==================== design 1
design_1/metal_stack.png
Bar = 50 um.
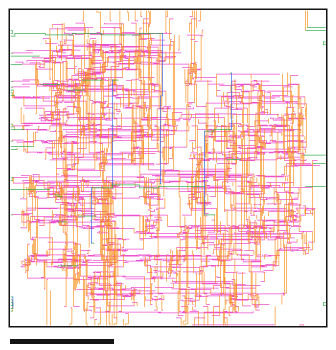
`src/rtl/axis_frame_gate_pkg.sv`:
```
// axis_frame_gate_pkg
//   Shared encodings for the frame gate:
//   - gate_mode_e  : run modes selected by i_mode
//   - gate_state_e : FSM states of the gate
//   - normalize_mode() folds the reserved mode onto pass-all.
package axis_frame_gate_pkg;

    typedef enum logic [1:0] {
        MODE_PASS_ALL = 2'd0,
        MODE_PASS_N   = 2'd1,
        MODE_DECIMATE = 2'd2,
        MODE_RESERVED = 2'd3
    } gate_mode_e;

    typedef enum logic [1:0] {
        IDLE     = 2'd0,
        WAIT_SOF = 2'd1,
        PASS     = 2'd2,
        DROP     = 2'd3
    } gate_state_e;

    function automatic gate_mode_e normalize_mode(input logic [1:0] raw);
        return (raw == MODE_RESERVED) ? MODE_PASS_ALL : gate_mode_e'(raw);
    endfunction

endpackage

```
`src/rtl/axis_frame_gate.sv`:
```
// axis_frame_gate
//   Frame-granular gate in front of an AXI stream sink. Each frame (SOF
//   marked by tuser) is either forwarded whole or discarded whole.
//   Ports:
//     i_axi_clk, i_axi_rst          clock, async active-high reset
//     i_start / i_abort             run control pulses
//     i_mode / i_count              run mode and its N or K argument
//     o_busy / o_done               armed flag, end-of-run pulse
//     o_frames_passed / _dropped    saturating status counters
//     i_axis_in_* / o_axis_in_tready    input stream
//     o_axis_out_* / i_axis_out_tready  output stream (zero latency)
module axis_frame_gate
    import axis_frame_gate_pkg::*;
#(
    parameter int AXIS_DATA_WIDTH = 8,
    parameter int COUNT_WIDTH     = 16
) (
    input  logic                       i_axi_clk,
    input  logic                       i_axi_rst,
    input  logic                       i_start,
    input  logic                       i_abort,
    input  logic [1:0]                 i_mode,
    input  logic [COUNT_WIDTH-1:0]     i_count,
    output logic                       o_busy,
    output logic                       o_done,
    output logic [COUNT_WIDTH-1:0]     o_frames_passed,
    output logic [COUNT_WIDTH-1:0]     o_frames_dropped,
    input  logic                       i_axis_in_tuser,
    input  logic                       i_axis_in_tvalid,
    input  logic                       i_axis_in_tlast,
    input  logic [AXIS_DATA_WIDTH-1:0] i_axis_in_tdata,
    output logic                       o_axis_in_tready,
    output logic                       o_axis_out_tuser,
    output logic                       o_axis_out_tvalid,
    output logic                       o_axis_out_tlast,
    output logic [AXIS_DATA_WIDTH-1:0] o_axis_out_tdata,
    input  logic                       i_axis_out_tready
);

    function automatic logic [COUNT_WIDTH-1:0] sat_inc(input logic [COUNT_WIDTH-1:0] v);
        return (&v) ? v : v + 1'b1;
    endfunction

    gate_state_e            state_q, state_d;
    gate_mode_e             mode_q, mode_d;
    logic [COUNT_WIDTH-1:0] count_q, count_d;
    logic [COUNT_WIDTH-1:0] phase_q, phase_d;
    logic [COUNT_WIDTH-1:0] passed_q, passed_d;
    logic [COUNT_WIDTH-1:0] dropped_q, dropped_d;
    logic                   abort_pend_q, abort_pend_d;
    logic                   done_q, done_d;

    logic fwd;            // current beat belongs to the forward phase
    logic sof_beat;       // SOF presented this cycle (not necessarily accepted)
    logic take_decision;  // SOF presented in an armed state
    logic end_run;        // this SOF closes the run
    logic pass_frame;     // this SOF starts a forwarded frame
    logic accept;
    logic decimate_all;   // K of 0 or 1 degenerates to pass-all

    // NOTE: every variable written here gets a default first, so no path
    // leaves one unassigned and no latch is inferred.
    always_comb begin
        state_d       = state_q;
        mode_d        = mode_q;
        count_d       = count_q;
        phase_d       = phase_q;
        passed_d      = passed_q;
        dropped_d     = dropped_q;
        abort_pend_d  = abort_pend_q;
        done_d        = 1'b0;
        take_decision = 1'b0;
        fwd           = (state_q == PASS);

        // Decision inputs come from registered state and tvalid/tuser only,
        // never from tready, so there is no combinational loop via accept.
        sof_beat     = i_axis_in_tvalid & i_axis_in_tuser;
        decimate_all = (count_q <= COUNT_WIDTH'(1));
        end_run      = abort_pend_q ||
                       ((mode_q == MODE_PASS_N) && (passed_q >= count_q));
        pass_frame   = (mode_q != MODE_DECIMATE) || decimate_all ||
                       (phase_q == '0);

        unique case (state_q)
            IDLE: begin
                if (i_start && !i_abort) begin
                    state_d      = WAIT_SOF;
                    mode_d       = normalize_mode(i_mode);
                    count_d      = i_count;
                    phase_d      = '0;
                    passed_d     = '0;
                    dropped_d    = '0;
                    abort_pend_d = 1'b0;
                end
            end
            WAIT_SOF: begin
                if (i_abort) begin
                    state_d = IDLE;
                    done_d  = 1'b1;
                end else begin
                    take_decision = sof_beat;
                end
            end
            PASS, DROP: begin
                if (i_abort) abort_pend_d = 1'b1;
                take_decision = sof_beat;
            end
        endcase

        // The SOF beat itself already follows the new frame's decision.
        if (take_decision) fwd = !end_run && pass_frame;

        o_axis_in_tready = fwd ? i_axis_out_tready : 1'b1;
        accept           = i_axis_in_tvalid & o_axis_in_tready;

        if (take_decision && accept) begin
            if (end_run) begin
                state_d      = IDLE;
                done_d       = 1'b1;
                abort_pend_d = 1'b0;
            end else if (pass_frame) begin
                state_d  = PASS;
                passed_d = sat_inc(passed_q);
            end else begin
                state_d   = DROP;
                dropped_d = sat_inc(dropped_q);
            end
            if (mode_q == MODE_DECIMATE && !decimate_all) begin
                phase_d = (phase_q == count_q - 1'b1) ? '0 : phase_q + 1'b1;
            end
        end
    end

    // NOTE: sequential state uses non-blocking assignments so every flop
    // samples pre-edge values regardless of process ordering.
    always_ff @(posedge i_axi_clk or posedge i_axi_rst) begin
        if (i_axi_rst) begin
            state_q      <= IDLE;
            mode_q       <= MODE_PASS_ALL;
            count_q      <= '0;
            phase_q      <= '0;
            passed_q     <= '0;
            dropped_q    <= '0;
            abort_pend_q <= 1'b0;
            done_q       <= 1'b0;
        end else begin
            state_q      <= state_d;
            mode_q       <= mode_d;
            count_q      <= count_d;
            phase_q      <= phase_d;
            passed_q     <= passed_d;
            dropped_q    <= dropped_d;
            abort_pend_q <= abort_pend_d;
            done_q       <= done_d;
        end
    end

    assign o_axis_out_tvalid = fwd & i_axis_in_tvalid;
    assign o_axis_out_tuser  = i_axis_in_tuser;
    assign o_axis_out_tlast  = i_axis_in_tlast;
    assign o_axis_out_tdata  = i_axis_in_tdata;

    assign o_busy           = (state_q != IDLE);
    assign o_done           = done_q;
    assign o_frames_passed  = passed_q;
    assign o_frames_dropped = dropped_q;

endmodule
```
`config.mk`:
```
export PLATFORM = sky130hd
export DESIGN_NAME = axis_frame_gate
export DESIGN_NICKNAME = d
export VERILOG_FILES = /design/src/rtl/axis_frame_gate_pkg.sv /design/src/rtl/axis_frame_gate.sv
export SDC_FILE = /design/constraint.sdc
export NUM_CORES = 1
export LEC_CHECK = 0
export ABC_AREA = 1
export ABC_CLOCK_PERIOD_IN_PS = 5600
export CAP_MARGIN = 20
export CELL_PAD_IN_SITES_DETAIL_PLACEMENT = 1
export CELL_PAD_IN_SITES_GLOBAL_PLACEMENT = 1
export CORE_UTILIZATION = 25
export CTS_BUF_LIST = sky130_fd_sc_hd__clkbuf_2 sky130_fd_sc_hd__clkbuf_4 sky130_fd_sc_hd__clkbuf_8
export DETAILED_ROUTE_END_ITERATION = 8
export GPL_ROUTABILITY_DRIVEN = 0
export PLACE_DENSITY_LB_ADDON = 0.1
export SLEW_MARGIN = 0
export SYNTH_ARGS = -nofsm -noshare
export SYNTH_HDL_FRONTEND = slang
export SYNTH_SLANG_ARGS = --single-unit
```
`constraint.sdc`:
```
create_clock -name i_axi_clk -period 5.6 [get_ports i_axi_clk]
set_input_delay 1.4 -clock i_axi_clk [delete_from_list [all_inputs] [get_ports i_axi_clk]]
set_output_delay 1.4 -clock i_axi_clk [all_outputs]
set_load 0.01 [all_outputs]
```
==> results_dict.tcl <==
# place-and-route summary
set metrics [dict create \
    status "finished, final reports clean" \
    regToRegEndpoint "phase_q[8]" \
    worst_pin_slew_ps 844 \
    die_area_um2 23000 \
    place_area_um2 6310 \
    wl_per_cell_um 16.8 \
    core_um2 21900 \
    top_cell "nand2_1" \
    endpoint_kind "primary output" \
    whs_path_depth 2 \
    grt_most_used_layer "met2" \
    power.total_mw 2.46 \
    setup_viol 0 \
    syn2layout_area_growth_pct 17.1 \
    grt_start_max_net_pins 53 \
]
About design_1/metal_stack.png:
- green: met3 (wire length 344 um)
- blue: met4 (wire length 223 um)
- orange: met2 (wire length 8840 um)
- magenta: met1 (wire length 8830 um)

## worst max-delay path, cell delays in order
cell             delay [ps]
clkdlybuf4s50_1         550
a21oi_4                 280
o21ai_0                 150
or2_2                   290
clkdlybuf4s50_1         480
## report_power, final
group	internal, mW	switching (mW)
Combinational	0.445	0.673
Clock	0.292	0.223
Sequential	0.630	0.192
## stage by stage
stage	utilization, %	setup WS [ps]
floorplan	-	2080
global placement	28.8	1030
detailed placement	28.8	1020
CTS	29.9	1010
global route	29.9	894
finish	29.9	1040
## flip-flops by register name, indices dropped and copies added (netlist names)
register	count
abort_pend_q	1
count_q	16
mode_q	2
o_done	1
o_frames_dropped	16
o_frames_passed	16
phase_q	16
state_q	2
## area by class of cell
cell class	count	area [um^2]
Fill cell	2686	15300
Multi-Input combinational cell	556	3210
Sequential cell	70	1750
Clock inverter	3	65.1
Inverter	96	368
Tap cell	280	350
Clock buffer	13	173
Timing Repair Buffer	64	633

==================== design 2
design_2/metal_stack.png
Bar = 20 um.
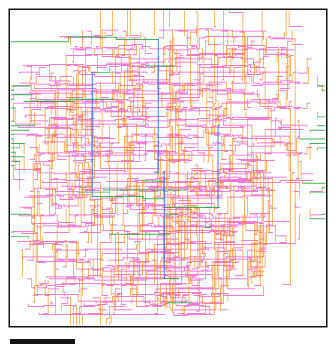
design_2/wire_density.png
Bar = 20 um. 19 x 19 tiles, from dark blue (low) to red (high), scaled to the fullest tile. Values are wire area over tile area, all layers added.
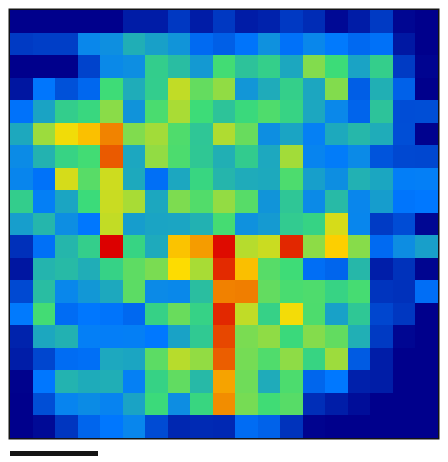
design_2/cell_classes.png
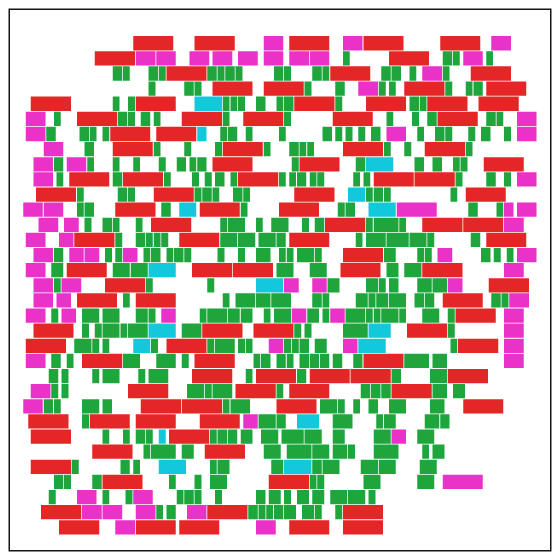
File: src/rtl/imem_loader.sv
// Program loader: parses a byte stream (count header, 4-byte bundles, XOR checksum)
// and writes 32-bit VLIW bundles to instruction memory, holding the core until done.
module imem_loader #(
    parameter int unsigned ADDR_W = 8
) (
    input  logic              clk,
    input  logic              reset,
    input  logic              in_valid,
    output logic              in_ready,
    input  logic [7:0]        in_data,
    output logic              imem_we,
    output logic [ADDR_W-1:0] imem_addr,
    output logic [31:0]       imem_wdata,
    output logic              core_hold,
    output logic              done,
    output logic              error
);

    localparam int unsigned CNT_W = ADDR_W + 1;
    localparam int unsigned DEPTH = 2 ** ADDR_W;

    typedef enum logic [2:0] {
        S_HDR0,
        S_HDR1,
        S_BODY,
        S_CSUM,
        S_DONE,
        S_ERR
    } state_t;

    state_t            r_state;
    state_t            w_next;
    logic [7:0]        r_cnt_lo;
    logic [7:0]        r_xor;
    logic [CNT_W-1:0]  r_count;
    logic [CNT_W-1:0]  r_idx;
    logic [1:0]        r_byte_idx;
    logic [23:0]       r_asm;

    logic              w_accept;
    logic [15:0]       w_n;
    logic              w_oversize;
    logic              w_last_byte;
    logic              w_last_bundle;

    assign w_accept      = in_valid && in_ready;
    assign w_n           = {in_data, r_cnt_lo};
    assign w_oversize    = 32'(w_n) > DEPTH;
    assign w_last_byte   = (r_byte_idx == 2'd3);
    assign w_last_bundle = (r_idx == (r_count - CNT_W'(1)));

    // State register
    always_ff @(posedge clk) begin
        if (reset) begin
            r_state <= S_HDR0;
        end else begin
            r_state <= w_next;
        end
    end

    // Next-state logic
    always_comb begin
        w_next = r_state;
        case (r_state)
            S_HDR0: begin
                if (w_accept) begin
                    w_next = S_HDR1;
                end
            end
            S_HDR1: begin
                if (w_accept) begin
                    if (w_oversize) begin
                        w_next = S_ERR;
                    end else if (w_n == 16'd0) begin
                        w_next = S_CSUM;
                    end else begin
                        w_next = S_BODY;
                    end
                end
            end
            S_BODY: begin
                if (w_accept && w_last_byte && w_last_bundle) begin
                    w_next = S_CSUM;
                end
            end
            S_CSUM: begin
                if (w_accept) begin
                    w_next = (in_data == r_xor) ? S_DONE : S_ERR;
                end
            end
            S_DONE:  w_next = S_DONE;
            S_ERR:   w_next = S_ERR;
            default: w_next = S_HDR0;
        endcase
    end

    // Status outputs registered from the next state so they move on the accepting edge
    always_ff @(posedge clk) begin
        if (reset) begin
            in_ready  <= 1'b1;
            done      <= 1'b0;
            error     <= 1'b0;
            core_hold <= 1'b1;
        end else begin
            in_ready  <= (w_next != S_DONE) && (w_next != S_ERR);
            done      <= (w_next == S_DONE);
            error     <= (w_next == S_ERR);
            core_hold <= (w_next != S_DONE);
        end
    end

    // Header capture, bundle assembly, write issue and running checksum
    always_ff @(posedge clk) begin
        if (reset) begin
            r_cnt_lo   <= 8'd0;
            r_xor      <= 8'd0;
            r_count    <= '0;
            r_idx      <= '0;
            r_byte_idx <= 2'd0;
            r_asm      <= 24'd0;
            imem_we    <= 1'b0;
            imem_addr  <= '0;
            imem_wdata <= 32'd0;
        end else begin
            imem_we <= 1'b0;
            if (w_accept) begin
                if (r_state != S_CSUM) begin
                    r_xor <= r_xor ^ in_data;
                end
                case (r_state)
                    S_HDR0: r_cnt_lo <= in_data;
                    S_HDR1: r_count  <= CNT_W'(w_n);
                    S_BODY: begin
                        r_byte_idx <= r_byte_idx + 2'd1;
                        if (w_last_byte) begin
                            imem_we    <= 1'b1;
                            imem_addr  <= r_idx[ADDR_W-1:0];
                            imem_wdata <= {in_data, r_asm};
                            r_idx      <= r_idx + CNT_W'(1);
                        end else begin
                            // New byte enters at the top so b0 ends up in the low lane
                            r_asm <= {in_data, r_asm[23:8]};
                        end
                    end
                    default: ;
                endcase
            end
        end
    end

endmodule

File: config.mk
export PLATFORM = sky130hd
export DESIGN_NAME = imem_loader
export DESIGN_NICKNAME = d
export VERILOG_FILES = /design/src/rtl/imem_loader.sv
export SDC_FILE = /design/constraint.sdc
export NUM_CORES = 1
export LEC_CHECK = 0
export CAP_MARGIN = 40
export CORE_MARGIN = 2
export CORE_UTILIZATION = 50
export CTS_CLUSTER_SIZE = 40
export DETAILED_ROUTE_END_ITERATION = 8
export PLACE_DENSITY = 0.7
export SKIP_CTS_REPAIR_TIMING = 1
export SYNTH_ARGS = -nofsm -noshare
export SYNTH_HDL_FRONTEND = slang
export SYNTH_SLANG_ARGS = --single-unit
File: constraint.sdc
create_clock -name clk -period 2.4 [get_ports clk]
set_clock_uncertainty 0.15 [all_clocks]
set_input_delay 0.24 -clock clk [delete_from_list [all_inputs] [get_ports clk]]
set_output_delay 0.24 -clock clk [all_outputs]
set_load 0.03 [all_outputs]
==> results_dict.tcl <==
# place-and-route summary
set metrics [dict create \
    cts_tree "built" \
    via_per_inst 5.24 \
    place_inst 673 \
    clkbuf_count 10 \
    gp_congestion 0.837 \
    regToRegEndpoint "r_state[0]" \
    critical_path_arrival_ps 2340 \
    timing.slew.headroom_pct 68.0 \
    status "finished, final reports clean" \
    layout_setup_ws_ps 216 \
    nets 593 \
    n_all_buffers 75 \
    clk_latency_ps 380 \
    grt_overflow_total 0 \
    crit_end "r_state[0]" \
    n_all_inverters 4 \
    stdcell_count 689 \
    use_met3_pct 3.81 \
    routed-wl-met3_um 307 \
    sequentialPowerShare_pct 59.0 \
    dr.pass1.iters 4 \
    cp_max_fo 5 \
    met1_usage_pct 29.9 \
    synth.avg_cell_area_um2 8.26 \
    synth_area_um2 4330 \
    cts_buffers 9 \
    n_antenna_cell 0 \
    ys_cells 525 \
    fin_area_um2 5220 \
    endpoint_kind "register" \
    grt_pass1_wl_um 16400 \
    buf_share_pct 13.8 \
    finish.utilization_pct 62.9 \
    edf_count 0 \
    min-delay-start "reset" \
    crit_chain "inv_1 > ha_1 > or4b_2 > nor4_2 > xnor2_1 > nand4_1 > o22ai_2" \
    drc 0 \
    power.total_mw 3.15 \
    setup_tns_ps 0 \
    p_leak_nw 1.84 \
    die-height_um 97.1 \
]
About design_2/metal_stack.png:
- blue: met4 (wire length 137 um)
- magenta: met1 (wire length 4890 um)
- green: met3 (wire length 308 um)
- orange: met2 (wire length 4380 um)
gr usage total: 21.1%
WL per Instance: 14.1 um
vias: 3613
Routed WL: 9720 um

About design_2/wire_density.png:
- fullest tile: 0.46
- tiles over half the peak: 25%
- emptiest ninth of the die: lower right
- mean over tiles: 0.16
- nearly empty tiles: 10%

About design_2/cell_classes.png:
- magenta: other buffers and delay cells (cells 75)
- cyan: clock drivers and dummy loads (cells 16)
- red: flip-flops (cells 108)
- green: all other logic (cells 385)

==> logic make-up after synthesis <==
| group | after synthesis | share of synthesized area, % |
|---|---|---|
| adder cells (fa/ha/maj) | 3 | 0.866 |
| buffers and inverters | 36 | 3.90 |
| AND-OR/OR-AND | 95 | 11.7 |
| AND/OR/NAND/NOR | 238 | 24.2 |
| flip-flops | 108 | 49.9 |
| multiplexers | 11 | 2.54 |
| XOR/XNOR | 34 | 6.87 |
==> sequential cells by signal, indices dropped and copies added, names as in the netlist <==
name / count
in_ready: 1
imem_addr: 8
r_xor: 8
core_hold: 1
r_asm: 24
r_state: 3
r_count: 9
r_cnt_lo: 8
r_idx: 9
r_byte_idx: 2
done: 1
imem_wdata: 32
error: 1
imem_we: 1
==> worst max-delay path, delay by kind of cell (launching register included) <==
kind	cells	cell delay, ps
xor+xnor	1	160
compound gates	1	130
flops	1	380
buf+inv	1	90
simple gates	3	960
fa+ha+maj	1	240

==================== design 3
design_3/cell_classes.png
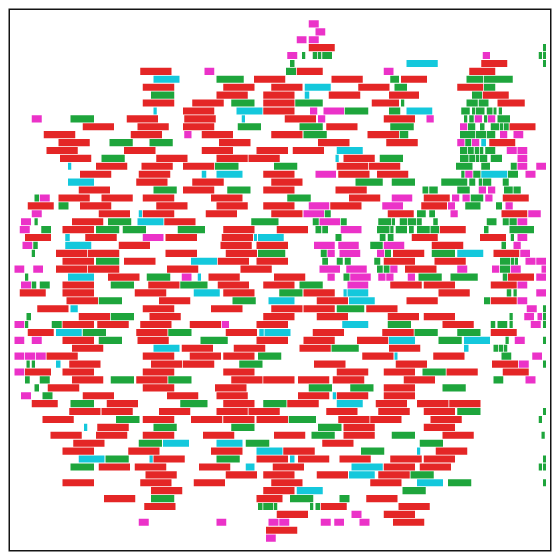
design_3/metal_stack.png
Bar = 50 um.
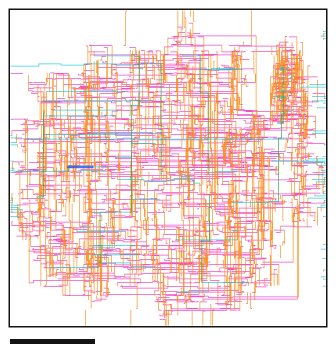
design_3/final_congestion.png
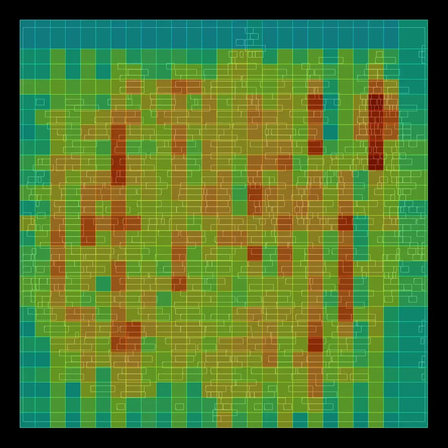
<file path="config.mk">
export PLATFORM = sky130hd
export DESIGN_NAME = tof_fb_write_arb_flat
export DESIGN_NICKNAME = d
export VERILOG_FILES = /design/src/rtl/tof_fb_write_arb_pkg.sv /design/src/rtl/tof_fb_write_arb_if.sv /design/src/rtl/tof_sync_fifo.sv /design/src/rtl/tof_fb_write_arb.sv /design/src/flat_wrapper.sv
export SDC_FILE = /design/constraint.sdc
export NUM_CORES = 1
export LEC_CHECK = 0
export CAP_MARGIN = 20
export CORE_UTILIZATION = 35
export CTS_BUF_LIST = sky130_fd_sc_hd__clkbuf_16
export DETAILED_ROUTE_END_ITERATION = 12
export HOLD_SLACK_MARGIN = 0.03
export PLACE_DENSITY = 0.52
export SLEW_MARGIN = 30
export SYNTH_ARGS = -nofsm -noshare
export SYNTH_HDL_FRONTEND = slang
export SYNTH_HIERARCHICAL = 1
export SYNTH_SLANG_ARGS = --single-unit
</file>
<file path="constraint.sdc">
create_clock -name clk_sys -period 2.9 [get_ports clk_sys]
set_input_delay 0.58 -clock clk_sys [delete_from_list [all_inputs] [get_ports clk_sys]]
set_output_delay 0.58 -clock clk_sys [all_outputs]
set_load 0.02 [all_outputs]
</file>
<file path="src/rtl/tof_fb_write_arb_pkg.sv">
// ============================================================================
// Module   : tof_fb_pkg
// Purpose  : Shared framebuffer geometry, arbiter state encoding, pixel type.
// Revision : 1.0  initial release
// ============================================================================
`default_nettype none

package tof_fb_pkg;

    localparam int FB_X_W    = 8;
    localparam int FB_Y_W    = 8;
    localparam int FB_ADDR_W = 16;

    typedef enum logic [1:0] {
        S_IDLE  = 2'd0,
        S_CLEAR = 2'd1,
        S_PLOT  = 2'd2
    } arb_state_e;

    typedef struct packed {
        logic [FB_Y_W-1:0] y;
        logic [FB_X_W-1:0] x;
    } fb_coord_t;

    // Framebuffer addresses are row-major: {y, x}.
    function automatic logic [FB_ADDR_W-1:0] coord_addr(input fb_coord_t c);
        return {c.y, c.x};
    endfunction

endpackage

`default_nettype wire

</file>
<file path="src/rtl/tof_fb_write_arb_if.sv">
// ============================================================================
// Module   : tof_fb_write_arb_if
// Purpose  : Clear-engine, plot-request and framebuffer write-port bundle.
// Revision : 1.0  initial release
// ============================================================================
`default_nettype none

interface tof_fb_write_arb_if
    import tof_fb_pkg::*;
#(
    parameter int ADDR_W     = 16,
    parameter int FIFO_DEPTH = 16
);
    logic                          clr_busy;
    logic                          clr_wr_en;
    logic [FB_X_W-1:0]             clr_wr_x;
    logic [FB_Y_W-1:0]             clr_wr_y;
    logic                          clr_wr_data;
    logic                          plot_valid;
    logic                          plot_ready;
    logic [FB_X_W-1:0]             plot_x;
    logic [FB_Y_W-1:0]             plot_y;
    logic                          fb_we;
    logic [ADDR_W-1:0]             fb_addr;
    logic                          fb_din;
    logic [$clog2(FIFO_DEPTH):0]   fifo_level;
    logic [15:0]                   pix_count;

    modport master (
        output clr_busy, clr_wr_en, clr_wr_x, clr_wr_y, clr_wr_data,
        output plot_valid, plot_x, plot_y,
        input  plot_ready, fb_we, fb_addr, fb_din, fifo_level, pix_count
    );

    modport slave (
        input  clr_busy, clr_wr_en, clr_wr_x, clr_wr_y, clr_wr_data,
        input  plot_valid, plot_x, plot_y,
        output plot_ready, fb_we, fb_addr, fb_din, fifo_level, pix_count
    );

endinterface

`default_nettype wire

</file>
<file path="src/rtl/tof_sync_fifo.sv">
// ============================================================================
// Module   : tof_sync_fifo
// Purpose  : Single-clock FIFO with registered space/empty flags and level.
// Revision : 1.0  initial release
// ============================================================================
`default_nettype none

module tof_sync_fifo #(
    parameter int WIDTH = 16,
    parameter int DEPTH = 16
) (
    input  wire logic                     clk_i,
    input  wire logic                     rst_n_i,
    input  wire logic                     push_i,
    input  wire logic                     pop_i,
    input  wire logic [WIDTH-1:0]         din_i,
    output logic      [WIDTH-1:0]         dout_o,
    output logic                          space_o,
    output logic                          empty_o,
    output logic      [$clog2(DEPTH):0]   level_o
);

    localparam int PTR_W = $clog2(DEPTH);
    localparam int LVL_W = PTR_W + 1;

    logic [WIDTH-1:0] mem_q [DEPTH];
    logic [PTR_W-1:0] wr_ptr_q;
    logic [PTR_W-1:0] rd_ptr_q;
    logic [LVL_W-1:0] level_q;
    logic [LVL_W-1:0] level_d;
    logic             space_q;
    logic             empty_q;
    logic             w_push;
    logic             w_pop;

    assign w_push = push_i & space_q;
    assign w_pop  = pop_i & ~empty_q;

    always_comb begin
        level_d = level_q;
        case ({w_push, w_pop})
            2'b10:   level_d = level_q + 1'b1;
            2'b01:   level_d = level_q - 1'b1;
            default: level_d = level_q;
        endcase
    end

    // space_q resets low so the producer sees not-ready until the first clock.
    always_ff @(posedge clk_i or negedge rst_n_i) begin
        if (!rst_n_i) begin
            wr_ptr_q <= '0;
            rd_ptr_q <= '0;
            level_q  <= '0;
            space_q  <= 1'b0;
            empty_q  <= 1'b1;
        end else begin
            if (w_push) wr_ptr_q <= wr_ptr_q + 1'b1;
            if (w_pop)  rd_ptr_q <= rd_ptr_q + 1'b1;
            level_q <= level_d;
            space_q <= (level_d != LVL_W'(DEPTH));
            empty_q <= (level_d == '0);
        end
    end

    always_ff @(posedge clk_i) begin
        if (w_push) mem_q[wr_ptr_q] <= din_i;
    end

    assign dout_o  = mem_q[rd_ptr_q];
    assign space_o = space_q;
    assign empty_o = empty_q;
    assign level_o = level_q;

endmodule

`default_nettype wire

</file>
<file path="src/rtl/tof_fb_write_arb.sv">
// ============================================================================
// Module   : tof_fb_write_arb
// Purpose  : Arbitrates clear-engine writes (absolute priority) against queued
//            plot pixels onto one framebuffer write port.
//            Optional pixel statistics: define TOF_FB_ARB_STATS_EN.
// Revision : 1.0  initial release
// ============================================================================
`default_nettype none

module tof_fb_write_arb
    import tof_fb_pkg::*;
#(
    parameter int ADDR_W     = 16,
    parameter int FIFO_DEPTH = 16
) (
    input  wire logic           clk_sys,
    input  wire logic           rst_sys_n,
    tof_fb_write_arb_if.slave   bus
);

    localparam int LVL_W = $clog2(FIFO_DEPTH) + 1;

    arb_state_e         state_q;
    arb_state_e         state_d;
    fb_coord_t          w_plot_coord;
    fb_coord_t          w_fifo_dout;
    logic               w_fifo_space;
    logic               w_fifo_empty;
    logic [LVL_W-1:0]   w_fifo_level;
    logic               w_push;
    logic               w_pop;
    logic               w_last;
    logic               fb_we_q,   fb_we_d;
    logic [ADDR_W-1:0]  fb_addr_q, fb_addr_d;
    logic               fb_din_q,  fb_din_d;

    assign w_plot_coord = '{y: bus.plot_y, x: bus.plot_x};
    assign w_push       = bus.plot_valid & w_fifo_space;
    // Any clear activity in the current cycle blocks the pop, keeping the port free.
    assign w_pop        = (state_q == S_PLOT) & ~w_fifo_empty & ~bus.clr_busy & ~bus.clr_wr_en;
    assign w_last       = w_pop & ~w_push & (w_fifo_level == LVL_W'(1));

    tof_sync_fifo #(
        .WIDTH (FB_ADDR_W),
        .DEPTH (FIFO_DEPTH)
    ) u_fifo (
        .clk_i   (clk_sys),
        .rst_n_i (rst_sys_n),
        .push_i  (w_push),
        .pop_i   (w_pop),
        .din_i   (w_plot_coord),
        .dout_o  (w_fifo_dout),
        .space_o (w_fifo_space),
        .empty_o (w_fifo_empty),
        .level_o (w_fifo_level)
    );

    always_comb begin
        state_d = state_q;
        case (state_q)
            S_IDLE: begin
                if (bus.clr_busy)       state_d = S_CLEAR;
                else if (!w_fifo_empty) state_d = S_PLOT;
            end
            S_CLEAR: begin
                if (bus.clr_busy)                           state_d = S_CLEAR;
                else if (!bus.clr_wr_en && !w_fifo_empty)   state_d = S_PLOT;
                else                                        state_d = S_IDLE;
            end
            S_PLOT: begin
                if (bus.clr_busy)                   state_d = S_CLEAR;
                else if (w_last || w_fifo_empty)    state_d = S_IDLE;
            end
            default: state_d = S_IDLE;
        endcase
    end

    always_comb begin
        fb_we_d   = 1'b0;
        fb_addr_d = fb_addr_q;
        fb_din_d  = fb_din_q;
        if (bus.clr_wr_en) begin
            fb_we_d   = 1'b1;
            fb_addr_d = ADDR_W'({bus.clr_wr_y, bus.clr_wr_x});
            fb_din_d  = bus.clr_wr_data;
        end else if (w_pop) begin
            fb_we_d   = 1'b1;
            fb_addr_d = ADDR_W'(coord_addr(w_fifo_dout));
            fb_din_d  = 1'b1;
        end
    end

    always_ff @(posedge clk_sys or negedge rst_sys_n) begin
        if (!rst_sys_n) begin
            state_q   <= S_IDLE;
            fb_we_q   <= 1'b0;
            fb_addr_q <= '0;
            fb_din_q  <= 1'b0;
        end else begin
            state_q   <= state_d;
            fb_we_q   <= fb_we_d;
            fb_addr_q <= fb_addr_d;
            fb_din_q  <= fb_din_d;
        end
    end

    assign bus.plot_ready = w_fifo_space;
    assign bus.fifo_level = w_fifo_level;
    assign bus.fb_we      = fb_we_q;
    assign bus.fb_addr    = fb_addr_q;
    assign bus.fb_din     = fb_din_q;

`ifdef TOF_FB_ARB_STATS_EN
    logic [15:0] pix_count_q;
    logic        clr_busy_q;

    // Counter restarts on the rising edge of clr_busy, i.e. at each clear start.
    always_ff @(posedge clk_sys or negedge rst_sys_n) begin
        if (!rst_sys_n) begin
            pix_count_q <= '0;
            clr_busy_q  <= 1'b0;
        end else begin
            clr_busy_q <= bus.clr_busy;
            if (bus.clr_busy && !clr_busy_q)
                pix_count_q <= '0;
            else if (w_pop && (pix_count_q != 16'hFFFF))
                pix_count_q <= pix_count_q + 16'd1;
        end
    end

    assign bus.pix_count = pix_count_q;
`else
    assign bus.pix_count = '0;
`endif

endmodule

`default_nettype wire

</file>
<file path="src/flat_wrapper.sv">
// flat-port wrapper written by rule: the top's interface ports become plain ports
module tof_fb_write_arb_flat import tof_fb_pkg::*;
#(
    parameter int ADDR_W     = 16,
    parameter int FIFO_DEPTH = 16
)
  (clk_sys, rst_sys_n, bus_clr_busy, bus_clr_wr_en, bus_clr_wr_x, bus_clr_wr_y, bus_clr_wr_data, bus_plot_valid, bus_plot_x, bus_plot_y, bus_plot_ready, bus_fb_we, bus_fb_addr, bus_fb_din, bus_fifo_level, bus_pix_count);
  tof_fb_write_arb_if #(.ADDR_W(ADDR_W), .FIFO_DEPTH(FIFO_DEPTH)) bus_i ();
  input  wire logic clk_sys;
  input  wire logic rst_sys_n;
  input wire logic [$bits(bus_i.clr_busy)-1:0] bus_clr_busy;
  input wire logic [$bits(bus_i.clr_wr_en)-1:0] bus_clr_wr_en;
  input wire logic [$bits(bus_i.clr_wr_x)-1:0] bus_clr_wr_x;
  input wire logic [$bits(bus_i.clr_wr_y)-1:0] bus_clr_wr_y;
  input wire logic [$bits(bus_i.clr_wr_data)-1:0] bus_clr_wr_data;
  input wire logic [$bits(bus_i.plot_valid)-1:0] bus_plot_valid;
  input wire logic [$bits(bus_i.plot_x)-1:0] bus_plot_x;
  input wire logic [$bits(bus_i.plot_y)-1:0] bus_plot_y;
  output wire logic [$bits(bus_i.plot_ready)-1:0] bus_plot_ready;
  output wire logic [$bits(bus_i.fb_we)-1:0] bus_fb_we;
  output wire logic [$bits(bus_i.fb_addr)-1:0] bus_fb_addr;
  output wire logic [$bits(bus_i.fb_din)-1:0] bus_fb_din;
  output wire logic [$bits(bus_i.fifo_level)-1:0] bus_fifo_level;
  output wire logic [$bits(bus_i.pix_count)-1:0] bus_pix_count;
  assign bus_i.clr_busy = bus_clr_busy;
  assign bus_i.clr_wr_en = bus_clr_wr_en;
  assign bus_i.clr_wr_x = bus_clr_wr_x;
  assign bus_i.clr_wr_y = bus_clr_wr_y;
  assign bus_i.clr_wr_data = bus_clr_wr_data;
  assign bus_i.plot_valid = bus_plot_valid;
  assign bus_i.plot_x = bus_plot_x;
  assign bus_i.plot_y = bus_plot_y;
  assign bus_plot_ready = bus_i.plot_ready;
  assign bus_fb_we = bus_i.fb_we;
  assign bus_fb_addr = bus_i.fb_addr;
  assign bus_fb_din = bus_i.fb_din;
  assign bus_fifo_level = bus_i.fifo_level;
  assign bus_pix_count = bus_i.pix_count;
  tof_fb_write_arb #(.ADDR_W(ADDR_W), .FIFO_DEPTH(FIFO_DEPTH)) u_core (.clk_sys(clk_sys), .rst_sys_n(rst_sys_n), .bus(bus_i));
endmodule
</file>
==> results_dict.tcl <==
# place-and-route summary
set metrics [dict create \
    clkbuf_count 31 \
    path_common_cell "nor2b_1" \
    powerSeq_mw 5.40 \
    n_all_buffers 109 \
    place_inst 1081 \
    path_delay_family "flip-flops" \
    dr.pass1.iters 4 \
    place_area_um2 13300 \
    met1_usage_pct 21.2 \
    synth_area_um2 11800 \
    dominantRegCellSynth "edfxtp_1" \
    grt_overflow_total 0 \
    n_all_inverters 4 \
    area_dominant_class "registers" \
    sh_comb_area_pct 21.0 \
    endpoint_kind "register" \
    dp_hpwl_um 15300 \
    log.warning_count 31 \
    sequentialPowerShare_pct 42.9 \
    ant_nets 0 \
    p_per_area_nw_per_um2 882 \
    status "finished, final reports clean" \
    via_per_inst 5.07 \
    fin_worst_skew_ps 12.1 \
]
## Picture notes: design_3/cell_classes.png
- red: flip-flops (cells 291)
- cyan: clock drivers and dummy loads (cells 57)
- magenta: other buffers and delay cells (cells 109)
- green: all other logic (cells 242)
Seq area share: 60.0%
core area: 32900 um^2
Util after Layout: 43.4%
final instance area: 14300 um^2
Placement Rows: 66

## Picture notes: design_3/metal_stack.png
- orange: met2 (wire length 13000 um)
- magenta: met1 (wire length 11100 um)
- cyan: met3 (wire length 1370 um)
- green: met4 (wire length 444 um)
- blue: met5 (wire length 13.8 um)
gr usage total: 15.7%
Routed WL: 25900 um
vias: 5787
WL per Instance: 22.7 um

## Picture notes: design_3/final_congestion.png
M2 GR Usage: 27.1%
GR peak layer: met2

==> path summary, 6_finish.rpt <==
kind,endpoint,from,depth (start not counted)
setup / recovery,u_core/u_fifo/empty_o,u_core/u_fifo/empty_o,12
hold / removal,u_core/state_q[1],bus_clr_busy,2
setup reg to reg,u_core/u_fifo/empty_o,u_core/u_fifo/empty_o,12
hold reg to reg,u_core/state_q[0],u_core/state_q[1],1
max in group asynchronous,u_core/bus.fb_addr[11],rst_sys_n,3
min in group asynchronous,u_core/bus.fb_we,rst_sys_n,2
==> flip-flops by register name, summed over array words and instances, names as in the netlist <==
| signal | cells |
|---|---|
| u_core/u_fifo/space_o | 1 |
| u_core/u_fifo/wr_ptr_q | 4 |
| u_core/u_fifo/empty_o | 1 |
| u_core/bus.fb_addr | 16 |
| u_core/u_fifo/rd_ptr_q | 4 |
| u_core/bus.fb_din | 1 |
| u_core/state_q | 2 |
| u_core/u_fifo/mem_q | 256 |
| u_core/u_fifo/level_o | 5 |
| u_core/bus.fb_we | 1 |
==> synthesized netlist by cell type, drive strengths merged, types with 6 or more instances <==
library cell	n
and2	14
and3	6
buf	36
clkbuf	7
dfrtp	34
edfxtp	256
ha	9
mux2i	19
mux4	80
nand2	23
o21ai	18
xnor2	7

==================== design 4
## src/rtl/spi_arbiter.sv

```systemverilog
// spi_arbiter: round-robin owner of one byte-level SPI engine, sequencing whole transactions per requester.
// Optional SPI_ARB_TIMEOUT_EN aborts a transaction whose owner stalls TIMEOUT cycles between bytes.
module spi_arbiter #(
  parameter int N       = 4,
  parameter int TIMEOUT = 255
) (
  input  logic           clk,
  input  logic           rst,
  input  logic [N-1:0]   req_valid,
  input  logic [8*N-1:0] req_data,
  input  logic [N-1:0]   req_last,
  output logic [N-1:0]   req_ready,
  output logic [N-1:0]   rsp_valid,
  output logic [7:0]     rsp_data,
  output logic           eng_start,
  output logic [7:0]     eng_tx,
  input  logic           eng_done,
  input  logic [7:0]     eng_rx,
  output logic [N-1:0]   ss_n,
  output logic [N-1:0]   grant,
  output logic           busy,
  output logic           timeout_err
);
  localparam int IW = $clog2(N);
  typedef enum logic [2:0] {IDLE, SELECT, LOAD, WAIT, TRAIL} state_t;
  state_t        state_q, state_d;
  logic [IW-1:0] ptr_q, gidx_q, sel;
  logic [N-1:0]  grant_q, ss_n_q, rsp_valid_q;
  logic [7:0]    eng_tx_q, rsp_data_q;
  logic          last_q, eng_start_q, timeout_err_q;
  logic          any_req, accept, done_ok, tmo;
`ifdef SPI_ARB_TIMEOUT_EN
  logic [15:0] cnt_q;
  // Counter only runs while the owner is silent in LOAD, so engine stalls never abort
  always_ff @(posedge clk) begin
    if (rst || state_q != LOAD) cnt_q <= '0;
    else if (!req_valid[gidx_q]) cnt_q <= cnt_q + 16'd1;
  end
  assign tmo = state_q == LOAD && !req_valid[gidx_q] && (cnt_q + 16'd1) == 16'(TIMEOUT);
`else
  assign tmo = 1'b0;
`endif
  always_ff @(posedge clk) begin
    if (rst) state_q <= IDLE;
    else state_q <= state_d;
  end
  always_comb begin
    state_d = state_q;
    case (state_q)
      IDLE:    state_d = any_req ? SELECT : IDLE;
      SELECT:  state_d = LOAD;
      LOAD:    state_d = accept ? WAIT : tmo ? TRAIL : LOAD;
      WAIT:    state_d = done_ok ? (last_q ? TRAIL : LOAD) : WAIT;
      default: state_d = IDLE;
    endcase
  end
  always_comb begin
    any_req   = |req_valid;
    accept    = state_q == LOAD && req_valid[gidx_q];
    done_ok   = state_q == WAIT && eng_done;
    req_ready = state_q == LOAD ? grant_q : '0;
    busy      = state_q != IDLE;
    sel       = ptr_q;
    // Descending scan so the lowest offset from the pointer wins
    for (int k = N - 1; k >= 0; k--)
      if (req_valid[(int'(ptr_q) + k) % N]) sel = IW'((int'(ptr_q) + k) % N);
  end
  always_ff @(posedge clk) begin
    if (rst) begin
      ptr_q         <= '0;
      gidx_q        <= '0;
      grant_q       <= '0;
      ss_n_q        <= '1;
      eng_tx_q      <= '0;
      last_q        <= 1'b0;
      eng_start_q   <= 1'b0;
      rsp_valid_q   <= '0;
      rsp_data_q    <= '0;
      timeout_err_q <= 1'b0;
    end else begin
      eng_start_q   <= accept;
      rsp_valid_q   <= done_ok ? grant_q : '0;
      timeout_err_q <= tmo;
      if (state_q == IDLE && any_req) begin
        gidx_q  <= sel;
        grant_q <= N'(1) << sel;
        ss_n_q  <= ~(N'(1) << sel);
      end
      if (accept) begin
        eng_tx_q <= req_data[8*gidx_q +: 8];
        last_q   <= req_last[gidx_q];
      end
      if (done_ok) rsp_data_q <= eng_rx;
      if (state_q == TRAIL) begin
        grant_q <= '0;
        ss_n_q  <= '1;
        ptr_q   <= (int'(gidx_q) == N - 1) ? '0 : gidx_q + 1'b1;
      end
    end
  end
  assign grant       = grant_q;
  assign ss_n        = ss_n_q;
  assign eng_tx      = eng_tx_q;
  assign eng_start   = eng_start_q;
  assign rsp_valid   = rsp_valid_q;
  assign rsp_data    = rsp_data_q;
  assign timeout_err = timeout_err_q;
endmodule

```

## config.mk

```make
export PLATFORM = sky130hd
export DESIGN_NAME = spi_arbiter
export DESIGN_NICKNAME = d
export VERILOG_FILES = /design/src/rtl/spi_arbiter.sv
export SDC_FILE = /design/constraint.sdc
export NUM_CORES = 1
export LEC_CHECK = 0
export CAP_MARGIN = 20
export CORE_ASPECT_RATIO = 0.8
export CORE_MARGIN = 5
export CORE_UTILIZATION = 39
export CTS_CLUSTER_DIAMETER = 60
export DETAILED_ROUTE_END_ITERATION = 8
export GPL_ROUTABILITY_DRIVEN = 0
export PLACE_DENSITY = 0.83
export SETUP_SLACK_MARGIN = 0.1
export SYNTH_ARGS = -nofsm -noshare
export SYNTH_HDL_FRONTEND = slang
export SYNTH_SLANG_ARGS = --single-unit
```

## constraint.sdc

```tcl
create_clock -name clk -period 1.65 [get_ports clk]
set_input_delay 0.33 -clock clk [delete_from_list [all_inputs] [get_ports clk]]
set_output_delay 0.33 -clock clk [all_outputs]
set_load 0.01 [all_outputs]
```

design_4/metal_stack.png
Bar = 20 um.
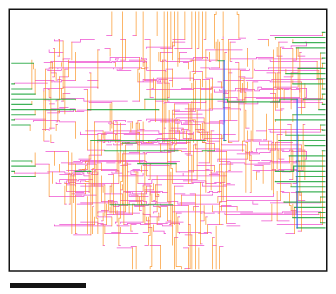
- magenta: met1 (wire length 2120 um)
- green: met3 (wire length 473 um)
- orange: met2 (wire length 2340 um)
- blue: met4 (wire length 55.1 um)
WL per Instance: 15.0 um
gr usage total: 18.0%

==> results_dict.tcl <==
# place-and-route summary
set metrics [dict create \
    ys_sh_xor_pct 0 \
    regToRegEndpoint "eng_tx[6]" \
    max_freq_mhz 639 \
    startpoint "state_q[1]" \
    place_area_um2 2700 \
    sequentialPowerShare_pct 45.1 \
    p_sw_uw 564 \
    cp.required_ps 1320 \
    period_minus_slack_ps 1560 \
    status "finished, final reports clean" \
    first_iter_violations 29 \
    synth.avg_cell_area_um2 9.75 \
    p_comb_share_pct 26.4 \
    ioPinCount 86 \
    synth_area_um2 1690 \
    p_leak_nw 1.28 \
    ant_nets 0 \
    log.warning_count 28 \
    cts_sinks 37 \
    ir_drop_mv 0.506 \
    powerSeq_uw 963 \
    min_to "rsp_data[4]" \
    crit_type "register to primary output" \
    path_clk_slew_ps 80 \
    clock_power_share_pct 28.5 \
    clock_path_buffers 2 \
    critPathLaunchType "register" \
    setup_tns_ps 0 \
    grt_most_used_layer "met2" \
    routed-wl-met3_um 473 \
    power.internal_mw 1.57 \
]
design_4/final_congestion.png
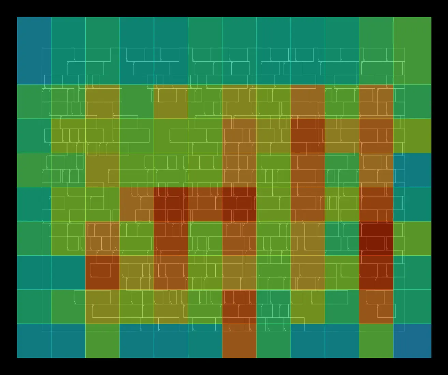
met1 Use GR: 21.1%
M2 GR Usage: 30.6%
Util after Layout: 69.8%

[Yosys cell counts (all sizes together)]
master / n / area, um^2
a2111oi: 2 / 23.8
a21o: 2 / 15.0
a21oi: 16 / 83.8
a2bb2oi: 1 / 8.76
a311oi: 1 / 8.76
and2: 10 / 62.6
and2b: 1 / 7.51
and3: 1 / 6.26
and3b: 1 / 8.76
buf: 5 / 30.0
clkbuf: 4 / 15.0
conb: 1 / 3.75
dfxtp: 37 / 741
ha: 1 / 12.5
inv: 2 / 7.51
mux2i: 9 / 90.1
mux4: 10 / 225
nand2: 25 / 93.8
nand2b: 3 / 18.8
nand3: 5 / 25.0
nand3b: 1 / 7.51
nor2: 17 / 63.8
nor2b: 4 / 25.0
nor3: 4 / 25.0
o21a: 1 / 7.51
o21ai: 5 / 25.0
o221a: 1 / 11.3
o31ai: 1 / 12.5
o32a: 1 / 10.0
or3: 1 / 11.3
[layout make-up]
class                   instances  area [um^2]
multi-input cells             125          962
fillers                       315         1260
inverters                       2         7.51
clock inverters                 2         10.0
repair buffers                105         1040
clock buffers                   6         72.6
flip-flops and latches         37          746
well taps                      57         71.3
[critical path, cell delays in order, from the launching register on]
cell     delay [ps]
dfxtp_2         330
buf_4           130
or3_4           360
buf_6           140

==================== design 5
[config.mk]
export PLATFORM = sky130hd
export DESIGN_NAME = narnet_seq_flat
export DESIGN_NICKNAME = d
export VERILOG_FILES = /design/src/rtl/narnet_pkg.sv /design/src/rtl/narnet_seq_if.sv /design/src/rtl/narnet_seq_fifo.sv /design/src/rtl/narnet_seq.sv /design/src/flat_wrapper.sv
export SDC_FILE = /design/constraint.sdc
export NUM_CORES = 1
export LEC_CHECK = 0
export CORE_MARGIN = 2
export CORE_UTILIZATION = 39
export CTS_BUF_LIST = sky130_fd_sc_hd__clkbuf_4
export DETAILED_ROUTE_END_ITERATION = 10
export PLACE_DENSITY = 0.6
export REMOVE_ABC_BUFFERS = 1
export SYNTH_ARGS = -nofsm -noshare
export SYNTH_HDL_FRONTEND = slang
export SYNTH_HIERARCHICAL = 1
export SYNTH_SLANG_ARGS = --single-unit
[constraint.sdc]
create_clock -name clk -period 5.5 [get_ports clk]
set_clock_uncertainty 0.1 [all_clocks]
set_input_delay 1.1 -clock clk [delete_from_list [all_inputs] [get_ports clk]]
set_output_delay 1.1 -clock clk [all_outputs]
set_load 0.1 [all_outputs]
[src/rtl/narnet_pkg.sv]
// Shared types and constants for the NARNet job sequencer.
package narnet_pkg;

  localparam int unsigned N_DEFAULT          = 8;
  localparam int unsigned Q_DEFAULT          = 7;
  localparam int unsigned FIFO_DEPTH_DEFAULT = 4;

  // Value the core loads into its tap-delay line on core_rst: 0.375 = 3/8.
  localparam logic [N_DEFAULT-1:0] DELAY_INIT = N_DEFAULT'(3 << (Q_DEFAULT - 3));

  typedef enum logic [2:0] {
    S_IDLE,
    S_CRST,
    S_ISSUE,
    S_WAIT,
    S_STORE
  } seq_state_e;

endpackage

[src/rtl/narnet_seq_if.sv]
// Priming-sample input stream and forecast output stream of the sequencer.
interface narnet_seq_if
  import narnet_pkg::*;
#(
  parameter int unsigned N = N_DEFAULT
) ();

  logic         in_valid;
  logic [N-1:0] in_data;
  logic         in_ready;
  logic         out_valid;
  logic [N-1:0] out_data;
  logic         out_last;
  logic         out_ready;

  modport master (
    output in_valid, in_data, out_ready,
    input  in_ready, out_valid, out_data, out_last
  );

  modport slave (
    input  in_valid, in_data, out_ready,
    output in_ready, out_valid, out_data, out_last
  );

endinterface

[src/rtl/narnet_seq_fifo.sv]
// Synchronous forecast buffer (data + last flag); DEPTH must be a power of two.
module narnet_seq_fifo
  import narnet_pkg::*;
#(
  parameter int unsigned W     = N_DEFAULT,
  parameter int unsigned DEPTH = FIFO_DEPTH_DEFAULT
) (
  input  logic         clk,
  input  logic         rst,
  input  logic         wr_en,
  input  logic [W-1:0] wr_data,
  input  logic         wr_last,
  input  logic         rd_en,
  output logic [W-1:0] rd_data,
  output logic         rd_last,
  output logic         empty,
  output logic         free
);

  localparam int unsigned AW = (DEPTH > 1) ? $clog2(DEPTH) : 1;

  logic [W:0]    mem [DEPTH];
  logic [AW-1:0] wr_ptr;
  logic [AW-1:0] rd_ptr;
  logic [AW:0]   count;
  logic          full;
  logic          do_wr;
  logic          do_rd;

  assign empty = (count == '0);
  assign full  = (count == (AW+1)'(DEPTH));
  assign free  = !full;
  assign do_rd = rd_en && !empty;
  // A simultaneous read frees the slot the write lands in.
  assign do_wr = wr_en && (!full || do_rd);

  assign {rd_last, rd_data} = empty ? '0 : mem[rd_ptr];

  always_ff @(posedge clk) begin
    if (do_wr) mem[wr_ptr] <= {wr_last, wr_data};
  end

  always_ff @(posedge clk) begin
    if (rst) begin
      wr_ptr <= '0;
      rd_ptr <= '0;
      count  <= '0;
    end else begin
      if (do_wr) wr_ptr <= wr_ptr + 1'b1;
      if (do_rd) rd_ptr <= rd_ptr + 1'b1;
      if (do_wr && !do_rd)      count <= count + 1'b1;
      else if (!do_wr && do_rd) count <= count - 1'b1;
    end
  end

endmodule

[src/rtl/narnet_seq.sv]
// NARNet job sequencer: primes the core open-loop, then feeds predictions back.
// Optional core watchdog enabled by defining NARNET_SEQ_TIMEOUT_EN.
module narnet_seq
  import narnet_pkg::*;
#(
  parameter int unsigned N          = N_DEFAULT,
  parameter int unsigned Q          = Q_DEFAULT,
  parameter int unsigned CW         = 8,
  parameter int unsigned FIFO_DEPTH = FIFO_DEPTH_DEFAULT,
  parameter int unsigned TIMEOUT    = 255
) (
  input  logic          clk,
  input  logic          rst,
  input  logic          start,
  input  logic [CW-1:0] cfg_prime,
  input  logic [CW-1:0] cfg_horizon,
  output logic          busy,
  output logic          done,
  output logic          err,
  narnet_seq_if.slave   strm,
  output logic          core_en,
  output logic          core_rst,
  output logic [N-1:0]  core_x_in,
  output logic          core_x_ready,
  input  logic [N-1:0]  core_y_out,
  input  logic          core_out_ready
);

  seq_state_e    state;
  logic [CW-1:0] p_q;
  logic [CW-1:0] h_q;
  logic [CW-1:0] fed;
  logic [CW-1:0] wr_cnt;
  logic [N-1:0]  y_q;
  logic          priming;
  logic          fifo_wr;
  logic          fifo_last;
  logic          fifo_empty;
  logic          fifo_free;

  assign priming   = (fed < p_q);
  assign fifo_wr   = (state == S_STORE) && !priming;
  assign fifo_last = (wr_cnt == h_q - 1'b1);

`ifdef NARNET_SEQ_TIMEOUT_EN
  localparam int unsigned WDW = $clog2(TIMEOUT + 1);
  logic [WDW-1:0] wd_cnt;
  logic           err_q;
  assign err = err_q;
`else
  assign err = 1'b0;
`endif

  always_ff @(posedge clk) begin
    if (rst) begin
      state        <= S_IDLE;
      busy         <= 1'b0;
      done         <= 1'b0;
      strm.in_ready <= 1'b0;
      core_x_ready <= 1'b0;
      core_x_in    <= '0;
      core_rst     <= 1'b1;
      core_en      <= 1'b0;
      p_q          <= '0;
      h_q          <= '0;
      fed          <= '0;
      wr_cnt       <= '0;
      y_q          <= '0;
`ifdef NARNET_SEQ_TIMEOUT_EN
      err_q        <= 1'b0;
      wd_cnt       <= '0;
`endif
    end else begin
      core_en      <= 1'b1;
      core_rst     <= 1'b0;
      core_x_ready <= 1'b0;
      done         <= 1'b0;
      unique case (state)
        S_IDLE: begin
          if (start) begin
            p_q      <= (cfg_prime == '0) ? CW'(1) : cfg_prime;
            h_q      <= (cfg_horizon == '0) ? CW'(1) : cfg_horizon;
            fed      <= '0;
            wr_cnt   <= '0;
            busy     <= 1'b1;
            core_rst <= 1'b1;
            state    <= S_CRST;
`ifdef NARNET_SEQ_TIMEOUT_EN
            err_q    <= 1'b0;
`endif
          end
        end
        S_CRST: begin
          strm.in_ready <= fifo_free;
          state         <= S_ISSUE;
        end
        // in_ready is registered; the slot it advertises cannot be taken
        // while in ISSUE because only STORE writes the buffer.
        S_ISSUE: begin
          if (priming) begin
            if (strm.in_ready && strm.in_valid) begin
              strm.in_ready <= 1'b0;
              core_x_in     <= strm.in_data;
              core_x_ready  <= 1'b1;
              fed           <= fed + 1'b1;
              state         <= S_WAIT;
            end else begin
              strm.in_ready <= fifo_free;
            end
          end else if (fifo_free) begin
            core_x_in    <= y_q;
            core_x_ready <= 1'b1;
            state        <= S_WAIT;
          end
        end
        S_WAIT: begin
`ifdef NARNET_SEQ_TIMEOUT_EN
          wd_cnt <= wd_cnt + 1'b1;
`endif
          if (core_out_ready) begin
            y_q   <= core_y_out;
            state <= S_STORE;
`ifdef NARNET_SEQ_TIMEOUT_EN
            wd_cnt <= '0;
          end else if (wd_cnt == WDW'(TIMEOUT - 1)) begin
            err_q    <= 1'b1;
            core_rst <= 1'b1;
            busy     <= 1'b0;
            wd_cnt   <= '0;
            state    <= S_IDLE;
`endif
          end
        end
        S_STORE: begin
          if (priming) begin
            strm.in_ready <= fifo_free;
            state         <= S_ISSUE;
          end else if (fifo_last) begin
            done  <= 1'b1;
            busy  <= 1'b0;
            state <= S_IDLE;
          end else begin
            wr_cnt <= wr_cnt + 1'b1;
            state  <= S_ISSUE;
          end
        end
        default: state <= S_IDLE;
      endcase
    end
  end

  narnet_seq_fifo #(
    .W     (N),
    .DEPTH (FIFO_DEPTH)
  ) u_fifo (
    .clk     (clk),
    .rst     (rst),
    .wr_en   (fifo_wr),
    .wr_data (y_q),
    .wr_last (fifo_last),
    .rd_en   (strm.out_ready),
    .rd_data (strm.out_data),
    .rd_last (strm.out_last),
    .empty   (fifo_empty),
    .free    (fifo_free)
  );

  assign strm.out_valid = !fifo_empty;

endmodule

[src/flat_wrapper.sv]
// flat-port wrapper written by rule: the top's interface ports become plain ports
module narnet_seq_flat import narnet_pkg::*;
#(
  parameter int unsigned N          = N_DEFAULT,
  parameter int unsigned Q          = Q_DEFAULT,
  parameter int unsigned CW         = 8,
  parameter int unsigned FIFO_DEPTH = FIFO_DEPTH_DEFAULT,
  parameter int unsigned TIMEOUT    = 255
)
  (clk, rst, start, cfg_prime, cfg_horizon, busy, done, err, core_en, core_rst, core_x_in, core_x_ready, core_y_out, core_out_ready, strm_in_valid, strm_in_data, strm_out_ready, strm_in_ready, strm_out_valid, strm_out_data, strm_out_last);
  narnet_seq_if #(.N(N)) strm_i ();
  input  logic clk;
  input  logic rst;
  input  logic start;
  input  logic [CW-1:0] cfg_prime;
  input  logic [CW-1:0] cfg_horizon;
  output logic busy;
  output logic done;
  output logic err;
  output logic core_en;
  output logic core_rst;
  output logic [N-1:0] core_x_in;
  output logic core_x_ready;
  input  logic [N-1:0] core_y_out;
  input  logic core_out_ready;
  input wire logic [$bits(strm_i.in_valid)-1:0] strm_in_valid;
  input wire logic [$bits(strm_i.in_data)-1:0] strm_in_data;
  input wire logic [$bits(strm_i.out_ready)-1:0] strm_out_ready;
  output wire logic [$bits(strm_i.in_ready)-1:0] strm_in_ready;
  output wire logic [$bits(strm_i.out_valid)-1:0] strm_out_valid;
  output wire logic [$bits(strm_i.out_data)-1:0] strm_out_data;
  output wire logic [$bits(strm_i.out_last)-1:0] strm_out_last;
  assign strm_i.in_valid = strm_in_valid;
  assign strm_i.in_data = strm_in_data;
  assign strm_i.out_ready = strm_out_ready;
  assign strm_in_ready = strm_i.in_ready;
  assign strm_out_valid = strm_i.out_valid;
  assign strm_out_data = strm_i.out_data;
  assign strm_out_last = strm_i.out_last;
  narnet_seq #(.N(N), .Q(Q), .CW(CW), .FIFO_DEPTH(FIFO_DEPTH), .TIMEOUT(TIMEOUT)) u_core (.clk(clk), .rst(rst), .start(start), .cfg_prime(cfg_prime), .cfg_horizon(cfg_horizon), .busy(busy), .done(done), .err(err), .strm(strm_i), .core_en(core_en), .core_rst(core_rst), .core_x_in(core_x_in), .core_x_ready(core_x_ready), .core_y_out(core_y_out), .core_out_ready(core_out_ready));
endmodule
design_5/cell_classes.png
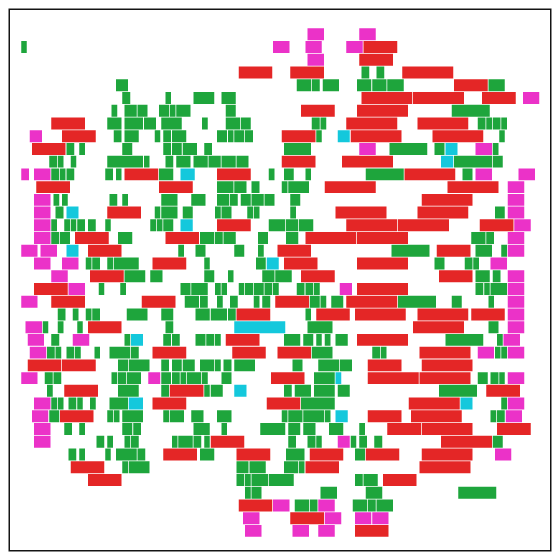
- magenta: other buffers and delay cells (cells 65)
- cyan: clock drivers and dummy loads (cells 15)
- green: all other logic (cells 341)
- red: flip-flops (cells 102)

==> results_dict.tcl <==
# place-and-route summary
set metrics [dict create \
    vias 3526 \
    n_all_buffers 65 \
    htreeDepth 3 \
    first_iter_violations 288 \
    final_common_cell "dfxtp_1" \
    ir_drop_mv 0.174 \
    wl_met2_um 5160 \
    ant_nets 0 \
    area_dominant_class "registers" \
    synth.avg_cell_area_um2 10.3 \
    logic_family "simple AND/OR/NAND/NOR gates" \
    grt_most_used_layer "met2" \
    setup_tns_ps 0 \
    crit_type "register to primary output" \
    die_w_um 115 \
    n_antenna_cell 0 \
    clock_path_buffers 2 \
    reg2reg_from "u_core/p_q[7]" \
    path_delay_family "buffers and inverters" \
    p_comb_share_pct 37.0 \
    hold_viol_final 0 \
    cp.required_ps 4300 \
    top_cell_area_share_pct 27.3 \
    n_all_inverters 23 \
    core_um2 12100 \
    dp_hpwl_um 7650 \
    place_inst 676 \
    status "finished, final reports clean" \
    cp_max_fo 9 \
    simple_gate_share_pct 16.2 \
    asyncSetResetFlopFracSynth_pct 0 \
    log.warning_count 28 \
    logic_gate_count 318 \
    ioPinCount 63 \
    p_leak_nw 2.04 \
]
[registers in the layout, indices dropped and copies added, names as in the netlist, named ones only]
| name | count |
|---|---|
| u_core/core_x_ready | 1 |
| u_core/fed | 8 |
| u_core/y_q | 8 |
| u_core/core_rst | 1 |
| u_core/u_fifo/count | 3 |
| u_core/done | 1 |
| u_core/u_fifo/mem | 36 |
| u_core/strm.in_ready | 1 |
| u_core/p_q | 8 |
| u_core/state | 3 |
| u_core/h_q | 8 |
| u_core/busy | 1 |
| u_core/u_fifo/wr_ptr | 2 |
| u_core/core_en | 1 |
| u_core/u_fifo/rd_ptr | 2 |
| u_core/core_x_in | 8 |
| u_core/wr_cnt | 8 |
[path summary, 6_finish.rpt]
path	slack, ps	cells past startpoint	endpoint
max reg2reg	1980	14	u_core/u_fifo/count[2]
min reg2reg	370	2	u_core/p_q[3]
min	370	2	u_core/p_q[3]
max	1400	3	strm_out_last
[through the flow]
step | worst slack, ps | cell area, um^2
floorplan | 2040 | 4700
global placement | 1870 | 5560
detailed placement | 1840 | 5560
CTS | 1300 | 5690
global route | 1200 | 5690
finish | 1400 | 5690

==================== design 6
$ cat src/rtl/lc3b_mem_ctrl.sv
`timescale 1ns/1ps
// LC-3b memory controller: turns the microsequencer's MIO_EN/R handshake into RAM strobes.
// Latency: R is a registered pulse in access cycle LATENCY; mem_rd in cycle LATENCY-1, write strobes with R.
// Backpressure: MIO_EN is held until R; dropping it mid-access aborts. Optional check: LC3B_MEM_UNALIGNED_CHK_EN.
module lc3b_mem_ctrl #(
  parameter int LATENCY = 5
) (
  input  logic        clk,
  input  logic        rst,
  input  logic        MIO_EN,
  input  logic        R_W,
  input  logic        DATA_SIZE,
  input  logic [15:0] MAR,
  input  logic [15:0] MDR_OUT,
  output logic        R,
  output logic [15:0] MEM_DATA,
  output logic        UNALIGNED,
  output logic [14:0] mem_addr,
  output logic        mem_rd,
  output logic        mem_we_lo,
  output logic        mem_we_hi,
  output logic [15:0] mem_wdata,
  input  logic [15:0] mem_rdata
);

  typedef enum logic [1:0] {IDLE, BUSY, DONE} state_t;

  // With LATENCY=2 there is no BUSY cycle: the read strobe must fire in the
  // request cycle itself, straight from the live request inputs.
  localparam bit         FAST     = (LATENCY == 2);
  localparam logic [3:0] CNT_INIT = 4'(LATENCY - 2);

  state_t      state;
  logic [3:0]  cnt;
  logic [14:0] cap_addr;
  logic        cap_a0;
  logic        cap_rw;
  logic        cap_size;
  logic        r_q;
  logic        we_lo_q;
  logic        we_hi_q;
  logic        unal_q;

  logic acc_rw;
  logic acc_size;
  logic acc_a0;
  logic acc_unal;
  logic nx_we_lo;
  logic nx_we_hi;

  // Attributes of the access about to complete: live inputs when finishing straight from IDLE, captured ones otherwise
  always_comb begin
    acc_rw   = (state == IDLE) ? R_W       : cap_rw;
    acc_size = (state == IDLE) ? DATA_SIZE : cap_size;
    acc_a0   = (state == IDLE) ? MAR[0]    : cap_a0;
`ifdef LC3B_MEM_UNALIGNED_CHK_EN
    acc_unal = acc_size & acc_a0;
`else
    acc_unal = 1'b0;
`endif
    // Word writes hit both lanes; byte writes pick the lane from address bit 0
    nx_we_lo = acc_rw & ~acc_unal & (acc_size | ~acc_a0);
    nx_we_hi = acc_rw & ~acc_unal & (acc_size |  acc_a0);
  end

  // Access FSM: capture on request, count down the wait, emit one-cycle completion pulses
  always_ff @(posedge clk or negedge rst) begin
    if (!rst) begin
      state     <= IDLE;
      cnt       <= 4'd0;
      cap_addr  <= 15'd0;
      cap_a0    <= 1'b0;
      cap_rw    <= 1'b0;
      cap_size  <= 1'b0;
      mem_wdata <= 16'h0000;
      r_q       <= 1'b0;
      we_lo_q   <= 1'b0;
      we_hi_q   <= 1'b0;
      unal_q    <= 1'b0;
    end else begin
      r_q     <= 1'b0;
      we_lo_q <= 1'b0;
      we_hi_q <= 1'b0;
      unal_q  <= 1'b0;
      case (state)
        IDLE: begin
          if (MIO_EN) begin
            cap_addr  <= MAR[15:1];
            cap_a0    <= MAR[0];
            cap_rw    <= R_W;
            cap_size  <= DATA_SIZE;
            mem_wdata <= DATA_SIZE ? MDR_OUT : {MDR_OUT[7:0], MDR_OUT[7:0]};
            cnt       <= CNT_INIT;
            if (FAST) begin
              state   <= DONE;
              r_q     <= 1'b1;
              we_lo_q <= nx_we_lo;
              we_hi_q <= nx_we_hi;
              unal_q  <= acc_unal;
            end else begin
              state   <= BUSY;
            end
          end
        end
        BUSY: begin
          if (!MIO_EN) begin
            state <= IDLE;
            cnt   <= 4'd0;
          end else if (cnt == 4'd1) begin
            state   <= DONE;
            cnt     <= 4'd0;
            r_q     <= 1'b1;
            we_lo_q <= nx_we_lo;
            we_hi_q <= nx_we_hi;
            unal_q  <= acc_unal;
          end else begin
            cnt <= cnt - 4'd1;
          end
        end
        DONE: begin
          state <= IDLE;
        end
        default: begin
          state <= IDLE;
        end
      endcase
    end
  end

  // RAM address/read strobe; the FAST build presents the live address during the request cycle
  always_comb begin
    mem_addr = (FAST && state == IDLE && rst) ? MAR[15:1] : cap_addr;
    if (FAST)
      mem_rd = rst & MIO_EN & (state == IDLE) & ~R_W;
    else
      mem_rd = rst & MIO_EN & (state == BUSY) & (cnt == 4'd1) & ~cap_rw;
  end

  // Completion outputs; read data is the RAM word returned one cycle after mem_rd
  always_comb begin
    R         = r_q;
    mem_we_lo = we_lo_q;
    mem_we_hi = we_hi_q;
    UNALIGNED = unal_q;
    MEM_DATA  = (r_q && !cap_rw) ? mem_rdata : 16'h0000;
  end

endmodule

$ cat config.mk
export PLATFORM = sky130hd
export DESIGN_NAME = lc3b_mem_ctrl
export DESIGN_NICKNAME = d
export VERILOG_FILES = /design/src/rtl/lc3b_mem_ctrl.sv
export SDC_FILE = /design/constraint.sdc
export NUM_CORES = 1
export LEC_CHECK = 0
export CAP_MARGIN = 20
export CORE_UTILIZATION = 43
export CTS_BUF_LIST = sky130_fd_sc_hd__clkbuf_8
export CTS_CLUSTER_SIZE = 40
export DETAILED_ROUTE_END_ITERATION = 7
export GPL_ROUTABILITY_DRIVEN = 0
export GPL_TIMING_DRIVEN = 0
export PLACE_DENSITY = 0.86
export SYNTH_ARGS = -nofsm -noshare
export SYNTH_HDL_FRONTEND = slang
export SYNTH_SLANG_ARGS = --single-unit
export TNS_END_PERCENT = 1
$ cat constraint.sdc
create_clock -name clk -period 2.9 [get_ports clk]
set_input_delay 0.58 -clock clk [delete_from_list [all_inputs] [get_ports clk]]
set_output_delay 0.58 -clock clk [all_outputs]
set_load 0.005 [all_outputs]
==> results_dict.tcl <==
# place-and-route summary
set metrics [dict create \
    status "finished, final reports clean" \
    num-fill-cells 341 \
    p_per_area_nw_per_um2 739 \
    p_leak_nw 1.33 \
    synth.avg_cell_area_um2 12.4 \
    core_um2 4350 \
    setup_tns_ps 0 \
    asyncSetResetFlopFracSynth_pct 100 \
    grt_antenna_before_repair 0 \
    path_clk_slew_ps 80 \
    max_freq_mhz 356 \
    ioPinCount 105 \
    met1_usage_pct 23.4 \
    ys_sh_xor_pct 0 \
    cp.required_ps 2320 \
    dominantRegCellSynth "dfrtp_1" \
    top_layer "met4" \
    ys_sh_aoi_pct 4.95 \
    grt_most_used_layer "met2" \
    use_met3_pct 7.12 \
    port_buffers 103 \
    clk_latency_ps 290 \
    startpoint "MIO_EN" \
    routed-wl-met3_um 374 \
    top_cell "dfrtp_1" \
    maxCapViolCount 0 \
    simple_gate_share_pct 13.5 \
    synth_cells 157 \
    path_common_cell "clkdlybuf4s50_1" \
]
==> logic make-up (layout without fill, tap and decap cells) <==
logic type                 after synthesis  count (layout)
and+or+nand+nor                         46              46
other                                    1               1
AOI/OAI and AO/OA                       16              16
muxes                                   36              36
DFF                                     43              43
buffers and inverters                   13             125
adders and majority gates                2               2
==> final cells by class <==
class | instances | area, um^2 | share of cell area [%]
Tap cell | 52 | 65.1 | 2.06
Clock buffer | 7 | 96.3 | 3.05
Clock inverter | 1 | 7.51 | 0.238
Buffer | 9 | 72.6 | 2.30
Inverter | 4 | 15.0 | 0.475
Timing Repair Buffer | 104 | 1050 | 33.1
Multi-Input combinational cell | 101 | 781 | 24.7
Sequential cell | 43 | 1080 | 34.1
==> report_power, final <==
| part | switching, mW | internal, mW | leakage (nW) |
|---|---|---|---|
| Clock | 0.202 | 0.217 | 0.0505 |
| Combinational | 0.326 | 0.641 | 0.773 |
| Sequential | 0.124 | 0.824 | 0.508 |
| Total | 0.651 | 1.68 | 1.33 |
==> worst max-delay path: cells and delay by family <==
family                 cells  cell delay, ps
AND/OR/NAND/NOR            3             570
buffers and inverters      2            1080
design_6/cell_classes.png
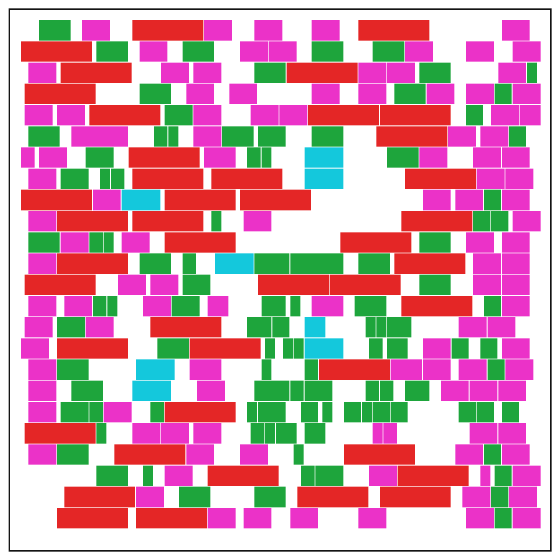
- cyan: clock drivers and dummy loads (cells 8)
- green: all other logic (cells 105)
- magenta: other buffers and delay cells (cells 113)
- red: flip-flops (cells 43)

design_6/registers.png
Bar = 20 um.
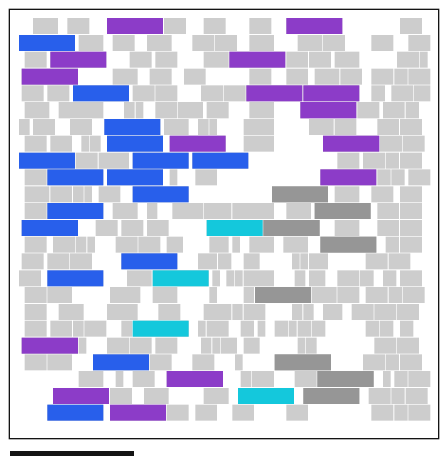
- cyan: cnt (placed flops 4)
- purple: mem_addr (placed flops 15; where spread over the die)
- blue: mem_wdata (placed flops 16)
- not colored: 8
Seq area share: 34.1%
Sequential Power: 948 uW
Sequential Area: 1080 um^2
Util after Layout: 72.6%

design_6/metal_stack.png
Bar = 20 um.
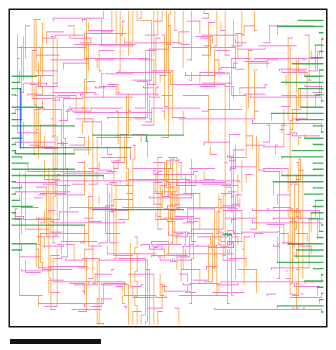
- magenta: met1 (wire length 1840 um)
- blue: met4 (wire length 12.9 um)
- green: met3 (wire length 374 um)
- orange: met2 (wire length 2250 um)
WL per Instance: 13.9 um
vias: 1592
Routed WL: 4470 um


==================== design 7
design_7/metal_stack.png
Bar = 50 um.
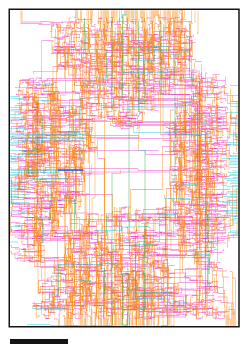
design_7/final_congestion.png
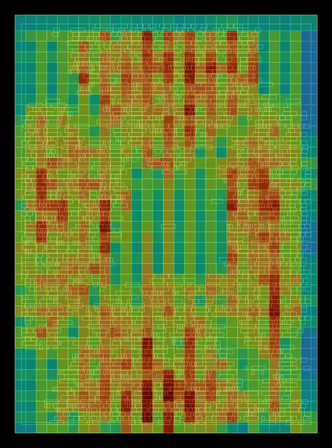
design_7/cell_classes.png
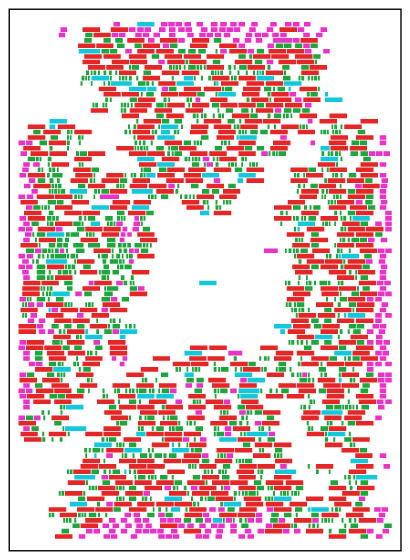
$ cat src/rtl/matrix_pkg.sv
// Shared constants and loader state encoding for the matrix engine input path.
// State codes stay fixed because they appear on the STATE-style debug bus.
package matrix_pkg;

    localparam int CH_NUM = 8;
    localparam int DEPTH  = 64;
    localparam int AW     = 6;
    localparam int DW     = 256;
    localparam int SW     = 32;

    typedef enum logic [3:0] {
        LDR_IDLE = 4'd0,
        LDR_LOAD = 4'd1,
        LDR_LAST = 4'd2,
        LDR_DONE = 4'd3
    } ldr_state_t;

endpackage

$ cat src/rtl/matrix_beat_packer.sv
// Packs DW/SW stream beats into one RAM word, first beat in the low slice.
// The final beat is forwarded combinationally so the word is complete on its handshake.
module matrix_beat_packer #(
    parameter int DW = 256,
    parameter int SW = 32
) (
    input  logic          clk_250MHz,
    input  logic          rst,
    input  logic          i_clr,
    input  logic          i_beat_en,
    input  logic [SW-1:0] i_data,
    output logic [DW-1:0] o_word,
    output logic          o_word_valid
);
    import matrix_pkg::*;

    localparam int NB = DW / SW;
    localparam int BW = $clog2(NB);

    logic [BW-1:0] r_beat;
    logic [SW-1:0] r_slot [NB-1];

    always_ff @(posedge clk_250MHz or posedge rst) begin
        if (rst) begin
            r_beat <= '0;
        end else if (i_clr) begin
            r_beat <= '0;
        end else if (i_beat_en) begin
            r_beat <= r_beat + 1'b1;
        end
    end

    genvar gi;
    generate
        for (gi = 0; gi < NB - 1; gi++) begin : g_slot
            always_ff @(posedge clk_250MHz or posedge rst) begin
                if (rst) begin
                    r_slot[gi] <= '0;
                end else if (i_clr) begin
                    r_slot[gi] <= '0;
                end else if (i_beat_en && (r_beat == BW'(gi))) begin
                    r_slot[gi] <= i_data;
                end
            end
            assign o_word[gi*SW +: SW] = r_slot[gi];
        end
    endgenerate

    assign o_word[DW-1 -: SW] = i_data;
    assign o_word_valid       = i_beat_en && (r_beat == BW'(NB - 1));

endmodule

$ cat src/rtl/matrix_in_loader.sv
// Streams 32-bit beats into the eight DAC input RAMs, channel-major, then pulses done.
// Write strobe/address/data are registered; abort or reset cancels any pending write.
module matrix_in_loader #(
    parameter int CH_NUM = matrix_pkg::CH_NUM,
    parameter int DEPTH  = matrix_pkg::DEPTH,
    parameter int AW     = matrix_pkg::AW,
    parameter int DW     = matrix_pkg::DW,
    parameter int SW     = matrix_pkg::SW
) (
    input  logic              clk_250MHz,
    input  logic              rst,
    input  logic              start,
    input  logic              abort,
    input  logic              s_valid,
    input  logic [SW-1:0]     s_data,
    output logic              s_ready,
    output logic [CH_NUM-1:0] in_ram_wen,
    output logic [AW-1:0]     in_ram_wadrs,
    output logic [DW-1:0]     in_ram_wdat,
    output logic              busy,
    output logic              done
);
    import matrix_pkg::*;

    localparam int CW = $clog2(CH_NUM);

    ldr_state_t        r_state;
    logic [AW-1:0]     r_adr;
    logic [CW-1:0]     r_ch;
    logic [CH_NUM-1:0] r_wen;
    logic [AW-1:0]     r_wadrs;
    logic [DW-1:0]     r_wdat;

    logic              w_hs;
    logic              w_pack_clr;
    logic [DW-1:0]     w_word;
    logic              w_word_valid;
    logic              w_adr_wrap;
    logic              w_last_word;

    assign w_hs        = (r_state == LDR_LOAD) && s_valid;
    assign w_pack_clr  = abort || ((r_state == LDR_IDLE) && start);
    assign w_adr_wrap  = (r_adr == AW'(DEPTH - 1));
    assign w_last_word = w_word_valid && w_adr_wrap && (r_ch == CW'(CH_NUM - 1));

    matrix_beat_packer #(
        .DW (DW),
        .SW (SW)
    ) u_packer (
        .clk_250MHz   (clk_250MHz),
        .rst          (rst),
        .i_clr        (w_pack_clr),
        .i_beat_en    (w_hs),
        .i_data       (s_data),
        .o_word       (w_word),
        .o_word_valid (w_word_valid)
    );

    always_ff @(posedge clk_250MHz or posedge rst) begin
        if (rst) begin
            r_state <= LDR_IDLE;
            r_adr   <= '0;
            r_ch    <= '0;
            r_wen   <= '0;
            r_wadrs <= '0;
            r_wdat  <= '0;
        end else begin
            r_wen <= '0;
            // Abort outranks everything, including a word completing on this edge.
            if (abort) begin
                r_state <= LDR_IDLE;
                r_adr   <= '0;
                r_ch    <= '0;
            end else begin
                case (r_state)
                    LDR_IDLE: begin
                        if (start) begin
                            r_state <= LDR_LOAD;
                            r_adr   <= '0;
                            r_ch    <= '0;
                        end
                    end
                    LDR_LOAD: begin
                        if (w_word_valid) begin
                            r_wen   <= CH_NUM'(1) << r_ch;
                            r_wadrs <= r_adr;
                            r_wdat  <= w_word;
                            r_adr   <= w_adr_wrap ? '0 : r_adr + 1'b1;
                            if (w_adr_wrap) begin
                                r_ch <= r_ch + 1'b1;
                            end
                            if (w_last_word) begin
                                r_state <= LDR_LAST;
                            end
                        end
                    end
                    LDR_LAST: r_state <= LDR_DONE;
                    LDR_DONE: r_state <= LDR_IDLE;
                    default:  r_state <= LDR_IDLE;
                endcase
            end
        end
    end

    assign s_ready      = (r_state == LDR_LOAD);
    assign busy         = (r_state != LDR_IDLE);
    assign done         = (r_state == LDR_DONE);
    assign in_ram_wen   = r_wen;
    assign in_ram_wadrs = r_wadrs;
    assign in_ram_wdat  = r_wdat;

endmodule

$ cat config.mk
export PLATFORM = sky130hd
export DESIGN_NAME = matrix_in_loader
export DESIGN_NICKNAME = d
export VERILOG_FILES = /design/src/rtl/matrix_pkg.sv /design/src/rtl/matrix_beat_packer.sv /design/src/rtl/matrix_in_loader.sv
export SDC_FILE = /design/constraint.sdc
export NUM_CORES = 1
export LEC_CHECK = 0
export CAP_MARGIN = 20
export CORE_ASPECT_RATIO = 1.4
export CORE_MARGIN = 4
export CORE_UTILIZATION = 40
export DETAILED_ROUTE_END_ITERATION = 12
export HOLD_SLACK_MARGIN = 0.06
export PLACE_DENSITY = 0.67
export SYNTH_ARGS = -nofsm -noshare
export SYNTH_HDL_FRONTEND = slang
export SYNTH_SLANG_ARGS = --single-unit
$ cat constraint.sdc
create_clock -name clk_250MHz -period 27.6 [get_ports clk_250MHz]
set_clock_uncertainty 0.1 [all_clocks]
set_input_delay 6.9 -clock clk_250MHz [delete_from_list [all_inputs] [get_ports clk_250MHz]]
set_output_delay 6.9 -clock clk_250MHz [all_outputs]
set_load 0.005 [all_outputs]
==> results_dict.tcl <==
# place-and-route summary
set metrics [dict create \
    p_leak_nw 11.6 \
    status "finished, final reports clean" \
    r2r_slack_ps 24330 \
    dp_hpwl_um 36300 \
    numSynthFlops 508 \
    drc 0 \
    ff_count 508 \
    ff2ff_path_depth 7 \
    root_buffer "clkbuf_16" \
    rsz0062_at_grt "no" \
    power.total_mw 1.67 \
    path_buffers 6 \
    startpoint "rst" \
    crit_cells 6 \
    seq_area_frac_synth_pct 63.7 \
    port_buffers 309 \
    die_w_um 197 \
    nets 2004 \
    layout_setup_ws_ps 17730 \
    synth_area_um2 20000 \
    clkCellAreaFrac_pct 7.33 \
    buf_share_pct 13.1 \
    setup_tns_ps 0 \
    worst_pin_slew_ps 1110 \
    finalClockPeriodUsage_pct 35.8 \
    fp_util_pct 40.5 \
]
About design_7/metal_stack.png:
- green: met4 (wire length 2050 um)
- cyan: met3 (wire length 2610 um)
- blue: met5 (wire length 20.2 um)
- magenta: met1 (wire length 22.2 mm)
- orange: met2 (wire length 29.2 mm)
WL per Instance: 21.3 um
gr usage total: 20.6%
Routed WL: 56100 um
vias: 13500

About design_7/final_congestion.png:
Util after Layout: 51.3%
met1 Use GR: 25.5%
GRT met3 Usage: 3.32%
M2 GR Usage: 36.5%
GR peak layer: met2

About design_7/cell_classes.png:
- red: flip-flops (cells 508)
- green: all other logic (cells 1062)
- cyan: clock drivers and dummy loads (cells 92)
- magenta: other buffers and delay cells (cells 330)

[state kept, by name (all words and copies together) (netlist names)]
signal / cells
in_ram_wadrs: 6
in_ram_wdat: 256
in_ram_wen: 8
r_adr: 6
r_ch: 3
r_state: 2
u_packer.o_word: 224
u_packer.r_beat: 3
[power by group]
group | switching [mW] | internal, mW | total (mW)
registers | 0.0111 | 0.762 | 0.773
clock network | 0.288 | 0.472 | 0.760
logic | 0.104 | 0.0336 | 0.138
total | 0.403 | 1.27 | 1.67
[tightest hold or removal path: stages (launching register included)]
cell and delay (ps):
dfrtp_1 340, nand2_1 50, o21ai_0 60
[metal layers]
metal	up-vias	part of all wire, %	wire length, um	track usage [%]
met3	98	4.7	2610	3.32
met5	-	0.036	20	0
li1	6135	-	-	-
met2	384	52	29200	36.5
met1	6929	40	22200	25.5
met4	2	3.7	2050	7.34
[metrics by stage]
stage               std cells  util (%)  hold WS, ps
floorplan                1704         -          343
global placement         2535      47.4          355
detailed placement       2535      47.4          363
CTS                      2627      51.2          376
global route             2629      51.3          393
finish                   2629      51.3          372

==================== design 8
## src/rtl/regfile_mp_pkg.sv

```systemverilog
// Shared defaults and helpers for the multi-port register file.
// Default geometry matches the pipelined MIPS decode-stage register file.
package regfile_mp_pkg;

    localparam int RF_DW       = 32;
    localparam int RF_AW       = 5;
    localparam int RF_DEPTH    = 32;
    localparam int RF_NR       = 2;
    localparam int RF_NW       = 1;
    localparam int RF_ZERO_REG = 1;
    localparam int RF_BYPASS   = 1;

    // Number of byte lanes in a word of width dw.
    function automatic int rf_nbytes(input int dw);
        return dw / 8;
    endfunction

endpackage

```

## src/rtl/regfile_wmerge.sv

```systemverilog
// Per-byte merge of all write ports into one entry value.
// Later (higher-indexed) ports overwrite earlier ones, so the highest index wins per byte.
module regfile_wmerge
    import regfile_mp_pkg::*;
#(
    parameter int DW = RF_DW,
    parameter int AW = RF_AW,
    parameter int NW = RF_NW
)
(
    input  logic [DW-1:0]               cur,
    input  logic [AW-1:0]               addr,
    input  logic [NW-1:0]               wen,
    input  logic [NW*AW-1:0]            waddr,
    input  logic [NW*DW-1:0]            wdata,
    input  logic [NW*rf_nbytes(DW)-1:0] wbe,
    output logic [DW-1:0]               nxt
);

    localparam int NB = rf_nbytes(DW);

    always_comb begin
        nxt = cur;
        for (int j = 0; j < NW; j++) begin
            if (wen[j] && (waddr[j*AW +: AW] == addr)) begin
                for (int b = 0; b < NB; b++) begin
                    if (wbe[j*NB + b]) begin
                        nxt[b*8 +: 8] = wdata[j*DW + b*8 +: 8];
                    end
                end
            end
        end
    end

endmodule

```

## src/rtl/regfile_mp.sv

```systemverilog
// Parametrised register file: NR registered read ports, NW byte-enabled write ports,
// optional hardwired zero entry and same-cycle write-to-read bypass.
module regfile_mp
    import regfile_mp_pkg::*;
#(
    parameter int DW       = RF_DW,
    parameter int AW       = RF_AW,
    parameter int DEPTH    = RF_DEPTH,
    parameter int NR       = RF_NR,
    parameter int NW       = RF_NW,
    parameter int ZERO_REG = RF_ZERO_REG,
    parameter int BYPASS   = RF_BYPASS
)
(
    input  logic                        clk,
    input  logic                        rst,
    input  logic [NR-1:0]               ren,
    input  logic [NR*AW-1:0]            raddr,
    output logic [NR*DW-1:0]            rdata,
    input  logic [NW-1:0]               wen,
    input  logic [NW*AW-1:0]            waddr,
    input  logic [NW*DW-1:0]            wdata,
    input  logic [NW*rf_nbytes(DW)-1:0] wbe
);

    logic [DW-1:0] mem      [DEPTH];
    logic [DW-1:0] mem_nxt  [DEPTH];
    logic [DW-1:0] rd_val   [NR];
    logic [DW-1:0] rdata_p1 [NR];

    // Next value of every entry; out-of-range write addresses never match an entry index.
    for (genvar e = 0; e < DEPTH; e++) begin : g_entry
        if ((ZERO_REG != 0) && (e == 0)) begin : g_zero
            assign mem_nxt[e] = '0;
        end else begin : g_live
            regfile_wmerge #(
                .DW (DW),
                .AW (AW),
                .NW (NW)
            ) u_merge (
                .cur   (mem[e]),
                .addr  (AW'(e)),
                .wen   (wen),
                .waddr (waddr),
                .wdata (wdata),
                .wbe   (wbe),
                .nxt   (mem_nxt[e])
            );
        end
    end

    always_ff @(posedge clk) begin
        for (int e = 0; e < DEPTH; e++) begin
            if (!rst) begin
                mem[e] <= '0;
            end else begin
                mem[e] <= mem_nxt[e];
            end
        end
    end

    // Read value per port; the bypass merge reuses the array's priority logic.
    for (genvar i = 0; i < NR; i++) begin : g_rd
        logic [AW-1:0] ra;
        logic          in_range;
        logic          is_zero;
        logic [DW-1:0] cur;

        assign ra       = raddr[i*AW +: AW];
        assign in_range = ({1'b0, ra} < (AW+1)'(DEPTH));
        assign is_zero  = (ZERO_REG != 0) && (ra == '0);
        assign cur      = in_range ? mem[ra] : '0;

        if (BYPASS != 0) begin : g_byp
            logic [DW-1:0] merged;

            regfile_wmerge #(
                .DW (DW),
                .AW (AW),
                .NW (NW)
            ) u_byp (
                .cur   (cur),
                .addr  (ra),
                .wen   (wen),
                .waddr (waddr),
                .wdata (wdata),
                .wbe   (wbe),
                .nxt   (merged)
            );

            assign rd_val[i] = (is_zero || !in_range) ? '0 : merged;
        end else begin : g_old
            assign rd_val[i] = (is_zero || !in_range) ? '0 : cur;
        end

        assign rdata[i*DW +: DW] = rdata_p1[i];
    end

    // p1: registered read data, held while ren is low
    always_ff @(posedge clk) begin
        for (int i = 0; i < NR; i++) begin
            if (!rst) begin
                rdata_p1[i] <= '0;
            end else if (ren[i]) begin
                rdata_p1[i] <= rd_val[i];
            end
        end
    end

endmodule

```

## config.mk

```make
export PLATFORM = sky130hd
export DESIGN_NAME = regfile_mp
export DESIGN_NICKNAME = d
export VERILOG_FILES = /design/src/rtl/regfile_mp_pkg.sv /design/src/rtl/regfile_wmerge.sv /design/src/rtl/regfile_mp.sv
export SDC_FILE = /design/constraint.sdc
export NUM_CORES = 2
export LEC_CHECK = 0
export CAP_MARGIN = 20
export CORE_MARGIN = 2
export CORE_UTILIZATION = 45
export DETAILED_ROUTE_END_ITERATION = 8
export HOLD_SLACK_MARGIN = 0.12
export PLACE_DENSITY = 0.66
export SKIP_CTS_REPAIR_TIMING = 1
export SLEW_MARGIN = 20
export SYNTH_ARGS = -nofsm -noshare
export SYNTH_HDL_FRONTEND = slang
export SYNTH_SLANG_ARGS = --single-unit
```

## constraint.sdc

```tcl
create_clock -name clk -period 3.9 [get_ports clk]
set_clock_uncertainty 0.2 [all_clocks]
set_input_delay 0.78 -clock clk [delete_from_list [all_inputs] [get_ports clk]]
set_output_delay 0.78 -clock clk [all_outputs]
set_load 0.02 [all_outputs]
```

design_8/final_congestion.png
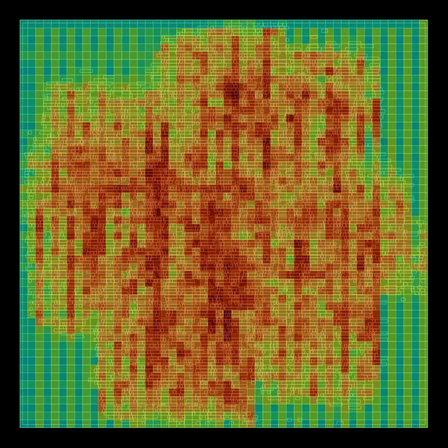
Util after Layout: 52.3%
GRT met3 Usage: 7.19%

design_8/registers.png
Bar = 100 um.
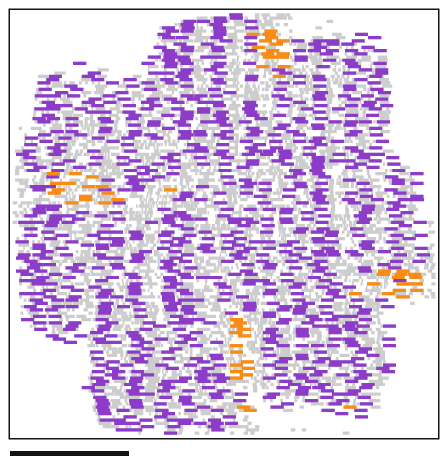
- purple: mem (placed flops 992; where spread over the die)
- orange: rdata_p1 (placed flops 64; where spread over the die)
Seq area share: 48.3%
Sequential Area: 31700 um^2
Sequential Power: 13.5 mW

[routing by layer]
| layer | wire length [um] | vias up | GRT usage (%) |
|---|---|---|---|
| met1 | 71100 | 19600 | 38.7 |
| met5 | 50 | - | 0 |
| met2 | 87500 | 2458 | 45.7 |
| met3 | 22300 | 472 | 7.19 |
| li1 | - | 16100 | - |
| met4 | 9190 | 8 | 13.5 |
[sequential cells by signal (all words and copies together) (netlist names)]
register / count
mem: 992
rdata_p1: 64
[worst max-delay path, delay by kind of cell]
kind / cells / cell delay [ps]
buffers and inverters: 3 / 970
AOI/OAI and AO/OA: 1 / 970
and+or+nand+nor: 2 / 270
muxes: 2 / 380
[through the flow]
stage                     area, um^2  util [%]  cells  worst slack [ps]  total power, mW
after global placement         62100      49.5   5875              32.9             17.1
final                          65600      52.3   6090               738             27.4
after CTS                      65600      52.3   6087               809             27.4
after global routing           65600      52.3   6088               706             28.0
after floorplan                56700         -   4010              1050             15.5
after detailed placement       62100      49.5   5875              7.81             17.1
==> results_dict.tcl <==
# place-and-route summary
set metrics [dict create \
    mux_area_share_pct 19.7 \
    crit_type "primary input to register" \
    sh_comb_area_pct 35.4 \
    htreeDepth 3 \
    asyncSetResetFlopFracSynth_pct 0 \
    n_antenna_cell 2 \
    seq_area_frac_synth_pct 55.9 \
    cpPeakStageDelay_ps 970 \
    ff2ff_path_depth 5 \
    buf_share_pct 7.74 \
    n_all_buffers 574 \
    grt_pass1_vias 38600 \
    status "finished, final reports clean" \
    critPathLaunchType "primary input" \
    dr.pass1.iters 6 \
    grt_antenna_before_repair 9 \
    cts_sinks 1056 \
    topCellsByArea "edfxtp_1 (56%), mux4_2 (15%), and2_1 (11%), mux2i_1 (1.9%), mux2_2 (1.7%)" \
    regToRegEndpoint "rdata_p1[1][16]" \
    ys_types 59 \
    hold_class "primary input to register" \
    power_leader "registers" \
    maxCapViolCount 0 \
    numSynthFlops 1056 \
    area_dominant_class "registers" \
    power.internal_mw 20.3 \
    startpoint "raddr[0]" \
    clock_power_share_pct 37.9 \
]

==================== design 9
design_9/wire_density.png
Bar = 20 um. 16 x 16 tiles, from dark blue (low) to red (high), scaled to the fullest tile. Values are wire area over tile area, all layers added.
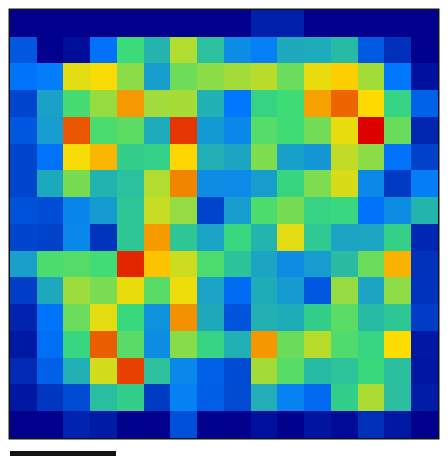
design_9/registers.png
Bar = 20 um.
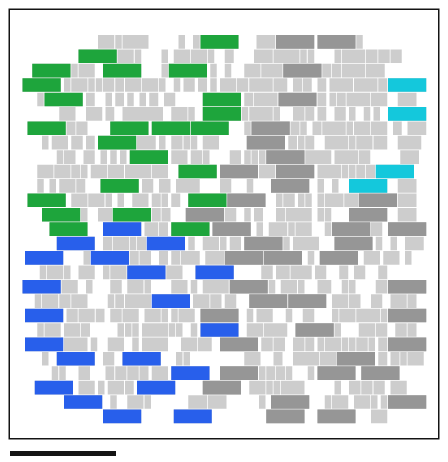
--- config.mk ---
export PLATFORM = sky130hd
export DESIGN_NAME = led_seq_ctrl
export DESIGN_NICKNAME = d
export VERILOG_FILES = /design/src/rtl/led_seq_ctrl_pkg.sv /design/src/rtl/led_seq_ctrl_btn_debounce.sv /design/src/rtl/led_seq_ctrl.sv
export SDC_FILE = /design/constraint.sdc
export NUM_CORES = 1
export LEC_CHECK = 0
export CORE_MARGIN = 2
export CORE_UTILIZATION = 65
export CTS_BUF_LIST = sky130_fd_sc_hd__clkbuf_4 sky130_fd_sc_hd__clkbuf_8 sky130_fd_sc_hd__clkbuf_16
export CTS_CLUSTER_DIAMETER = 200
export CTS_CLUSTER_SIZE = 25
export DETAILED_ROUTE_END_ITERATION = 10
export GPL_TIMING_DRIVEN = 0
export MAX_ROUTING_LAYER = met4
export PLACE_DENSITY = 0.83
export SYNTH_ARGS = -nofsm -noshare
export SYNTH_HDL_FRONTEND = slang
export SYNTH_SLANG_ARGS = --single-unit
--- constraint.sdc ---
create_clock -name CLK -period 2.7 [get_ports CLK]
set_input_delay 0.54 -clock CLK [delete_from_list [all_inputs] [get_ports CLK]]
set_output_delay 0.54 -clock CLK [all_outputs]
set_load 0.1 [all_outputs]
--- src/rtl/led_seq_ctrl_pkg.sv ---
// Mode encodings and LED decode tables shared by the LED sequencer blocks.
package led_seq_ctrl_pkg;

   typedef enum logic [1:0] {
      MODE_OFF   = 2'd0,
      MODE_SCAN  = 2'd1,
      MODE_BLINK = 2'd2,
      MODE_COUNT = 2'd3
   } mode_e;

   localparam logic [3:0] SCAN_LAST  = 4'd5;
   localparam logic [3:0] LED_ALL_ON = 4'b1111;

   // Back-and-forth sweep: 0001 0010 0100 1000 0100 0010
   function automatic logic [3:0] scan_led(input logic [3:0] step);
      logic [3:0] led;
      case (step)
         4'd0:    led = 4'b0001;
         4'd1:    led = 4'b0010;
         4'd2:    led = 4'b0100;
         4'd3:    led = 4'b1000;
         4'd4:    led = 4'b0100;
         4'd5:    led = 4'b0010;
         default: led = 4'b0001;
      endcase
      return led;
   endfunction

endpackage

--- src/rtl/led_seq_ctrl_btn_debounce.sv ---
// Pushbutton front end: 2-flop synchronizer, counting debouncer and
// rising-edge press pulse.
module btn_debounce #(
   parameter int DEB_W = 20
) (
   input  logic i_clk,
   input  logic i_rst,
   input  logic i_btn,
   output logic o_press
);

   logic             r_sync1;
   logic             r_sync2;
   logic [1:0]       r_vld;
   logic             r_armed;
   logic             r_level;
   logic             r_level_q;
   logic [DEB_W-1:0] r_cnt;
   logic             w_cnt_max;

   assign w_cnt_max = (r_cnt == {DEB_W{1'b1}});

   always_ff @(posedge i_clk) begin
      if (i_rst) begin
         r_sync1   <= 1'b0;
         r_sync2   <= 1'b0;
         r_vld     <= 2'b00;
         r_armed   <= 1'b0;
         r_level   <= 1'b0;
         r_level_q <= 1'b0;
         r_cnt     <= '0;
      end else begin
         r_sync1   <= i_btn;
         r_sync2   <= r_sync1;
         r_vld     <= {r_vld[0], 1'b1};
         r_level_q <= r_level;
         // A button held through reset must be seen released before it may press.
         if (r_vld[1] && !r_sync2)
            r_armed <= 1'b1;
         if (r_sync2 == r_level)
            r_cnt <= '0;
         else if (w_cnt_max) begin
            r_level <= r_sync2;
            r_cnt   <= '0;
         end else
            r_cnt <= r_cnt + 1'b1;
      end
   end

   assign o_press = r_level & ~r_level_q & r_armed;

endmodule

--- src/rtl/led_seq_ctrl.sv ---
// LED pattern sequencer: two debounced buttons select mode and speed,
// a divider paces the step counter, and the LEDs decode mode/step.
//   state      | meaning
//   MODE_OFF   | all LEDs dark, step held at 0
//   MODE_SCAN  | single LED sweeps 0->3->0, 6 steps
//   MODE_BLINK | all LEDs toggle on/off each step
//   MODE_COUNT | LEDs show a 4-bit binary count
module led_seq_ctrl
   import led_seq_ctrl_pkg::*;
#(
   parameter int DEB_W  = 20,
   parameter int TICK_W = 23
) (
   input  logic       CLK,
   input  logic       RST,
   input  logic       BTN_MODE,
   input  logic       BTN_SPD,
   output logic [3:0] LED,
   output logic [1:0] MODE,
   output logic [1:0] SPD
);

   mode_e             r_mode;
   mode_e             w_mode_nxt;
   logic [1:0]        r_spd;
   logic [TICK_W-1:0] r_div;
   logic [TICK_W-1:0] w_mask;
   logic              w_tick;
   logic [3:0]        r_step;
   logic [3:0]        w_step_nxt;
   logic [3:0]        r_led;
   logic [3:0]        w_led_nxt;
   logic              w_mode_press;
   logic              w_spd_press;

   btn_debounce #(.DEB_W(DEB_W)) u_btn_mode (
      .i_clk   (CLK),
      .i_rst   (RST),
      .i_btn   (BTN_MODE),
      .o_press (w_mode_press)
   );

   btn_debounce #(.DEB_W(DEB_W)) u_btn_spd (
      .i_clk   (CLK),
      .i_rst   (RST),
      .i_btn   (BTN_SPD),
      .o_press (w_spd_press)
   );

   always_ff @(posedge CLK) begin
      if (RST)
         r_mode <= MODE_OFF;
      else
         r_mode <= w_mode_nxt;
   end

   always_comb begin
      w_mode_nxt = r_mode;
      if (w_mode_press) begin
         case (r_mode)
            MODE_OFF:   w_mode_nxt = MODE_SCAN;
            MODE_SCAN:  w_mode_nxt = MODE_BLINK;
            MODE_BLINK: w_mode_nxt = MODE_COUNT;
            default:    w_mode_nxt = MODE_OFF;
         endcase
      end
   end

   always_comb begin
      w_led_nxt = 4'b0000;
      case (r_mode)
         MODE_SCAN:  w_led_nxt = scan_led(r_step);
         MODE_BLINK: w_led_nxt = r_step[0] ? 4'b0000 : LED_ALL_ON;
         MODE_COUNT: w_led_nxt = r_step;
         default:    w_led_nxt = 4'b0000;
      endcase
   end

   // Faster speeds watch fewer low divider bits, halving the period per step.
   assign w_mask = {TICK_W{1'b1}} >> r_spd;
   assign w_tick = ((r_div & w_mask) == w_mask);

   // Any press overrides a coincident tick.
   always_comb begin
      w_step_nxt = r_step;
      if (w_mode_press)
         w_step_nxt = 4'd0;
      else if (w_tick && !w_spd_press) begin
         case (r_mode)
            MODE_SCAN:  w_step_nxt = (r_step >= SCAN_LAST) ? 4'd0 : r_step + 4'd1;
            MODE_BLINK: w_step_nxt = {3'b000, ~r_step[0]};
            MODE_COUNT: w_step_nxt = r_step + 4'd1;
            default:    w_step_nxt = 4'd0;
         endcase
      end
   end

   always_ff @(posedge CLK) begin
      if (RST) begin
         r_spd  <= 2'd0;
         r_div  <= '0;
         r_step <= 4'd0;
         r_led  <= 4'b0000;
      end else begin
         r_led  <= w_led_nxt;
         r_step <= w_step_nxt;
         if (w_spd_press)
            r_spd <= r_spd + 2'd1;
         if (w_mode_press || w_spd_press)
            r_div <= '0;
         else
            r_div <= r_div + 1'b1;
      end
   end

   assign LED  = r_led;
   assign MODE = r_mode;
   assign SPD  = r_spd;

endmodule

==> results_dict.tcl <==
# place-and-route summary
set metrics [dict create \
    status "finished, final reports clean" \
    nets 470 \
    path_buffers 1 \
    met1_usage_pct 27.9 \
    finish.utilization_pct 75.2 \
    power.total_mw 2.17 \
    syn2layout_area_growth_pct 10.0 \
    grt_pass1_wl_um 11700 \
    met2_usage_pct 37.9 \
    clock_path_buffers 2 \
    adder_share_pct 4.89 \
    synth.avg_cell_area_um2 8.94 \
    cts_sinks 87 \
    cts_tree "built" \
    finalClockPeriodUsage_pct 91.8 \
    min-delay-start "u_btn_mode.r_sync1" \
    dominantRegCellSynth "dfxtp_1" \
    hold_class "register to register" \
    ys_sh_aoi_pct 4.01 \
    cpPeakStageDelay_ps 1170 \
    log.warning_count 35 \
    synth_area_um2 3830 \
    maxCapViolCount 0 \
    die-height_um 80.8 \
    r2r_slack_ps 630 \
    first_iter_violations 107 \
    ys_sh_xor_pct 13.0 \
    fp_util_pct 68.4 \
    die_area_um2 6530 \
    seq_area_frac_synth_pct 45.4 \
    simple_gate_share_pct 28.9 \
    ff2ff_path_depth 8 \
    cts_setup_buffers 0 \
    grt_pass1_vias 2800 \
    critical_path_arrival_ps 1940 \
    port_buffers 11 \
    rows 27 \
    dp_hpwl_um 4660 \
    grt_antenna_before_repair 0 \
    cts_resized 0 \
    whs_path_depth 1 \
    clk_latency_ps 340 \
    grt_start_max_net_pins 14 \
    ys_cells 429 \
    grt_overflow_total 0 \
]
## Picture notes: design_9/wire_density.png
- fullest tile: 0.42
- tiles over half the peak: 32%
- nearly empty tiles: 9.4%
- mean over tiles: 0.16

## Picture notes: design_9/registers.png
- cyan: LED (placed flops 4)
- green: r_div (placed flops 23)
- blue: u_btn_spd.r_cnt (placed flops 20)
- not colored: 40

==> sequential cells by signal, indices dropped and copies added (netlist names), 2 cells and up <==
register / count
u_btn_mode.r_cnt: 20
LED: 4
r_step: 4
MODE: 2
u_btn_spd.r_cnt: 20
u_btn_spd.r_vld: 2
r_div: 23
SPD: 2
==> per-stage QoR <==
stage	hold WS [ps]	instances	area, um^2	setup WS, ps
3_5_place_dp	428	512	4040	589
2_1_floorplan	414	429	3830	407
4_1_cts	447	528	4220	198
3_3_place_gp	417	512	4040	612
5_1_grt	472	528	4220	157
6_report	441	528	4220	222
==> area by class of cell <==
cell class | count | area [um^2]
plain buffers | 8 | 46.3
clock buffers | 13 | 166
clock inverters | 3 | 17.5
fillers | 423 | 1390
inverters | 15 | 56.3
multi-input cells | 319 | 1990
flip-flops and latches | 87 | 1740
well taps | 72 | 90.1
repair buffers | 11 | 110
==> power breakdown <==
part           switching [mW]  internal [mW]
Combinational          0.0252         0.0158
Sequential            0.00832           1.29
Clock                   0.427          0.403

==================== design 10
design_10/registers.png
Bar = 50 um.
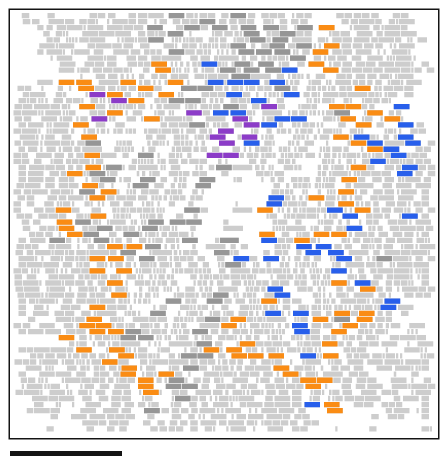
design_10/wire_density.png
Bar = 50 um. 38 x 38 tiles, from dark blue (low) to red (high), scaled to the fullest tile. Values are wire area over tile area, all layers added.
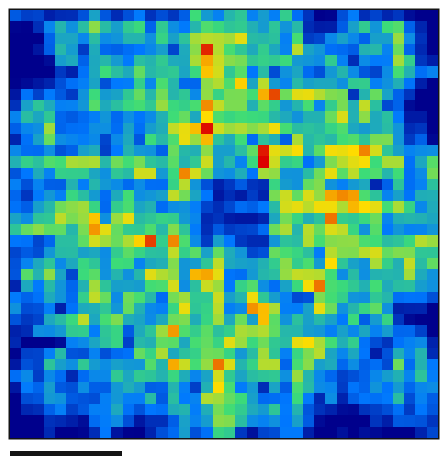
design_10/metal_stack.png
Bar = 50 um.
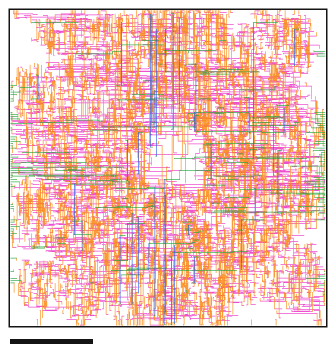
$ cat src/rtl/ys_poly_small_inv3.sv
// Inverse of the mode-3 small-polynomial transform: g[i] = g[i-1] - h[i]*3^-1 (mod 2^13),
// streamed 8 coefficients per cycle from ram1 into ram2 through a 3-stage pipeline.
module ys_poly_small_inv3 #(
  parameter int NTRU_N  = 509,
  parameter int AW      = 7,
  parameter int N_PAIRS = (NTRU_N + 7) / 8,
  localparam int DW_PH  = 52
) (
  input  logic             clk,
  input  logic             rst,
  input  logic             start,
  output logic             busy,
  output logic             done,
  output logic [AW-1:0]    ram1_addra,
  output logic [AW-1:0]    ram1_addrb,
  input  logic [DW_PH-1:0] ram1_douta,
  input  logic [DW_PH-1:0] ram1_doutb,
  output logic [AW-1:0]    ram2_addra,
  output logic [AW-1:0]    ram2_addrb,
  output logic             ram2_wea,
  output logic             ram2_web,
  output logic [DW_PH-1:0] ram2_dina,
  output logic [DW_PH-1:0] ram2_dinb
);

  localparam int CW = 13;
  localparam int KW = AW - 1;

  typedef enum logic [1:0] {IDLE, READ, FLUSH, DONE} state_t;

  state_t           state_reg;
  logic [KW-1:0]    k_reg;
  logic [1:0]       flush_cnt_reg;
  logic [CW-1:0]    acc_reg;
  logic             busy_reg;
  logic             done_reg;

  // Pipeline tags: stage 1 marks the cycle ram1 data is present, stage 2 holds q.
  logic             v1_reg;
  logic             v2_reg;
  logic [KW-1:0]    k1_reg;
  logic [KW-1:0]    k2_reg;
  logic [CW-1:0]    q_reg  [8];
  logic [CW-1:0]    q_next [8];
  logic [CW-1:0]    g_next [8];

  logic [AW-1:0]    wr_addra_reg;
  logic [AW-1:0]    wr_addrb_reg;
  logic             wea_reg;
  logic             web_reg;
  logic [DW_PH-1:0] dina_reg;
  logic [DW_PH-1:0] dinb_reg;
  logic [DW_PH-1:0] dina_next;
  logic [DW_PH-1:0] dinb_next;

  assign ram1_addra = {k_reg, 1'b0};
  assign ram1_addrb = {k_reg, 1'b1};
  assign busy       = busy_reg;
  assign done       = done_reg;
  assign ram2_addra = wr_addra_reg;
  assign ram2_addrb = wr_addrb_reg;
  assign ram2_wea   = wea_reg;
  assign ram2_web   = web_reg;
  assign ram2_dina  = dina_reg;
  assign ram2_dinb  = dinb_reg;

  // 2731 = 2048+512+128+32+8+2+1; shifted terms are pre-truncated to 13 bits.
  genvar gi;
  generate
    for (gi = 0; gi < 8; gi++) begin : g_lane
      logic [CW-1:0] h;
      if (gi < 4) begin : g_lo
        assign h = ram1_douta[CW*gi +: CW];
      end else begin : g_hi
        assign h = ram1_doutb[CW*(gi-4) +: CW];
      end
      assign q_next[gi] = h + {h[11:0], 1'b0} + {h[9:0], 3'b0} + {h[7:0], 5'b0}
                        + {h[5:0], 7'b0} + {h[3:0], 9'b0} + {h[1:0], 11'b0};
    end
  endgenerate

  // Running difference across the 8 lanes; lanes past NTRU_N are forced to zero.
  always_comb begin
    logic [CW-1:0] run;
    run       = acc_reg;
    dina_next = '0;
    dinb_next = '0;
    for (int j = 0; j < 8; j++) begin
      run       = run - q_reg[j];
      g_next[j] = run;
      if (int'({k2_reg, 3'(j)}) < NTRU_N) begin
        if (j < 4) dina_next[CW*j +: CW] = run;
        else       dinb_next[CW*(j-4) +: CW] = run;
      end
    end
  end

  always_ff @(posedge clk) begin
    if (rst) begin
      state_reg     <= IDLE;
      k_reg         <= '0;
      flush_cnt_reg <= '0;
      acc_reg       <= '0;
      busy_reg      <= 1'b0;
      done_reg      <= 1'b0;
      v1_reg        <= 1'b0;
      v2_reg        <= 1'b0;
      k1_reg        <= '0;
      k2_reg        <= '0;
      for (int j = 0; j < 8; j++) q_reg[j] <= '0;
      wr_addra_reg  <= '0;
      wr_addrb_reg  <= '0;
      wea_reg       <= 1'b0;
      web_reg       <= 1'b0;
      dina_reg      <= '0;
      dinb_reg      <= '0;
    end else begin
      v1_reg  <= (state_reg == READ);
      k1_reg  <= k_reg;
      v2_reg  <= v1_reg;
      k2_reg  <= k1_reg;
      if (v1_reg) q_reg <= q_next;

      wea_reg <= v2_reg;
      web_reg <= v2_reg;
      if (v2_reg) begin
        wr_addra_reg <= {k2_reg, 1'b0};
        wr_addrb_reg <= {k2_reg, 1'b1};
        dina_reg     <= dina_next;
        dinb_reg     <= dinb_next;
        acc_reg      <= g_next[7];
      end

      done_reg <= 1'b0;
      case (state_reg)
        IDLE: begin
          if (start) begin
            k_reg     <= '0;
            acc_reg   <= '0;
            busy_reg  <= 1'b1;
            state_reg <= READ;
          end
        end
        READ: begin
          k_reg <= k_reg + 1'b1;
          if (k_reg == KW'(N_PAIRS - 1)) begin
            flush_cnt_reg <= '0;
            state_reg     <= FLUSH;
          end
        end
        FLUSH: begin
          flush_cnt_reg <= flush_cnt_reg + 1'b1;
          if (flush_cnt_reg == 2'd2) begin
            done_reg  <= 1'b1;
            state_reg <= DONE;
          end
        end
        DONE: begin
          busy_reg  <= 1'b0;
          state_reg <= IDLE;
        end
        default: state_reg <= IDLE;
      endcase
    end
  end

endmodule
$ cat config.mk
export PLATFORM = sky130hd
export DESIGN_NAME = ys_poly_small_inv3
export DESIGN_NICKNAME = d
export VERILOG_FILES = /design/src/rtl/ys_poly_small_inv3.sv
export SDC_FILE = /design/constraint.sdc
export NUM_CORES = 1
export LEC_CHECK = 0
export ABC_CLOCK_PERIOD_IN_PS = 20800
export CAP_MARGIN = 15
export CORE_UTILIZATION = 60
export DETAILED_ROUTE_END_ITERATION = 10
export GPL_ROUTABILITY_DRIVEN = 1
export HOLD_SLACK_MARGIN = 0.03
export PLACE_DENSITY_LB_ADDON = 0.3
export SYNTH_ARGS = -nofsm -noshare
export SYNTH_HDL_FRONTEND = slang
export SYNTH_SLANG_ARGS = --single-unit
$ cat constraint.sdc
create_clock -name clk -period 20.8 [get_ports clk]
set_input_delay 4.16 -clock clk [delete_from_list [all_inputs] [get_ports clk]]
set_output_delay 4.16 -clock clk [all_outputs]
set_load 0.02 [all_outputs]
==> results_dict.tcl <==
# place-and-route summary
set metrics [dict create \
    hold_viol_final 0 \
    cts_resized 0 \
    yosysTopAreaCell "dfxtp_1" \
    yosys_area_um2 21500 \
    place_area_um2 24200 \
    seq_area_frac_synth_pct 23.7 \
    hold_class "register to register" \
    reg2reg_from "acc_reg[0]" \
    crit_type "register to register" \
    num-fill-cells 2683 \
    synth_cells 2306 \
    status "finished, final reports clean" \
    mux_area_share_pct 6.97 \
    max_freq_mhz 114 \
    gp_congestion 0.882 \
    core_um2 35500 \
    cp.required_ps 21220 \
    worst_pin_slew_ps 1210 \
    ioPinCount 243 \
    cts_tree "built" \
    fp_util_pct 60.7 \
    ff2ff_path_depth 40 \
    r2r_slack_ps 12010 \
]
About design_10/registers.png:
- blue: ram2_dinb (placed flops 52)
- purple: acc_reg (placed flops 13; where top center)
- orange: q_reg (placed flops 104; where spread over the die)

About design_10/wire_density.png:
- nearly empty tiles: 4.4%
- mean over tiles: 0.22
- tiles over half the peak: 24%
- fullest tile: 0.59
WL per Instance: 16.7 um
Routed WL: 49700 um
vias: 16400
gr usage total: 27.5%

About design_10/metal_stack.png:
- green: met3 (wire length 2320 um)
- magenta: met1 (wire length 21.6 mm)
- blue: met4 (wire length 1400 um)
- orange: met2 (wire length 24.5 mm)

==> final cells by class <==
type	instances	area share, %
Sequential cell	255	20.4
Tap cell	461	2.30
Clock inverter	7	0.249
Timing Repair Buffer	247	9.77
Multi-Input combinational cell	1672	59.6
Inverter	303	4.53
Clock buffer	40	3.21
==> Yosys cell counts (3+ instances only) <==
master and count:
ha_1 326, nor2_1 307, inv_1 302, dfxtp_1 255
fa_1 168, mux2i_1 150, xnor2_1 130, a21oi_1 83
nand2_1 76, o21ai_0 67, a21o_1 47, clkbuf_1 39
nor2b_1 36, nor3_1 33, xor2_1 32, a211oi_1 31
a21boi_0 25, buf_1 22, a22oi_1 19, nand3_1 18
buf_4 16, and3_1 15, nand2b_1 11, o21bai_1 10
a311o_1 9, o21a_1 8, nor4_1 7, o211a_1 7
nor4b_1 6, a31oi_1 3, and2_1 3, o211ai_1 3
o31ai_1 3, or4_1 3

==================== design 11
[src/rtl/serial_adder.sv]
// Multi-cycle adder/subtractor: adds one DIGIT-bit slice per clock, LSB first,
// with the inter-slice carry held in a flop. Results are held until the next completion.
module serial_adder #(
    parameter int WIDTH = 8,
    parameter int DIGIT = 1
) (
    input  logic             clk,
    input  logic             rst_n,
    input  logic             start,
    input  logic             sub,
    input  logic [WIDTH-1:0] a,
    input  logic [WIDTH-1:0] b,
    input  logic             cin,
    output logic             busy,
    output logic             done,
    output logic [WIDTH-1:0] sum,
    output logic             cout,
    output logic             ovf
);

    localparam int N  = WIDTH / DIGIT;
    localparam int CW = (N > 1) ? $clog2(N) : 1;

    if (WIDTH < 2 || DIGIT < 1 || (WIDTH % DIGIT) != 0) begin : g_param_check
        $error("serial_adder: WIDTH must be >= 2 and an exact multiple of DIGIT >= 1");
    end

    // Handshake: start is accepted on any rising edge where busy=0; done pulses
    // for one cycle when sum/cout/ovf have just been updated.
    typedef enum logic {IDLE, RUN} state_t;

    state_t           state;
    logic [WIDTH-1:0] a_sh;
    logic [WIDTH-1:0] b_sh;
    logic [WIDTH-1:0] acc;
    logic             carry;
    logic [CW-1:0]    cnt;

    logic [DIGIT:0]   slice;
    logic             c_msb;
    logic [WIDTH-1:0] acc_next;

    always_comb begin
        slice    = {1'b0, a_sh[DIGIT-1:0]} + {1'b0, b_sh[DIGIT-1:0]} + {{DIGIT{1'b0}}, carry};
        // Carry into the top bit of this slice; only meaningful on the last slice.
        c_msb    = slice[DIGIT-1] ^ a_sh[DIGIT-1] ^ b_sh[DIGIT-1];
        acc_next = (acc >> DIGIT) | (WIDTH'(slice[DIGIT-1:0]) << (WIDTH - DIGIT));
    end

    always_ff @(posedge clk or negedge rst_n) begin
        if (!rst_n) begin
            state <= IDLE;
            a_sh  <= '0;
            b_sh  <= '0;
            acc   <= '0;
            carry <= 1'b0;
            cnt   <= '0;
            busy  <= 1'b0;
            done  <= 1'b0;
            sum   <= '0;
            cout  <= 1'b0;
            ovf   <= 1'b0;
        end else begin
            done <= 1'b0;
            case (state)
                IDLE: begin
                    if (start) begin
                        a_sh  <= a;
                        b_sh  <= sub ? ~b : b;
                        carry <= sub ? 1'b1 : cin;
                        cnt   <= '0;
                        busy  <= 1'b1;
                        state <= RUN;
                    end
                end
                RUN: begin
                    a_sh  <= a_sh >> DIGIT;
                    b_sh  <= b_sh >> DIGIT;
                    acc   <= acc_next;
                    carry <= slice[DIGIT];
                    cnt   <= cnt + 1'b1;
                    if (cnt == CW'(N - 1)) begin
                        sum   <= acc_next;
                        cout  <= slice[DIGIT];
                        ovf   <= c_msb ^ slice[DIGIT];
                        busy  <= 1'b0;
                        done  <= 1'b1;
                        state <= IDLE;
                    end
                end
                default: state <= IDLE;
            endcase
        end
    end

endmodule
[config.mk]
export PLATFORM = sky130hd
export DESIGN_NAME = serial_adder
export DESIGN_NICKNAME = d
export VERILOG_FILES = /design/src/rtl/serial_adder.sv
export SDC_FILE = /design/constraint.sdc
export NUM_CORES = 1
export LEC_CHECK = 0
export CELL_PAD_IN_SITES_DETAIL_PLACEMENT = 1
export CELL_PAD_IN_SITES_GLOBAL_PLACEMENT = 2
export CORE_MARGIN = 2
export CORE_UTILIZATION = 31
export CTS_CLUSTER_DIAMETER = 50
export CTS_CLUSTER_SIZE = 28
export DETAILED_ROUTE_END_ITERATION = 10
export HOLD_SLACK_MARGIN = 0.03
export PLACE_DENSITY_LB_ADDON = 0.1
export REMOVE_ABC_BUFFERS = 1
export SYNTH_ARGS = -nofsm -noshare
export SYNTH_HDL_FRONTEND = slang
export SYNTH_SLANG_ARGS = --single-unit
[constraint.sdc]
create_clock -name clk -period 1.46 [get_ports clk]
set_input_delay 0.292 -clock clk [delete_from_list [all_inputs] [get_ports clk]]
set_output_delay 0.292 -clock clk [all_outputs]
set_load 0.01 [all_outputs]
design_11/registers.png
Bar = 20 um.
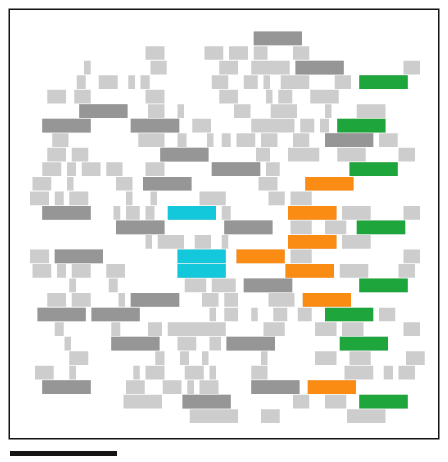
- cyan: cnt (placed flops 3)
- orange: acc (placed flops 7)
- green: sum (placed flops 8)
- not colored: 22
Sequential Power: 1.89 mW
Sequential Area: 1000 um^2
Seq area share: 41.5%
Util after Layout: 43.6%

[worst min-delay path by stage]
stage | end | slack, ps | depth (start not counted)
detailed placement | sum[0] | 290 | 2
finish | a_sh[5] | 490 | 2
CTS | sum[0] | 500 | 3
global route | sum[1] | 520 | 3
floorplan | a_sh[0] | -4 | 0
global placement | sum[0] | 280 | 2
[cell usage after synthesis]
cell / count / share of area (%)
o31ai_1: 1 / 0.42
buf_4: 3 / 1.3
ha_1: 2 / 1.4
xnor2_1: 4 / 1.9
mux2_2: 10 / 6.3
nand2_4: 1 / 0.63
buf_2: 3 / 0.84
mux2i_1: 15 / 8.4
a211oi_1: 1 / 0.42
fa_1: 1 / 1.1
dfrtp_1: 40 / 56
nand2_1: 16 / 3.3
nor2_1: 6 / 1.3
inv_1: 2 / 0.42
nor3b_1: 1 / 0.42
buf_6: 2 / 1.3
o21ai_0: 15 / 4.2
xor2_1: 7 / 3.4
clkbuf_1: 1 / 0.21
mux2_4: 7 / 5.8
o22ai_1: 1 / 0.35
a22o_1: 2 / 0.98
[registers in the layout, summed over array words and instances, names as in the netlist]
register  flops
sum           8
cnt           3
ovf           1
done          1
state         1
acc           7
b_sh          8
carry         1
a_sh          8
cout          1
busy          1
==> results_dict.tcl <==
# place-and-route summary
set metrics [dict create \
    grt_pass1_vias 1320 \
    place_area_um2 2260 \
    syn2layout_area_growth_pct 34.4 \
    power.internal_mw 3.21 \
    finalClockPeriodUsage_pct 98.3 \
    cts_sinks 40 \
    path_clk_slew_ps 80 \
    die_w_um 80.1 \
    core_um2 5540 \
    ir_drop_mv 0.606 \
    reg2reg_from "b_sh[0]" \
    p_per_area_nw_per_um2 1950 \
    status "finished, final reports clean" \
    clkCellAreaFrac_pct 4.82 \
    rsz0062_at_grt "yes" \
    taps 72 \
    synth_area_um2 1800 \
    clock_power_share_pct 19.7 \
    critPathLaunchType "register" \
    cts_setup_buffers 1 \
    n_all_inverters 2 \
    ys_sh_aoi_pct 6.34 \
    place_inst 247 \
    timing.slew.headroom_pct 79.5 \
]

==================== design 12
design_12/cell_classes.png
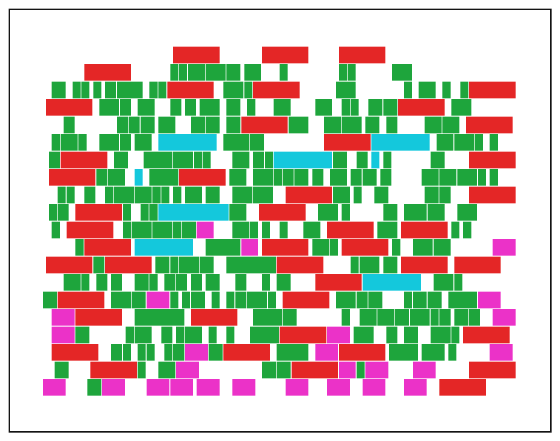
design_12/metal_stack.png
Bar = 20 um.
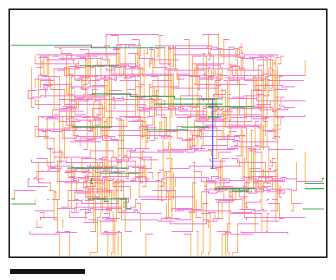
design_12/wire_density.png
Bar = 20 um. 17 x 13 tiles, from dark blue (low) to red (high), scaled to the fullest tile. Values are wire area over tile area, all layers added.
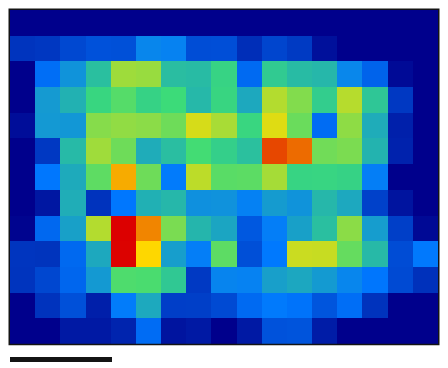
--- src/rtl/rst_seq_pkg.sv ---
// Shared types and helpers for the reset sequencer: FSM state encoding and a
// clog2 variant that never returns zero, for sizing index/count fields.
package rst_seq_pkg;

  typedef enum logic [1:0] {
    ST_IDLE    = 2'd0,
    ST_HOLD    = 2'd1,
    ST_STRETCH = 2'd2,
    ST_ARMED   = 2'd3
  } rst_state_t;

  function automatic int clog2_min1(input int n);
    int w;
    w = $clog2(n);
    return (w < 1) ? 1 : w;
  endfunction

endpackage

--- src/rtl/rst_down_counter.sv ---
// Loadable down-counter shared by the stretch and replay-delay phases.
// zero_next flags the last counted cycle (count == 1).
module rst_down_counter #(
  parameter int CNT_W   = 24,
  parameter int RST_VAL = 1
) (
  input  logic             clk_sys,
  input  logic             reset,
  input  logic             load,
  input  logic [CNT_W-1:0] load_val,
  input  logic             dec,
  output logic             zero_next
);

  logic [CNT_W-1:0] count_d;
  logic [CNT_W-1:0] count_q;

  // Next count: load wins over decrement.
  always_comb begin
    count_d = count_q;
    if (load) begin
      count_d = load_val;
    end else if (dec) begin
      count_d = count_q - CNT_W'(1);
    end else begin
      count_d = count_q;
    end
  end

  // Count register.
  always_ff @(posedge clk_sys) begin
    if (reset) begin
      count_q <= CNT_W'(RST_VAL);
    end else begin
      count_q <= count_d;
    end
  end

  assign zero_next = (count_q == CNT_W'(1));

endmodule

--- src/rtl/reset_sequencer.sv ---
// Merges level reset requests into one stretched core reset and optionally
// re-issues delayed replay resets after replay-masked sources release.
module reset_sequencer
  import rst_seq_pkg::*;
#(
  parameter int NUM_SRC      = 4,
  parameter int STRETCH      = 1000,
  parameter int REPLAY_DELAY = 5000000,
  parameter int NUM_REPLAY   = 1,
  parameter int CNT_W        = 24
) (
  input  logic                             clk_sys,
  input  logic                             reset,
  input  logic [NUM_SRC-1:0]               src_req,
  input  logic [NUM_SRC-1:0]               src_replay,
  input  logic                             replay_en,
  output logic                             core_reset,
  output logic                             busy,
  output logic                             replay_pending,
  output logic [clog2_min1(NUM_SRC)-1:0]   last_src,
  output logic [7:0]                       reset_count
);

  localparam int LS_W = clog2_min1(NUM_SRC);
  localparam int RL_W = clog2_min1(NUM_REPLAY + 1);

  rst_state_t       state_d, state_q;
  logic [NUM_SRC-1:0] src_q;
  logic             arm_d, arm_q;
  logic [RL_W-1:0]  replay_left_d, replay_left_q;
  logic [LS_W-1:0]  last_src_d, last_src_q;
  logic [LS_W-1:0]  lowest_idx;
  logic [7:0]       reset_count_d, reset_count_q;
  logic             core_reset_d, core_reset_q;
  logic             busy_q, replay_pending_q;
  logic             any_req, hit_replay;
  logic             cnt_load, cnt_dec, cnt_zero_next;
  logic [CNT_W-1:0] cnt_val;

  assign any_req    = |src_q;
  assign hit_replay = |(src_q & src_replay);

  // Lowest-index active request; scanning downward lets the lowest win.
  always_comb begin
    lowest_idx = '0;
    for (int i = NUM_SRC - 1; i >= 0; i--) begin
      lowest_idx = src_q[i] ? LS_W'(i) : lowest_idx;
    end
  end

  // Next-state, counter control and output decode.
  always_comb begin
    state_d       = state_q;
    arm_d         = any_req ? (arm_q | hit_replay) : arm_q;
    replay_left_d = replay_left_q;
    last_src_d    = last_src_q;
    cnt_load      = 1'b0;
    cnt_dec       = 1'b0;
    cnt_val       = CNT_W'(STRETCH);
    case (state_q)
      ST_IDLE: begin
        if (any_req) begin
          state_d    = ST_HOLD;
          last_src_d = lowest_idx;
        end else begin
          state_d = ST_IDLE;
        end
      end
      ST_HOLD: begin
        if (!any_req) begin
          state_d  = ST_STRETCH;
          cnt_load = 1'b1;
        end else begin
          state_d = ST_HOLD;
        end
      end
      ST_STRETCH: begin
        // A request arriving on the final count takes precedence, so the
        // reset never drops for a cycle in between.
        if (any_req) begin
          state_d    = ST_HOLD;
          last_src_d = lowest_idx;
        end else if (cnt_zero_next) begin
          if (arm_q && replay_en && (replay_left_q != '0)) begin
            state_d  = ST_ARMED;
            cnt_load = 1'b1;
            cnt_val  = CNT_W'(REPLAY_DELAY);
          end else begin
            state_d       = ST_IDLE;
            arm_d         = 1'b0;
            replay_left_d = RL_W'(NUM_REPLAY);
          end
        end else begin
          cnt_dec = 1'b1;
        end
      end
      ST_ARMED: begin
        if (any_req) begin
          state_d       = ST_HOLD;
          last_src_d    = lowest_idx;
          replay_left_d = RL_W'(NUM_REPLAY);
        end else if (!replay_en) begin
          state_d       = ST_IDLE;
          arm_d         = 1'b0;
          replay_left_d = RL_W'(NUM_REPLAY);
        end else if (cnt_zero_next) begin
          state_d       = ST_STRETCH;
          cnt_load      = 1'b1;
          replay_left_d = replay_left_q - RL_W'(1);
        end else begin
          cnt_dec = 1'b1;
        end
      end
      default: begin
        state_d       = ST_IDLE;
        arm_d         = 1'b0;
        replay_left_d = RL_W'(NUM_REPLAY);
      end
    endcase

    core_reset_d = (state_d == ST_HOLD) || (state_d == ST_STRETCH);
    if (core_reset_d && !core_reset_q && (reset_count_q != 8'hFF)) begin
      reset_count_d = reset_count_q + 8'd1;
    end else begin
      reset_count_d = reset_count_q;
    end
  end

  // State and registered outputs.
  always_ff @(posedge clk_sys) begin
    if (reset) begin
      state_q          <= ST_STRETCH;
      src_q            <= '0;
      arm_q            <= 1'b0;
      replay_left_q    <= RL_W'(NUM_REPLAY);
      last_src_q       <= '0;
      reset_count_q    <= 8'd0;
      core_reset_q     <= 1'b1;
      busy_q           <= 1'b1;
      replay_pending_q <= 1'b0;
    end else begin
      state_q          <= state_d;
      src_q            <= src_req;
      arm_q            <= arm_d;
      replay_left_q    <= replay_left_d;
      last_src_q       <= last_src_d;
      reset_count_q    <= reset_count_d;
      core_reset_q     <= core_reset_d;
      busy_q           <= (state_d != ST_IDLE);
      replay_pending_q <= (state_d == ST_ARMED);
    end
  end

  rst_down_counter #(
    .CNT_W   (CNT_W),
    .RST_VAL (STRETCH)
  ) u_counter (
    .clk_sys   (clk_sys),
    .reset     (reset),
    .load      (cnt_load),
    .load_val  (cnt_val),
    .dec       (cnt_dec),
    .zero_next (cnt_zero_next)
  );

  assign core_reset     = core_reset_q;
  assign busy           = busy_q;
  assign replay_pending = replay_pending_q;
  assign last_src       = last_src_q;
  assign reset_count    = reset_count_q;

endmodule
--- config.mk ---
export PLATFORM = sky130hd
export DESIGN_NAME = reset_sequencer
export DESIGN_NICKNAME = d
export VERILOG_FILES = /design/src/rtl/rst_seq_pkg.sv /design/src/rtl/rst_down_counter.sv /design/src/rtl/reset_sequencer.sv
export SDC_FILE = /design/constraint.sdc
export NUM_CORES = 1
export LEC_CHECK = 0
export CAP_MARGIN = 15
export CORE_ASPECT_RATIO = 0.75
export CORE_MARGIN = 5
export CORE_UTILIZATION = 58
export CTS_BUF_LIST = sky130_fd_sc_hd__clkbuf_16
export CTS_CLUSTER_DIAMETER = 120
export DETAILED_ROUTE_END_ITERATION = 16
export PLACE_DENSITY = 0.81
export SYNTH_ARGS = -nofsm -noshare
export SYNTH_HDL_FRONTEND = slang
export SYNTH_HIERARCHICAL = 1
export SYNTH_SLANG_ARGS = --single-unit
--- constraint.sdc ---
create_clock -name clk_sys -period 10 [get_ports clk_sys]
set_input_delay 2.5 -clock clk_sys [delete_from_list [all_inputs] [get_ports clk_sys]]
set_output_delay 2.5 -clock clk_sys [all_outputs]
set_load 0.03 [all_outputs]
==> results_dict.tcl <==
# place-and-route summary
set metrics [dict create \
    fp_util_pct 59.4 \
    cts_tree "built" \
    asyncSetResetFlopFracSynth_pct 0 \
    grt_overflow_total 0 \
    period_minus_slack_ps 5320 \
    top_layer "met4" \
    finalClockPeriodUsage_pct 53.2 \
    top_register "u_counter/count_q" \
    status "finished, final reports clean" \
    drc 0 \
    endpoint_kind "register" \
    hold_viol_final 0 \
    ys_sh_aoi_pct 20.4 \
    port_buffers 23 \
    ys_sh_xor_pct 4.05 \
    root_buffer "clkbuf_16" \
    p_sw_share_pct 25.7 \
    pg_comb_uw 63.5 \
    cts_sinks 45 \
    rsz0062_at_grt "no" \
    wl_met2_um 2380 \
    buf_share_pct 8.89 \
    min_to "u_counter/count_q[18]" \
    layout_setup_ws_ps 4680 \
    die_area_um2 5500 \
    dominantRegCellSynth "dfxtp_1" \
    grt_antenna_before_repair 0 \
    synth-warning-count 6 \
    area_dominant_class "logic gates" \
    n_all_buffers 26 \
    path_buffers 1 \
    logic_family "simple AND/OR/NAND/NOR gates" \
    power.total_uw 448 \
    ir_drop_mv 0.117 \
    clk_latency_ps 280 \
    ys_types 55 \
    pg_clk_uw 183 \
    place_inst 361 \
    htreeDepth 2 \
]
## Picture notes: design_12/cell_classes.png
- red: flip-flops (cells 45)
- cyan: clock drivers and dummy loads (cells 8)
- magenta: other buffers and delay cells (cells 26)
- green: all other logic (cells 235)
core area: 4000 um^2
Seq area share: 31.7%
Util after Layout: 71.0%
final instance area: 2840 um^2
Placement Rows: 20

## Picture notes: design_12/metal_stack.png
- orange: met2 (wire length 2380 um)
- magenta: met1 (wire length 2500 um)
- green: met3 (wire length 229 um)
- blue: met4 (wire length 18.4 um)
gr usage total: 19.5%
vias: 2124
WL per Instance: 13.9 um
Routed WL: 5120 um

## Picture notes: design_12/wire_density.png
- tiles over half the peak: 19%
- nearly empty tiles: 20%
- mean over tiles: 0.15
- densest ninth of the die: center
- fullest tile: 0.52
- emptiest ninth of the die: upper right

cells in the final DEF (no fill, tap or decap), drive strengths merged, types with 6 or more instances in the layout:
cell	count
dfxtp	45
nor2	39
clkdlybuf4s50	23
o21ai	17
conb	16
nand2	14
a311oi	12
or4	12
nor3	11
o31ai	9
nor2b	9
inv	9
or3	8
a21oi	7
xor2	6
or2	6
nor4	6
synth_stat cells (all sizes together), types with 6 or more instances:
library cell | number | area (um^2)
or2 | 6 | 37.5
nor4 | 6 | 52.6
dfxtp | 45 | 901
nor2b | 9 | 63.8
inv | 8 | 30.0
a311oi | 12 | 105
nand2 | 14 | 52.6
nor2 | 39 | 146
o21ai | 17 | 88.8
or4 | 12 | 97.6
or3 | 8 | 50.1
nor3 | 11 | 55.1
xor2 | 6 | 52.6
clkbuf | 11 | 41.3
a21oi | 7 | 38.8
o31ai | 9 | 67.6
worst max path at each step:
stage	cells past startpoint	slack [ps]	to
floorplan	8	5240	u_counter/count_q[13]
global placement	7	4590	u_counter/count_q[21]
detailed placement	7	4530	u_counter/count_q[21]
CTS	7	4750	u_counter/count_q[13]
global route	7	4540	u_counter/count_q[18]
finish	7	4680	u_counter/count_q[18]

==================== design 13
design_13/wire_density.png
Bar = 50 um. 28 x 28 tiles, from dark blue (low) to red (high), scaled to the fullest tile. Values are wire area over tile area, all layers added.
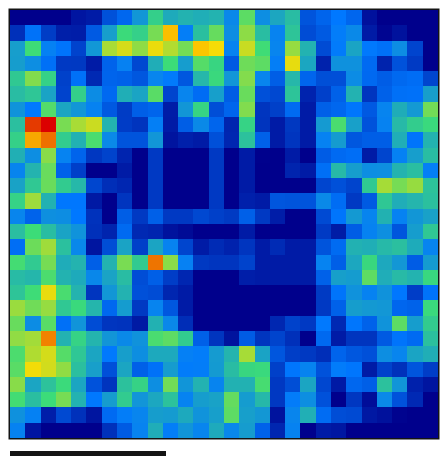
design_13/registers.png
Bar = 50 um.
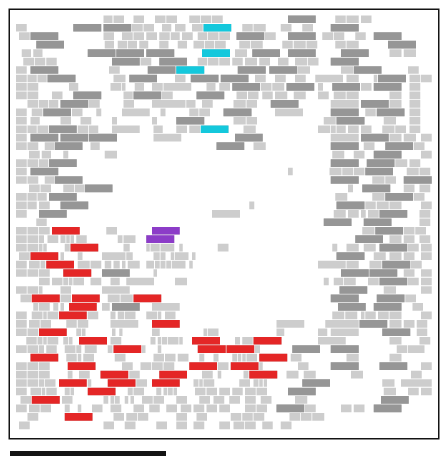
design_13/cell_classes.png
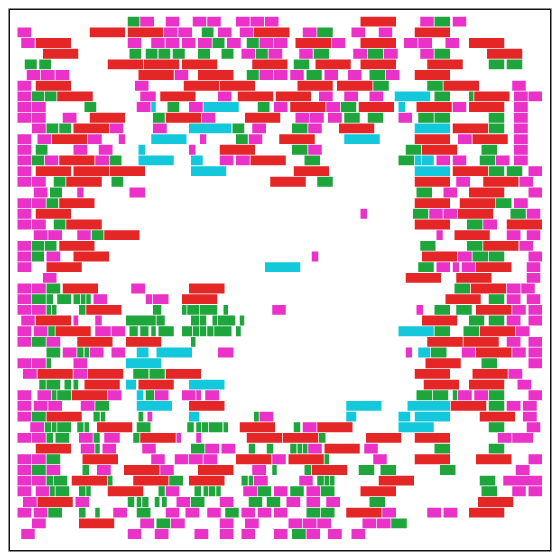
--- config.mk ---
export PLATFORM = sky130hd
export DESIGN_NAME = mem_port_arbiter
export DESIGN_NICKNAME = d
export VERILOG_FILES = /design/src/rtl/mem_port_arbiter_pkg.sv /design/src/rtl/mem_arb_pick.sv /design/src/rtl/mem_port_arbiter.sv
export SDC_FILE = /design/constraint.sdc
export NUM_CORES = 1
export LEC_CHECK = 0
export CORE_MARGIN = 1.5
export CORE_UTILIZATION = 30
export DETAILED_ROUTE_END_ITERATION = 6
export GPL_TIMING_DRIVEN = 0
export PLACE_DENSITY = 0.69
export SLEW_MARGIN = 20
export SYNTH_ARGS = -nofsm -noshare
export SYNTH_HDL_FRONTEND = slang
export SYNTH_SLANG_ARGS = --single-unit
--- constraint.sdc ---
create_clock -name clk -period 4.15 [get_ports clk]
set_input_delay 1.245 -clock clk [delete_from_list [all_inputs] [get_ports clk]]
set_output_delay 1.245 -clock clk [all_outputs]
set_load 0.1 [all_outputs]
--- src/rtl/mem_port_arbiter_pkg.sv ---
// Shared types for the memory-port arbiter: FSM states and requester identity.
package mem_arb_types;

    typedef enum logic [1:0] {
        IDLE   = 2'd0,
        I_BUSY = 2'd1,
        D_BUSY = 2'd2,
        DONE   = 2'd3
    } arb_state_t;

    typedef enum logic {
        SIDE_I = 1'b0,
        SIDE_D = 1'b1
    } arb_side_t;

endpackage

--- src/rtl/mem_arb_pick.sv ---
// Combinational grant selection between I-side and D-side requests.
// MEM_PORT_ARBITER_RR_EN selects round-robin on contention; otherwise D wins.
module mem_arb_pick
    import mem_arb_types::*;
(
    input  logic i_req,
    input  logic d_req,
    input  logic last_served,
    output logic grant_valid,
    output logic grant_side
);

`ifndef MEM_PORT_ARBITER_RR_EN
    logic unused_last;
    assign unused_last = last_served;
`endif

    always_comb begin
        grant_valid = i_req | d_req;
        grant_side  = SIDE_I;
        if (d_req && !i_req) begin
            grant_side = SIDE_D;
        end else if (d_req && i_req) begin
`ifdef MEM_PORT_ARBITER_RR_EN
            // Contention goes to whichever side was not served last.
            grant_side = (last_served == SIDE_I) ? SIDE_D : SIDE_I;
`else
            grant_side = SIDE_D;
`endif
        end
    end

endmodule

--- src/rtl/mem_port_arbiter.sv ---
// Shares one physical memory port between the I-side and D-side requesters.
// Build option MEM_PORT_ARBITER_RR_EN: round-robin on contention instead of fixed D priority.
module mem_port_arbiter
    import mem_arb_types::*;
#(
    parameter int ADDR_W = 32,
    parameter int DATA_W = 32,
    parameter int MBE_W  = DATA_W / 8
) (
    input  logic              clk,
    input  logic              rst,
    input  logic              i_read,
    input  logic [ADDR_W-1:0] i_addr,
    output logic [DATA_W-1:0] i_rdata,
    output logic              i_resp,
    input  logic              d_read,
    input  logic              d_write,
    input  logic [ADDR_W-1:0] d_addr,
    input  logic [DATA_W-1:0] d_wdata,
    input  logic [MBE_W-1:0]  d_mbe,
    output logic [DATA_W-1:0] d_rdata,
    output logic              d_resp,
    output logic              pmem_read,
    output logic              pmem_write,
    output logic [ADDR_W-1:0] pmem_addr,
    output logic [DATA_W-1:0] pmem_wdata,
    output logic [MBE_W-1:0]  pmem_mbe,
    input  logic [DATA_W-1:0] pmem_rdata,
    input  logic              pmem_resp
);

    arb_state_t state, state_n;
    logic       d_req;
    logic       grant_valid;
    logic       grant_side;
    logic       last_served;

    assign d_req = d_read | d_write;

    mem_arb_pick u_pick (
        .i_req       (i_read),
        .d_req       (d_req),
        .last_served (last_served),
        .grant_valid (grant_valid),
        .grant_side  (grant_side)
    );

`ifdef MEM_PORT_ARBITER_RR_EN
    always_ff @(posedge clk or negedge rst) begin
        if (!rst) begin
            last_served <= SIDE_I;
        end else if (state == IDLE && grant_valid) begin
            last_served <= grant_side;
        end
    end
`else
    assign last_served = SIDE_I;
`endif

    always_ff @(posedge clk or negedge rst) begin
        if (!rst) begin
            state <= IDLE;
        end else begin
            state <= state_n;
        end
    end

    always_comb begin
        state_n = state;
        case (state)
            IDLE: begin
                if (grant_valid) begin
                    state_n = (grant_side == SIDE_D) ? D_BUSY : I_BUSY;
                end
            end
            I_BUSY, D_BUSY: begin
                if (pmem_resp) begin
                    state_n = DONE;
                end
            end
            DONE:    state_n = IDLE;
            default: state_n = IDLE;
        endcase
    end

    // pmem_* are loaded once at grant and then frozen; requester inputs are
    // not looked at again until the arbiter is back in IDLE.
    always_ff @(posedge clk or negedge rst) begin
        if (!rst) begin
            pmem_read  <= 1'b0;
            pmem_write <= 1'b0;
            pmem_addr  <= '0;
            pmem_wdata <= '0;
            pmem_mbe   <= '0;
            i_rdata    <= '0;
            d_rdata    <= '0;
            i_resp     <= 1'b0;
            d_resp     <= 1'b0;
        end else begin
            i_resp <= 1'b0;
            d_resp <= 1'b0;
            case (state)
                IDLE: begin
                    if (grant_valid && grant_side == SIDE_D) begin
                        pmem_addr  <= d_addr;
                        pmem_wdata <= d_wdata;
                        pmem_mbe   <= d_mbe;
                        pmem_write <= d_write;
                        pmem_read  <= ~d_write;
                    end else if (grant_valid) begin
                        pmem_addr  <= i_addr;
                        pmem_wdata <= '0;
                        pmem_mbe   <= '0;
                        pmem_write <= 1'b0;
                        pmem_read  <= 1'b1;
                    end
                end
                I_BUSY: begin
                    if (pmem_resp) begin
                        i_rdata    <= pmem_rdata;
                        i_resp     <= 1'b1;
                        pmem_read  <= 1'b0;
                        pmem_write <= 1'b0;
                    end
                end
                D_BUSY: begin
                    if (pmem_resp) begin
                        d_rdata    <= pmem_rdata;
                        d_resp     <= 1'b1;
                        pmem_read  <= 1'b0;
                        pmem_write <= 1'b0;
                    end
                end
                default: ;
            endcase
        end
    end

endmodule

==> results_dict.tcl <==
# place-and-route summary
set metrics [dict create \
    taps 229 \
    final_layout_size_suffix_gt1_share_pct 17.4 \
    fp_util_pct 30.5 \
    top_cell_area_share_pct 63.5 \
    grt_antenna_before_repair 0 \
    ff_count 138 \
    cts_hold_buffers 0 \
    logic_gate_count 219 \
    status "finished, final reports clean" \
    area_dominant_class "registers" \
    fin_worst_skew_ps 7.20 \
    critPathLaunchType "register" \
    min_to "pmem_addr[20]" \
    cts_resized 0 \
    n_all_buffers 297 \
    num-fill-cells 1503 \
    cts_tree "built" \
    min-delay-start "pmem_addr[20]" \
    regToRegEndpoint "d_rdata[28]" \
    dp_hpwl_um 11500 \
    yosys_area_um2 5440 \
]
## Picture notes: design_13/wire_density.png
- tiles over half the peak: 11%
- fullest tile: 0.51
- emptiest ninth of the die: center
Routed WL: 15200 um
gr usage total: 16.2%

## Picture notes: design_13/registers.png
- red: pmem_addr (placed flops 32)
- cyan: pmem_mbe (placed flops 4; where top center)
- purple: state (placed flops 2)
- not colored: 100
Sequential Area: 3450 um^2
Seq area share: 38.1%

## Picture notes: design_13/cell_classes.png
- green: all other logic (cells 224)
- red: flip-flops (cells 138)
- magenta: other buffers and delay cells (cells 297)
- cyan: clock drivers and dummy loads (cells 32)
Placement Rows: 49
Util after Layout: 50.8%
core area: 17800 um^2

sequential cells by signal, indices dropped and copies added, names as in the netlist:
name	count
d_rdata	32
i_rdata	32
pmem_addr	32
pmem_wdata	32
pmem_mbe	4
state	2
d_resp	1
i_resp	1
pmem_read	1
pmem_write	1
layout by cell type, fill, tap and decap left out:
cell type,n
o31ai_4,1
o21ai_0,32
a211o_1,1
nand2_1,35
clkinv_4,3
clkbuf_1,6
mux2_2,66
or2_1,1
a21oi_1,4
o221a_2,1
dfrtp_1,138
diode_2,1
clkinv_2,4
a211oi_1,1
and2_1,1
clkinvlp_4,3
nand2b_1,2
nor2_1,1
buf_8,1
buf_16,1
inv_6,2
bufinv_16,2
buf_2,12
clkbuf_16,17
ha_1,3
clkdlybuf4s50_1,272
mux2i_1,32
a22o_1,36
nor2b_1,1
buf_6,6
nor2_2,1
inv_1,5
cell families (layout without fill, tap and decap cells):
kind of cell	count (synthesis)	count (layout)	synth area share, %
buf+inv	28	334	3.04
flops	138	138	63.5
simple gates	42	42	3.18
mux	98	98	19.6
fa+ha+maj	3	3	0.691
other cells	0	1	0
compound gates	76	76	10.0

==================== design 14
design_14/registers.png
Bar = 50 um.
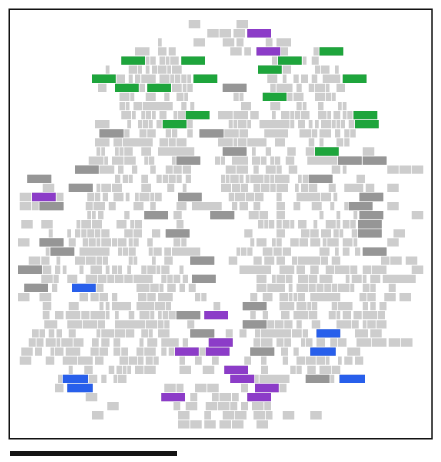
design_14/final_congestion.png
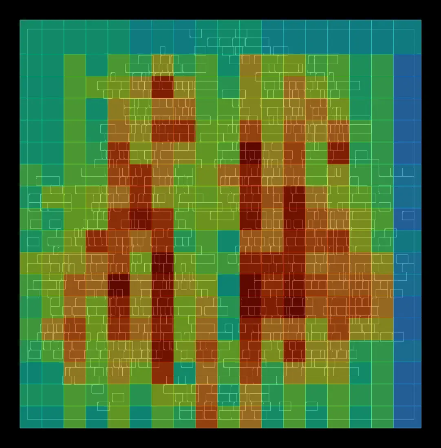
### config.mk
export PLATFORM = sky130hd
export DESIGN_NAME = elevator_scan_scheduler
export DESIGN_NICKNAME = d
export VERILOG_FILES = /design/src/rtl/elevator_scan_scheduler.sv
export SDC_FILE = /design/constraint.sdc
export NUM_CORES = 1
export LEC_CHECK = 0
export CAP_MARGIN = 0
export CORE_AREA = 2 2 124 126
export CTS_CLUSTER_DIAMETER = 200
export CTS_CLUSTER_SIZE = 10
export DETAILED_ROUTE_END_ITERATION = 10
export DIE_AREA = 0 0 126 128
export PLACE_DENSITY = 0.58
export SYNTH_ARGS = -nofsm -noshare
export SYNTH_HDL_FRONTEND = slang
export SYNTH_SLANG_ARGS = --single-unit
### constraint.sdc
create_clock -name clk -period 2.95 [get_ports clk]
set_input_delay 0.295 -clock clk [delete_from_list [all_inputs] [get_ports clk]]
set_output_delay 0.295 -clock clk [all_outputs]
set_load 0.005 [all_outputs]
### src/rtl/elevator_scan_scheduler.sv
// Multi-car SCAN elevator scheduler: latches floor calls on rising edges and
// runs one independent sweep state machine (idle / moving / door) per car.
module elevator_scan_scheduler #(
  parameter int NUM_CARS      = 2,
  parameter int NUM_FLOORS    = 6,
  parameter int FLOOR_W       = $clog2(NUM_FLOORS),
  parameter int TRAVEL_CYCLES = 60,
  parameter int DWELL_CYCLES  = 30,
  parameter int TIMER_W       = 8
) (
  input  logic                             clk,
  input  logic                             rst,
  input  logic                             halt,
  input  logic [NUM_CARS*NUM_FLOORS-1:0]   floor_destinations,
  input  logic [NUM_CARS*NUM_FLOORS-1:0]   floors_requested,
  output logic [NUM_CARS*FLOOR_W-1:0]      car_floor,
  output logic [NUM_CARS-1:0]              car_dir,
  output logic [NUM_CARS-1:0]              car_moving,
  output logic [NUM_CARS-1:0]              door_open,
  output logic [NUM_CARS*NUM_FLOORS-1:0]   served,
  output logic [NUM_CARS*NUM_FLOORS-1:0]   pending
);

  typedef enum logic [1:0] {
    ST_IDLE   = 2'd0,
    ST_MOVING = 2'd1,
    ST_DOOR   = 2'd2
  } state_e;

  localparam logic [TIMER_W-1:0] TRAVEL_LOAD = TIMER_W'(TRAVEL_CYCLES - 1);
  localparam logic [TIMER_W-1:0] DWELL_LOAD  = TIMER_W'(DWELL_CYCLES - 1);
  localparam logic [FLOOR_W-1:0] TOP_FLOOR   = FLOOR_W'(NUM_FLOORS - 1);

  // Returns {here, above, below} for the pending calls relative to floor f.
  function automatic logic [2:0] decode_calls(input logic [NUM_FLOORS-1:0] pend,
                                              input logic [FLOOR_W-1:0]    f);
    logic h, a, b;
    h = 1'b0;
    a = 1'b0;
    b = 1'b0;
    for (int i = 0; i < NUM_FLOORS; i++) begin
      if (pend[i]) begin
        if (i == int'(f))      h = 1'b1;
        else if (i > int'(f))  a = 1'b1;
        else                   b = 1'b1;
      end
    end
    return {h, a, b};
  endfunction

  function automatic logic [NUM_FLOORS-1:0] floor_mask(input logic [FLOOR_W-1:0] f);
    logic [NUM_FLOORS-1:0] m;
    for (int i = 0; i < NUM_FLOORS; i++) begin
      m[i] = (i == int'(f));
    end
    return m;
  endfunction

  for (genvar c = 0; c < NUM_CARS; c++) begin : g_car
    logic [NUM_FLOORS-1:0] call_s, rise_s, hist_q, pend_q, served_q;
    logic [FLOOR_W-1:0]    floor_q, next_floor_s;
    logic [TIMER_W-1:0]    timer_q;
    logic                  dir_q, moving_q, door_q;
    logic [2:0]            cur_s, nxt_s;
    logic                  ahead_cur_s, behind_cur_s, ahead_nxt_s, behind_nxt_s;
    state_e                state_q;

    assign call_s = floor_destinations[c*NUM_FLOORS +: NUM_FLOORS]
                  | floors_requested[c*NUM_FLOORS +: NUM_FLOORS];
    assign rise_s = call_s & ~hist_q;

    // Floor reached when the current travel leg completes, clamped at the shaft ends.
    always_comb begin
      next_floor_s = floor_q;
      if (dir_q && (floor_q != TOP_FLOOR)) begin
        next_floor_s = floor_q + FLOOR_W'(1);
      end else if (!dir_q && (floor_q != {FLOOR_W{1'b0}})) begin
        next_floor_s = floor_q - FLOOR_W'(1);
      end else begin
        next_floor_s = floor_q;
      end
    end

    assign cur_s        = decode_calls(pend_q, floor_q);
    assign nxt_s        = decode_calls(pend_q, next_floor_s);
    assign ahead_cur_s  = dir_q ? cur_s[1] : cur_s[0];
    assign behind_cur_s = dir_q ? cur_s[0] : cur_s[1];
    assign ahead_nxt_s  = dir_q ? nxt_s[1] : nxt_s[0];
    assign behind_nxt_s = dir_q ? nxt_s[0] : nxt_s[1];

    // Call latch plus per-car SCAN state machine; a service clear overrides a same-cycle set.
    always_ff @(posedge clk) begin
      if (!rst) begin
        state_q  <= ST_IDLE;
        floor_q  <= {FLOOR_W{1'b0}};
        dir_q    <= 1'b1;
        timer_q  <= {TIMER_W{1'b0}};
        pend_q   <= {NUM_FLOORS{1'b0}};
        served_q <= {NUM_FLOORS{1'b0}};
        moving_q <= 1'b0;
        door_q   <= 1'b0;
        // History tracks the live level so a call held through reset needs a fresh edge.
        hist_q   <= call_s;
      end else begin
        hist_q   <= call_s;
        served_q <= {NUM_FLOORS{1'b0}};
        pend_q   <= pend_q | rise_s;
        if (!halt) begin
          case (state_q)
            ST_IDLE: begin
              if (cur_s[2]) begin
                state_q  <= ST_DOOR;
                timer_q  <= DWELL_LOAD;
                pend_q   <= (pend_q | rise_s) & ~floor_mask(floor_q);
                served_q <= floor_mask(floor_q);
                door_q   <= 1'b1;
              end else if (cur_s[1] || cur_s[0]) begin
                if (!(cur_s[1] && cur_s[0])) dir_q <= cur_s[1];
                else                         dir_q <= dir_q;
                state_q  <= ST_MOVING;
                timer_q  <= TRAVEL_LOAD;
                moving_q <= 1'b1;
              end else begin
                state_q  <= ST_IDLE;
              end
            end
            ST_MOVING: begin
              if (timer_q != {TIMER_W{1'b0}}) begin
                timer_q <= timer_q - TIMER_W'(1);
              end else begin
                floor_q <= next_floor_s;
                if (nxt_s[2]) begin
                  state_q  <= ST_DOOR;
                  timer_q  <= DWELL_LOAD;
                  pend_q   <= (pend_q | rise_s) & ~floor_mask(next_floor_s);
                  served_q <= floor_mask(next_floor_s);
                  moving_q <= 1'b0;
                  door_q   <= 1'b1;
                end else if (ahead_nxt_s) begin
                  timer_q  <= TRAVEL_LOAD;
                end else if (behind_nxt_s) begin
                  dir_q    <= ~dir_q;
                  timer_q  <= TRAVEL_LOAD;
                end else begin
                  state_q  <= ST_IDLE;
                  moving_q <= 1'b0;
                end
              end
            end
            ST_DOOR: begin
              if (cur_s[2]) begin
                timer_q  <= DWELL_LOAD;
                pend_q   <= (pend_q | rise_s) & ~floor_mask(floor_q);
                served_q <= floor_mask(floor_q);
              end else if (timer_q != {TIMER_W{1'b0}}) begin
                timer_q  <= timer_q - TIMER_W'(1);
              end else if (ahead_cur_s || behind_cur_s) begin
                if (!ahead_cur_s) dir_q <= ~dir_q;
                else              dir_q <= dir_q;
                state_q  <= ST_MOVING;
                timer_q  <= TRAVEL_LOAD;
                moving_q <= 1'b1;
                door_q   <= 1'b0;
              end else begin
                state_q  <= ST_IDLE;
                door_q   <= 1'b0;
              end
            end
            default: begin
              state_q  <= ST_IDLE;
              moving_q <= 1'b0;
              door_q   <= 1'b0;
            end
          endcase
        end
      end
    end

    assign car_floor[c*FLOOR_W +: FLOOR_W]    = floor_q;
    assign car_dir[c]                         = dir_q;
    assign car_moving[c]                      = moving_q;
    assign door_open[c]                       = door_q;
    assign served[c*NUM_FLOORS +: NUM_FLOORS]  = served_q;
    assign pending[c*NUM_FLOORS +: NUM_FLOORS] = pend_q;
  end

endmodule

==> results_dict.tcl <==
# place-and-route summary
set metrics [dict create \
    status "finished, final reports clean" \
    nets 818 \
    n_all_buffers 138 \
    clk_latency_ps 350 \
    grt_start_max_net_pins 25 \
    drt-met1-wl_um 6910 \
    yosys_area_um2 5080 \
    finalClockPeriodUsage_pct 96.6 \
    reg2reg_from "g_car[1].floor_q[0]" \
    crit_end "g_car[1].state_q[0]" \
    cts_sinks 68 \
    n_antenna_cell 0 \
    finish.utilization_pct 45.2 \
    core_um2 14900 \
    worst_pin_slew_ps 733 \
    ff_count 68 \
    cts_buffers 9 \
    crit_type "register to register" \
    grt_antenna_before_repair 0 \
    yosysTopAreaCell "dfxtp_1" \
    ioPinCount 63 \
    via_per_inst 5.86 \
    p_per_area_nw_per_um2 613 \
    die_w_um 126 \
    place_inst 939 \
    area_dominant_class "logic gates" \
    r2r_slack_ps 100 \
    buf_share_pct 18.0 \
    log.warning_count 42 \
    cts_setup_buffers 0 \
    p_leak_nw 2.63 \
    final_layout_size_suffix_gt1_share_pct 21.1 \
    drv_slew 0 \
    endpoint_kind "register" \
    dp_hpwl_um 12400 \
    gp_congestion 0.987 \
    routed-wl-met3_um 1230 \
    hold_class "register to register" \
    regToRegEndpoint "g_car[1].state_q[0]" \
    clkbuf_count 11 \
    maxCapViolCount 0 \
    ys_sh_xor_pct 0.862 \
    critPathLaunchType "register" \
]
About design_14/registers.png:
- purple: g_car.hist_q (placed flops 12)
- green: g_car.timer_q (placed flops 16)
- blue: g_car.floor_q (placed flops 6)
- not colored: 34

About design_14/final_congestion.png:
M2 GR Usage: 34.6%
WL per Instance: 17.5 um

[report_power, final]
group / leakage (nW) / internal (mW) / switching [mW]
registers: 0.560 / 1.01 / 0.126
clock network: 0.146 / 0.681 / 0.450
logic: 1.92 / 0.805 / 1.04
[registers in the layout (all words and copies together), names as in the netlist]
signal / count
g_car.hist_q: 12
g_car.served_q: 12
g_car.dir_q: 2
g_car.state_q: 4
g_car.door_q: 2
g_car.pend_q: 12
g_car.timer_q: 16
g_car.moving_q: 2
g_car.floor_q: 6
[routing by layer]
layer,track usage (%),vias to the layer above
met5,0,-
met4,11.1,0
met3,3.17,48
met2,34.6,263
met1,25.2,2648
li1,-,2676
[kinds of logic (layout without fill, tap and decap cells)]
group / count (synthesis) / after routing
fa+ha+maj: 23 / 23
compound gates: 241 / 241
mux: 9 / 9
flops: 68 / 68
buf+inv: 78 / 183
simple gates: 244 / 244
xor+xnor: 5 / 5
[stage by stage]
stage               setup WS, ps  setup TNS, ps
finish                       101              0
global route               -57.2           -103
CTS                         8.26              0
detailed placement          2.42              0
global placement           -28.4          -28.4
floorplan                   6.97              0

==================== design 15
design_15/wire_density.png
Bar = 100 um. 26 x 14 tiles, from dark blue (low) to red (high), scaled to the fullest tile. Values are wire area over tile area, all layers added.
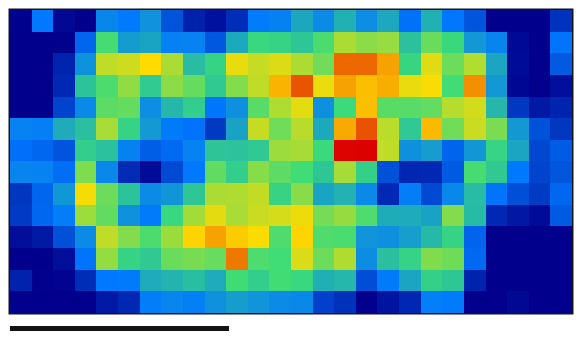
design_15/final_congestion.png
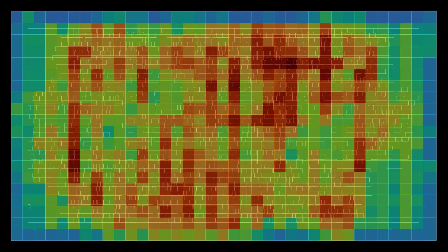
design_15/registers.png
Bar = 100 um.
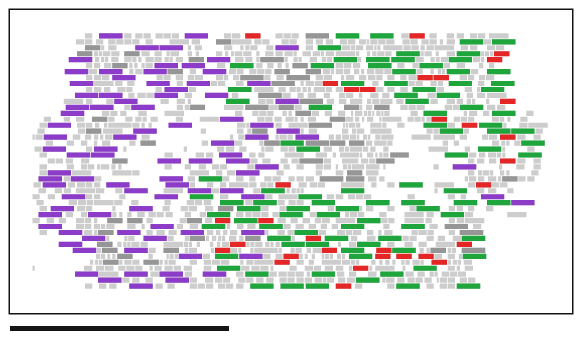
**config.mk**
```make
export PLATFORM = sky130hd
export DESIGN_NAME = avl_arb_master_flat
export DESIGN_NICKNAME = d
export VERILOG_FILES = /design/src/rtl/avl_arb_master_if.sv /design/src/rtl/avl_arb_master.sv /design/src/flat_wrapper.sv
export SDC_FILE = /design/constraint.sdc
export NUM_CORES = 1
export LEC_CHECK = 0
export CAP_MARGIN = 20
export CORE_ASPECT_RATIO = 0.5
export CORE_MARGIN = 10
export CORE_UTILIZATION = 47
export CTS_CLUSTER_DIAMETER = 30
export DETAILED_ROUTE_END_ITERATION = 10
export GPL_ROUTABILITY_DRIVEN = 0
export PLACE_DENSITY = 0.78
export SETUP_SLACK_MARGIN = 0.3
export SLEW_MARGIN = 10
export SYNTH_ARGS = -nofsm -noshare
export SYNTH_HDL_FRONTEND = slang
export SYNTH_SLANG_ARGS = --single-unit
export TNS_END_PERCENT = 1
```
**constraint.sdc**
```tcl
create_clock -name clk -period 14.1 [get_ports clk]
set_input_delay 4.23 -clock clk [delete_from_list [all_inputs] [get_ports clk]]
set_output_delay 4.23 -clock clk [all_outputs]
set_load 0.1 [all_outputs]
```
**src/rtl/avl_arb_master_if.sv**
```systemverilog
// Avalon-MM host-port bundle shared by the arbitrating bridge and the fabric.
// The master modport is the bridge side; the slave modport is the fabric side.
interface avl_arb_master_if #(
  parameter int DATA_W = 32
);
  localparam int BE_W = DATA_W / 8;

  logic [31:0]       address;
  logic              read;
  logic              write;
  logic [BE_W-1:0]   byteenable;
  logic [DATA_W-1:0] writedata;
  logic [DATA_W-1:0] readdata;
  logic              waitrequest;

  modport master (
    output address, read, write, byteenable, writedata,
    input  readdata, waitrequest
  );

  modport slave (
    input  address, read, write, byteenable, writedata,
    output readdata, waitrequest
  );
endinterface

```
**src/rtl/avl_arb_master.sv**
```systemverilog
// Avalon-MM host bridge: N_CH request channels share one Avalon host port
// through round-robin arbitration. Each channel owns a one-entry pending slot.
// A request can go out on the same edge it is accepted, and the next command
// can be issued on the same edge that the current one completes.
module avl_arb_master #(
  parameter int N_CH     = 3,
  parameter int DATA_W   = 32,
  parameter int WADDR_W  = 30,
  parameter int ADDR_LSB = 2
) (
  input  logic                       clk,
  input  logic                       rst_n,
  input  logic [N_CH-1:0]            ch_start_i,
  input  logic [N_CH-1:0]            ch_write_i,
  input  logic [N_CH*WADDR_W-1:0]    ch_addr_i,
  input  logic [N_CH*DATA_W-1:0]     ch_wdata_i,
  input  logic [N_CH*(DATA_W/8)-1:0] ch_be_i,
  output logic [N_CH-1:0]            ch_busy_o,
  output logic [N_CH-1:0]            ch_ready_o,
  output logic [DATA_W-1:0]          ch_rdata_o,
  avl_arb_master_if.master           avl
);

  localparam int BE_W  = DATA_W / 8;
  localparam int IDX_W = (N_CH > 1) ? $clog2(N_CH) : 1;

  typedef enum logic {ST_IDLE, ST_BUSY} state_t;

  // Bus FSM and arbitration state
  state_t             state_q;
  logic [IDX_W-1:0]   grant_q;
  logic [IDX_W-1:0]   rr_q;

  // Registered Avalon command
  logic [31:0]        avl_address_q;
  logic               avl_read_q;
  logic               avl_write_q;
  logic [BE_W-1:0]    avl_be_q;
  logic [DATA_W-1:0]  avl_wdata_q;

  // Per-channel pending slots
  logic [N_CH-1:0]    pend_q;
  logic [N_CH-1:0]    slot_write_q;
  logic [WADDR_W-1:0] slot_addr_q  [N_CH];
  logic [DATA_W-1:0]  slot_wdata_q [N_CH];
  logic [BE_W-1:0]    slot_be_q    [N_CH];

  // Unpacked channel inputs and effective request fields
  logic [WADDR_W-1:0] in_addr   [N_CH];
  logic [DATA_W-1:0]  in_wdata  [N_CH];
  logic [BE_W-1:0]    in_be     [N_CH];
  logic [N_CH-1:0]    req_write;
  logic [WADDR_W-1:0] req_addr  [N_CH];
  logic [DATA_W-1:0]  req_wdata [N_CH];
  logic [BE_W-1:0]    req_be    [N_CH];

  logic [N_CH-1:0]    accept;
  logic [N_CH-1:0]    req;
  logic               busy_st;
  logic               done;
  logic               free;
  logic               issue;
  logic [IDX_W-1:0]   pick;
  logic               pick_found;
  logic [31:0]        pick_address;

  assign busy_st = (state_q == ST_BUSY);
  assign done    = busy_st & ~avl.waitrequest;
  assign free    = ~busy_st | done;
  assign issue   = free & (|req);

  generate
    for (genvar gi = 0; gi < N_CH; gi++) begin : g_ch
      assign in_addr[gi]  = ch_addr_i[gi*WADDR_W +: WADDR_W];
      assign in_wdata[gi] = ch_wdata_i[gi*DATA_W +: DATA_W];
      assign in_be[gi]    = ch_be_i[gi*BE_W +: BE_W];

      // A channel is busy while it holds a pending request or owns the bus.
      assign ch_busy_o[gi]  = pend_q[gi] | (busy_st & (grant_q == IDX_W'(gi)));
      assign ch_ready_o[gi] = done & (grant_q == IDX_W'(gi));

      // The owner may restart in its completion cycle; otherwise busy drops it.
      assign accept[gi] = ch_start_i[gi] &
                          (~ch_busy_o[gi] | (done & (grant_q == IDX_W'(gi))));
      assign req[gi]    = pend_q[gi] | accept[gi];

      // Pending slot wins; a fresh start is forwarded straight from the inputs.
      assign req_write[gi] = pend_q[gi] ? slot_write_q[gi] : ch_write_i[gi];
      assign req_addr[gi]  = pend_q[gi] ? slot_addr_q[gi]  : in_addr[gi];
      assign req_wdata[gi] = pend_q[gi] ? slot_wdata_q[gi] : in_wdata[gi];
      assign req_be[gi]    = pend_q[gi] ? slot_be_q[gi]    : in_be[gi];
    end
  endgenerate

  // Round-robin pick: first requester strictly after rr_q, then wrap to 0..rr_q.
  always_comb begin
    pick       = '0;
    pick_found = 1'b0;
    for (int c = 0; c < N_CH; c++) begin
      if (!pick_found && req[c] && (c > int'(rr_q))) begin
        pick_found = 1'b1;
        pick       = IDX_W'(c);
      end
    end
    for (int c = 0; c < N_CH; c++) begin
      if (!pick_found && req[c] && (c <= int'(rr_q))) begin
        pick_found = 1'b1;
        pick       = IDX_W'(c);
      end
    end
  end

  // Byte address of the picked request: word address shifted up by ADDR_LSB.
  always_comb begin
    pick_address = '0;
    pick_address[ADDR_LSB +: WADDR_W] = req_addr[pick];
  end

  // Bus FSM, arbitration pointer, Avalon command registers and slot valid bits.
  always_ff @(posedge clk) begin
    if (!rst_n) begin
      state_q       <= ST_IDLE;
      grant_q       <= '0;
      rr_q          <= IDX_W'(N_CH - 1);
      avl_address_q <= '0;
      avl_read_q    <= 1'b0;
      avl_write_q   <= 1'b0;
      avl_be_q      <= '0;
      avl_wdata_q   <= '0;
      pend_q        <= '0;
    end else begin
      if (issue) begin
        state_q       <= ST_BUSY;
        grant_q       <= pick;
        rr_q          <= pick;
        avl_address_q <= pick_address;
        avl_read_q    <= ~req_write[pick];
        avl_write_q   <= req_write[pick];
        avl_be_q      <= req_be[pick];
        avl_wdata_q   <= req_wdata[pick];
      end else if (done) begin
        state_q     <= ST_IDLE;
        avl_read_q  <= 1'b0;
        avl_write_q <= 1'b0;
      end
      for (int c = 0; c < N_CH; c++) begin
        if (issue && (pick == IDX_W'(c))) begin
          pend_q[c] <= 1'b0;
        end else if (accept[c]) begin
          pend_q[c] <= 1'b1;
        end
      end
    end
  end

  // Slot payload capture; only meaningful while the matching pend_q bit is set.
  always_ff @(posedge clk) begin
    for (int c = 0; c < N_CH; c++) begin
      if (accept[c]) begin
        slot_write_q[c] <= ch_write_i[c];
        slot_addr_q[c]  <= in_addr[c];
        slot_wdata_q[c] <= in_wdata[c];
        slot_be_q[c]    <= in_be[c];
      end
    end
  end

  assign avl.address    = avl_address_q;
  assign avl.read       = avl_read_q;
  assign avl.write      = avl_write_q;
  assign avl.byteenable = avl_be_q;
  assign avl.writedata  = avl_wdata_q;
  assign ch_rdata_o     = avl.readdata;

endmodule

```
**src/flat_wrapper.sv**
```systemverilog
// flat-port wrapper written by rule: the top's interface ports become plain ports
module avl_arb_master_flat 
#(
  parameter int N_CH     = 3,
  parameter int DATA_W   = 32,
  parameter int WADDR_W  = 30,
  parameter int ADDR_LSB = 2
)
  (clk, rst_n, ch_start_i, ch_write_i, ch_addr_i, ch_wdata_i, ch_be_i, ch_busy_o, ch_ready_o, ch_rdata_o, avl_address, avl_read, avl_write, avl_byteenable, avl_writedata, avl_readdata, avl_waitrequest);
  avl_arb_master_if #(.DATA_W(DATA_W)) avl_i ();
  input  logic clk;
  input  logic rst_n;
  input  logic [N_CH-1:0] ch_start_i;
  input  logic [N_CH-1:0] ch_write_i;
  input  logic [N_CH*WADDR_W-1:0] ch_addr_i;
  input  logic [N_CH*DATA_W-1:0] ch_wdata_i;
  input  logic [N_CH*(DATA_W/8)-1:0] ch_be_i;
  output logic [N_CH-1:0] ch_busy_o;
  output logic [N_CH-1:0] ch_ready_o;
  output logic [DATA_W-1:0] ch_rdata_o;
  output wire logic [$bits(avl_i.address)-1:0] avl_address;
  output wire logic [$bits(avl_i.read)-1:0] avl_read;
  output wire logic [$bits(avl_i.write)-1:0] avl_write;
  output wire logic [$bits(avl_i.byteenable)-1:0] avl_byteenable;
  output wire logic [$bits(avl_i.writedata)-1:0] avl_writedata;
  input wire logic [$bits(avl_i.readdata)-1:0] avl_readdata;
  input wire logic [$bits(avl_i.waitrequest)-1:0] avl_waitrequest;
  assign avl_address = avl_i.address;
  assign avl_read = avl_i.read;
  assign avl_write = avl_i.write;
  assign avl_byteenable = avl_i.byteenable;
  assign avl_writedata = avl_i.writedata;
  assign avl_i.readdata = avl_readdata;
  assign avl_i.waitrequest = avl_waitrequest;
  avl_arb_master #(.N_CH(N_CH), .DATA_W(DATA_W), .WADDR_W(WADDR_W), .ADDR_LSB(ADDR_LSB)) u_core (.clk(clk), .rst_n(rst_n), .ch_start_i(ch_start_i), .ch_write_i(ch_write_i), .ch_addr_i(ch_addr_i), .ch_wdata_i(ch_wdata_i), .ch_be_i(ch_be_i), .ch_busy_o(ch_busy_o), .ch_ready_o(ch_ready_o), .ch_rdata_o(ch_rdata_o), .avl(avl_i));
endmodule
```
==> results_dict.tcl <==
# place-and-route summary
set metrics [dict create \
    status "finished, final reports clean" \
    routed-wl-met3_um 2680 \
    dp_hpwl_um 26700 \
    grt_most_used_layer "met2" \
    grt_antenna_before_repair 12 \
    first_iter_violations 1005 \
    clk_latency_ps 530 \
    cts_sinks 276 \
    r2r_slack_ps 10310 \
    setup_viol 0 \
    final_common_cell "clkdlybuf4s50_1" \
    logic_family "AND-OR/OR-AND gates" \
    p_leak_nw 5.69 \
    pre_cts_slack_ps 3500 \
    ys_cells 1024 \
    ant_nets 0 \
    htreeDepth 2 \
    finalWirelength_um 43200 \
    mostFrequentLayoutCells "clkdlybuf4s50_1 (279), edfxtp_1 (201), mux2_2 (132)" \
    power.total_mw 2.79 \
    die-height_um 138 \
    seq_area_frac_synth_pct 57.3 \
    yosys_area_um2 13200 \
    die_area_um2 35500 \
    met1_usage_pct 28.9 \
    mux_area_share_pct 16.7 \
    whs_ps 554 \
    ys_types 44 \
    endpoint_kind "primary output" \
    drc 0 \
    top_register "u_core.slot_wdata_q" \
    cp_max_fo 10 \
    pg_clk_uw 997 \
    ff_count 276 \
    topCellsByArea "edfxtp_1 (46%), dfxtp_1 (11%), mux2_2 (11%), mux2i_1 (5.3%), o21ai_0 (5.0%)" \
    cts_tree "built" \
    ys_sh_xor_pct 0 \
    syn2layout_area_growth_pct 31.7 \
    p_sw_uw 977 \
    clkCellAreaFrac_pct 7.65 \
    wl_per_cell_um 26.4 \
]
## Picture notes: design_15/wire_density.png
- nearly empty tiles: 13%
- mean over tiles: 0.20
- tiles over half the peak: 32%
- emptiest ninth of the die: lower right

## Picture notes: design_15/final_congestion.png
GRT met3 Usage: 3.81%
Util after Layout: 62.7%
M2 GR Usage: 37.7%

## Picture notes: design_15/registers.png
- red: u_core.avl.writedata (placed flops 32)
- purple: u_core.slot_addr_q (placed flops 90)
- green: u_core.slot_wdata_q (placed flops 96)
Sequential Power: 1.01 mW
Sequential Area: 7550 um^2
Seq area share: 43.6%

## Yosys cell counts (2+ instances only)
cell type	number
o21ai_0	131
nor2_1	8
nand3_1	2
o21ai_1	6
buf_2	26
inv_1	5
buf_1	5
a31oi_1	68
o221ai_1	67
nand2_1	6
nand2b_1	3
a21o_1	3
clkbuf_1	78
a211oi_1	3
a21oi_1	4
nor3_1	2
o2111ai_1	67
mux2i_1	69
edfxtp_1	201
o21ba_2	2
dfxtp_1	75
mux2_2	132
and2_1	2
buf_4	39
## worst min path at each step
stage,startpoint,depth (start not counted),slack [ps],end
finish,u_core.avl.writedata[13],2,550,u_core.avl.writedata[13]
global route,u_core.avl.byteenable[1],2,580,u_core.avl.byteenable[1]
CTS,u_core.avl.writedata[13],2,550,u_core.avl.writedata[13]
detailed placement,u_core.avl.byteenable[1],2,540,u_core.avl.byteenable[1]
global placement,u_core.avl.writedata[29],2,540,u_core.avl.writedata[29]
floorplan,u_core.rr_q[1],2,490,u_core.rr_q[1]
## critical path: stages
cell             delay, ps
clkdlybuf4s50_1        660
nor3_1                 310
clkdlybuf4s50_1       1180

==================== design 16
design_16/registers.png
Bar = 20 um.
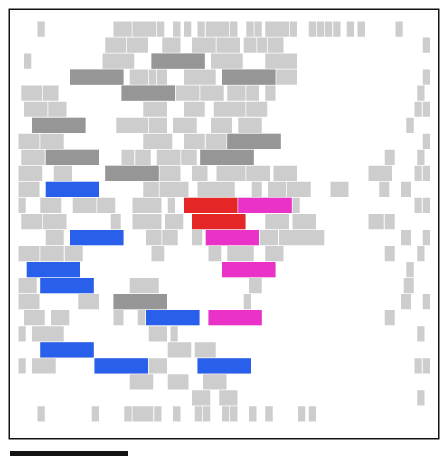
### config.mk
export PLATFORM = sky130hd
export DESIGN_NAME = uart_stream_bridge
export DESIGN_NICKNAME = d
export VERILOG_FILES = /design/src/rtl/uart_stream_bridge.sv
export SDC_FILE = /design/constraint.sdc
export NUM_CORES = 1
export LEC_CHECK = 0
export CAP_MARGIN = 20
export CORE_UTILIZATION = 30
export CTS_BUF_LIST = sky130_fd_sc_hd__clkbuf_4 sky130_fd_sc_hd__clkbuf_8
export CTS_CLUSTER_DIAMETER = 50
export DETAILED_ROUTE_END_ITERATION = 8
export PLACE_DENSITY = 0.8
export SYNTH_ARGS = -nofsm -noshare
export SYNTH_HDL_FRONTEND = slang
export SYNTH_SLANG_ARGS = --single-unit
export TNS_END_PERCENT = 1
### constraint.sdc
create_clock -name wb_clk_i -period 1.2 [get_ports wb_clk_i]
set_input_delay 0.12 -clock wb_clk_i [delete_from_list [all_inputs] [get_ports wb_clk_i]]
set_output_delay 0.12 -clock wb_clk_i [all_outputs]
set_load 0.005 [all_outputs]
### src/rtl/uart_stream_bridge.sv
// uart_stream_bridge: byte valid/ready streams <-> polled UART registers over a Wishbone master, one cycle in flight.
// Latency: POLL_DIV idle cycles + 2-cycle status read + 2-cycle data access; backpressure by holding tx_ready low / rx_valid high.
// Optional ack timeout with sticky err is built when UART_BRIDGE_TIMEOUT_EN is defined.
module uart_stream_bridge #(
  parameter logic [31:0] STATUS_ADDR    = 32'h3000_0008,
  parameter logic [31:0] TXDATA_ADDR    = 32'h3000_0004,
  parameter logic [31:0] RXDATA_ADDR    = 32'h3000_0000,
  parameter int unsigned TX_FULL_BIT    = 0,
  parameter int unsigned RX_EMPTY_BIT   = 1,
  parameter int unsigned POLL_DIV       = 16,
  parameter int unsigned TIMEOUT_CYCLES = 255
) (
  input  logic        wb_clk_i,
  input  logic        wb_rst_n_i,
  input  logic [7:0]  tx_data,
  input  logic        tx_valid,
  output logic        tx_ready,
  output logic [7:0]  rx_data,
  output logic        rx_valid,
  input  logic        rx_ready,
  output logic        wbm_cyc_o,
  output logic        wbm_stb_o,
  output logic        wbm_we_o,
  output logic [3:0]  wbm_sel_o,
  output logic [31:0] wbm_adr_o,
  output logic [31:0] wbm_dat_o,
  input  logic [31:0] wbm_dat_i,
  input  logic        wbm_ack_i,
  output logic        err,
  input  logic        err_clr
);

  localparam int unsigned PW = (POLL_DIV > 1) ? $clog2(POLL_DIV) : 1;
  localparam logic [PW-1:0] POLL_LAST = PW'(POLL_DIV - 1);

  typedef enum logic [1:0] {S_IDLE, S_STAT, S_WTX, S_RRX} state_e;

  state_e        state_q, state_d;
  logic [PW-1:0] poll_q, poll_d;
  logic [7:0]    hold_q, hold_d;
  logic          hold_vld_q, hold_vld_d;
  logic [7:0]    rx_dat_q, rx_dat_d;
  logic          rx_vld_q, rx_vld_d;
  logic          ack;
  logic          abort;

  // Acks are only meaningful while a cycle is open.
  assign ack      = wbm_ack_i && (state_q != S_IDLE);
  assign tx_ready = !hold_vld_q;
  assign rx_valid = rx_vld_q;
  assign rx_data  = rx_dat_q;

`ifdef UART_BRIDGE_TIMEOUT_EN
  localparam logic [7:0] WAIT_LAST = 8'(TIMEOUT_CYCLES);

  logic [7:0] wait_q, wait_d;
  logic       err_q, err_d;

  assign abort = (state_q != S_IDLE) && !wbm_ack_i && (wait_q == WAIT_LAST);
  assign err   = err_q;

  always_comb begin
    wait_d = (state_q == S_IDLE || state_d != state_q) ? 8'd0 : wait_q + 8'd1;
    err_d  = err_q;
    if (err_clr) begin
      err_d = 1'b0;
    end else if (abort) begin
      err_d = 1'b1;
    end
  end

  always_ff @(posedge wb_clk_i or negedge wb_rst_n_i) begin
    if (!wb_rst_n_i) begin
      wait_q <= 8'd0;
      err_q  <= 1'b0;
    end else begin
      wait_q <= wait_d;
      err_q  <= err_d;
    end
  end

  logic unused_ok;
  assign unused_ok = &{1'b0, wbm_dat_i};
`else
  assign abort = 1'b0;
  assign err   = 1'b0;

  logic unused_ok;
  assign unused_ok = &{1'b0, err_clr, wbm_dat_i, 32'(TIMEOUT_CYCLES)};
`endif

  always_ff @(posedge wb_clk_i or negedge wb_rst_n_i) begin
    if (!wb_rst_n_i) begin
      state_q <= S_IDLE;
    end else begin
      state_q <= state_d;
    end
  end

  // TX wins over RX; RX eligibility looks at the registered rx_valid only.
  always_comb begin
    state_d = state_q;
    case (state_q)
      S_IDLE: begin
        if (poll_q == POLL_LAST) state_d = S_STAT;
      end
      S_STAT: begin
        if (ack) begin
          if (hold_vld_q && !wbm_dat_i[TX_FULL_BIT]) begin
            state_d = S_WTX;
          end else if (!wbm_dat_i[RX_EMPTY_BIT] && !rx_vld_q) begin
            state_d = S_RRX;
          end else begin
            state_d = S_IDLE;
          end
        end
      end
      S_WTX, S_RRX: begin
        if (ack) state_d = S_IDLE;
      end
      default: state_d = S_IDLE;
    endcase
    if (abort) state_d = S_IDLE;
  end

  always_comb begin
    wbm_cyc_o = 1'b0;
    wbm_stb_o = 1'b0;
    wbm_we_o  = 1'b0;
    wbm_sel_o = 4'h0;
    wbm_adr_o = 32'h0;
    wbm_dat_o = 32'h0;
    case (state_q)
      S_STAT: begin
        wbm_cyc_o = 1'b1;
        wbm_stb_o = 1'b1;
        wbm_sel_o = 4'hF;
        wbm_adr_o = STATUS_ADDR;
      end
      S_WTX: begin
        wbm_cyc_o = 1'b1;
        wbm_stb_o = 1'b1;
        wbm_we_o  = 1'b1;
        wbm_sel_o = 4'b0001;
        wbm_adr_o = TXDATA_ADDR;
        wbm_dat_o = {24'h0, hold_q};
      end
      S_RRX: begin
        wbm_cyc_o = 1'b1;
        wbm_stb_o = 1'b1;
        wbm_sel_o = 4'hF;
        wbm_adr_o = RXDATA_ADDR;
      end
      default: ;
    endcase
  end

  always_comb begin
    poll_d = (state_q == S_IDLE && poll_q != POLL_LAST) ? poll_q + PW'(1) : '0;

    hold_d     = hold_q;
    hold_vld_d = hold_vld_q;
    if (tx_valid && tx_ready) begin
      hold_d     = tx_data;
      hold_vld_d = 1'b1;
    end else if (state_q == S_WTX && ack) begin
      hold_vld_d = 1'b0;
    end

    rx_dat_d = rx_dat_q;
    rx_vld_d = rx_vld_q;
    if (state_q == S_RRX && ack) begin
      rx_dat_d = wbm_dat_i[7:0];
      rx_vld_d = 1'b1;
    end else if (rx_vld_q && rx_ready) begin
      rx_vld_d = 1'b0;
    end
  end

  always_ff @(posedge wb_clk_i or negedge wb_rst_n_i) begin
    if (!wb_rst_n_i) begin
      poll_q     <= '0;
      hold_q     <= 8'h0;
      hold_vld_q <= 1'b0;
      rx_dat_q   <= 8'h0;
      rx_vld_q   <= 1'b0;
    end else begin
      poll_q     <= poll_d;
      hold_q     <= hold_d;
      hold_vld_q <= hold_vld_d;
      rx_dat_q   <= rx_dat_d;
      rx_vld_q   <= rx_vld_d;
    end
  end

endmodule

==> results_dict.tcl <==
# place-and-route summary
set metrics [dict create \
    status "finished, violations left" \
    violations "setup timing" \
    port_buffers 49 \
    path_delay_family "flip-flops" \
    critPathLaunchType "register" \
    cts_resized 115 \
    die_area_um2 5270 \
    nets 249 \
    ioPinCount 128 \
    path_buffers 3 \
    final_common_cell "conb_1" \
    stdcell_count 267 \
    logic_family "buffers and inverters" \
    critical_path_arrival_ps 1280 \
    hold_class "primary input to async pin" \
    path_common_cell "buf_6" \
    power.total_mw 4.09 \
    setup_viol 34 \
    grt_antenna_before_repair 0 \
    layout_setup_ws_ps -198 \
    adder_share_pct 0.837 \
    p_leak_nw 1.04 \
    dr.pass1.iters 4 \
    place_area_um2 1870 \
    gp_congestion 0.639 \
]
## Picture notes: design_16/registers.png
- magenta: poll_q (placed flops 4; where center)
- red: state_q (placed flops 2)
- blue: rx_data (placed flops 8)
- not colored: 10
Util after Layout: 42.9%
Sequential Power: 1.40 mW
Seq area share: 29.4%

flip-flops by register name, summed over array words and instances (netlist names):
signal      flops
hold_q          8
rx_data         8
poll_q          4
state_q         2
hold_vld_q      1
rx_valid        1
where the power goes:
group	switching [mW]	internal (mW)	leakage [nW]
clock	0.245	0.224	0.0216
combinational	0.819	1.40	0.725
sequential	0.220	1.18	0.293
layout make-up:
cell class                      count  area (um^2)
Fill cell                         467         2720
Multi-Input combinational cell    103          696
Timing Repair Buffer               67          607
Sequential cell                    24          601
Tap cell                           67         83.8
Clock buffer                        3         41.3
Inverter                            3         11.3
synth_stat cells:
library cell,count,area share (%)
a21oi_1,1,0.33
a31o_1,1,0.59
a31oi_1,1,0.42
a32oi_1,1,0.59
and2_1,9,3.8
and2b_1,2,1.0
buf_2,2,0.67
buf_4,60,30
buf_6,1,0.75
conb_1,1,0.25
dfrtp_1,24,40
ha_1,1,0.84
inv_1,3,0.75
mux2_2,16,12
mux2i_1,1,0.67
nand2b_1,1,0.42
nand3_1,1,0.33
nand3_2,1,0.67
nor2_1,3,0.75
nor2_2,1,0.42
nor2b_1,3,1.3
o211ai_1,1,0.50
o21ai_0,2,0.67
or2_1,2,0.84
xnor2_1,1,0.59
xor2_1,1,0.59

==================== design 17
design_17/final_congestion.png
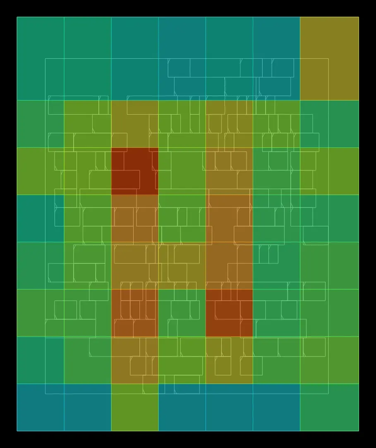
design_17/metal_stack.png
Bar = 10 um.
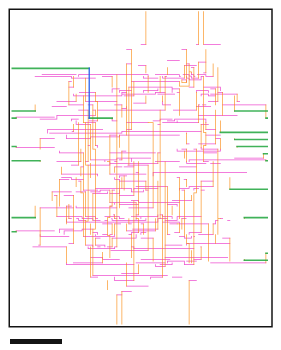
design_17/cell_classes.png
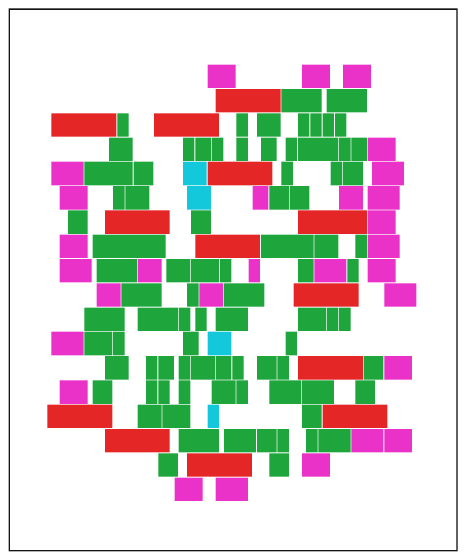
<file path="src/rtl/adder_pkg.sv">
// rtl/adder_pkg.sv - shared types and helpers for the adder result accumulator
package adder_pkg;

  typedef enum logic {ACCUM, HOLD} acc_state_t;

  function automatic int cnt_width(input int count);
    return $clog2(count + 1);
  endfunction

endpackage

</file>
<file path="src/rtl/adder_result_accumulator_if.sv">
// rtl/adder_result_accumulator_if.sv - sample input and block output handshakes
interface adder_result_accumulator_if #(
  parameter int WIDTH     = 4,
  parameter int ACC_WIDTH = 8,
  parameter int COUNT     = 4
);
  import adder_pkg::*;

  localparam int CW = cnt_width(COUNT);

  logic                 in_valid;
  logic                 in_ready;
  logic [WIDTH-1:0]     in_result;
  logic                 in_carry;
  logic                 flush;
  logic                 out_valid;
  logic                 out_ready;
  logic [ACC_WIDTH-1:0] out_sum;
  logic [CW-1:0]        out_count;
  logic                 out_overflow;

  modport master (
    output in_valid, in_result, in_carry, flush, out_ready,
    input  in_ready, out_valid, out_sum, out_count, out_overflow
  );

  modport slave (
    input  in_valid, in_result, in_carry, flush, out_ready,
    output in_ready, out_valid, out_sum, out_count, out_overflow
  );

endinterface

</file>
<file path="src/rtl/adder.sv">
// rtl/adder.sv - unsigned ripple adder with carry out
module adder #(
  parameter int WIDTH = 4
) (
  input  logic [WIDTH-1:0] a,
  input  logic [WIDTH-1:0] b,
  output logic [WIDTH-1:0] result,
  output logic             carry_out
);

  assign {carry_out, result} = {1'b0, a} + {1'b0, b};

endmodule

</file>
<file path="src/rtl/adder_result_accumulator.sv">
// rtl/adder_result_accumulator.sv - sums COUNT adder results per block, presents total with sticky overflow
module adder_result_accumulator
  import adder_pkg::*;
#(
  parameter int WIDTH     = 4,
  parameter int ACC_WIDTH = 8,
  parameter int COUNT     = 4
) (
  input  logic                         clk,
  input  logic                         rst,
  adder_result_accumulator_if.slave    bus
);

  localparam int CW = cnt_width(COUNT);

  acc_state_t           state, state_next;
  logic [ACC_WIDTH-1:0] acc;
  logic [ACC_WIDTH-1:0] sample;
  logic [ACC_WIDTH-1:0] sum_next;
  logic                 add_carry;
  logic [CW-1:0]        cnt;
  logic                 ovf;
  logic                 accept;
  logic                 handoff;

  always_comb begin
    sample = '0;
    sample[WIDTH:0] = {bus.in_carry, bus.in_result};
  end

  adder #(.WIDTH(ACC_WIDTH)) u_acc_adder (
    .a         (acc),
    .b         (sample),
    .result    (sum_next),
    .carry_out (add_carry)
  );

  assign accept  = bus.in_valid && (state == ACCUM);
  assign handoff = (state == HOLD) && bus.out_ready;

  always_comb begin
    state_next = state;
    case (state)
      ACCUM: begin
        // a sample arriving with flush still belongs to the closing block
        if ((accept && cnt == CW'(COUNT - 1)) ||
            (bus.flush && (cnt != '0 || accept)))
          state_next = HOLD;
      end
      HOLD: begin
        if (bus.out_ready)
          state_next = ACCUM;
      end
      default: state_next = ACCUM;
    endcase
  end

  always_ff @(posedge clk) begin
    if (rst) begin
      state <= ACCUM;
      acc   <= '0;
      cnt   <= '0;
      ovf   <= 1'b0;
    end else begin
      state <= state_next;
      if (accept) begin
        acc <= sum_next;
        cnt <= cnt + 1'b1;
        ovf <= ovf | add_carry;
      end else if (handoff) begin
        acc <= '0;
        cnt <= '0;
        ovf <= 1'b0;
      end
    end
  end

  assign bus.in_ready     = (state == ACCUM);
  assign bus.out_valid    = (state == HOLD);
  assign bus.out_sum      = (state == HOLD) ? acc : '0;
  assign bus.out_count    = (state == HOLD) ? cnt : '0;
  assign bus.out_overflow = (state == HOLD) ? ovf : 1'b0;

endmodule
</file>
<file path="src/flat_wrapper.sv">
// flat-port wrapper written by rule: the top's interface ports become plain ports
module adder_result_accumulator_flat import adder_pkg::*;
#(
  parameter int WIDTH     = 4,
  parameter int ACC_WIDTH = 8,
  parameter int COUNT     = 4
)
  (clk, rst, bus_in_valid, bus_in_result, bus_in_carry, bus_flush, bus_out_ready, bus_in_ready, bus_out_valid, bus_out_sum, bus_out_count, bus_out_overflow);
  adder_result_accumulator_if #(.WIDTH(WIDTH), .ACC_WIDTH(ACC_WIDTH), .COUNT(COUNT)) bus_i ();
  input  logic clk;
  input  logic rst;
  input wire logic [$bits(bus_i.in_valid)-1:0] bus_in_valid;
  input wire logic [$bits(bus_i.in_result)-1:0] bus_in_result;
  input wire logic [$bits(bus_i.in_carry)-1:0] bus_in_carry;
  input wire logic [$bits(bus_i.flush)-1:0] bus_flush;
  input wire logic [$bits(bus_i.out_ready)-1:0] bus_out_ready;
  output wire logic [$bits(bus_i.in_ready)-1:0] bus_in_ready;
  output wire logic [$bits(bus_i.out_valid)-1:0] bus_out_valid;
  output wire logic [$bits(bus_i.out_sum)-1:0] bus_out_sum;
  output wire logic [$bits(bus_i.out_count)-1:0] bus_out_count;
  output wire logic [$bits(bus_i.out_overflow)-1:0] bus_out_overflow;
  assign bus_i.in_valid = bus_in_valid;
  assign bus_i.in_result = bus_in_result;
  assign bus_i.in_carry = bus_in_carry;
  assign bus_i.flush = bus_flush;
  assign bus_i.out_ready = bus_out_ready;
  assign bus_in_ready = bus_i.in_ready;
  assign bus_out_valid = bus_i.out_valid;
  assign bus_out_sum = bus_i.out_sum;
  assign bus_out_count = bus_i.out_count;
  assign bus_out_overflow = bus_i.out_overflow;
  adder_result_accumulator #(.WIDTH(WIDTH), .ACC_WIDTH(ACC_WIDTH), .COUNT(COUNT)) u_core (.clk(clk), .rst(rst), .bus(bus_i));
endmodule
</file>
<file path="config.mk">
export PLATFORM = sky130hd
export DESIGN_NAME = adder_result_accumulator_flat
export DESIGN_NICKNAME = d
export VERILOG_FILES = /design/src/rtl/adder_pkg.sv /design/src/rtl/adder_result_accumulator_if.sv /design/src/rtl/adder.sv /design/src/rtl/adder_result_accumulator.sv /design/src/flat_wrapper.sv
export SDC_FILE = /design/constraint.sdc
export NUM_CORES = 1
export LEC_CHECK = 0
export CORE_ASPECT_RATIO = 1.25
export CORE_MARGIN = 4
export CORE_UTILIZATION = 38
export CTS_CLUSTER_DIAMETER = 100
export DETAILED_ROUTE_END_ITERATION = 8
export GPL_TIMING_DRIVEN = 0
export PLACE_DENSITY_LB_ADDON = 0.12
export SLEW_MARGIN = 20
export SYNTH_ARGS = -nofsm -noshare
export SYNTH_HDL_FRONTEND = slang
export SYNTH_SLANG_ARGS = --single-unit
</file>
<file path="constraint.sdc">
create_clock -name clk -period 2.05 [get_ports clk]
set_input_delay 0.5125 -clock clk [delete_from_list [all_inputs] [get_ports clk]]
set_output_delay 0.5125 -clock clk [all_outputs]
set_load 0.02 [all_outputs]
</file>
==> results_dict.tcl <==
# place-and-route summary
set metrics [dict create \
    numSynthFlops 13 \
    common_cells "nor2_1 (23), dfxtp_1 (13), and2_1 (8), ha_1 (8), inv_1 (7)" \
    r2r_slack_ps 400 \
    sh_comb_area_pct 47.9 \
    cts_sinks 13 \
    cts_buffers 3 \
    cts_hold_buffers 0 \
    place_inst 144 \
    status "finished, final reports clean" \
    max_freq_mhz 508 \
    fin_worst_skew_ps 2.99 \
    path_delay_family "AND-OR/OR-AND gates" \
    dominantRegCellSynth "dfxtp_1" \
    buf_share_pct 22.3 \
    port_buffers 23 \
    log.warning_count 27 \
    top_layer "met4" \
    finalClockPeriodUsage_pct 96.0 \
    path_clk_slew_ps 80 \
]
## Picture notes: design_17/final_congestion.png
M2 GR Usage: 22.0%
Util after Layout: 56.0%
gr usage total: 13.6%

## Picture notes: design_17/metal_stack.png
- magenta: met1 (wire length 924 um)
- blue: met4 (wire length 9.50 um)
- orange: met2 (wire length 776 um)
- green: met3 (wire length 79.6 um)
WL per Instance: 11.8 um
vias: 761
Routed WL: 1790 um

## Picture notes: design_17/cell_classes.png
- cyan: clock drivers and dummy loads (cells 4)
- red: flip-flops (cells 13)
- green: all other logic (cells 85)
- magenta: other buffers and delay cells (cells 29)
core area: 2030 um^2
Seq area share: 23.0%
Placement Rows: 18
final instance area: 1130 um^2

-- how the worst min path moves through the flow --
stage                     from         end
floorplan           u_core.ovf  u_core.ovf
global placement    u_core.ovf  u_core.ovf
detailed placement  u_core.ovf  u_core.ovf
CTS                 u_core.ovf  u_core.ovf
global route        u_core.ovf  u_core.ovf
finish              u_core.ovf  u_core.ovf
-- cells by family after synthesis --
| kind of cell | after synthesis | synth area share, % |
|---|---|---|
| AND/OR/NAND/NOR | 43 | 24.8 |
| AND-OR/OR-AND | 23 | 21.7 |
| flip-flops | 13 | 31.1 |
| buffers and inverters | 10 | 4.63 |
| adder cells (fa/ha/maj) | 9 | 14.4 |
| multiplexers | 2 | 2.39 |
| XOR/XNOR | 1 | 1.05 |
-- repair_timing --
item / CTS / global route
setup buffers: 3 / 0
gates resized: 18 / 0
setup endpoints to repair: 15 / 2
pin swaps: 5 / 2
gates cloned: 0 / 0
-- where the power goes --
group	leakage, nW	switching, mW	internal (mW)	total [mW]
sequential	0.106	0.0162	0.270	0.286
combinational	0.404	0.103	0.0922	0.195
clock	0.0150	0.0859	0.0754	0.161
total	0.525	0.205	0.438	0.642

==================== design 18
design_18/final_congestion.png
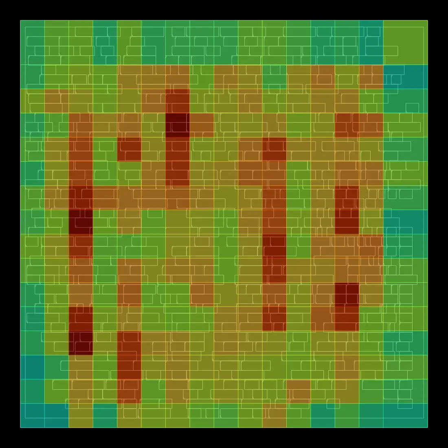
design_18/cell_classes.png
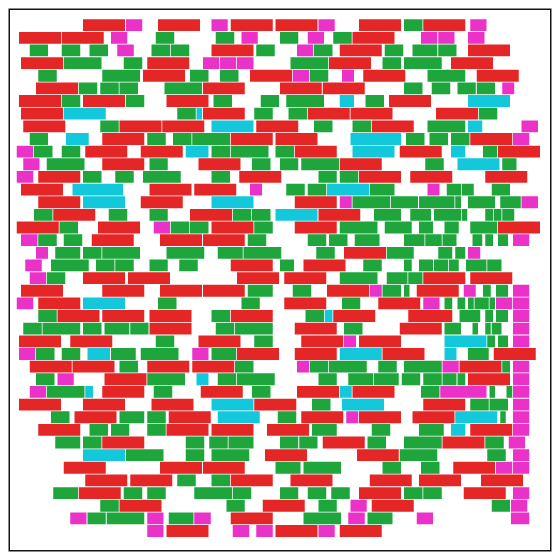
## src/rtl/input_vc_buffer.sv

```systemverilog
// rtl/input_vc_buffer.sv - single virtual-channel router input buffer with RC/VA/SA sequencing
//
// Buffers incoming flits in a circular FIFO and presents the head flit's
// destination to the route computation unit. It latches the returned route,
// requests a downstream VC and then requests the switch until the tail is
// forwarded. Outgoing flits carry the allocated downstream VC.
//
// Ports:
//   clk, rst          clock (rising edge), asynchronous active-low reset
//   data_i            incoming flit {label[1:0], vc_id, payload}
//   valid_flit_i      data_i valid this cycle
//   read_i            switch allocation grant, pops the front flit
//   va_done_i         VC allocation granted this cycle
//   vc_new_i          allocated downstream VC, valid with va_done_i
//   out_port_i        route of the front flit from the route computation unit
//   x_dest_o          front flit x destination
//   y_dest_o          front flit y destination
//   data_o            front flit with its vc_id replaced by the allocated VC
//   out_port_o        latched route of the current packet (CENTER is encoding 0)
//   vc_request_o      requesting VC allocation
//   switch_request_o  requesting switch allocation
//   is_full_o         FIFO holds BUFFER_SIZE flits
//   is_empty_o        FIFO holds no flits
//   error_o           one-cycle protocol error pulse (registered)

module input_vc_buffer #(
  parameter int  BUFFER_SIZE    = 8,
  parameter int  VC_ID_SIZE     = 2,
  parameter int  FLIT_DATA_SIZE = 16,
  parameter int  DEST_ADDR_SIZE = 4,
  parameter type port_t         = logic [2:0]
) (
  input  logic                                 clk,
  input  logic                                 rst,
  input  logic [2+VC_ID_SIZE+FLIT_DATA_SIZE-1:0] data_i,
  input  logic                                 valid_flit_i,
  input  logic                                 read_i,
  input  logic                                 va_done_i,
  input  logic [VC_ID_SIZE-1:0]                vc_new_i,
  input  port_t                                out_port_i,
  output logic [DEST_ADDR_SIZE-1:0]            x_dest_o,
  output logic [DEST_ADDR_SIZE-1:0]            y_dest_o,
  output logic [2+VC_ID_SIZE+FLIT_DATA_SIZE-1:0] data_o,
  output port_t                                out_port_o,
  output logic                                 vc_request_o,
  output logic                                 switch_request_o,
  output logic                                 is_full_o,
  output logic                                 is_empty_o,
  output logic                                 error_o
);

  localparam int FLIT_W = 2 + VC_ID_SIZE + FLIT_DATA_SIZE;
  localparam int IDX_W  = $clog2(BUFFER_SIZE);
  localparam int PTR_W  = IDX_W + 1;
  localparam int MEM_W  = 2 + FLIT_DATA_SIZE;

  localparam logic [1:0] HEAD     = 2'd0;
  localparam logic [1:0] BODY     = 2'd1;
  localparam logic [1:0] TAIL     = 2'd2;
  localparam logic [1:0] HEADTAIL = 2'd3;

  localparam port_t CENTER = port_t'(0);

  typedef enum logic [1:0] {IDLE, VA, SA} state_t;

  state_t state, next_state;

  // The incoming vc_id is always overwritten on the way out, so it is not stored.
  logic [MEM_W-1:0] mem [BUFFER_SIZE];
  logic [PTR_W-1:0] rd_ptr, wr_ptr;
  logic [VC_ID_SIZE-1:0] vc_q;

  logic [1:0]                front_label;
  logic [FLIT_DATA_SIZE-1:0] front_payload;
  logic empty, full;
  logic front_is_head, front_is_last;
  logic discard, sa_pop, pop, push, bad_read, overflow, err_next;
  logic [VC_ID_SIZE-1:0] unused_in_vc;

  assign unused_in_vc  = data_i[FLIT_DATA_SIZE +: VC_ID_SIZE];

  assign front_label   = mem[rd_ptr[IDX_W-1:0]][MEM_W-1 -: 2];
  assign front_payload = mem[rd_ptr[IDX_W-1:0]][FLIT_DATA_SIZE-1:0];

  assign empty = (rd_ptr == wr_ptr);
  assign full  = (rd_ptr[IDX_W-1:0] == wr_ptr[IDX_W-1:0]) && (rd_ptr[IDX_W] != wr_ptr[IDX_W]);

  assign front_is_head = (front_label == HEAD) || (front_label == HEADTAIL);
  assign front_is_last = (front_label == TAIL) || (front_label == HEADTAIL);

  // A non-head flit at the front while idle belongs to no packet: drop it.
  assign discard  = (state == IDLE) && !empty && !front_is_head;
  assign sa_pop   = (state == SA) && read_i && !empty;
  assign pop      = discard || sa_pop;
  assign bad_read = read_i && !((state == SA) && !empty);
  // A pop in the same cycle frees the slot, so a write while full is legal then.
  assign push     = valid_flit_i && (!full || pop);
  assign overflow = valid_flit_i && full && !pop;
  assign err_next = discard || bad_read || overflow;

  assign x_dest_o = front_payload[DEST_ADDR_SIZE-1:0];
  assign y_dest_o = front_payload[2*DEST_ADDR_SIZE-1 -: DEST_ADDR_SIZE];
  assign data_o   = {front_label, vc_q, front_payload};
  assign is_empty_o = empty;
  assign is_full_o  = full;

  // State register
  always_ff @(posedge clk or negedge rst) begin
    if (!rst) state <= IDLE;
    else      state <= next_state;
  end

  // Next-state logic
  always_comb begin
    next_state = state;
    unique case (state)
      IDLE: if (!empty && front_is_head) next_state = VA;
      VA:   if (va_done_i) next_state = SA;
      SA:   if (sa_pop && front_is_last) next_state = IDLE;
      default: next_state = IDLE;
    endcase
  end

  // Moore outputs
  always_comb begin
    vc_request_o     = (state == VA);
    switch_request_o = (state == SA) && !empty;
  end

  // FIFO storage, pointers, latched route/VC and error pulse
  always_ff @(posedge clk or negedge rst) begin
    if (!rst) begin
      for (int i = 0; i < BUFFER_SIZE; i++) mem[i] <= '0;
      rd_ptr     <= '0;
      wr_ptr     <= '0;
      vc_q       <= '0;
      out_port_o <= CENTER;
      error_o    <= 1'b0;
    end else begin
      if (push) begin
        mem[wr_ptr[IDX_W-1:0]] <= {data_i[FLIT_W-1 -: 2], data_i[FLIT_DATA_SIZE-1:0]};
        wr_ptr <= wr_ptr + PTR_W'(1);
      end
      if (pop) rd_ptr <= rd_ptr + PTR_W'(1);
      if ((state == IDLE) && !empty && front_is_head) out_port_o <= out_port_i;
      if ((state == VA) && va_done_i) vc_q <= vc_new_i;
      error_o <= err_next;
    end
  end

endmodule

```

## config.mk

```make
export PLATFORM = sky130hd
export DESIGN_NAME = input_vc_buffer
export DESIGN_NICKNAME = d
export VERILOG_FILES = /design/src/rtl/input_vc_buffer.sv
export SDC_FILE = /design/constraint.sdc
export NUM_CORES = 1
export LEC_CHECK = 0
export CAP_MARGIN = 20
export CORE_UTILIZATION = 58
export DETAILED_ROUTE_END_ITERATION = 6
export GPL_ROUTABILITY_DRIVEN = 0
export PLACE_DENSITY_LB_ADDON = 0.12
export SYNTH_ARGS = -nofsm -noshare
export SYNTH_HDL_FRONTEND = slang
export SYNTH_SLANG_ARGS = --single-unit
```

## constraint.sdc

```tcl
create_clock -name clk -period 4.6 [get_ports clk]
set_clock_uncertainty 0.05 [all_clocks]
set_input_delay 0.92 -clock clk [delete_from_list [all_inputs] [get_ports clk]]
set_output_delay 0.92 -clock clk [all_outputs]
set_load 0.01 [all_outputs]
```

==> results_dict.tcl <==
# place-and-route summary
set metrics [dict create \
    status "finished, final reports clean" \
    cp_max_fo 20 \
    fp_util_pct 59.6 \
    common_cells "dfrtp_1 (160), mux2_2 (139), mux4_2 (36)" \
    wl_per_cell_um 20.4 \
    final_common_cell "dfrtp_1" \
    cts_buffers 17 \
    grt_antenna_before_repair 0 \
    vias 4082 \
    critPathLaunchType "register" \
    ir_drop_mv 0.476 \
    hold_viol_final 0 \
    crit_cells 4 \
    critical_path_arrival_ps 2900 \
    dominantRegCellSynth "dfrtp_1" \
    cts_sinks 160 \
    ys_sh_xor_pct 1.28 \
    ys_cells 457 \
    grt_pass1_vias 4244 \
    die-height_um 116 \
    rows 41 \
    yosysTopAreaCell "dfrtp_1" \
    yosys_area_um2 7560 \
    reg2reg_from "rd_ptr[0]" \
    final_layout_size_suffix_gt1_share_pct 47.6 \
    mux_area_share_pct 36.9 \
    grt_pass1_wl_um 23300 \
    setup_tns_ps 0 \
    place_area_um2 8250 \
    grt_start_max_net_pins 122 \
    cts_setup_buffers 0 \
    ioPinCount 66 \
    cts_hold_buffers 0 \
    syn2layout_area_growth_pct 17.4 \
    mostFrequentLayoutCells "dfrtp_1 (159), mux2_2 (139), clkdlybuf4s50_1 (62)" \
    clk_latency_ps 420 \
    die_w_um 116 \
    logic_family "multiplexers" \
    worst_pin_slew_ps 937 \
    ant_nets 0 \
    core_um2 12700 \
    layout_setup_ws_ps 726 \
    syn_nets 491 \
    simple_gate_share_pct 2.04 \
    numSynthFlops 160 \
]
Notes on design_18/final_congestion.png above:
gr usage total: 23.9%
M2 GR Usage: 38.4%
met1 Use GR: 32.8%
GR peak layer: met2

Notes on design_18/cell_classes.png above:
- green: all other logic (cells 266)
- magenta: other buffers and delay cells (cells 76)
- red: flip-flops (cells 160)
- cyan: clock drivers and dummy loads (cells 32)

power breakdown:
part | switching (mW) | internal, mW
clock network | 0.561 | 0.845
registers | 0.456 | 2.13
logic | 1.34 | 2.13
registers in the layout, indices dropped and copies added, names as in the netlist:
name / cells
error_o: 1
mem: 144
rd_ptr: 4
vc_q: 2
state: 2
wr_ptr: 4
out_port_o: 3
area by class of cell:
type / count / area, um^2
Multi-Input combinational cell: 261 / 3280
Fill cell: 864 / 3800
Timing Repair Buffer: 76 / 749
Sequential cell: 160 / 4010
Clock inverter: 11 / 128
Clock buffer: 21 / 470
Inverter: 5 / 21.3
Tap cell: 172 / 215
how the worst min path moves through the flow:
| stage | start | slack [ps] | endpoint |
|---|---|---|---|
| after detailed placement | mem[14] | 420 | mem[14] |
| after global placement | mem[15] | 410 | mem[15] |
| after global routing | rst | 280 | state[1] |
| after floorplan | mem[10] | 400 | mem[10] |
| final | rst | 280 | vc_q[0] |
| after CTS | mem[14] | 440 | mem[14] |
layer usage:
metal | wire length [um] | vias up | track usage, %
li1 | - | 1830 | -
met1 | 6690 | 2173 | 32.8
met2 | 7110 | 66 | 38.4
met3 | 432 | 13 | 4.83
met4 | 174 | 0 | 7.95
met5 | 0 | - | 0

==================== design 19
design_19/registers.png
Bar = 20 um.
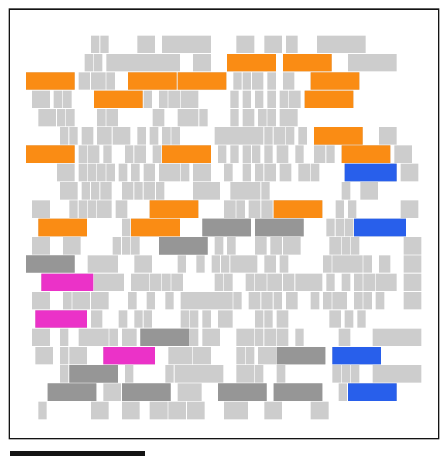
[config.mk]
export PLATFORM = sky130hd
export DESIGN_NAME = res_seq_ctrl
export DESIGN_NICKNAME = d
export VERILOG_FILES = /design/src/rtl/res_seq_ctrl.sv
export SDC_FILE = /design/constraint.sdc
export NUM_CORES = 1
export LEC_CHECK = 0
export ABC_AREA = 1
export CORE_MARGIN = 2
export CORE_UTILIZATION = 48
export DETAILED_ROUTE_END_ITERATION = 10
export PLACE_DENSITY_LB_ADDON = 0.2
export SKIP_CTS_REPAIR_TIMING = 1
export SYNTH_ARGS = -nofsm -noshare
export SYNTH_HDL_FRONTEND = slang
export SYNTH_SLANG_ARGS = --single-unit
[constraint.sdc]
create_clock -name clk -period 2.1 [get_ports clk]
set_input_delay 0.525 -clock clk [delete_from_list [all_inputs] [get_ports clk]]
set_output_delay 0.525 -clock clk [all_outputs]
set_load 0.1 [all_outputs]
[src/rtl/res_seq_ctrl.sv]
// Reservoir update sequencer: time-multiplexes N_PE MAC PEs over N_NODES nodes per state update.
// Optional macro RES_FREE_RUN_EN: with start held, COMMIT chains straight into the next update.
module res_seq_ctrl #(
    parameter int N_NODES = 16,
    parameter int N_PE    = 2,
    parameter int PE_LAT  = 2,
    parameter int IDX_W   = 4,
    parameter int PASS_W  = 3,
    parameter int CNT_W   = 16
) (
    input  logic                    clk,
    input  logic                    rst,
    input  logic                    start,
    input  logic                    hold,
    output logic                    busy,
    output logic                    done,
    output logic [PASS_W-1:0]       pass_idx,
    output logic [IDX_W-1:0]        col_idx,
    output logic [PASS_W+IDX_W-1:0] w_addr,
    output logic                    pe_clr,
    output logic                    pe_mac,
    output logic                    wb_en,
    output logic [IDX_W-1:0]        wb_base,
    output logic                    x_commit,
    output logic [CNT_W-1:0]        step_cnt
);

    localparam int N_PASS = N_NODES / N_PE;
    localparam int DRN_W  = (PE_LAT > 1) ? $clog2(PE_LAT) : 1;
    localparam logic [IDX_W-1:0]  LAST_COL  = IDX_W'(N_NODES - 1);
    localparam logic [PASS_W-1:0] LAST_PASS = PASS_W'(N_PASS - 1);
    localparam logic [DRN_W-1:0]  LAST_DRN  = DRN_W'(PE_LAT - 1);

    typedef enum logic [2:0] {
        S_IDLE, S_CLR, S_MAC, S_DRAIN, S_WB, S_COMMIT
    } state_t;

    state_t            state_q, state_d;
    logic [PASS_W-1:0] pass_q, pass_d;
    logic [IDX_W-1:0]  col_q, col_d;
    logic [DRN_W-1:0]  drn_q, drn_d;
    logic [CNT_W-1:0]  cnt_q, cnt_d;
    logic [IDX_W-1:0]  wb_base_q, wb_base_d;
    logic              clr_q, clr_d, mac_q, mac_d, wb_q, wb_d, commit_q, commit_d;

    // The registered state is the step currently presented on the outputs; a held
    // edge keeps that step but drops its strobe, so the next released edge moves on.
    always_comb begin
        state_d   = state_q;
        pass_d    = pass_q;
        col_d     = col_q;
        drn_d     = drn_q;
        cnt_d     = cnt_q;
        clr_d     = 1'b0;
        mac_d     = 1'b0;
        wb_d      = 1'b0;
        commit_d  = 1'b0;
        if (state_q == S_IDLE) begin
            if (start && !hold) begin
                state_d = S_CLR;
                pass_d  = '0;
                col_d   = '0;
                clr_d   = 1'b1;
            end
        end else if (!hold) begin
            case (state_q)
                S_CLR: begin
                    state_d = S_MAC;
                    col_d   = '0;
                    mac_d   = 1'b1;
                end
                S_MAC: begin
                    if (col_q == LAST_COL) begin
                        state_d = S_DRAIN;
                        drn_d   = '0;
                    end else begin
                        col_d = col_q + 1'b1;
                        mac_d = 1'b1;
                    end
                end
                S_DRAIN: begin
                    if (drn_q == LAST_DRN) begin
                        state_d = S_WB;
                        wb_d    = 1'b1;
                    end else begin
                        drn_d = drn_q + 1'b1;
                    end
                end
                S_WB: begin
                    col_d = '0;
                    if (pass_q != LAST_PASS) begin
                        state_d = S_CLR;
                        pass_d  = pass_q + 1'b1;
                        clr_d   = 1'b1;
                    end else begin
                        state_d  = S_COMMIT;
                        pass_d   = '0;
                        commit_d = 1'b1;
                        cnt_d    = cnt_q + 1'b1;
                    end
                end
                S_COMMIT: begin
`ifdef RES_FREE_RUN_EN
                    if (start) begin
                        state_d = S_CLR;
                        pass_d  = '0;
                        col_d   = '0;
                        clr_d   = 1'b1;
                    end else begin
                        state_d = S_IDLE;
                    end
`else
                    state_d = S_IDLE;
`endif
                end
                default: state_d = S_IDLE;
            endcase
        end
        wb_base_d = wb_d ? IDX_W'(int'(pass_d) * N_PE) : '0;
    end

    always_ff @(posedge clk) begin
        if (rst) begin
            state_q   <= S_IDLE;
            pass_q    <= '0;
            col_q     <= '0;
            drn_q     <= '0;
            cnt_q     <= '0;
            wb_base_q <= '0;
            clr_q     <= 1'b0;
            mac_q     <= 1'b0;
            wb_q      <= 1'b0;
            commit_q  <= 1'b0;
        end else begin
            state_q   <= state_d;
            pass_q    <= pass_d;
            col_q     <= col_d;
            drn_q     <= drn_d;
            cnt_q     <= cnt_d;
            wb_base_q <= wb_base_d;
            clr_q     <= clr_d;
            mac_q     <= mac_d;
            wb_q      <= wb_d;
            commit_q  <= commit_d;
        end
    end

    assign busy     = (state_q != S_IDLE);
    assign done     = commit_q;
    assign x_commit = commit_q;
    assign pass_idx = pass_q;
    assign col_idx  = col_q;
    assign w_addr   = {pass_q, col_q};
    assign pe_clr   = clr_q;
    assign pe_mac   = mac_q;
    assign wb_en    = wb_q;
    assign wb_base  = wb_base_q;
    assign step_cnt = cnt_q;

endmodule
==> results_dict.tcl <==
# place-and-route summary
set metrics [dict create \
    p_leak_nw 1.03 \
    gp_congestion 0.824 \
    crit_path_top_delay_cell "dfxtp_1" \
    status "finished, final reports clean" \
    ff2ff_path_depth 6 \
    regArea_um2 687 \
    dr.pass1.iters 4 \
    period_minus_slack_ps 1810 \
    final_layout_size_suffix_gt1_share_pct 23.1 \
    common_cells "nand2_1 (47), nor2_1 (47), dfxtp_1 (34), inv_1 (34), nand3_1 (13)" \
    clock_power_share_pct 22.7 \
    endpoint_kind "primary output" \
    synth.avg_cell_area_um2 6.98 \
    first_iter_violations 70 \
    dominantRegCellSynth "dfxtp_1" \
    grt_start_max_net_pins 20 \
    htreeDepth 2 \
    wl_met2_um 1540 \
    dp_hpwl_um 2490 \
    sequentialPowerShare_pct 36.1 \
    ir_drop_mv 0.460 \
    grt_pass1_wl_um 6030 \
    setup_tns_ps 0 \
    cts_tree "built" \
    yosys_area_um2 1700 \
    wl_per_cell_um 10.1 \
    met2_usage_pct 29.9 \
    powerSeq_uw 753 \
    crit_end "busy" \
    top_cell_area_share_pct 39.9 \
    die_w_um 63.6 \
    p_per_area_nw_per_um2 949 \
    top_layer "met4" \
    num-fill-cells 350 \
    cp_max_fo 6 \
    logic_area_um2 810 \
    synth-warning-count 0 \
]
## Picture notes: design_19/registers.png
- magenta: pass_idx (placed flops 3)
- orange: step_cnt (placed flops 16)
- blue: col_idx (placed flops 4)
- not colored: 11

[cell type report]
| cell class | instances | area share, % |
|---|---|---|
| repair buffers | 46 | 19.5 |
| inverters | 36 | 6.16 |
| multi-input cells | 162 | 36.9 |
| clock inverters | 3 | 1.82 |
| well taps | 46 | 2.62 |
| clock buffers | 5 | 1.71 |
| flip-flops and latches | 34 | 31.3 |
[per-stage QoR]
stage / instances / power, mW / util (%) / hold slack, ps / area [um^2]
after detailed placement: 324 / 1.63 / 62.9 / 473 / 2120
after global placement: 324 / 1.62 / 62.9 / 473 / 2120
final: 332 / 2.08 / 65.3 / 483 / 2190
after global routing: 332 / 2.20 / 65.3 / 513 / 2190
after floorplan: 244 / 1.46 / - / 441 / 1710
after CTS: 332 / 2.10 / 65.3 / 491 / 2190
[critical path, delay by kind of cell (launching register included)]
family | cells | cell delay [ps]
simple gates | 1 | 170
flops | 1 | 470
buf+inv | 2 | 310
[kinds of logic after synthesis]
group / count (synthesis) / share of synthesized area, %
xor+xnor: 3 / 1.54
simple gates: 126 / 33.5
fa+ha+maj: 5 / 3.67
flops: 34 / 39.9
other cells: 1 / 0.220
buf+inv: 48 / 12.6
compound gates: 27 / 8.59

==================== design 20
design_20/metal_stack.png
Bar = 50 um.
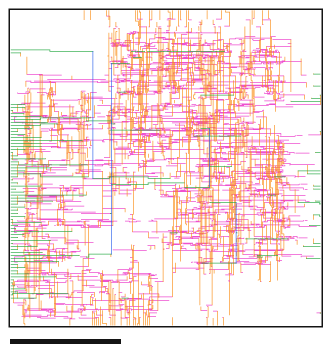
File: config.mk
export PLATFORM = sky130hd
export DESIGN_NAME = alu_sequencer
export DESIGN_NICKNAME = d
export VERILOG_FILES = /design/src/rtl/alu_sequencer.sv
export SDC_FILE = /design/constraint.sdc
export NUM_CORES = 1
export LEC_CHECK = 0
export ABC_AREA = 1
export ABC_CLOCK_PERIOD_IN_PS = 2000
export CAP_MARGIN = 20
export CORE_AREA = 2 2 138 140
export DETAILED_ROUTE_END_ITERATION = 10
export DIE_AREA = 0 0 140 142
export SYNTH_ARGS = -nofsm -noshare
export SYNTH_HDL_FRONTEND = slang
export SYNTH_SLANG_ARGS = --single-unit
File: constraint.sdc
create_clock -name clk -period 2 [get_ports clk]
set_clock_uncertainty 0.1 [all_clocks]
set_input_delay 0.3 -clock clk [delete_from_list [all_inputs] [get_ports clk]]
set_output_delay 0.3 -clock clk [all_outputs]
set_load 0.02 [all_outputs]
File: src/rtl/alu_sequencer.sv
// alu_sequencer: valid/ready front-end for the pipelined alu with an in-order result FIFO.
// Define ALU_SEQ_CHECK_EN to carry expected values and flag mismatching results.
module alu_sequencer #(
    parameter int WORD_WIDTH  = 16,
    parameter int ALU_LATENCY = 1,
    parameter int FIFO_DEPTH  = 4
) (
    input  logic                  clk,
    input  logic                  rst_n,
    input  logic                  req_valid,
    output logic                  req_ready,
    input  logic [0:2]            req_op,
    input  logic [0:WORD_WIDTH-1] req_in1,
    input  logic [0:WORD_WIDTH-1] req_in2,
    input  logic [0:WORD_WIDTH-1] req_expected,
    output logic [0:2]            alu_op,
    output logic [0:WORD_WIDTH-1] alu_in1,
    output logic [0:WORD_WIDTH-1] alu_in2,
    input  logic [0:WORD_WIDTH-1] alu_out,
    output logic                  rsp_valid,
    input  logic                  rsp_ready,
    output logic [0:2]            rsp_op,
    output logic [0:WORD_WIDTH-1] rsp_data,
    output logic                  rsp_ok,
    output logic [7:0]            issue_count,
    output logic [7:0]            done_count,
    output logic [7:0]            err_count
);
    localparam int AW = $clog2(FIFO_DEPTH);
    localparam int PW = AW + 1;
    localparam int NT = ALU_LATENCY + 1;

    logic [PW-1:0] wr_ptr;
    logic [PW-1:0] rd_ptr;
    logic [PW-1:0] outstanding;
    logic [AW-1:0] wr_idx;
    logic [AW-1:0] rd_idx;
    logic          accept;
    logic          pop;
    logic          push;

    logic                  tag_v     [NT];
    logic [0:2]            tag_op    [NT];
    logic [0:2]            fifo_op   [FIFO_DEPTH];
    logic [0:WORD_WIDTH-1] fifo_data [FIFO_DEPTH];

    // Credit covers in-flight tags too, so a result is never dropped.
    assign req_ready = rst_n && (outstanding < PW'(FIFO_DEPTH));
    assign accept    = req_valid && req_ready;
    assign rsp_valid = (wr_ptr != rd_ptr);
    assign pop       = rsp_valid && rsp_ready;
    assign push      = tag_v[NT-1];
    assign wr_idx    = wr_ptr[AW-1:0];
    assign rd_idx    = rd_ptr[AW-1:0];
    assign rsp_op    = rsp_valid ? fifo_op[rd_idx] : '0;
    assign rsp_data  = rsp_valid ? fifo_data[rd_idx] : '0;

    always_ff @(posedge clk or negedge rst_n) begin
        if (!rst_n) begin
            alu_op      <= '0;
            alu_in1     <= '0;
            alu_in2     <= '0;
            wr_ptr      <= '0;
            rd_ptr      <= '0;
            outstanding <= '0;
            issue_count <= '0;
            done_count  <= '0;
            for (int i = 0; i < NT; i++) begin
                tag_v[i]  <= 1'b0;
                tag_op[i] <= '0;
            end
            for (int i = 0; i < FIFO_DEPTH; i++) begin
                fifo_op[i]   <= '0;
                fifo_data[i] <= '0;
            end
        end else begin
            if (accept) begin
                alu_op      <= req_op;
                alu_in1     <= req_in1;
                alu_in2     <= req_in2;
                issue_count <= issue_count + 8'd1;
            end
            tag_v[0]  <= accept;
            tag_op[0] <= req_op;
            for (int i = 1; i < NT; i++) begin
                tag_v[i]  <= tag_v[i-1];
                tag_op[i] <= tag_op[i-1];
            end
            if (push) begin
                fifo_op[wr_idx]   <= tag_op[NT-1];
                fifo_data[wr_idx] <= alu_out;
                wr_ptr            <= wr_ptr + PW'(1);
            end
            if (pop) begin
                rd_ptr     <= rd_ptr + PW'(1);
                done_count <= done_count + 8'd1;
            end
            if (accept && !pop)
                outstanding <= outstanding + PW'(1);
            else if (!accept && pop)
                outstanding <= outstanding - PW'(1);
        end
    end

`ifdef ALU_SEQ_CHECK_EN
    logic [0:WORD_WIDTH-1] tag_exp [NT];
    logic                  fifo_ok [FIFO_DEPTH];
    logic [7:0]            err_q;

    always_ff @(posedge clk or negedge rst_n) begin
        if (!rst_n) begin
            err_q <= '0;
            for (int i = 0; i < NT; i++)
                tag_exp[i] <= '0;
            for (int i = 0; i < FIFO_DEPTH; i++)
                fifo_ok[i] <= 1'b0;
        end else begin
            tag_exp[0] <= req_expected;
            for (int i = 1; i < NT; i++)
                tag_exp[i] <= tag_exp[i-1];
            if (push)
                fifo_ok[wr_idx] <= (alu_out == tag_exp[NT-1]);
            if (pop && !fifo_ok[rd_idx] && err_q != 8'hFF)
                err_q <= err_q + 8'd1;
        end
    end

    assign rsp_ok    = rsp_valid && fifo_ok[rd_idx];
    assign err_count = err_q;
`else
    logic unused_expected;
    assign unused_expected = ^req_expected;
    assign rsp_ok          = 1'b1;
    assign err_count       = 8'd0;
`endif

endmodule

==> results_dict.tcl <==
# place-and-route summary
set metrics [dict create \
    sh_comb_area_pct 26.9 \
    drc 2 \
    numSynthFlops 144 \
    wl_met2_um 6740 \
    area_dominant_class "registers" \
    setup_viol 21 \
    port_buffers 126 \
    grt_start_max_net_pins 120 \
    pg_clk_mw 3.42 \
    n_antenna_cell 0 \
    powerSeq_mw 2.92 \
    regArea_um2 3610 \
    status "finished, violations left" \
    whs_ps 196 \
    r2r_slack_ps -120 \
    drt-met1-wl_um 7110 \
    hold_class "primary input to async pin" \
    yosysTopAreaCell "dfrtp_1" \
    p_sw_share_pct 20.1 \
    top_layer "met4" \
    violations "DRC, setup timing" \
    p_sw_mw 1.32 \
    grt_pass1_wl_um 25200 \
    reg2reg_from "rd_ptr[0]" \
    layout_setup_ws_ps -116 \
    power_leader "clock" \
    pre_cts_slack_ps -146 \
]
About design_20/metal_stack.png:
- green: met3 (wire length 1130 um)
- blue: met4 (wire length 197 um)
- magenta: met1 (wire length 7110 um)
- orange: met2 (wire length 6740 um)
vias: 5147
Routed WL: 15200 um
gr usage total: 16.0%
WL per Instance: 13.4 um

sequential cells by signal (all words and copies together) (netlist names):
register     flops
push             1
wr_ptr           3
alu_in2         16
outstanding      3
issue_count      8
tag_v            1
fifo_op         12
alu_in1         16
rd_ptr           3
fifo_data       64
done_count       8
alu_op           3
tag_op           6
cell usage in the layout (no fill, tap or decap), drive strengths merged, types with 4 or more instances in the layout:
master / synthesis / routed
nand2: 257 / 257
dfrtp: 144 / 144
o21ai: 117 / 117
clkdlybuf4s50: 0 / 104
buf: 35 / 63
inv: 57 / 57
nor2: 45 / 45
clkbuf: 15 / 22
o22ai: 19 / 19
nand3: 17 / 17
conb: 2 / 9
xor2: 8 / 8
ha: 8 / 8
xnor2: 6 / 6
clkinv: 0 / 5
bufinv: 0 / 4
logic make-up (layout without fill, tap and decap cells):
kind of cell	count (synthesis)	count (layout)	share of synthesized area, %
and+or+nand+nor	323	323	19.8
DFF	144	144	57.1
AOI/OAI and AO/OA	137	137	11.2
buffers and inverters	107	258	7.73
xor gates and xnor gates	14	14	1.94
adders and majority gates	9	9	1.90
other	2	9	0.119
muxes	1	1	0.178


==> gallery <==
Wire density map.
image #1
Bar = 20 um. 16 x 16 tiles, from dark blue (low) to red (high), scaled to the fullest tile. Values are wire area over tile area, all layers added.
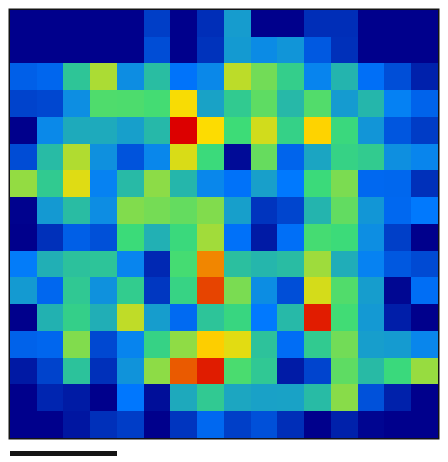
image #2
Bar = 20 um. 23 x 23 tiles, from dark blue (low) to red (high), scaled to the fullest tile. Values are wire area over tile area, all layers added.
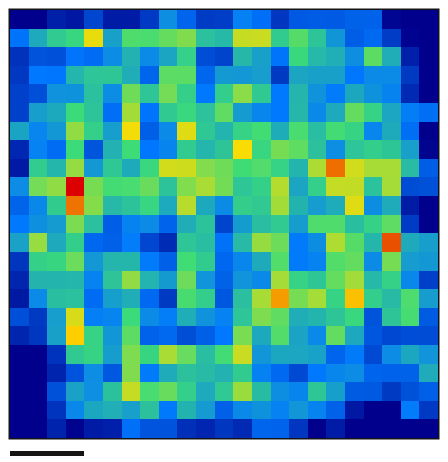
image #3
Bar = 20 um. 23 x 23 tiles, from dark blue (low) to red (high), scaled to the fullest tile. Values are wire area over tile area, all layers added.
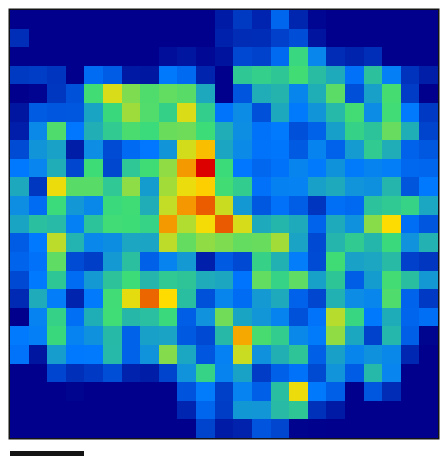
image #4
Bar = 100 um. 36 x 36 tiles, from dark blue (low) to red (high), scaled to the fullest tile. Values are wire area over tile area, all layers added.
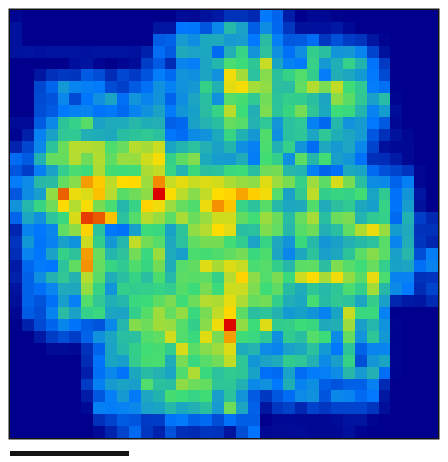
image #5
Bar = 20 um. 17 x 14 tiles, from dark blue (low) to red (high), scaled to the fullest tile. Values are wire area over tile area, all layers added.
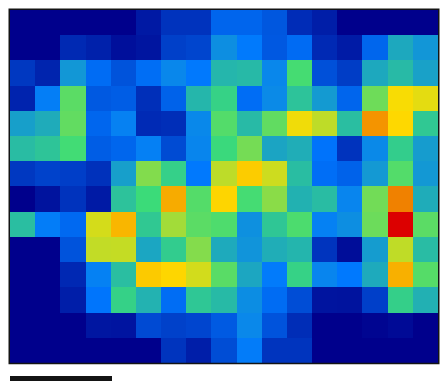
image #6
Bar = 20 um. 14 x 14 tiles, from dark blue (low) to red (high), scaled to the fullest tile. Values are wire area over tile area, all layers added.
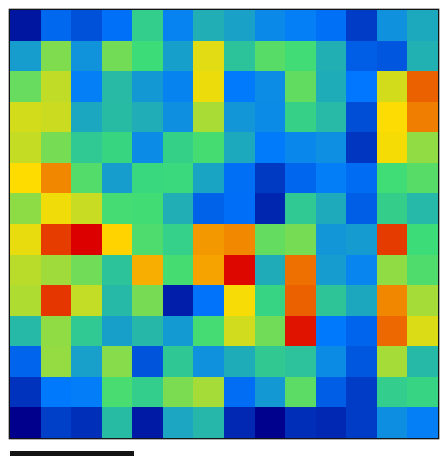
- largest die: image #4
- smallest die: image #6
image #2 -> design 18
image #1 -> design 11
image #5 -> design 4
image #6 -> design 6
image #4 -> design 8
image #3 -> design 5

Key to image #6:
- densest ninth of the die: middle left
- nearly empty tiles: 1.0%
- fullest tile: 0.34
- mean over tiles: 0.15
- tiles over half the peak: 38%


==> notes/layouts.md <==
Pictures saved along the way, in no particular order.

Track usage over the die.
picture 1
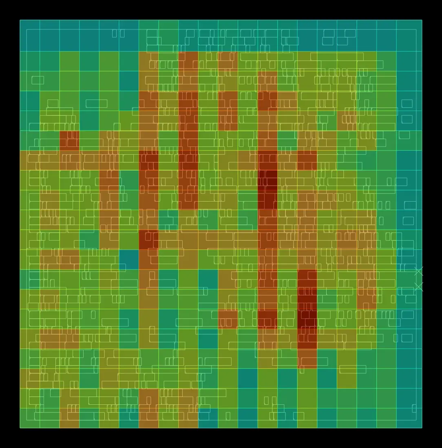
picture 2
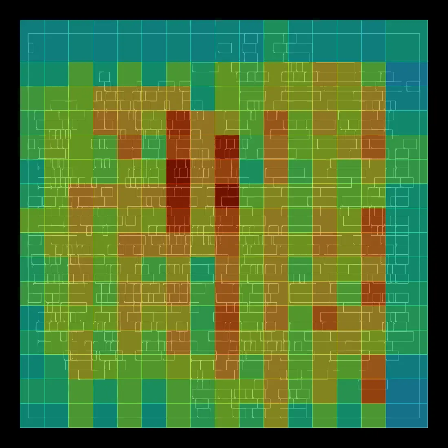
picture 3
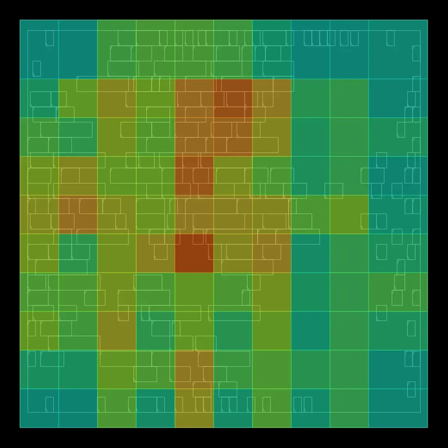
picture 4
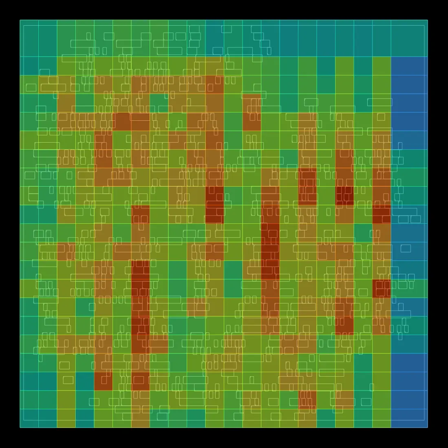
picture 5
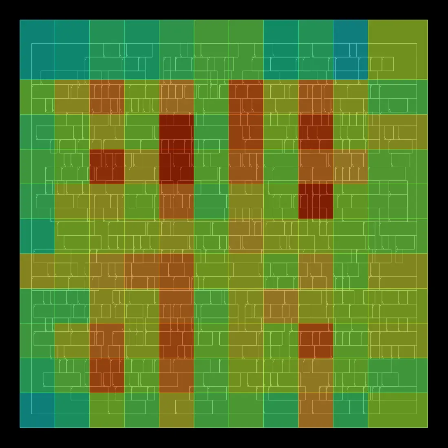
picture 6
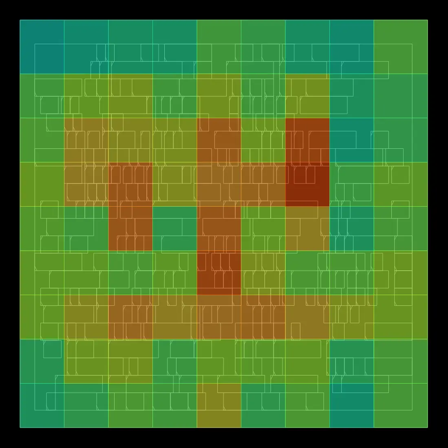
Design 19 is picture 6.
Design 20 is picture 1.
Design 9 is picture 5.
Design 1 is picture 4.
Design 5 is picture 2.
Design 16 is picture 3.
- lowest utilization: picture 4
- highest track usage: picture 5

Power and IR drop assume default switching activity.
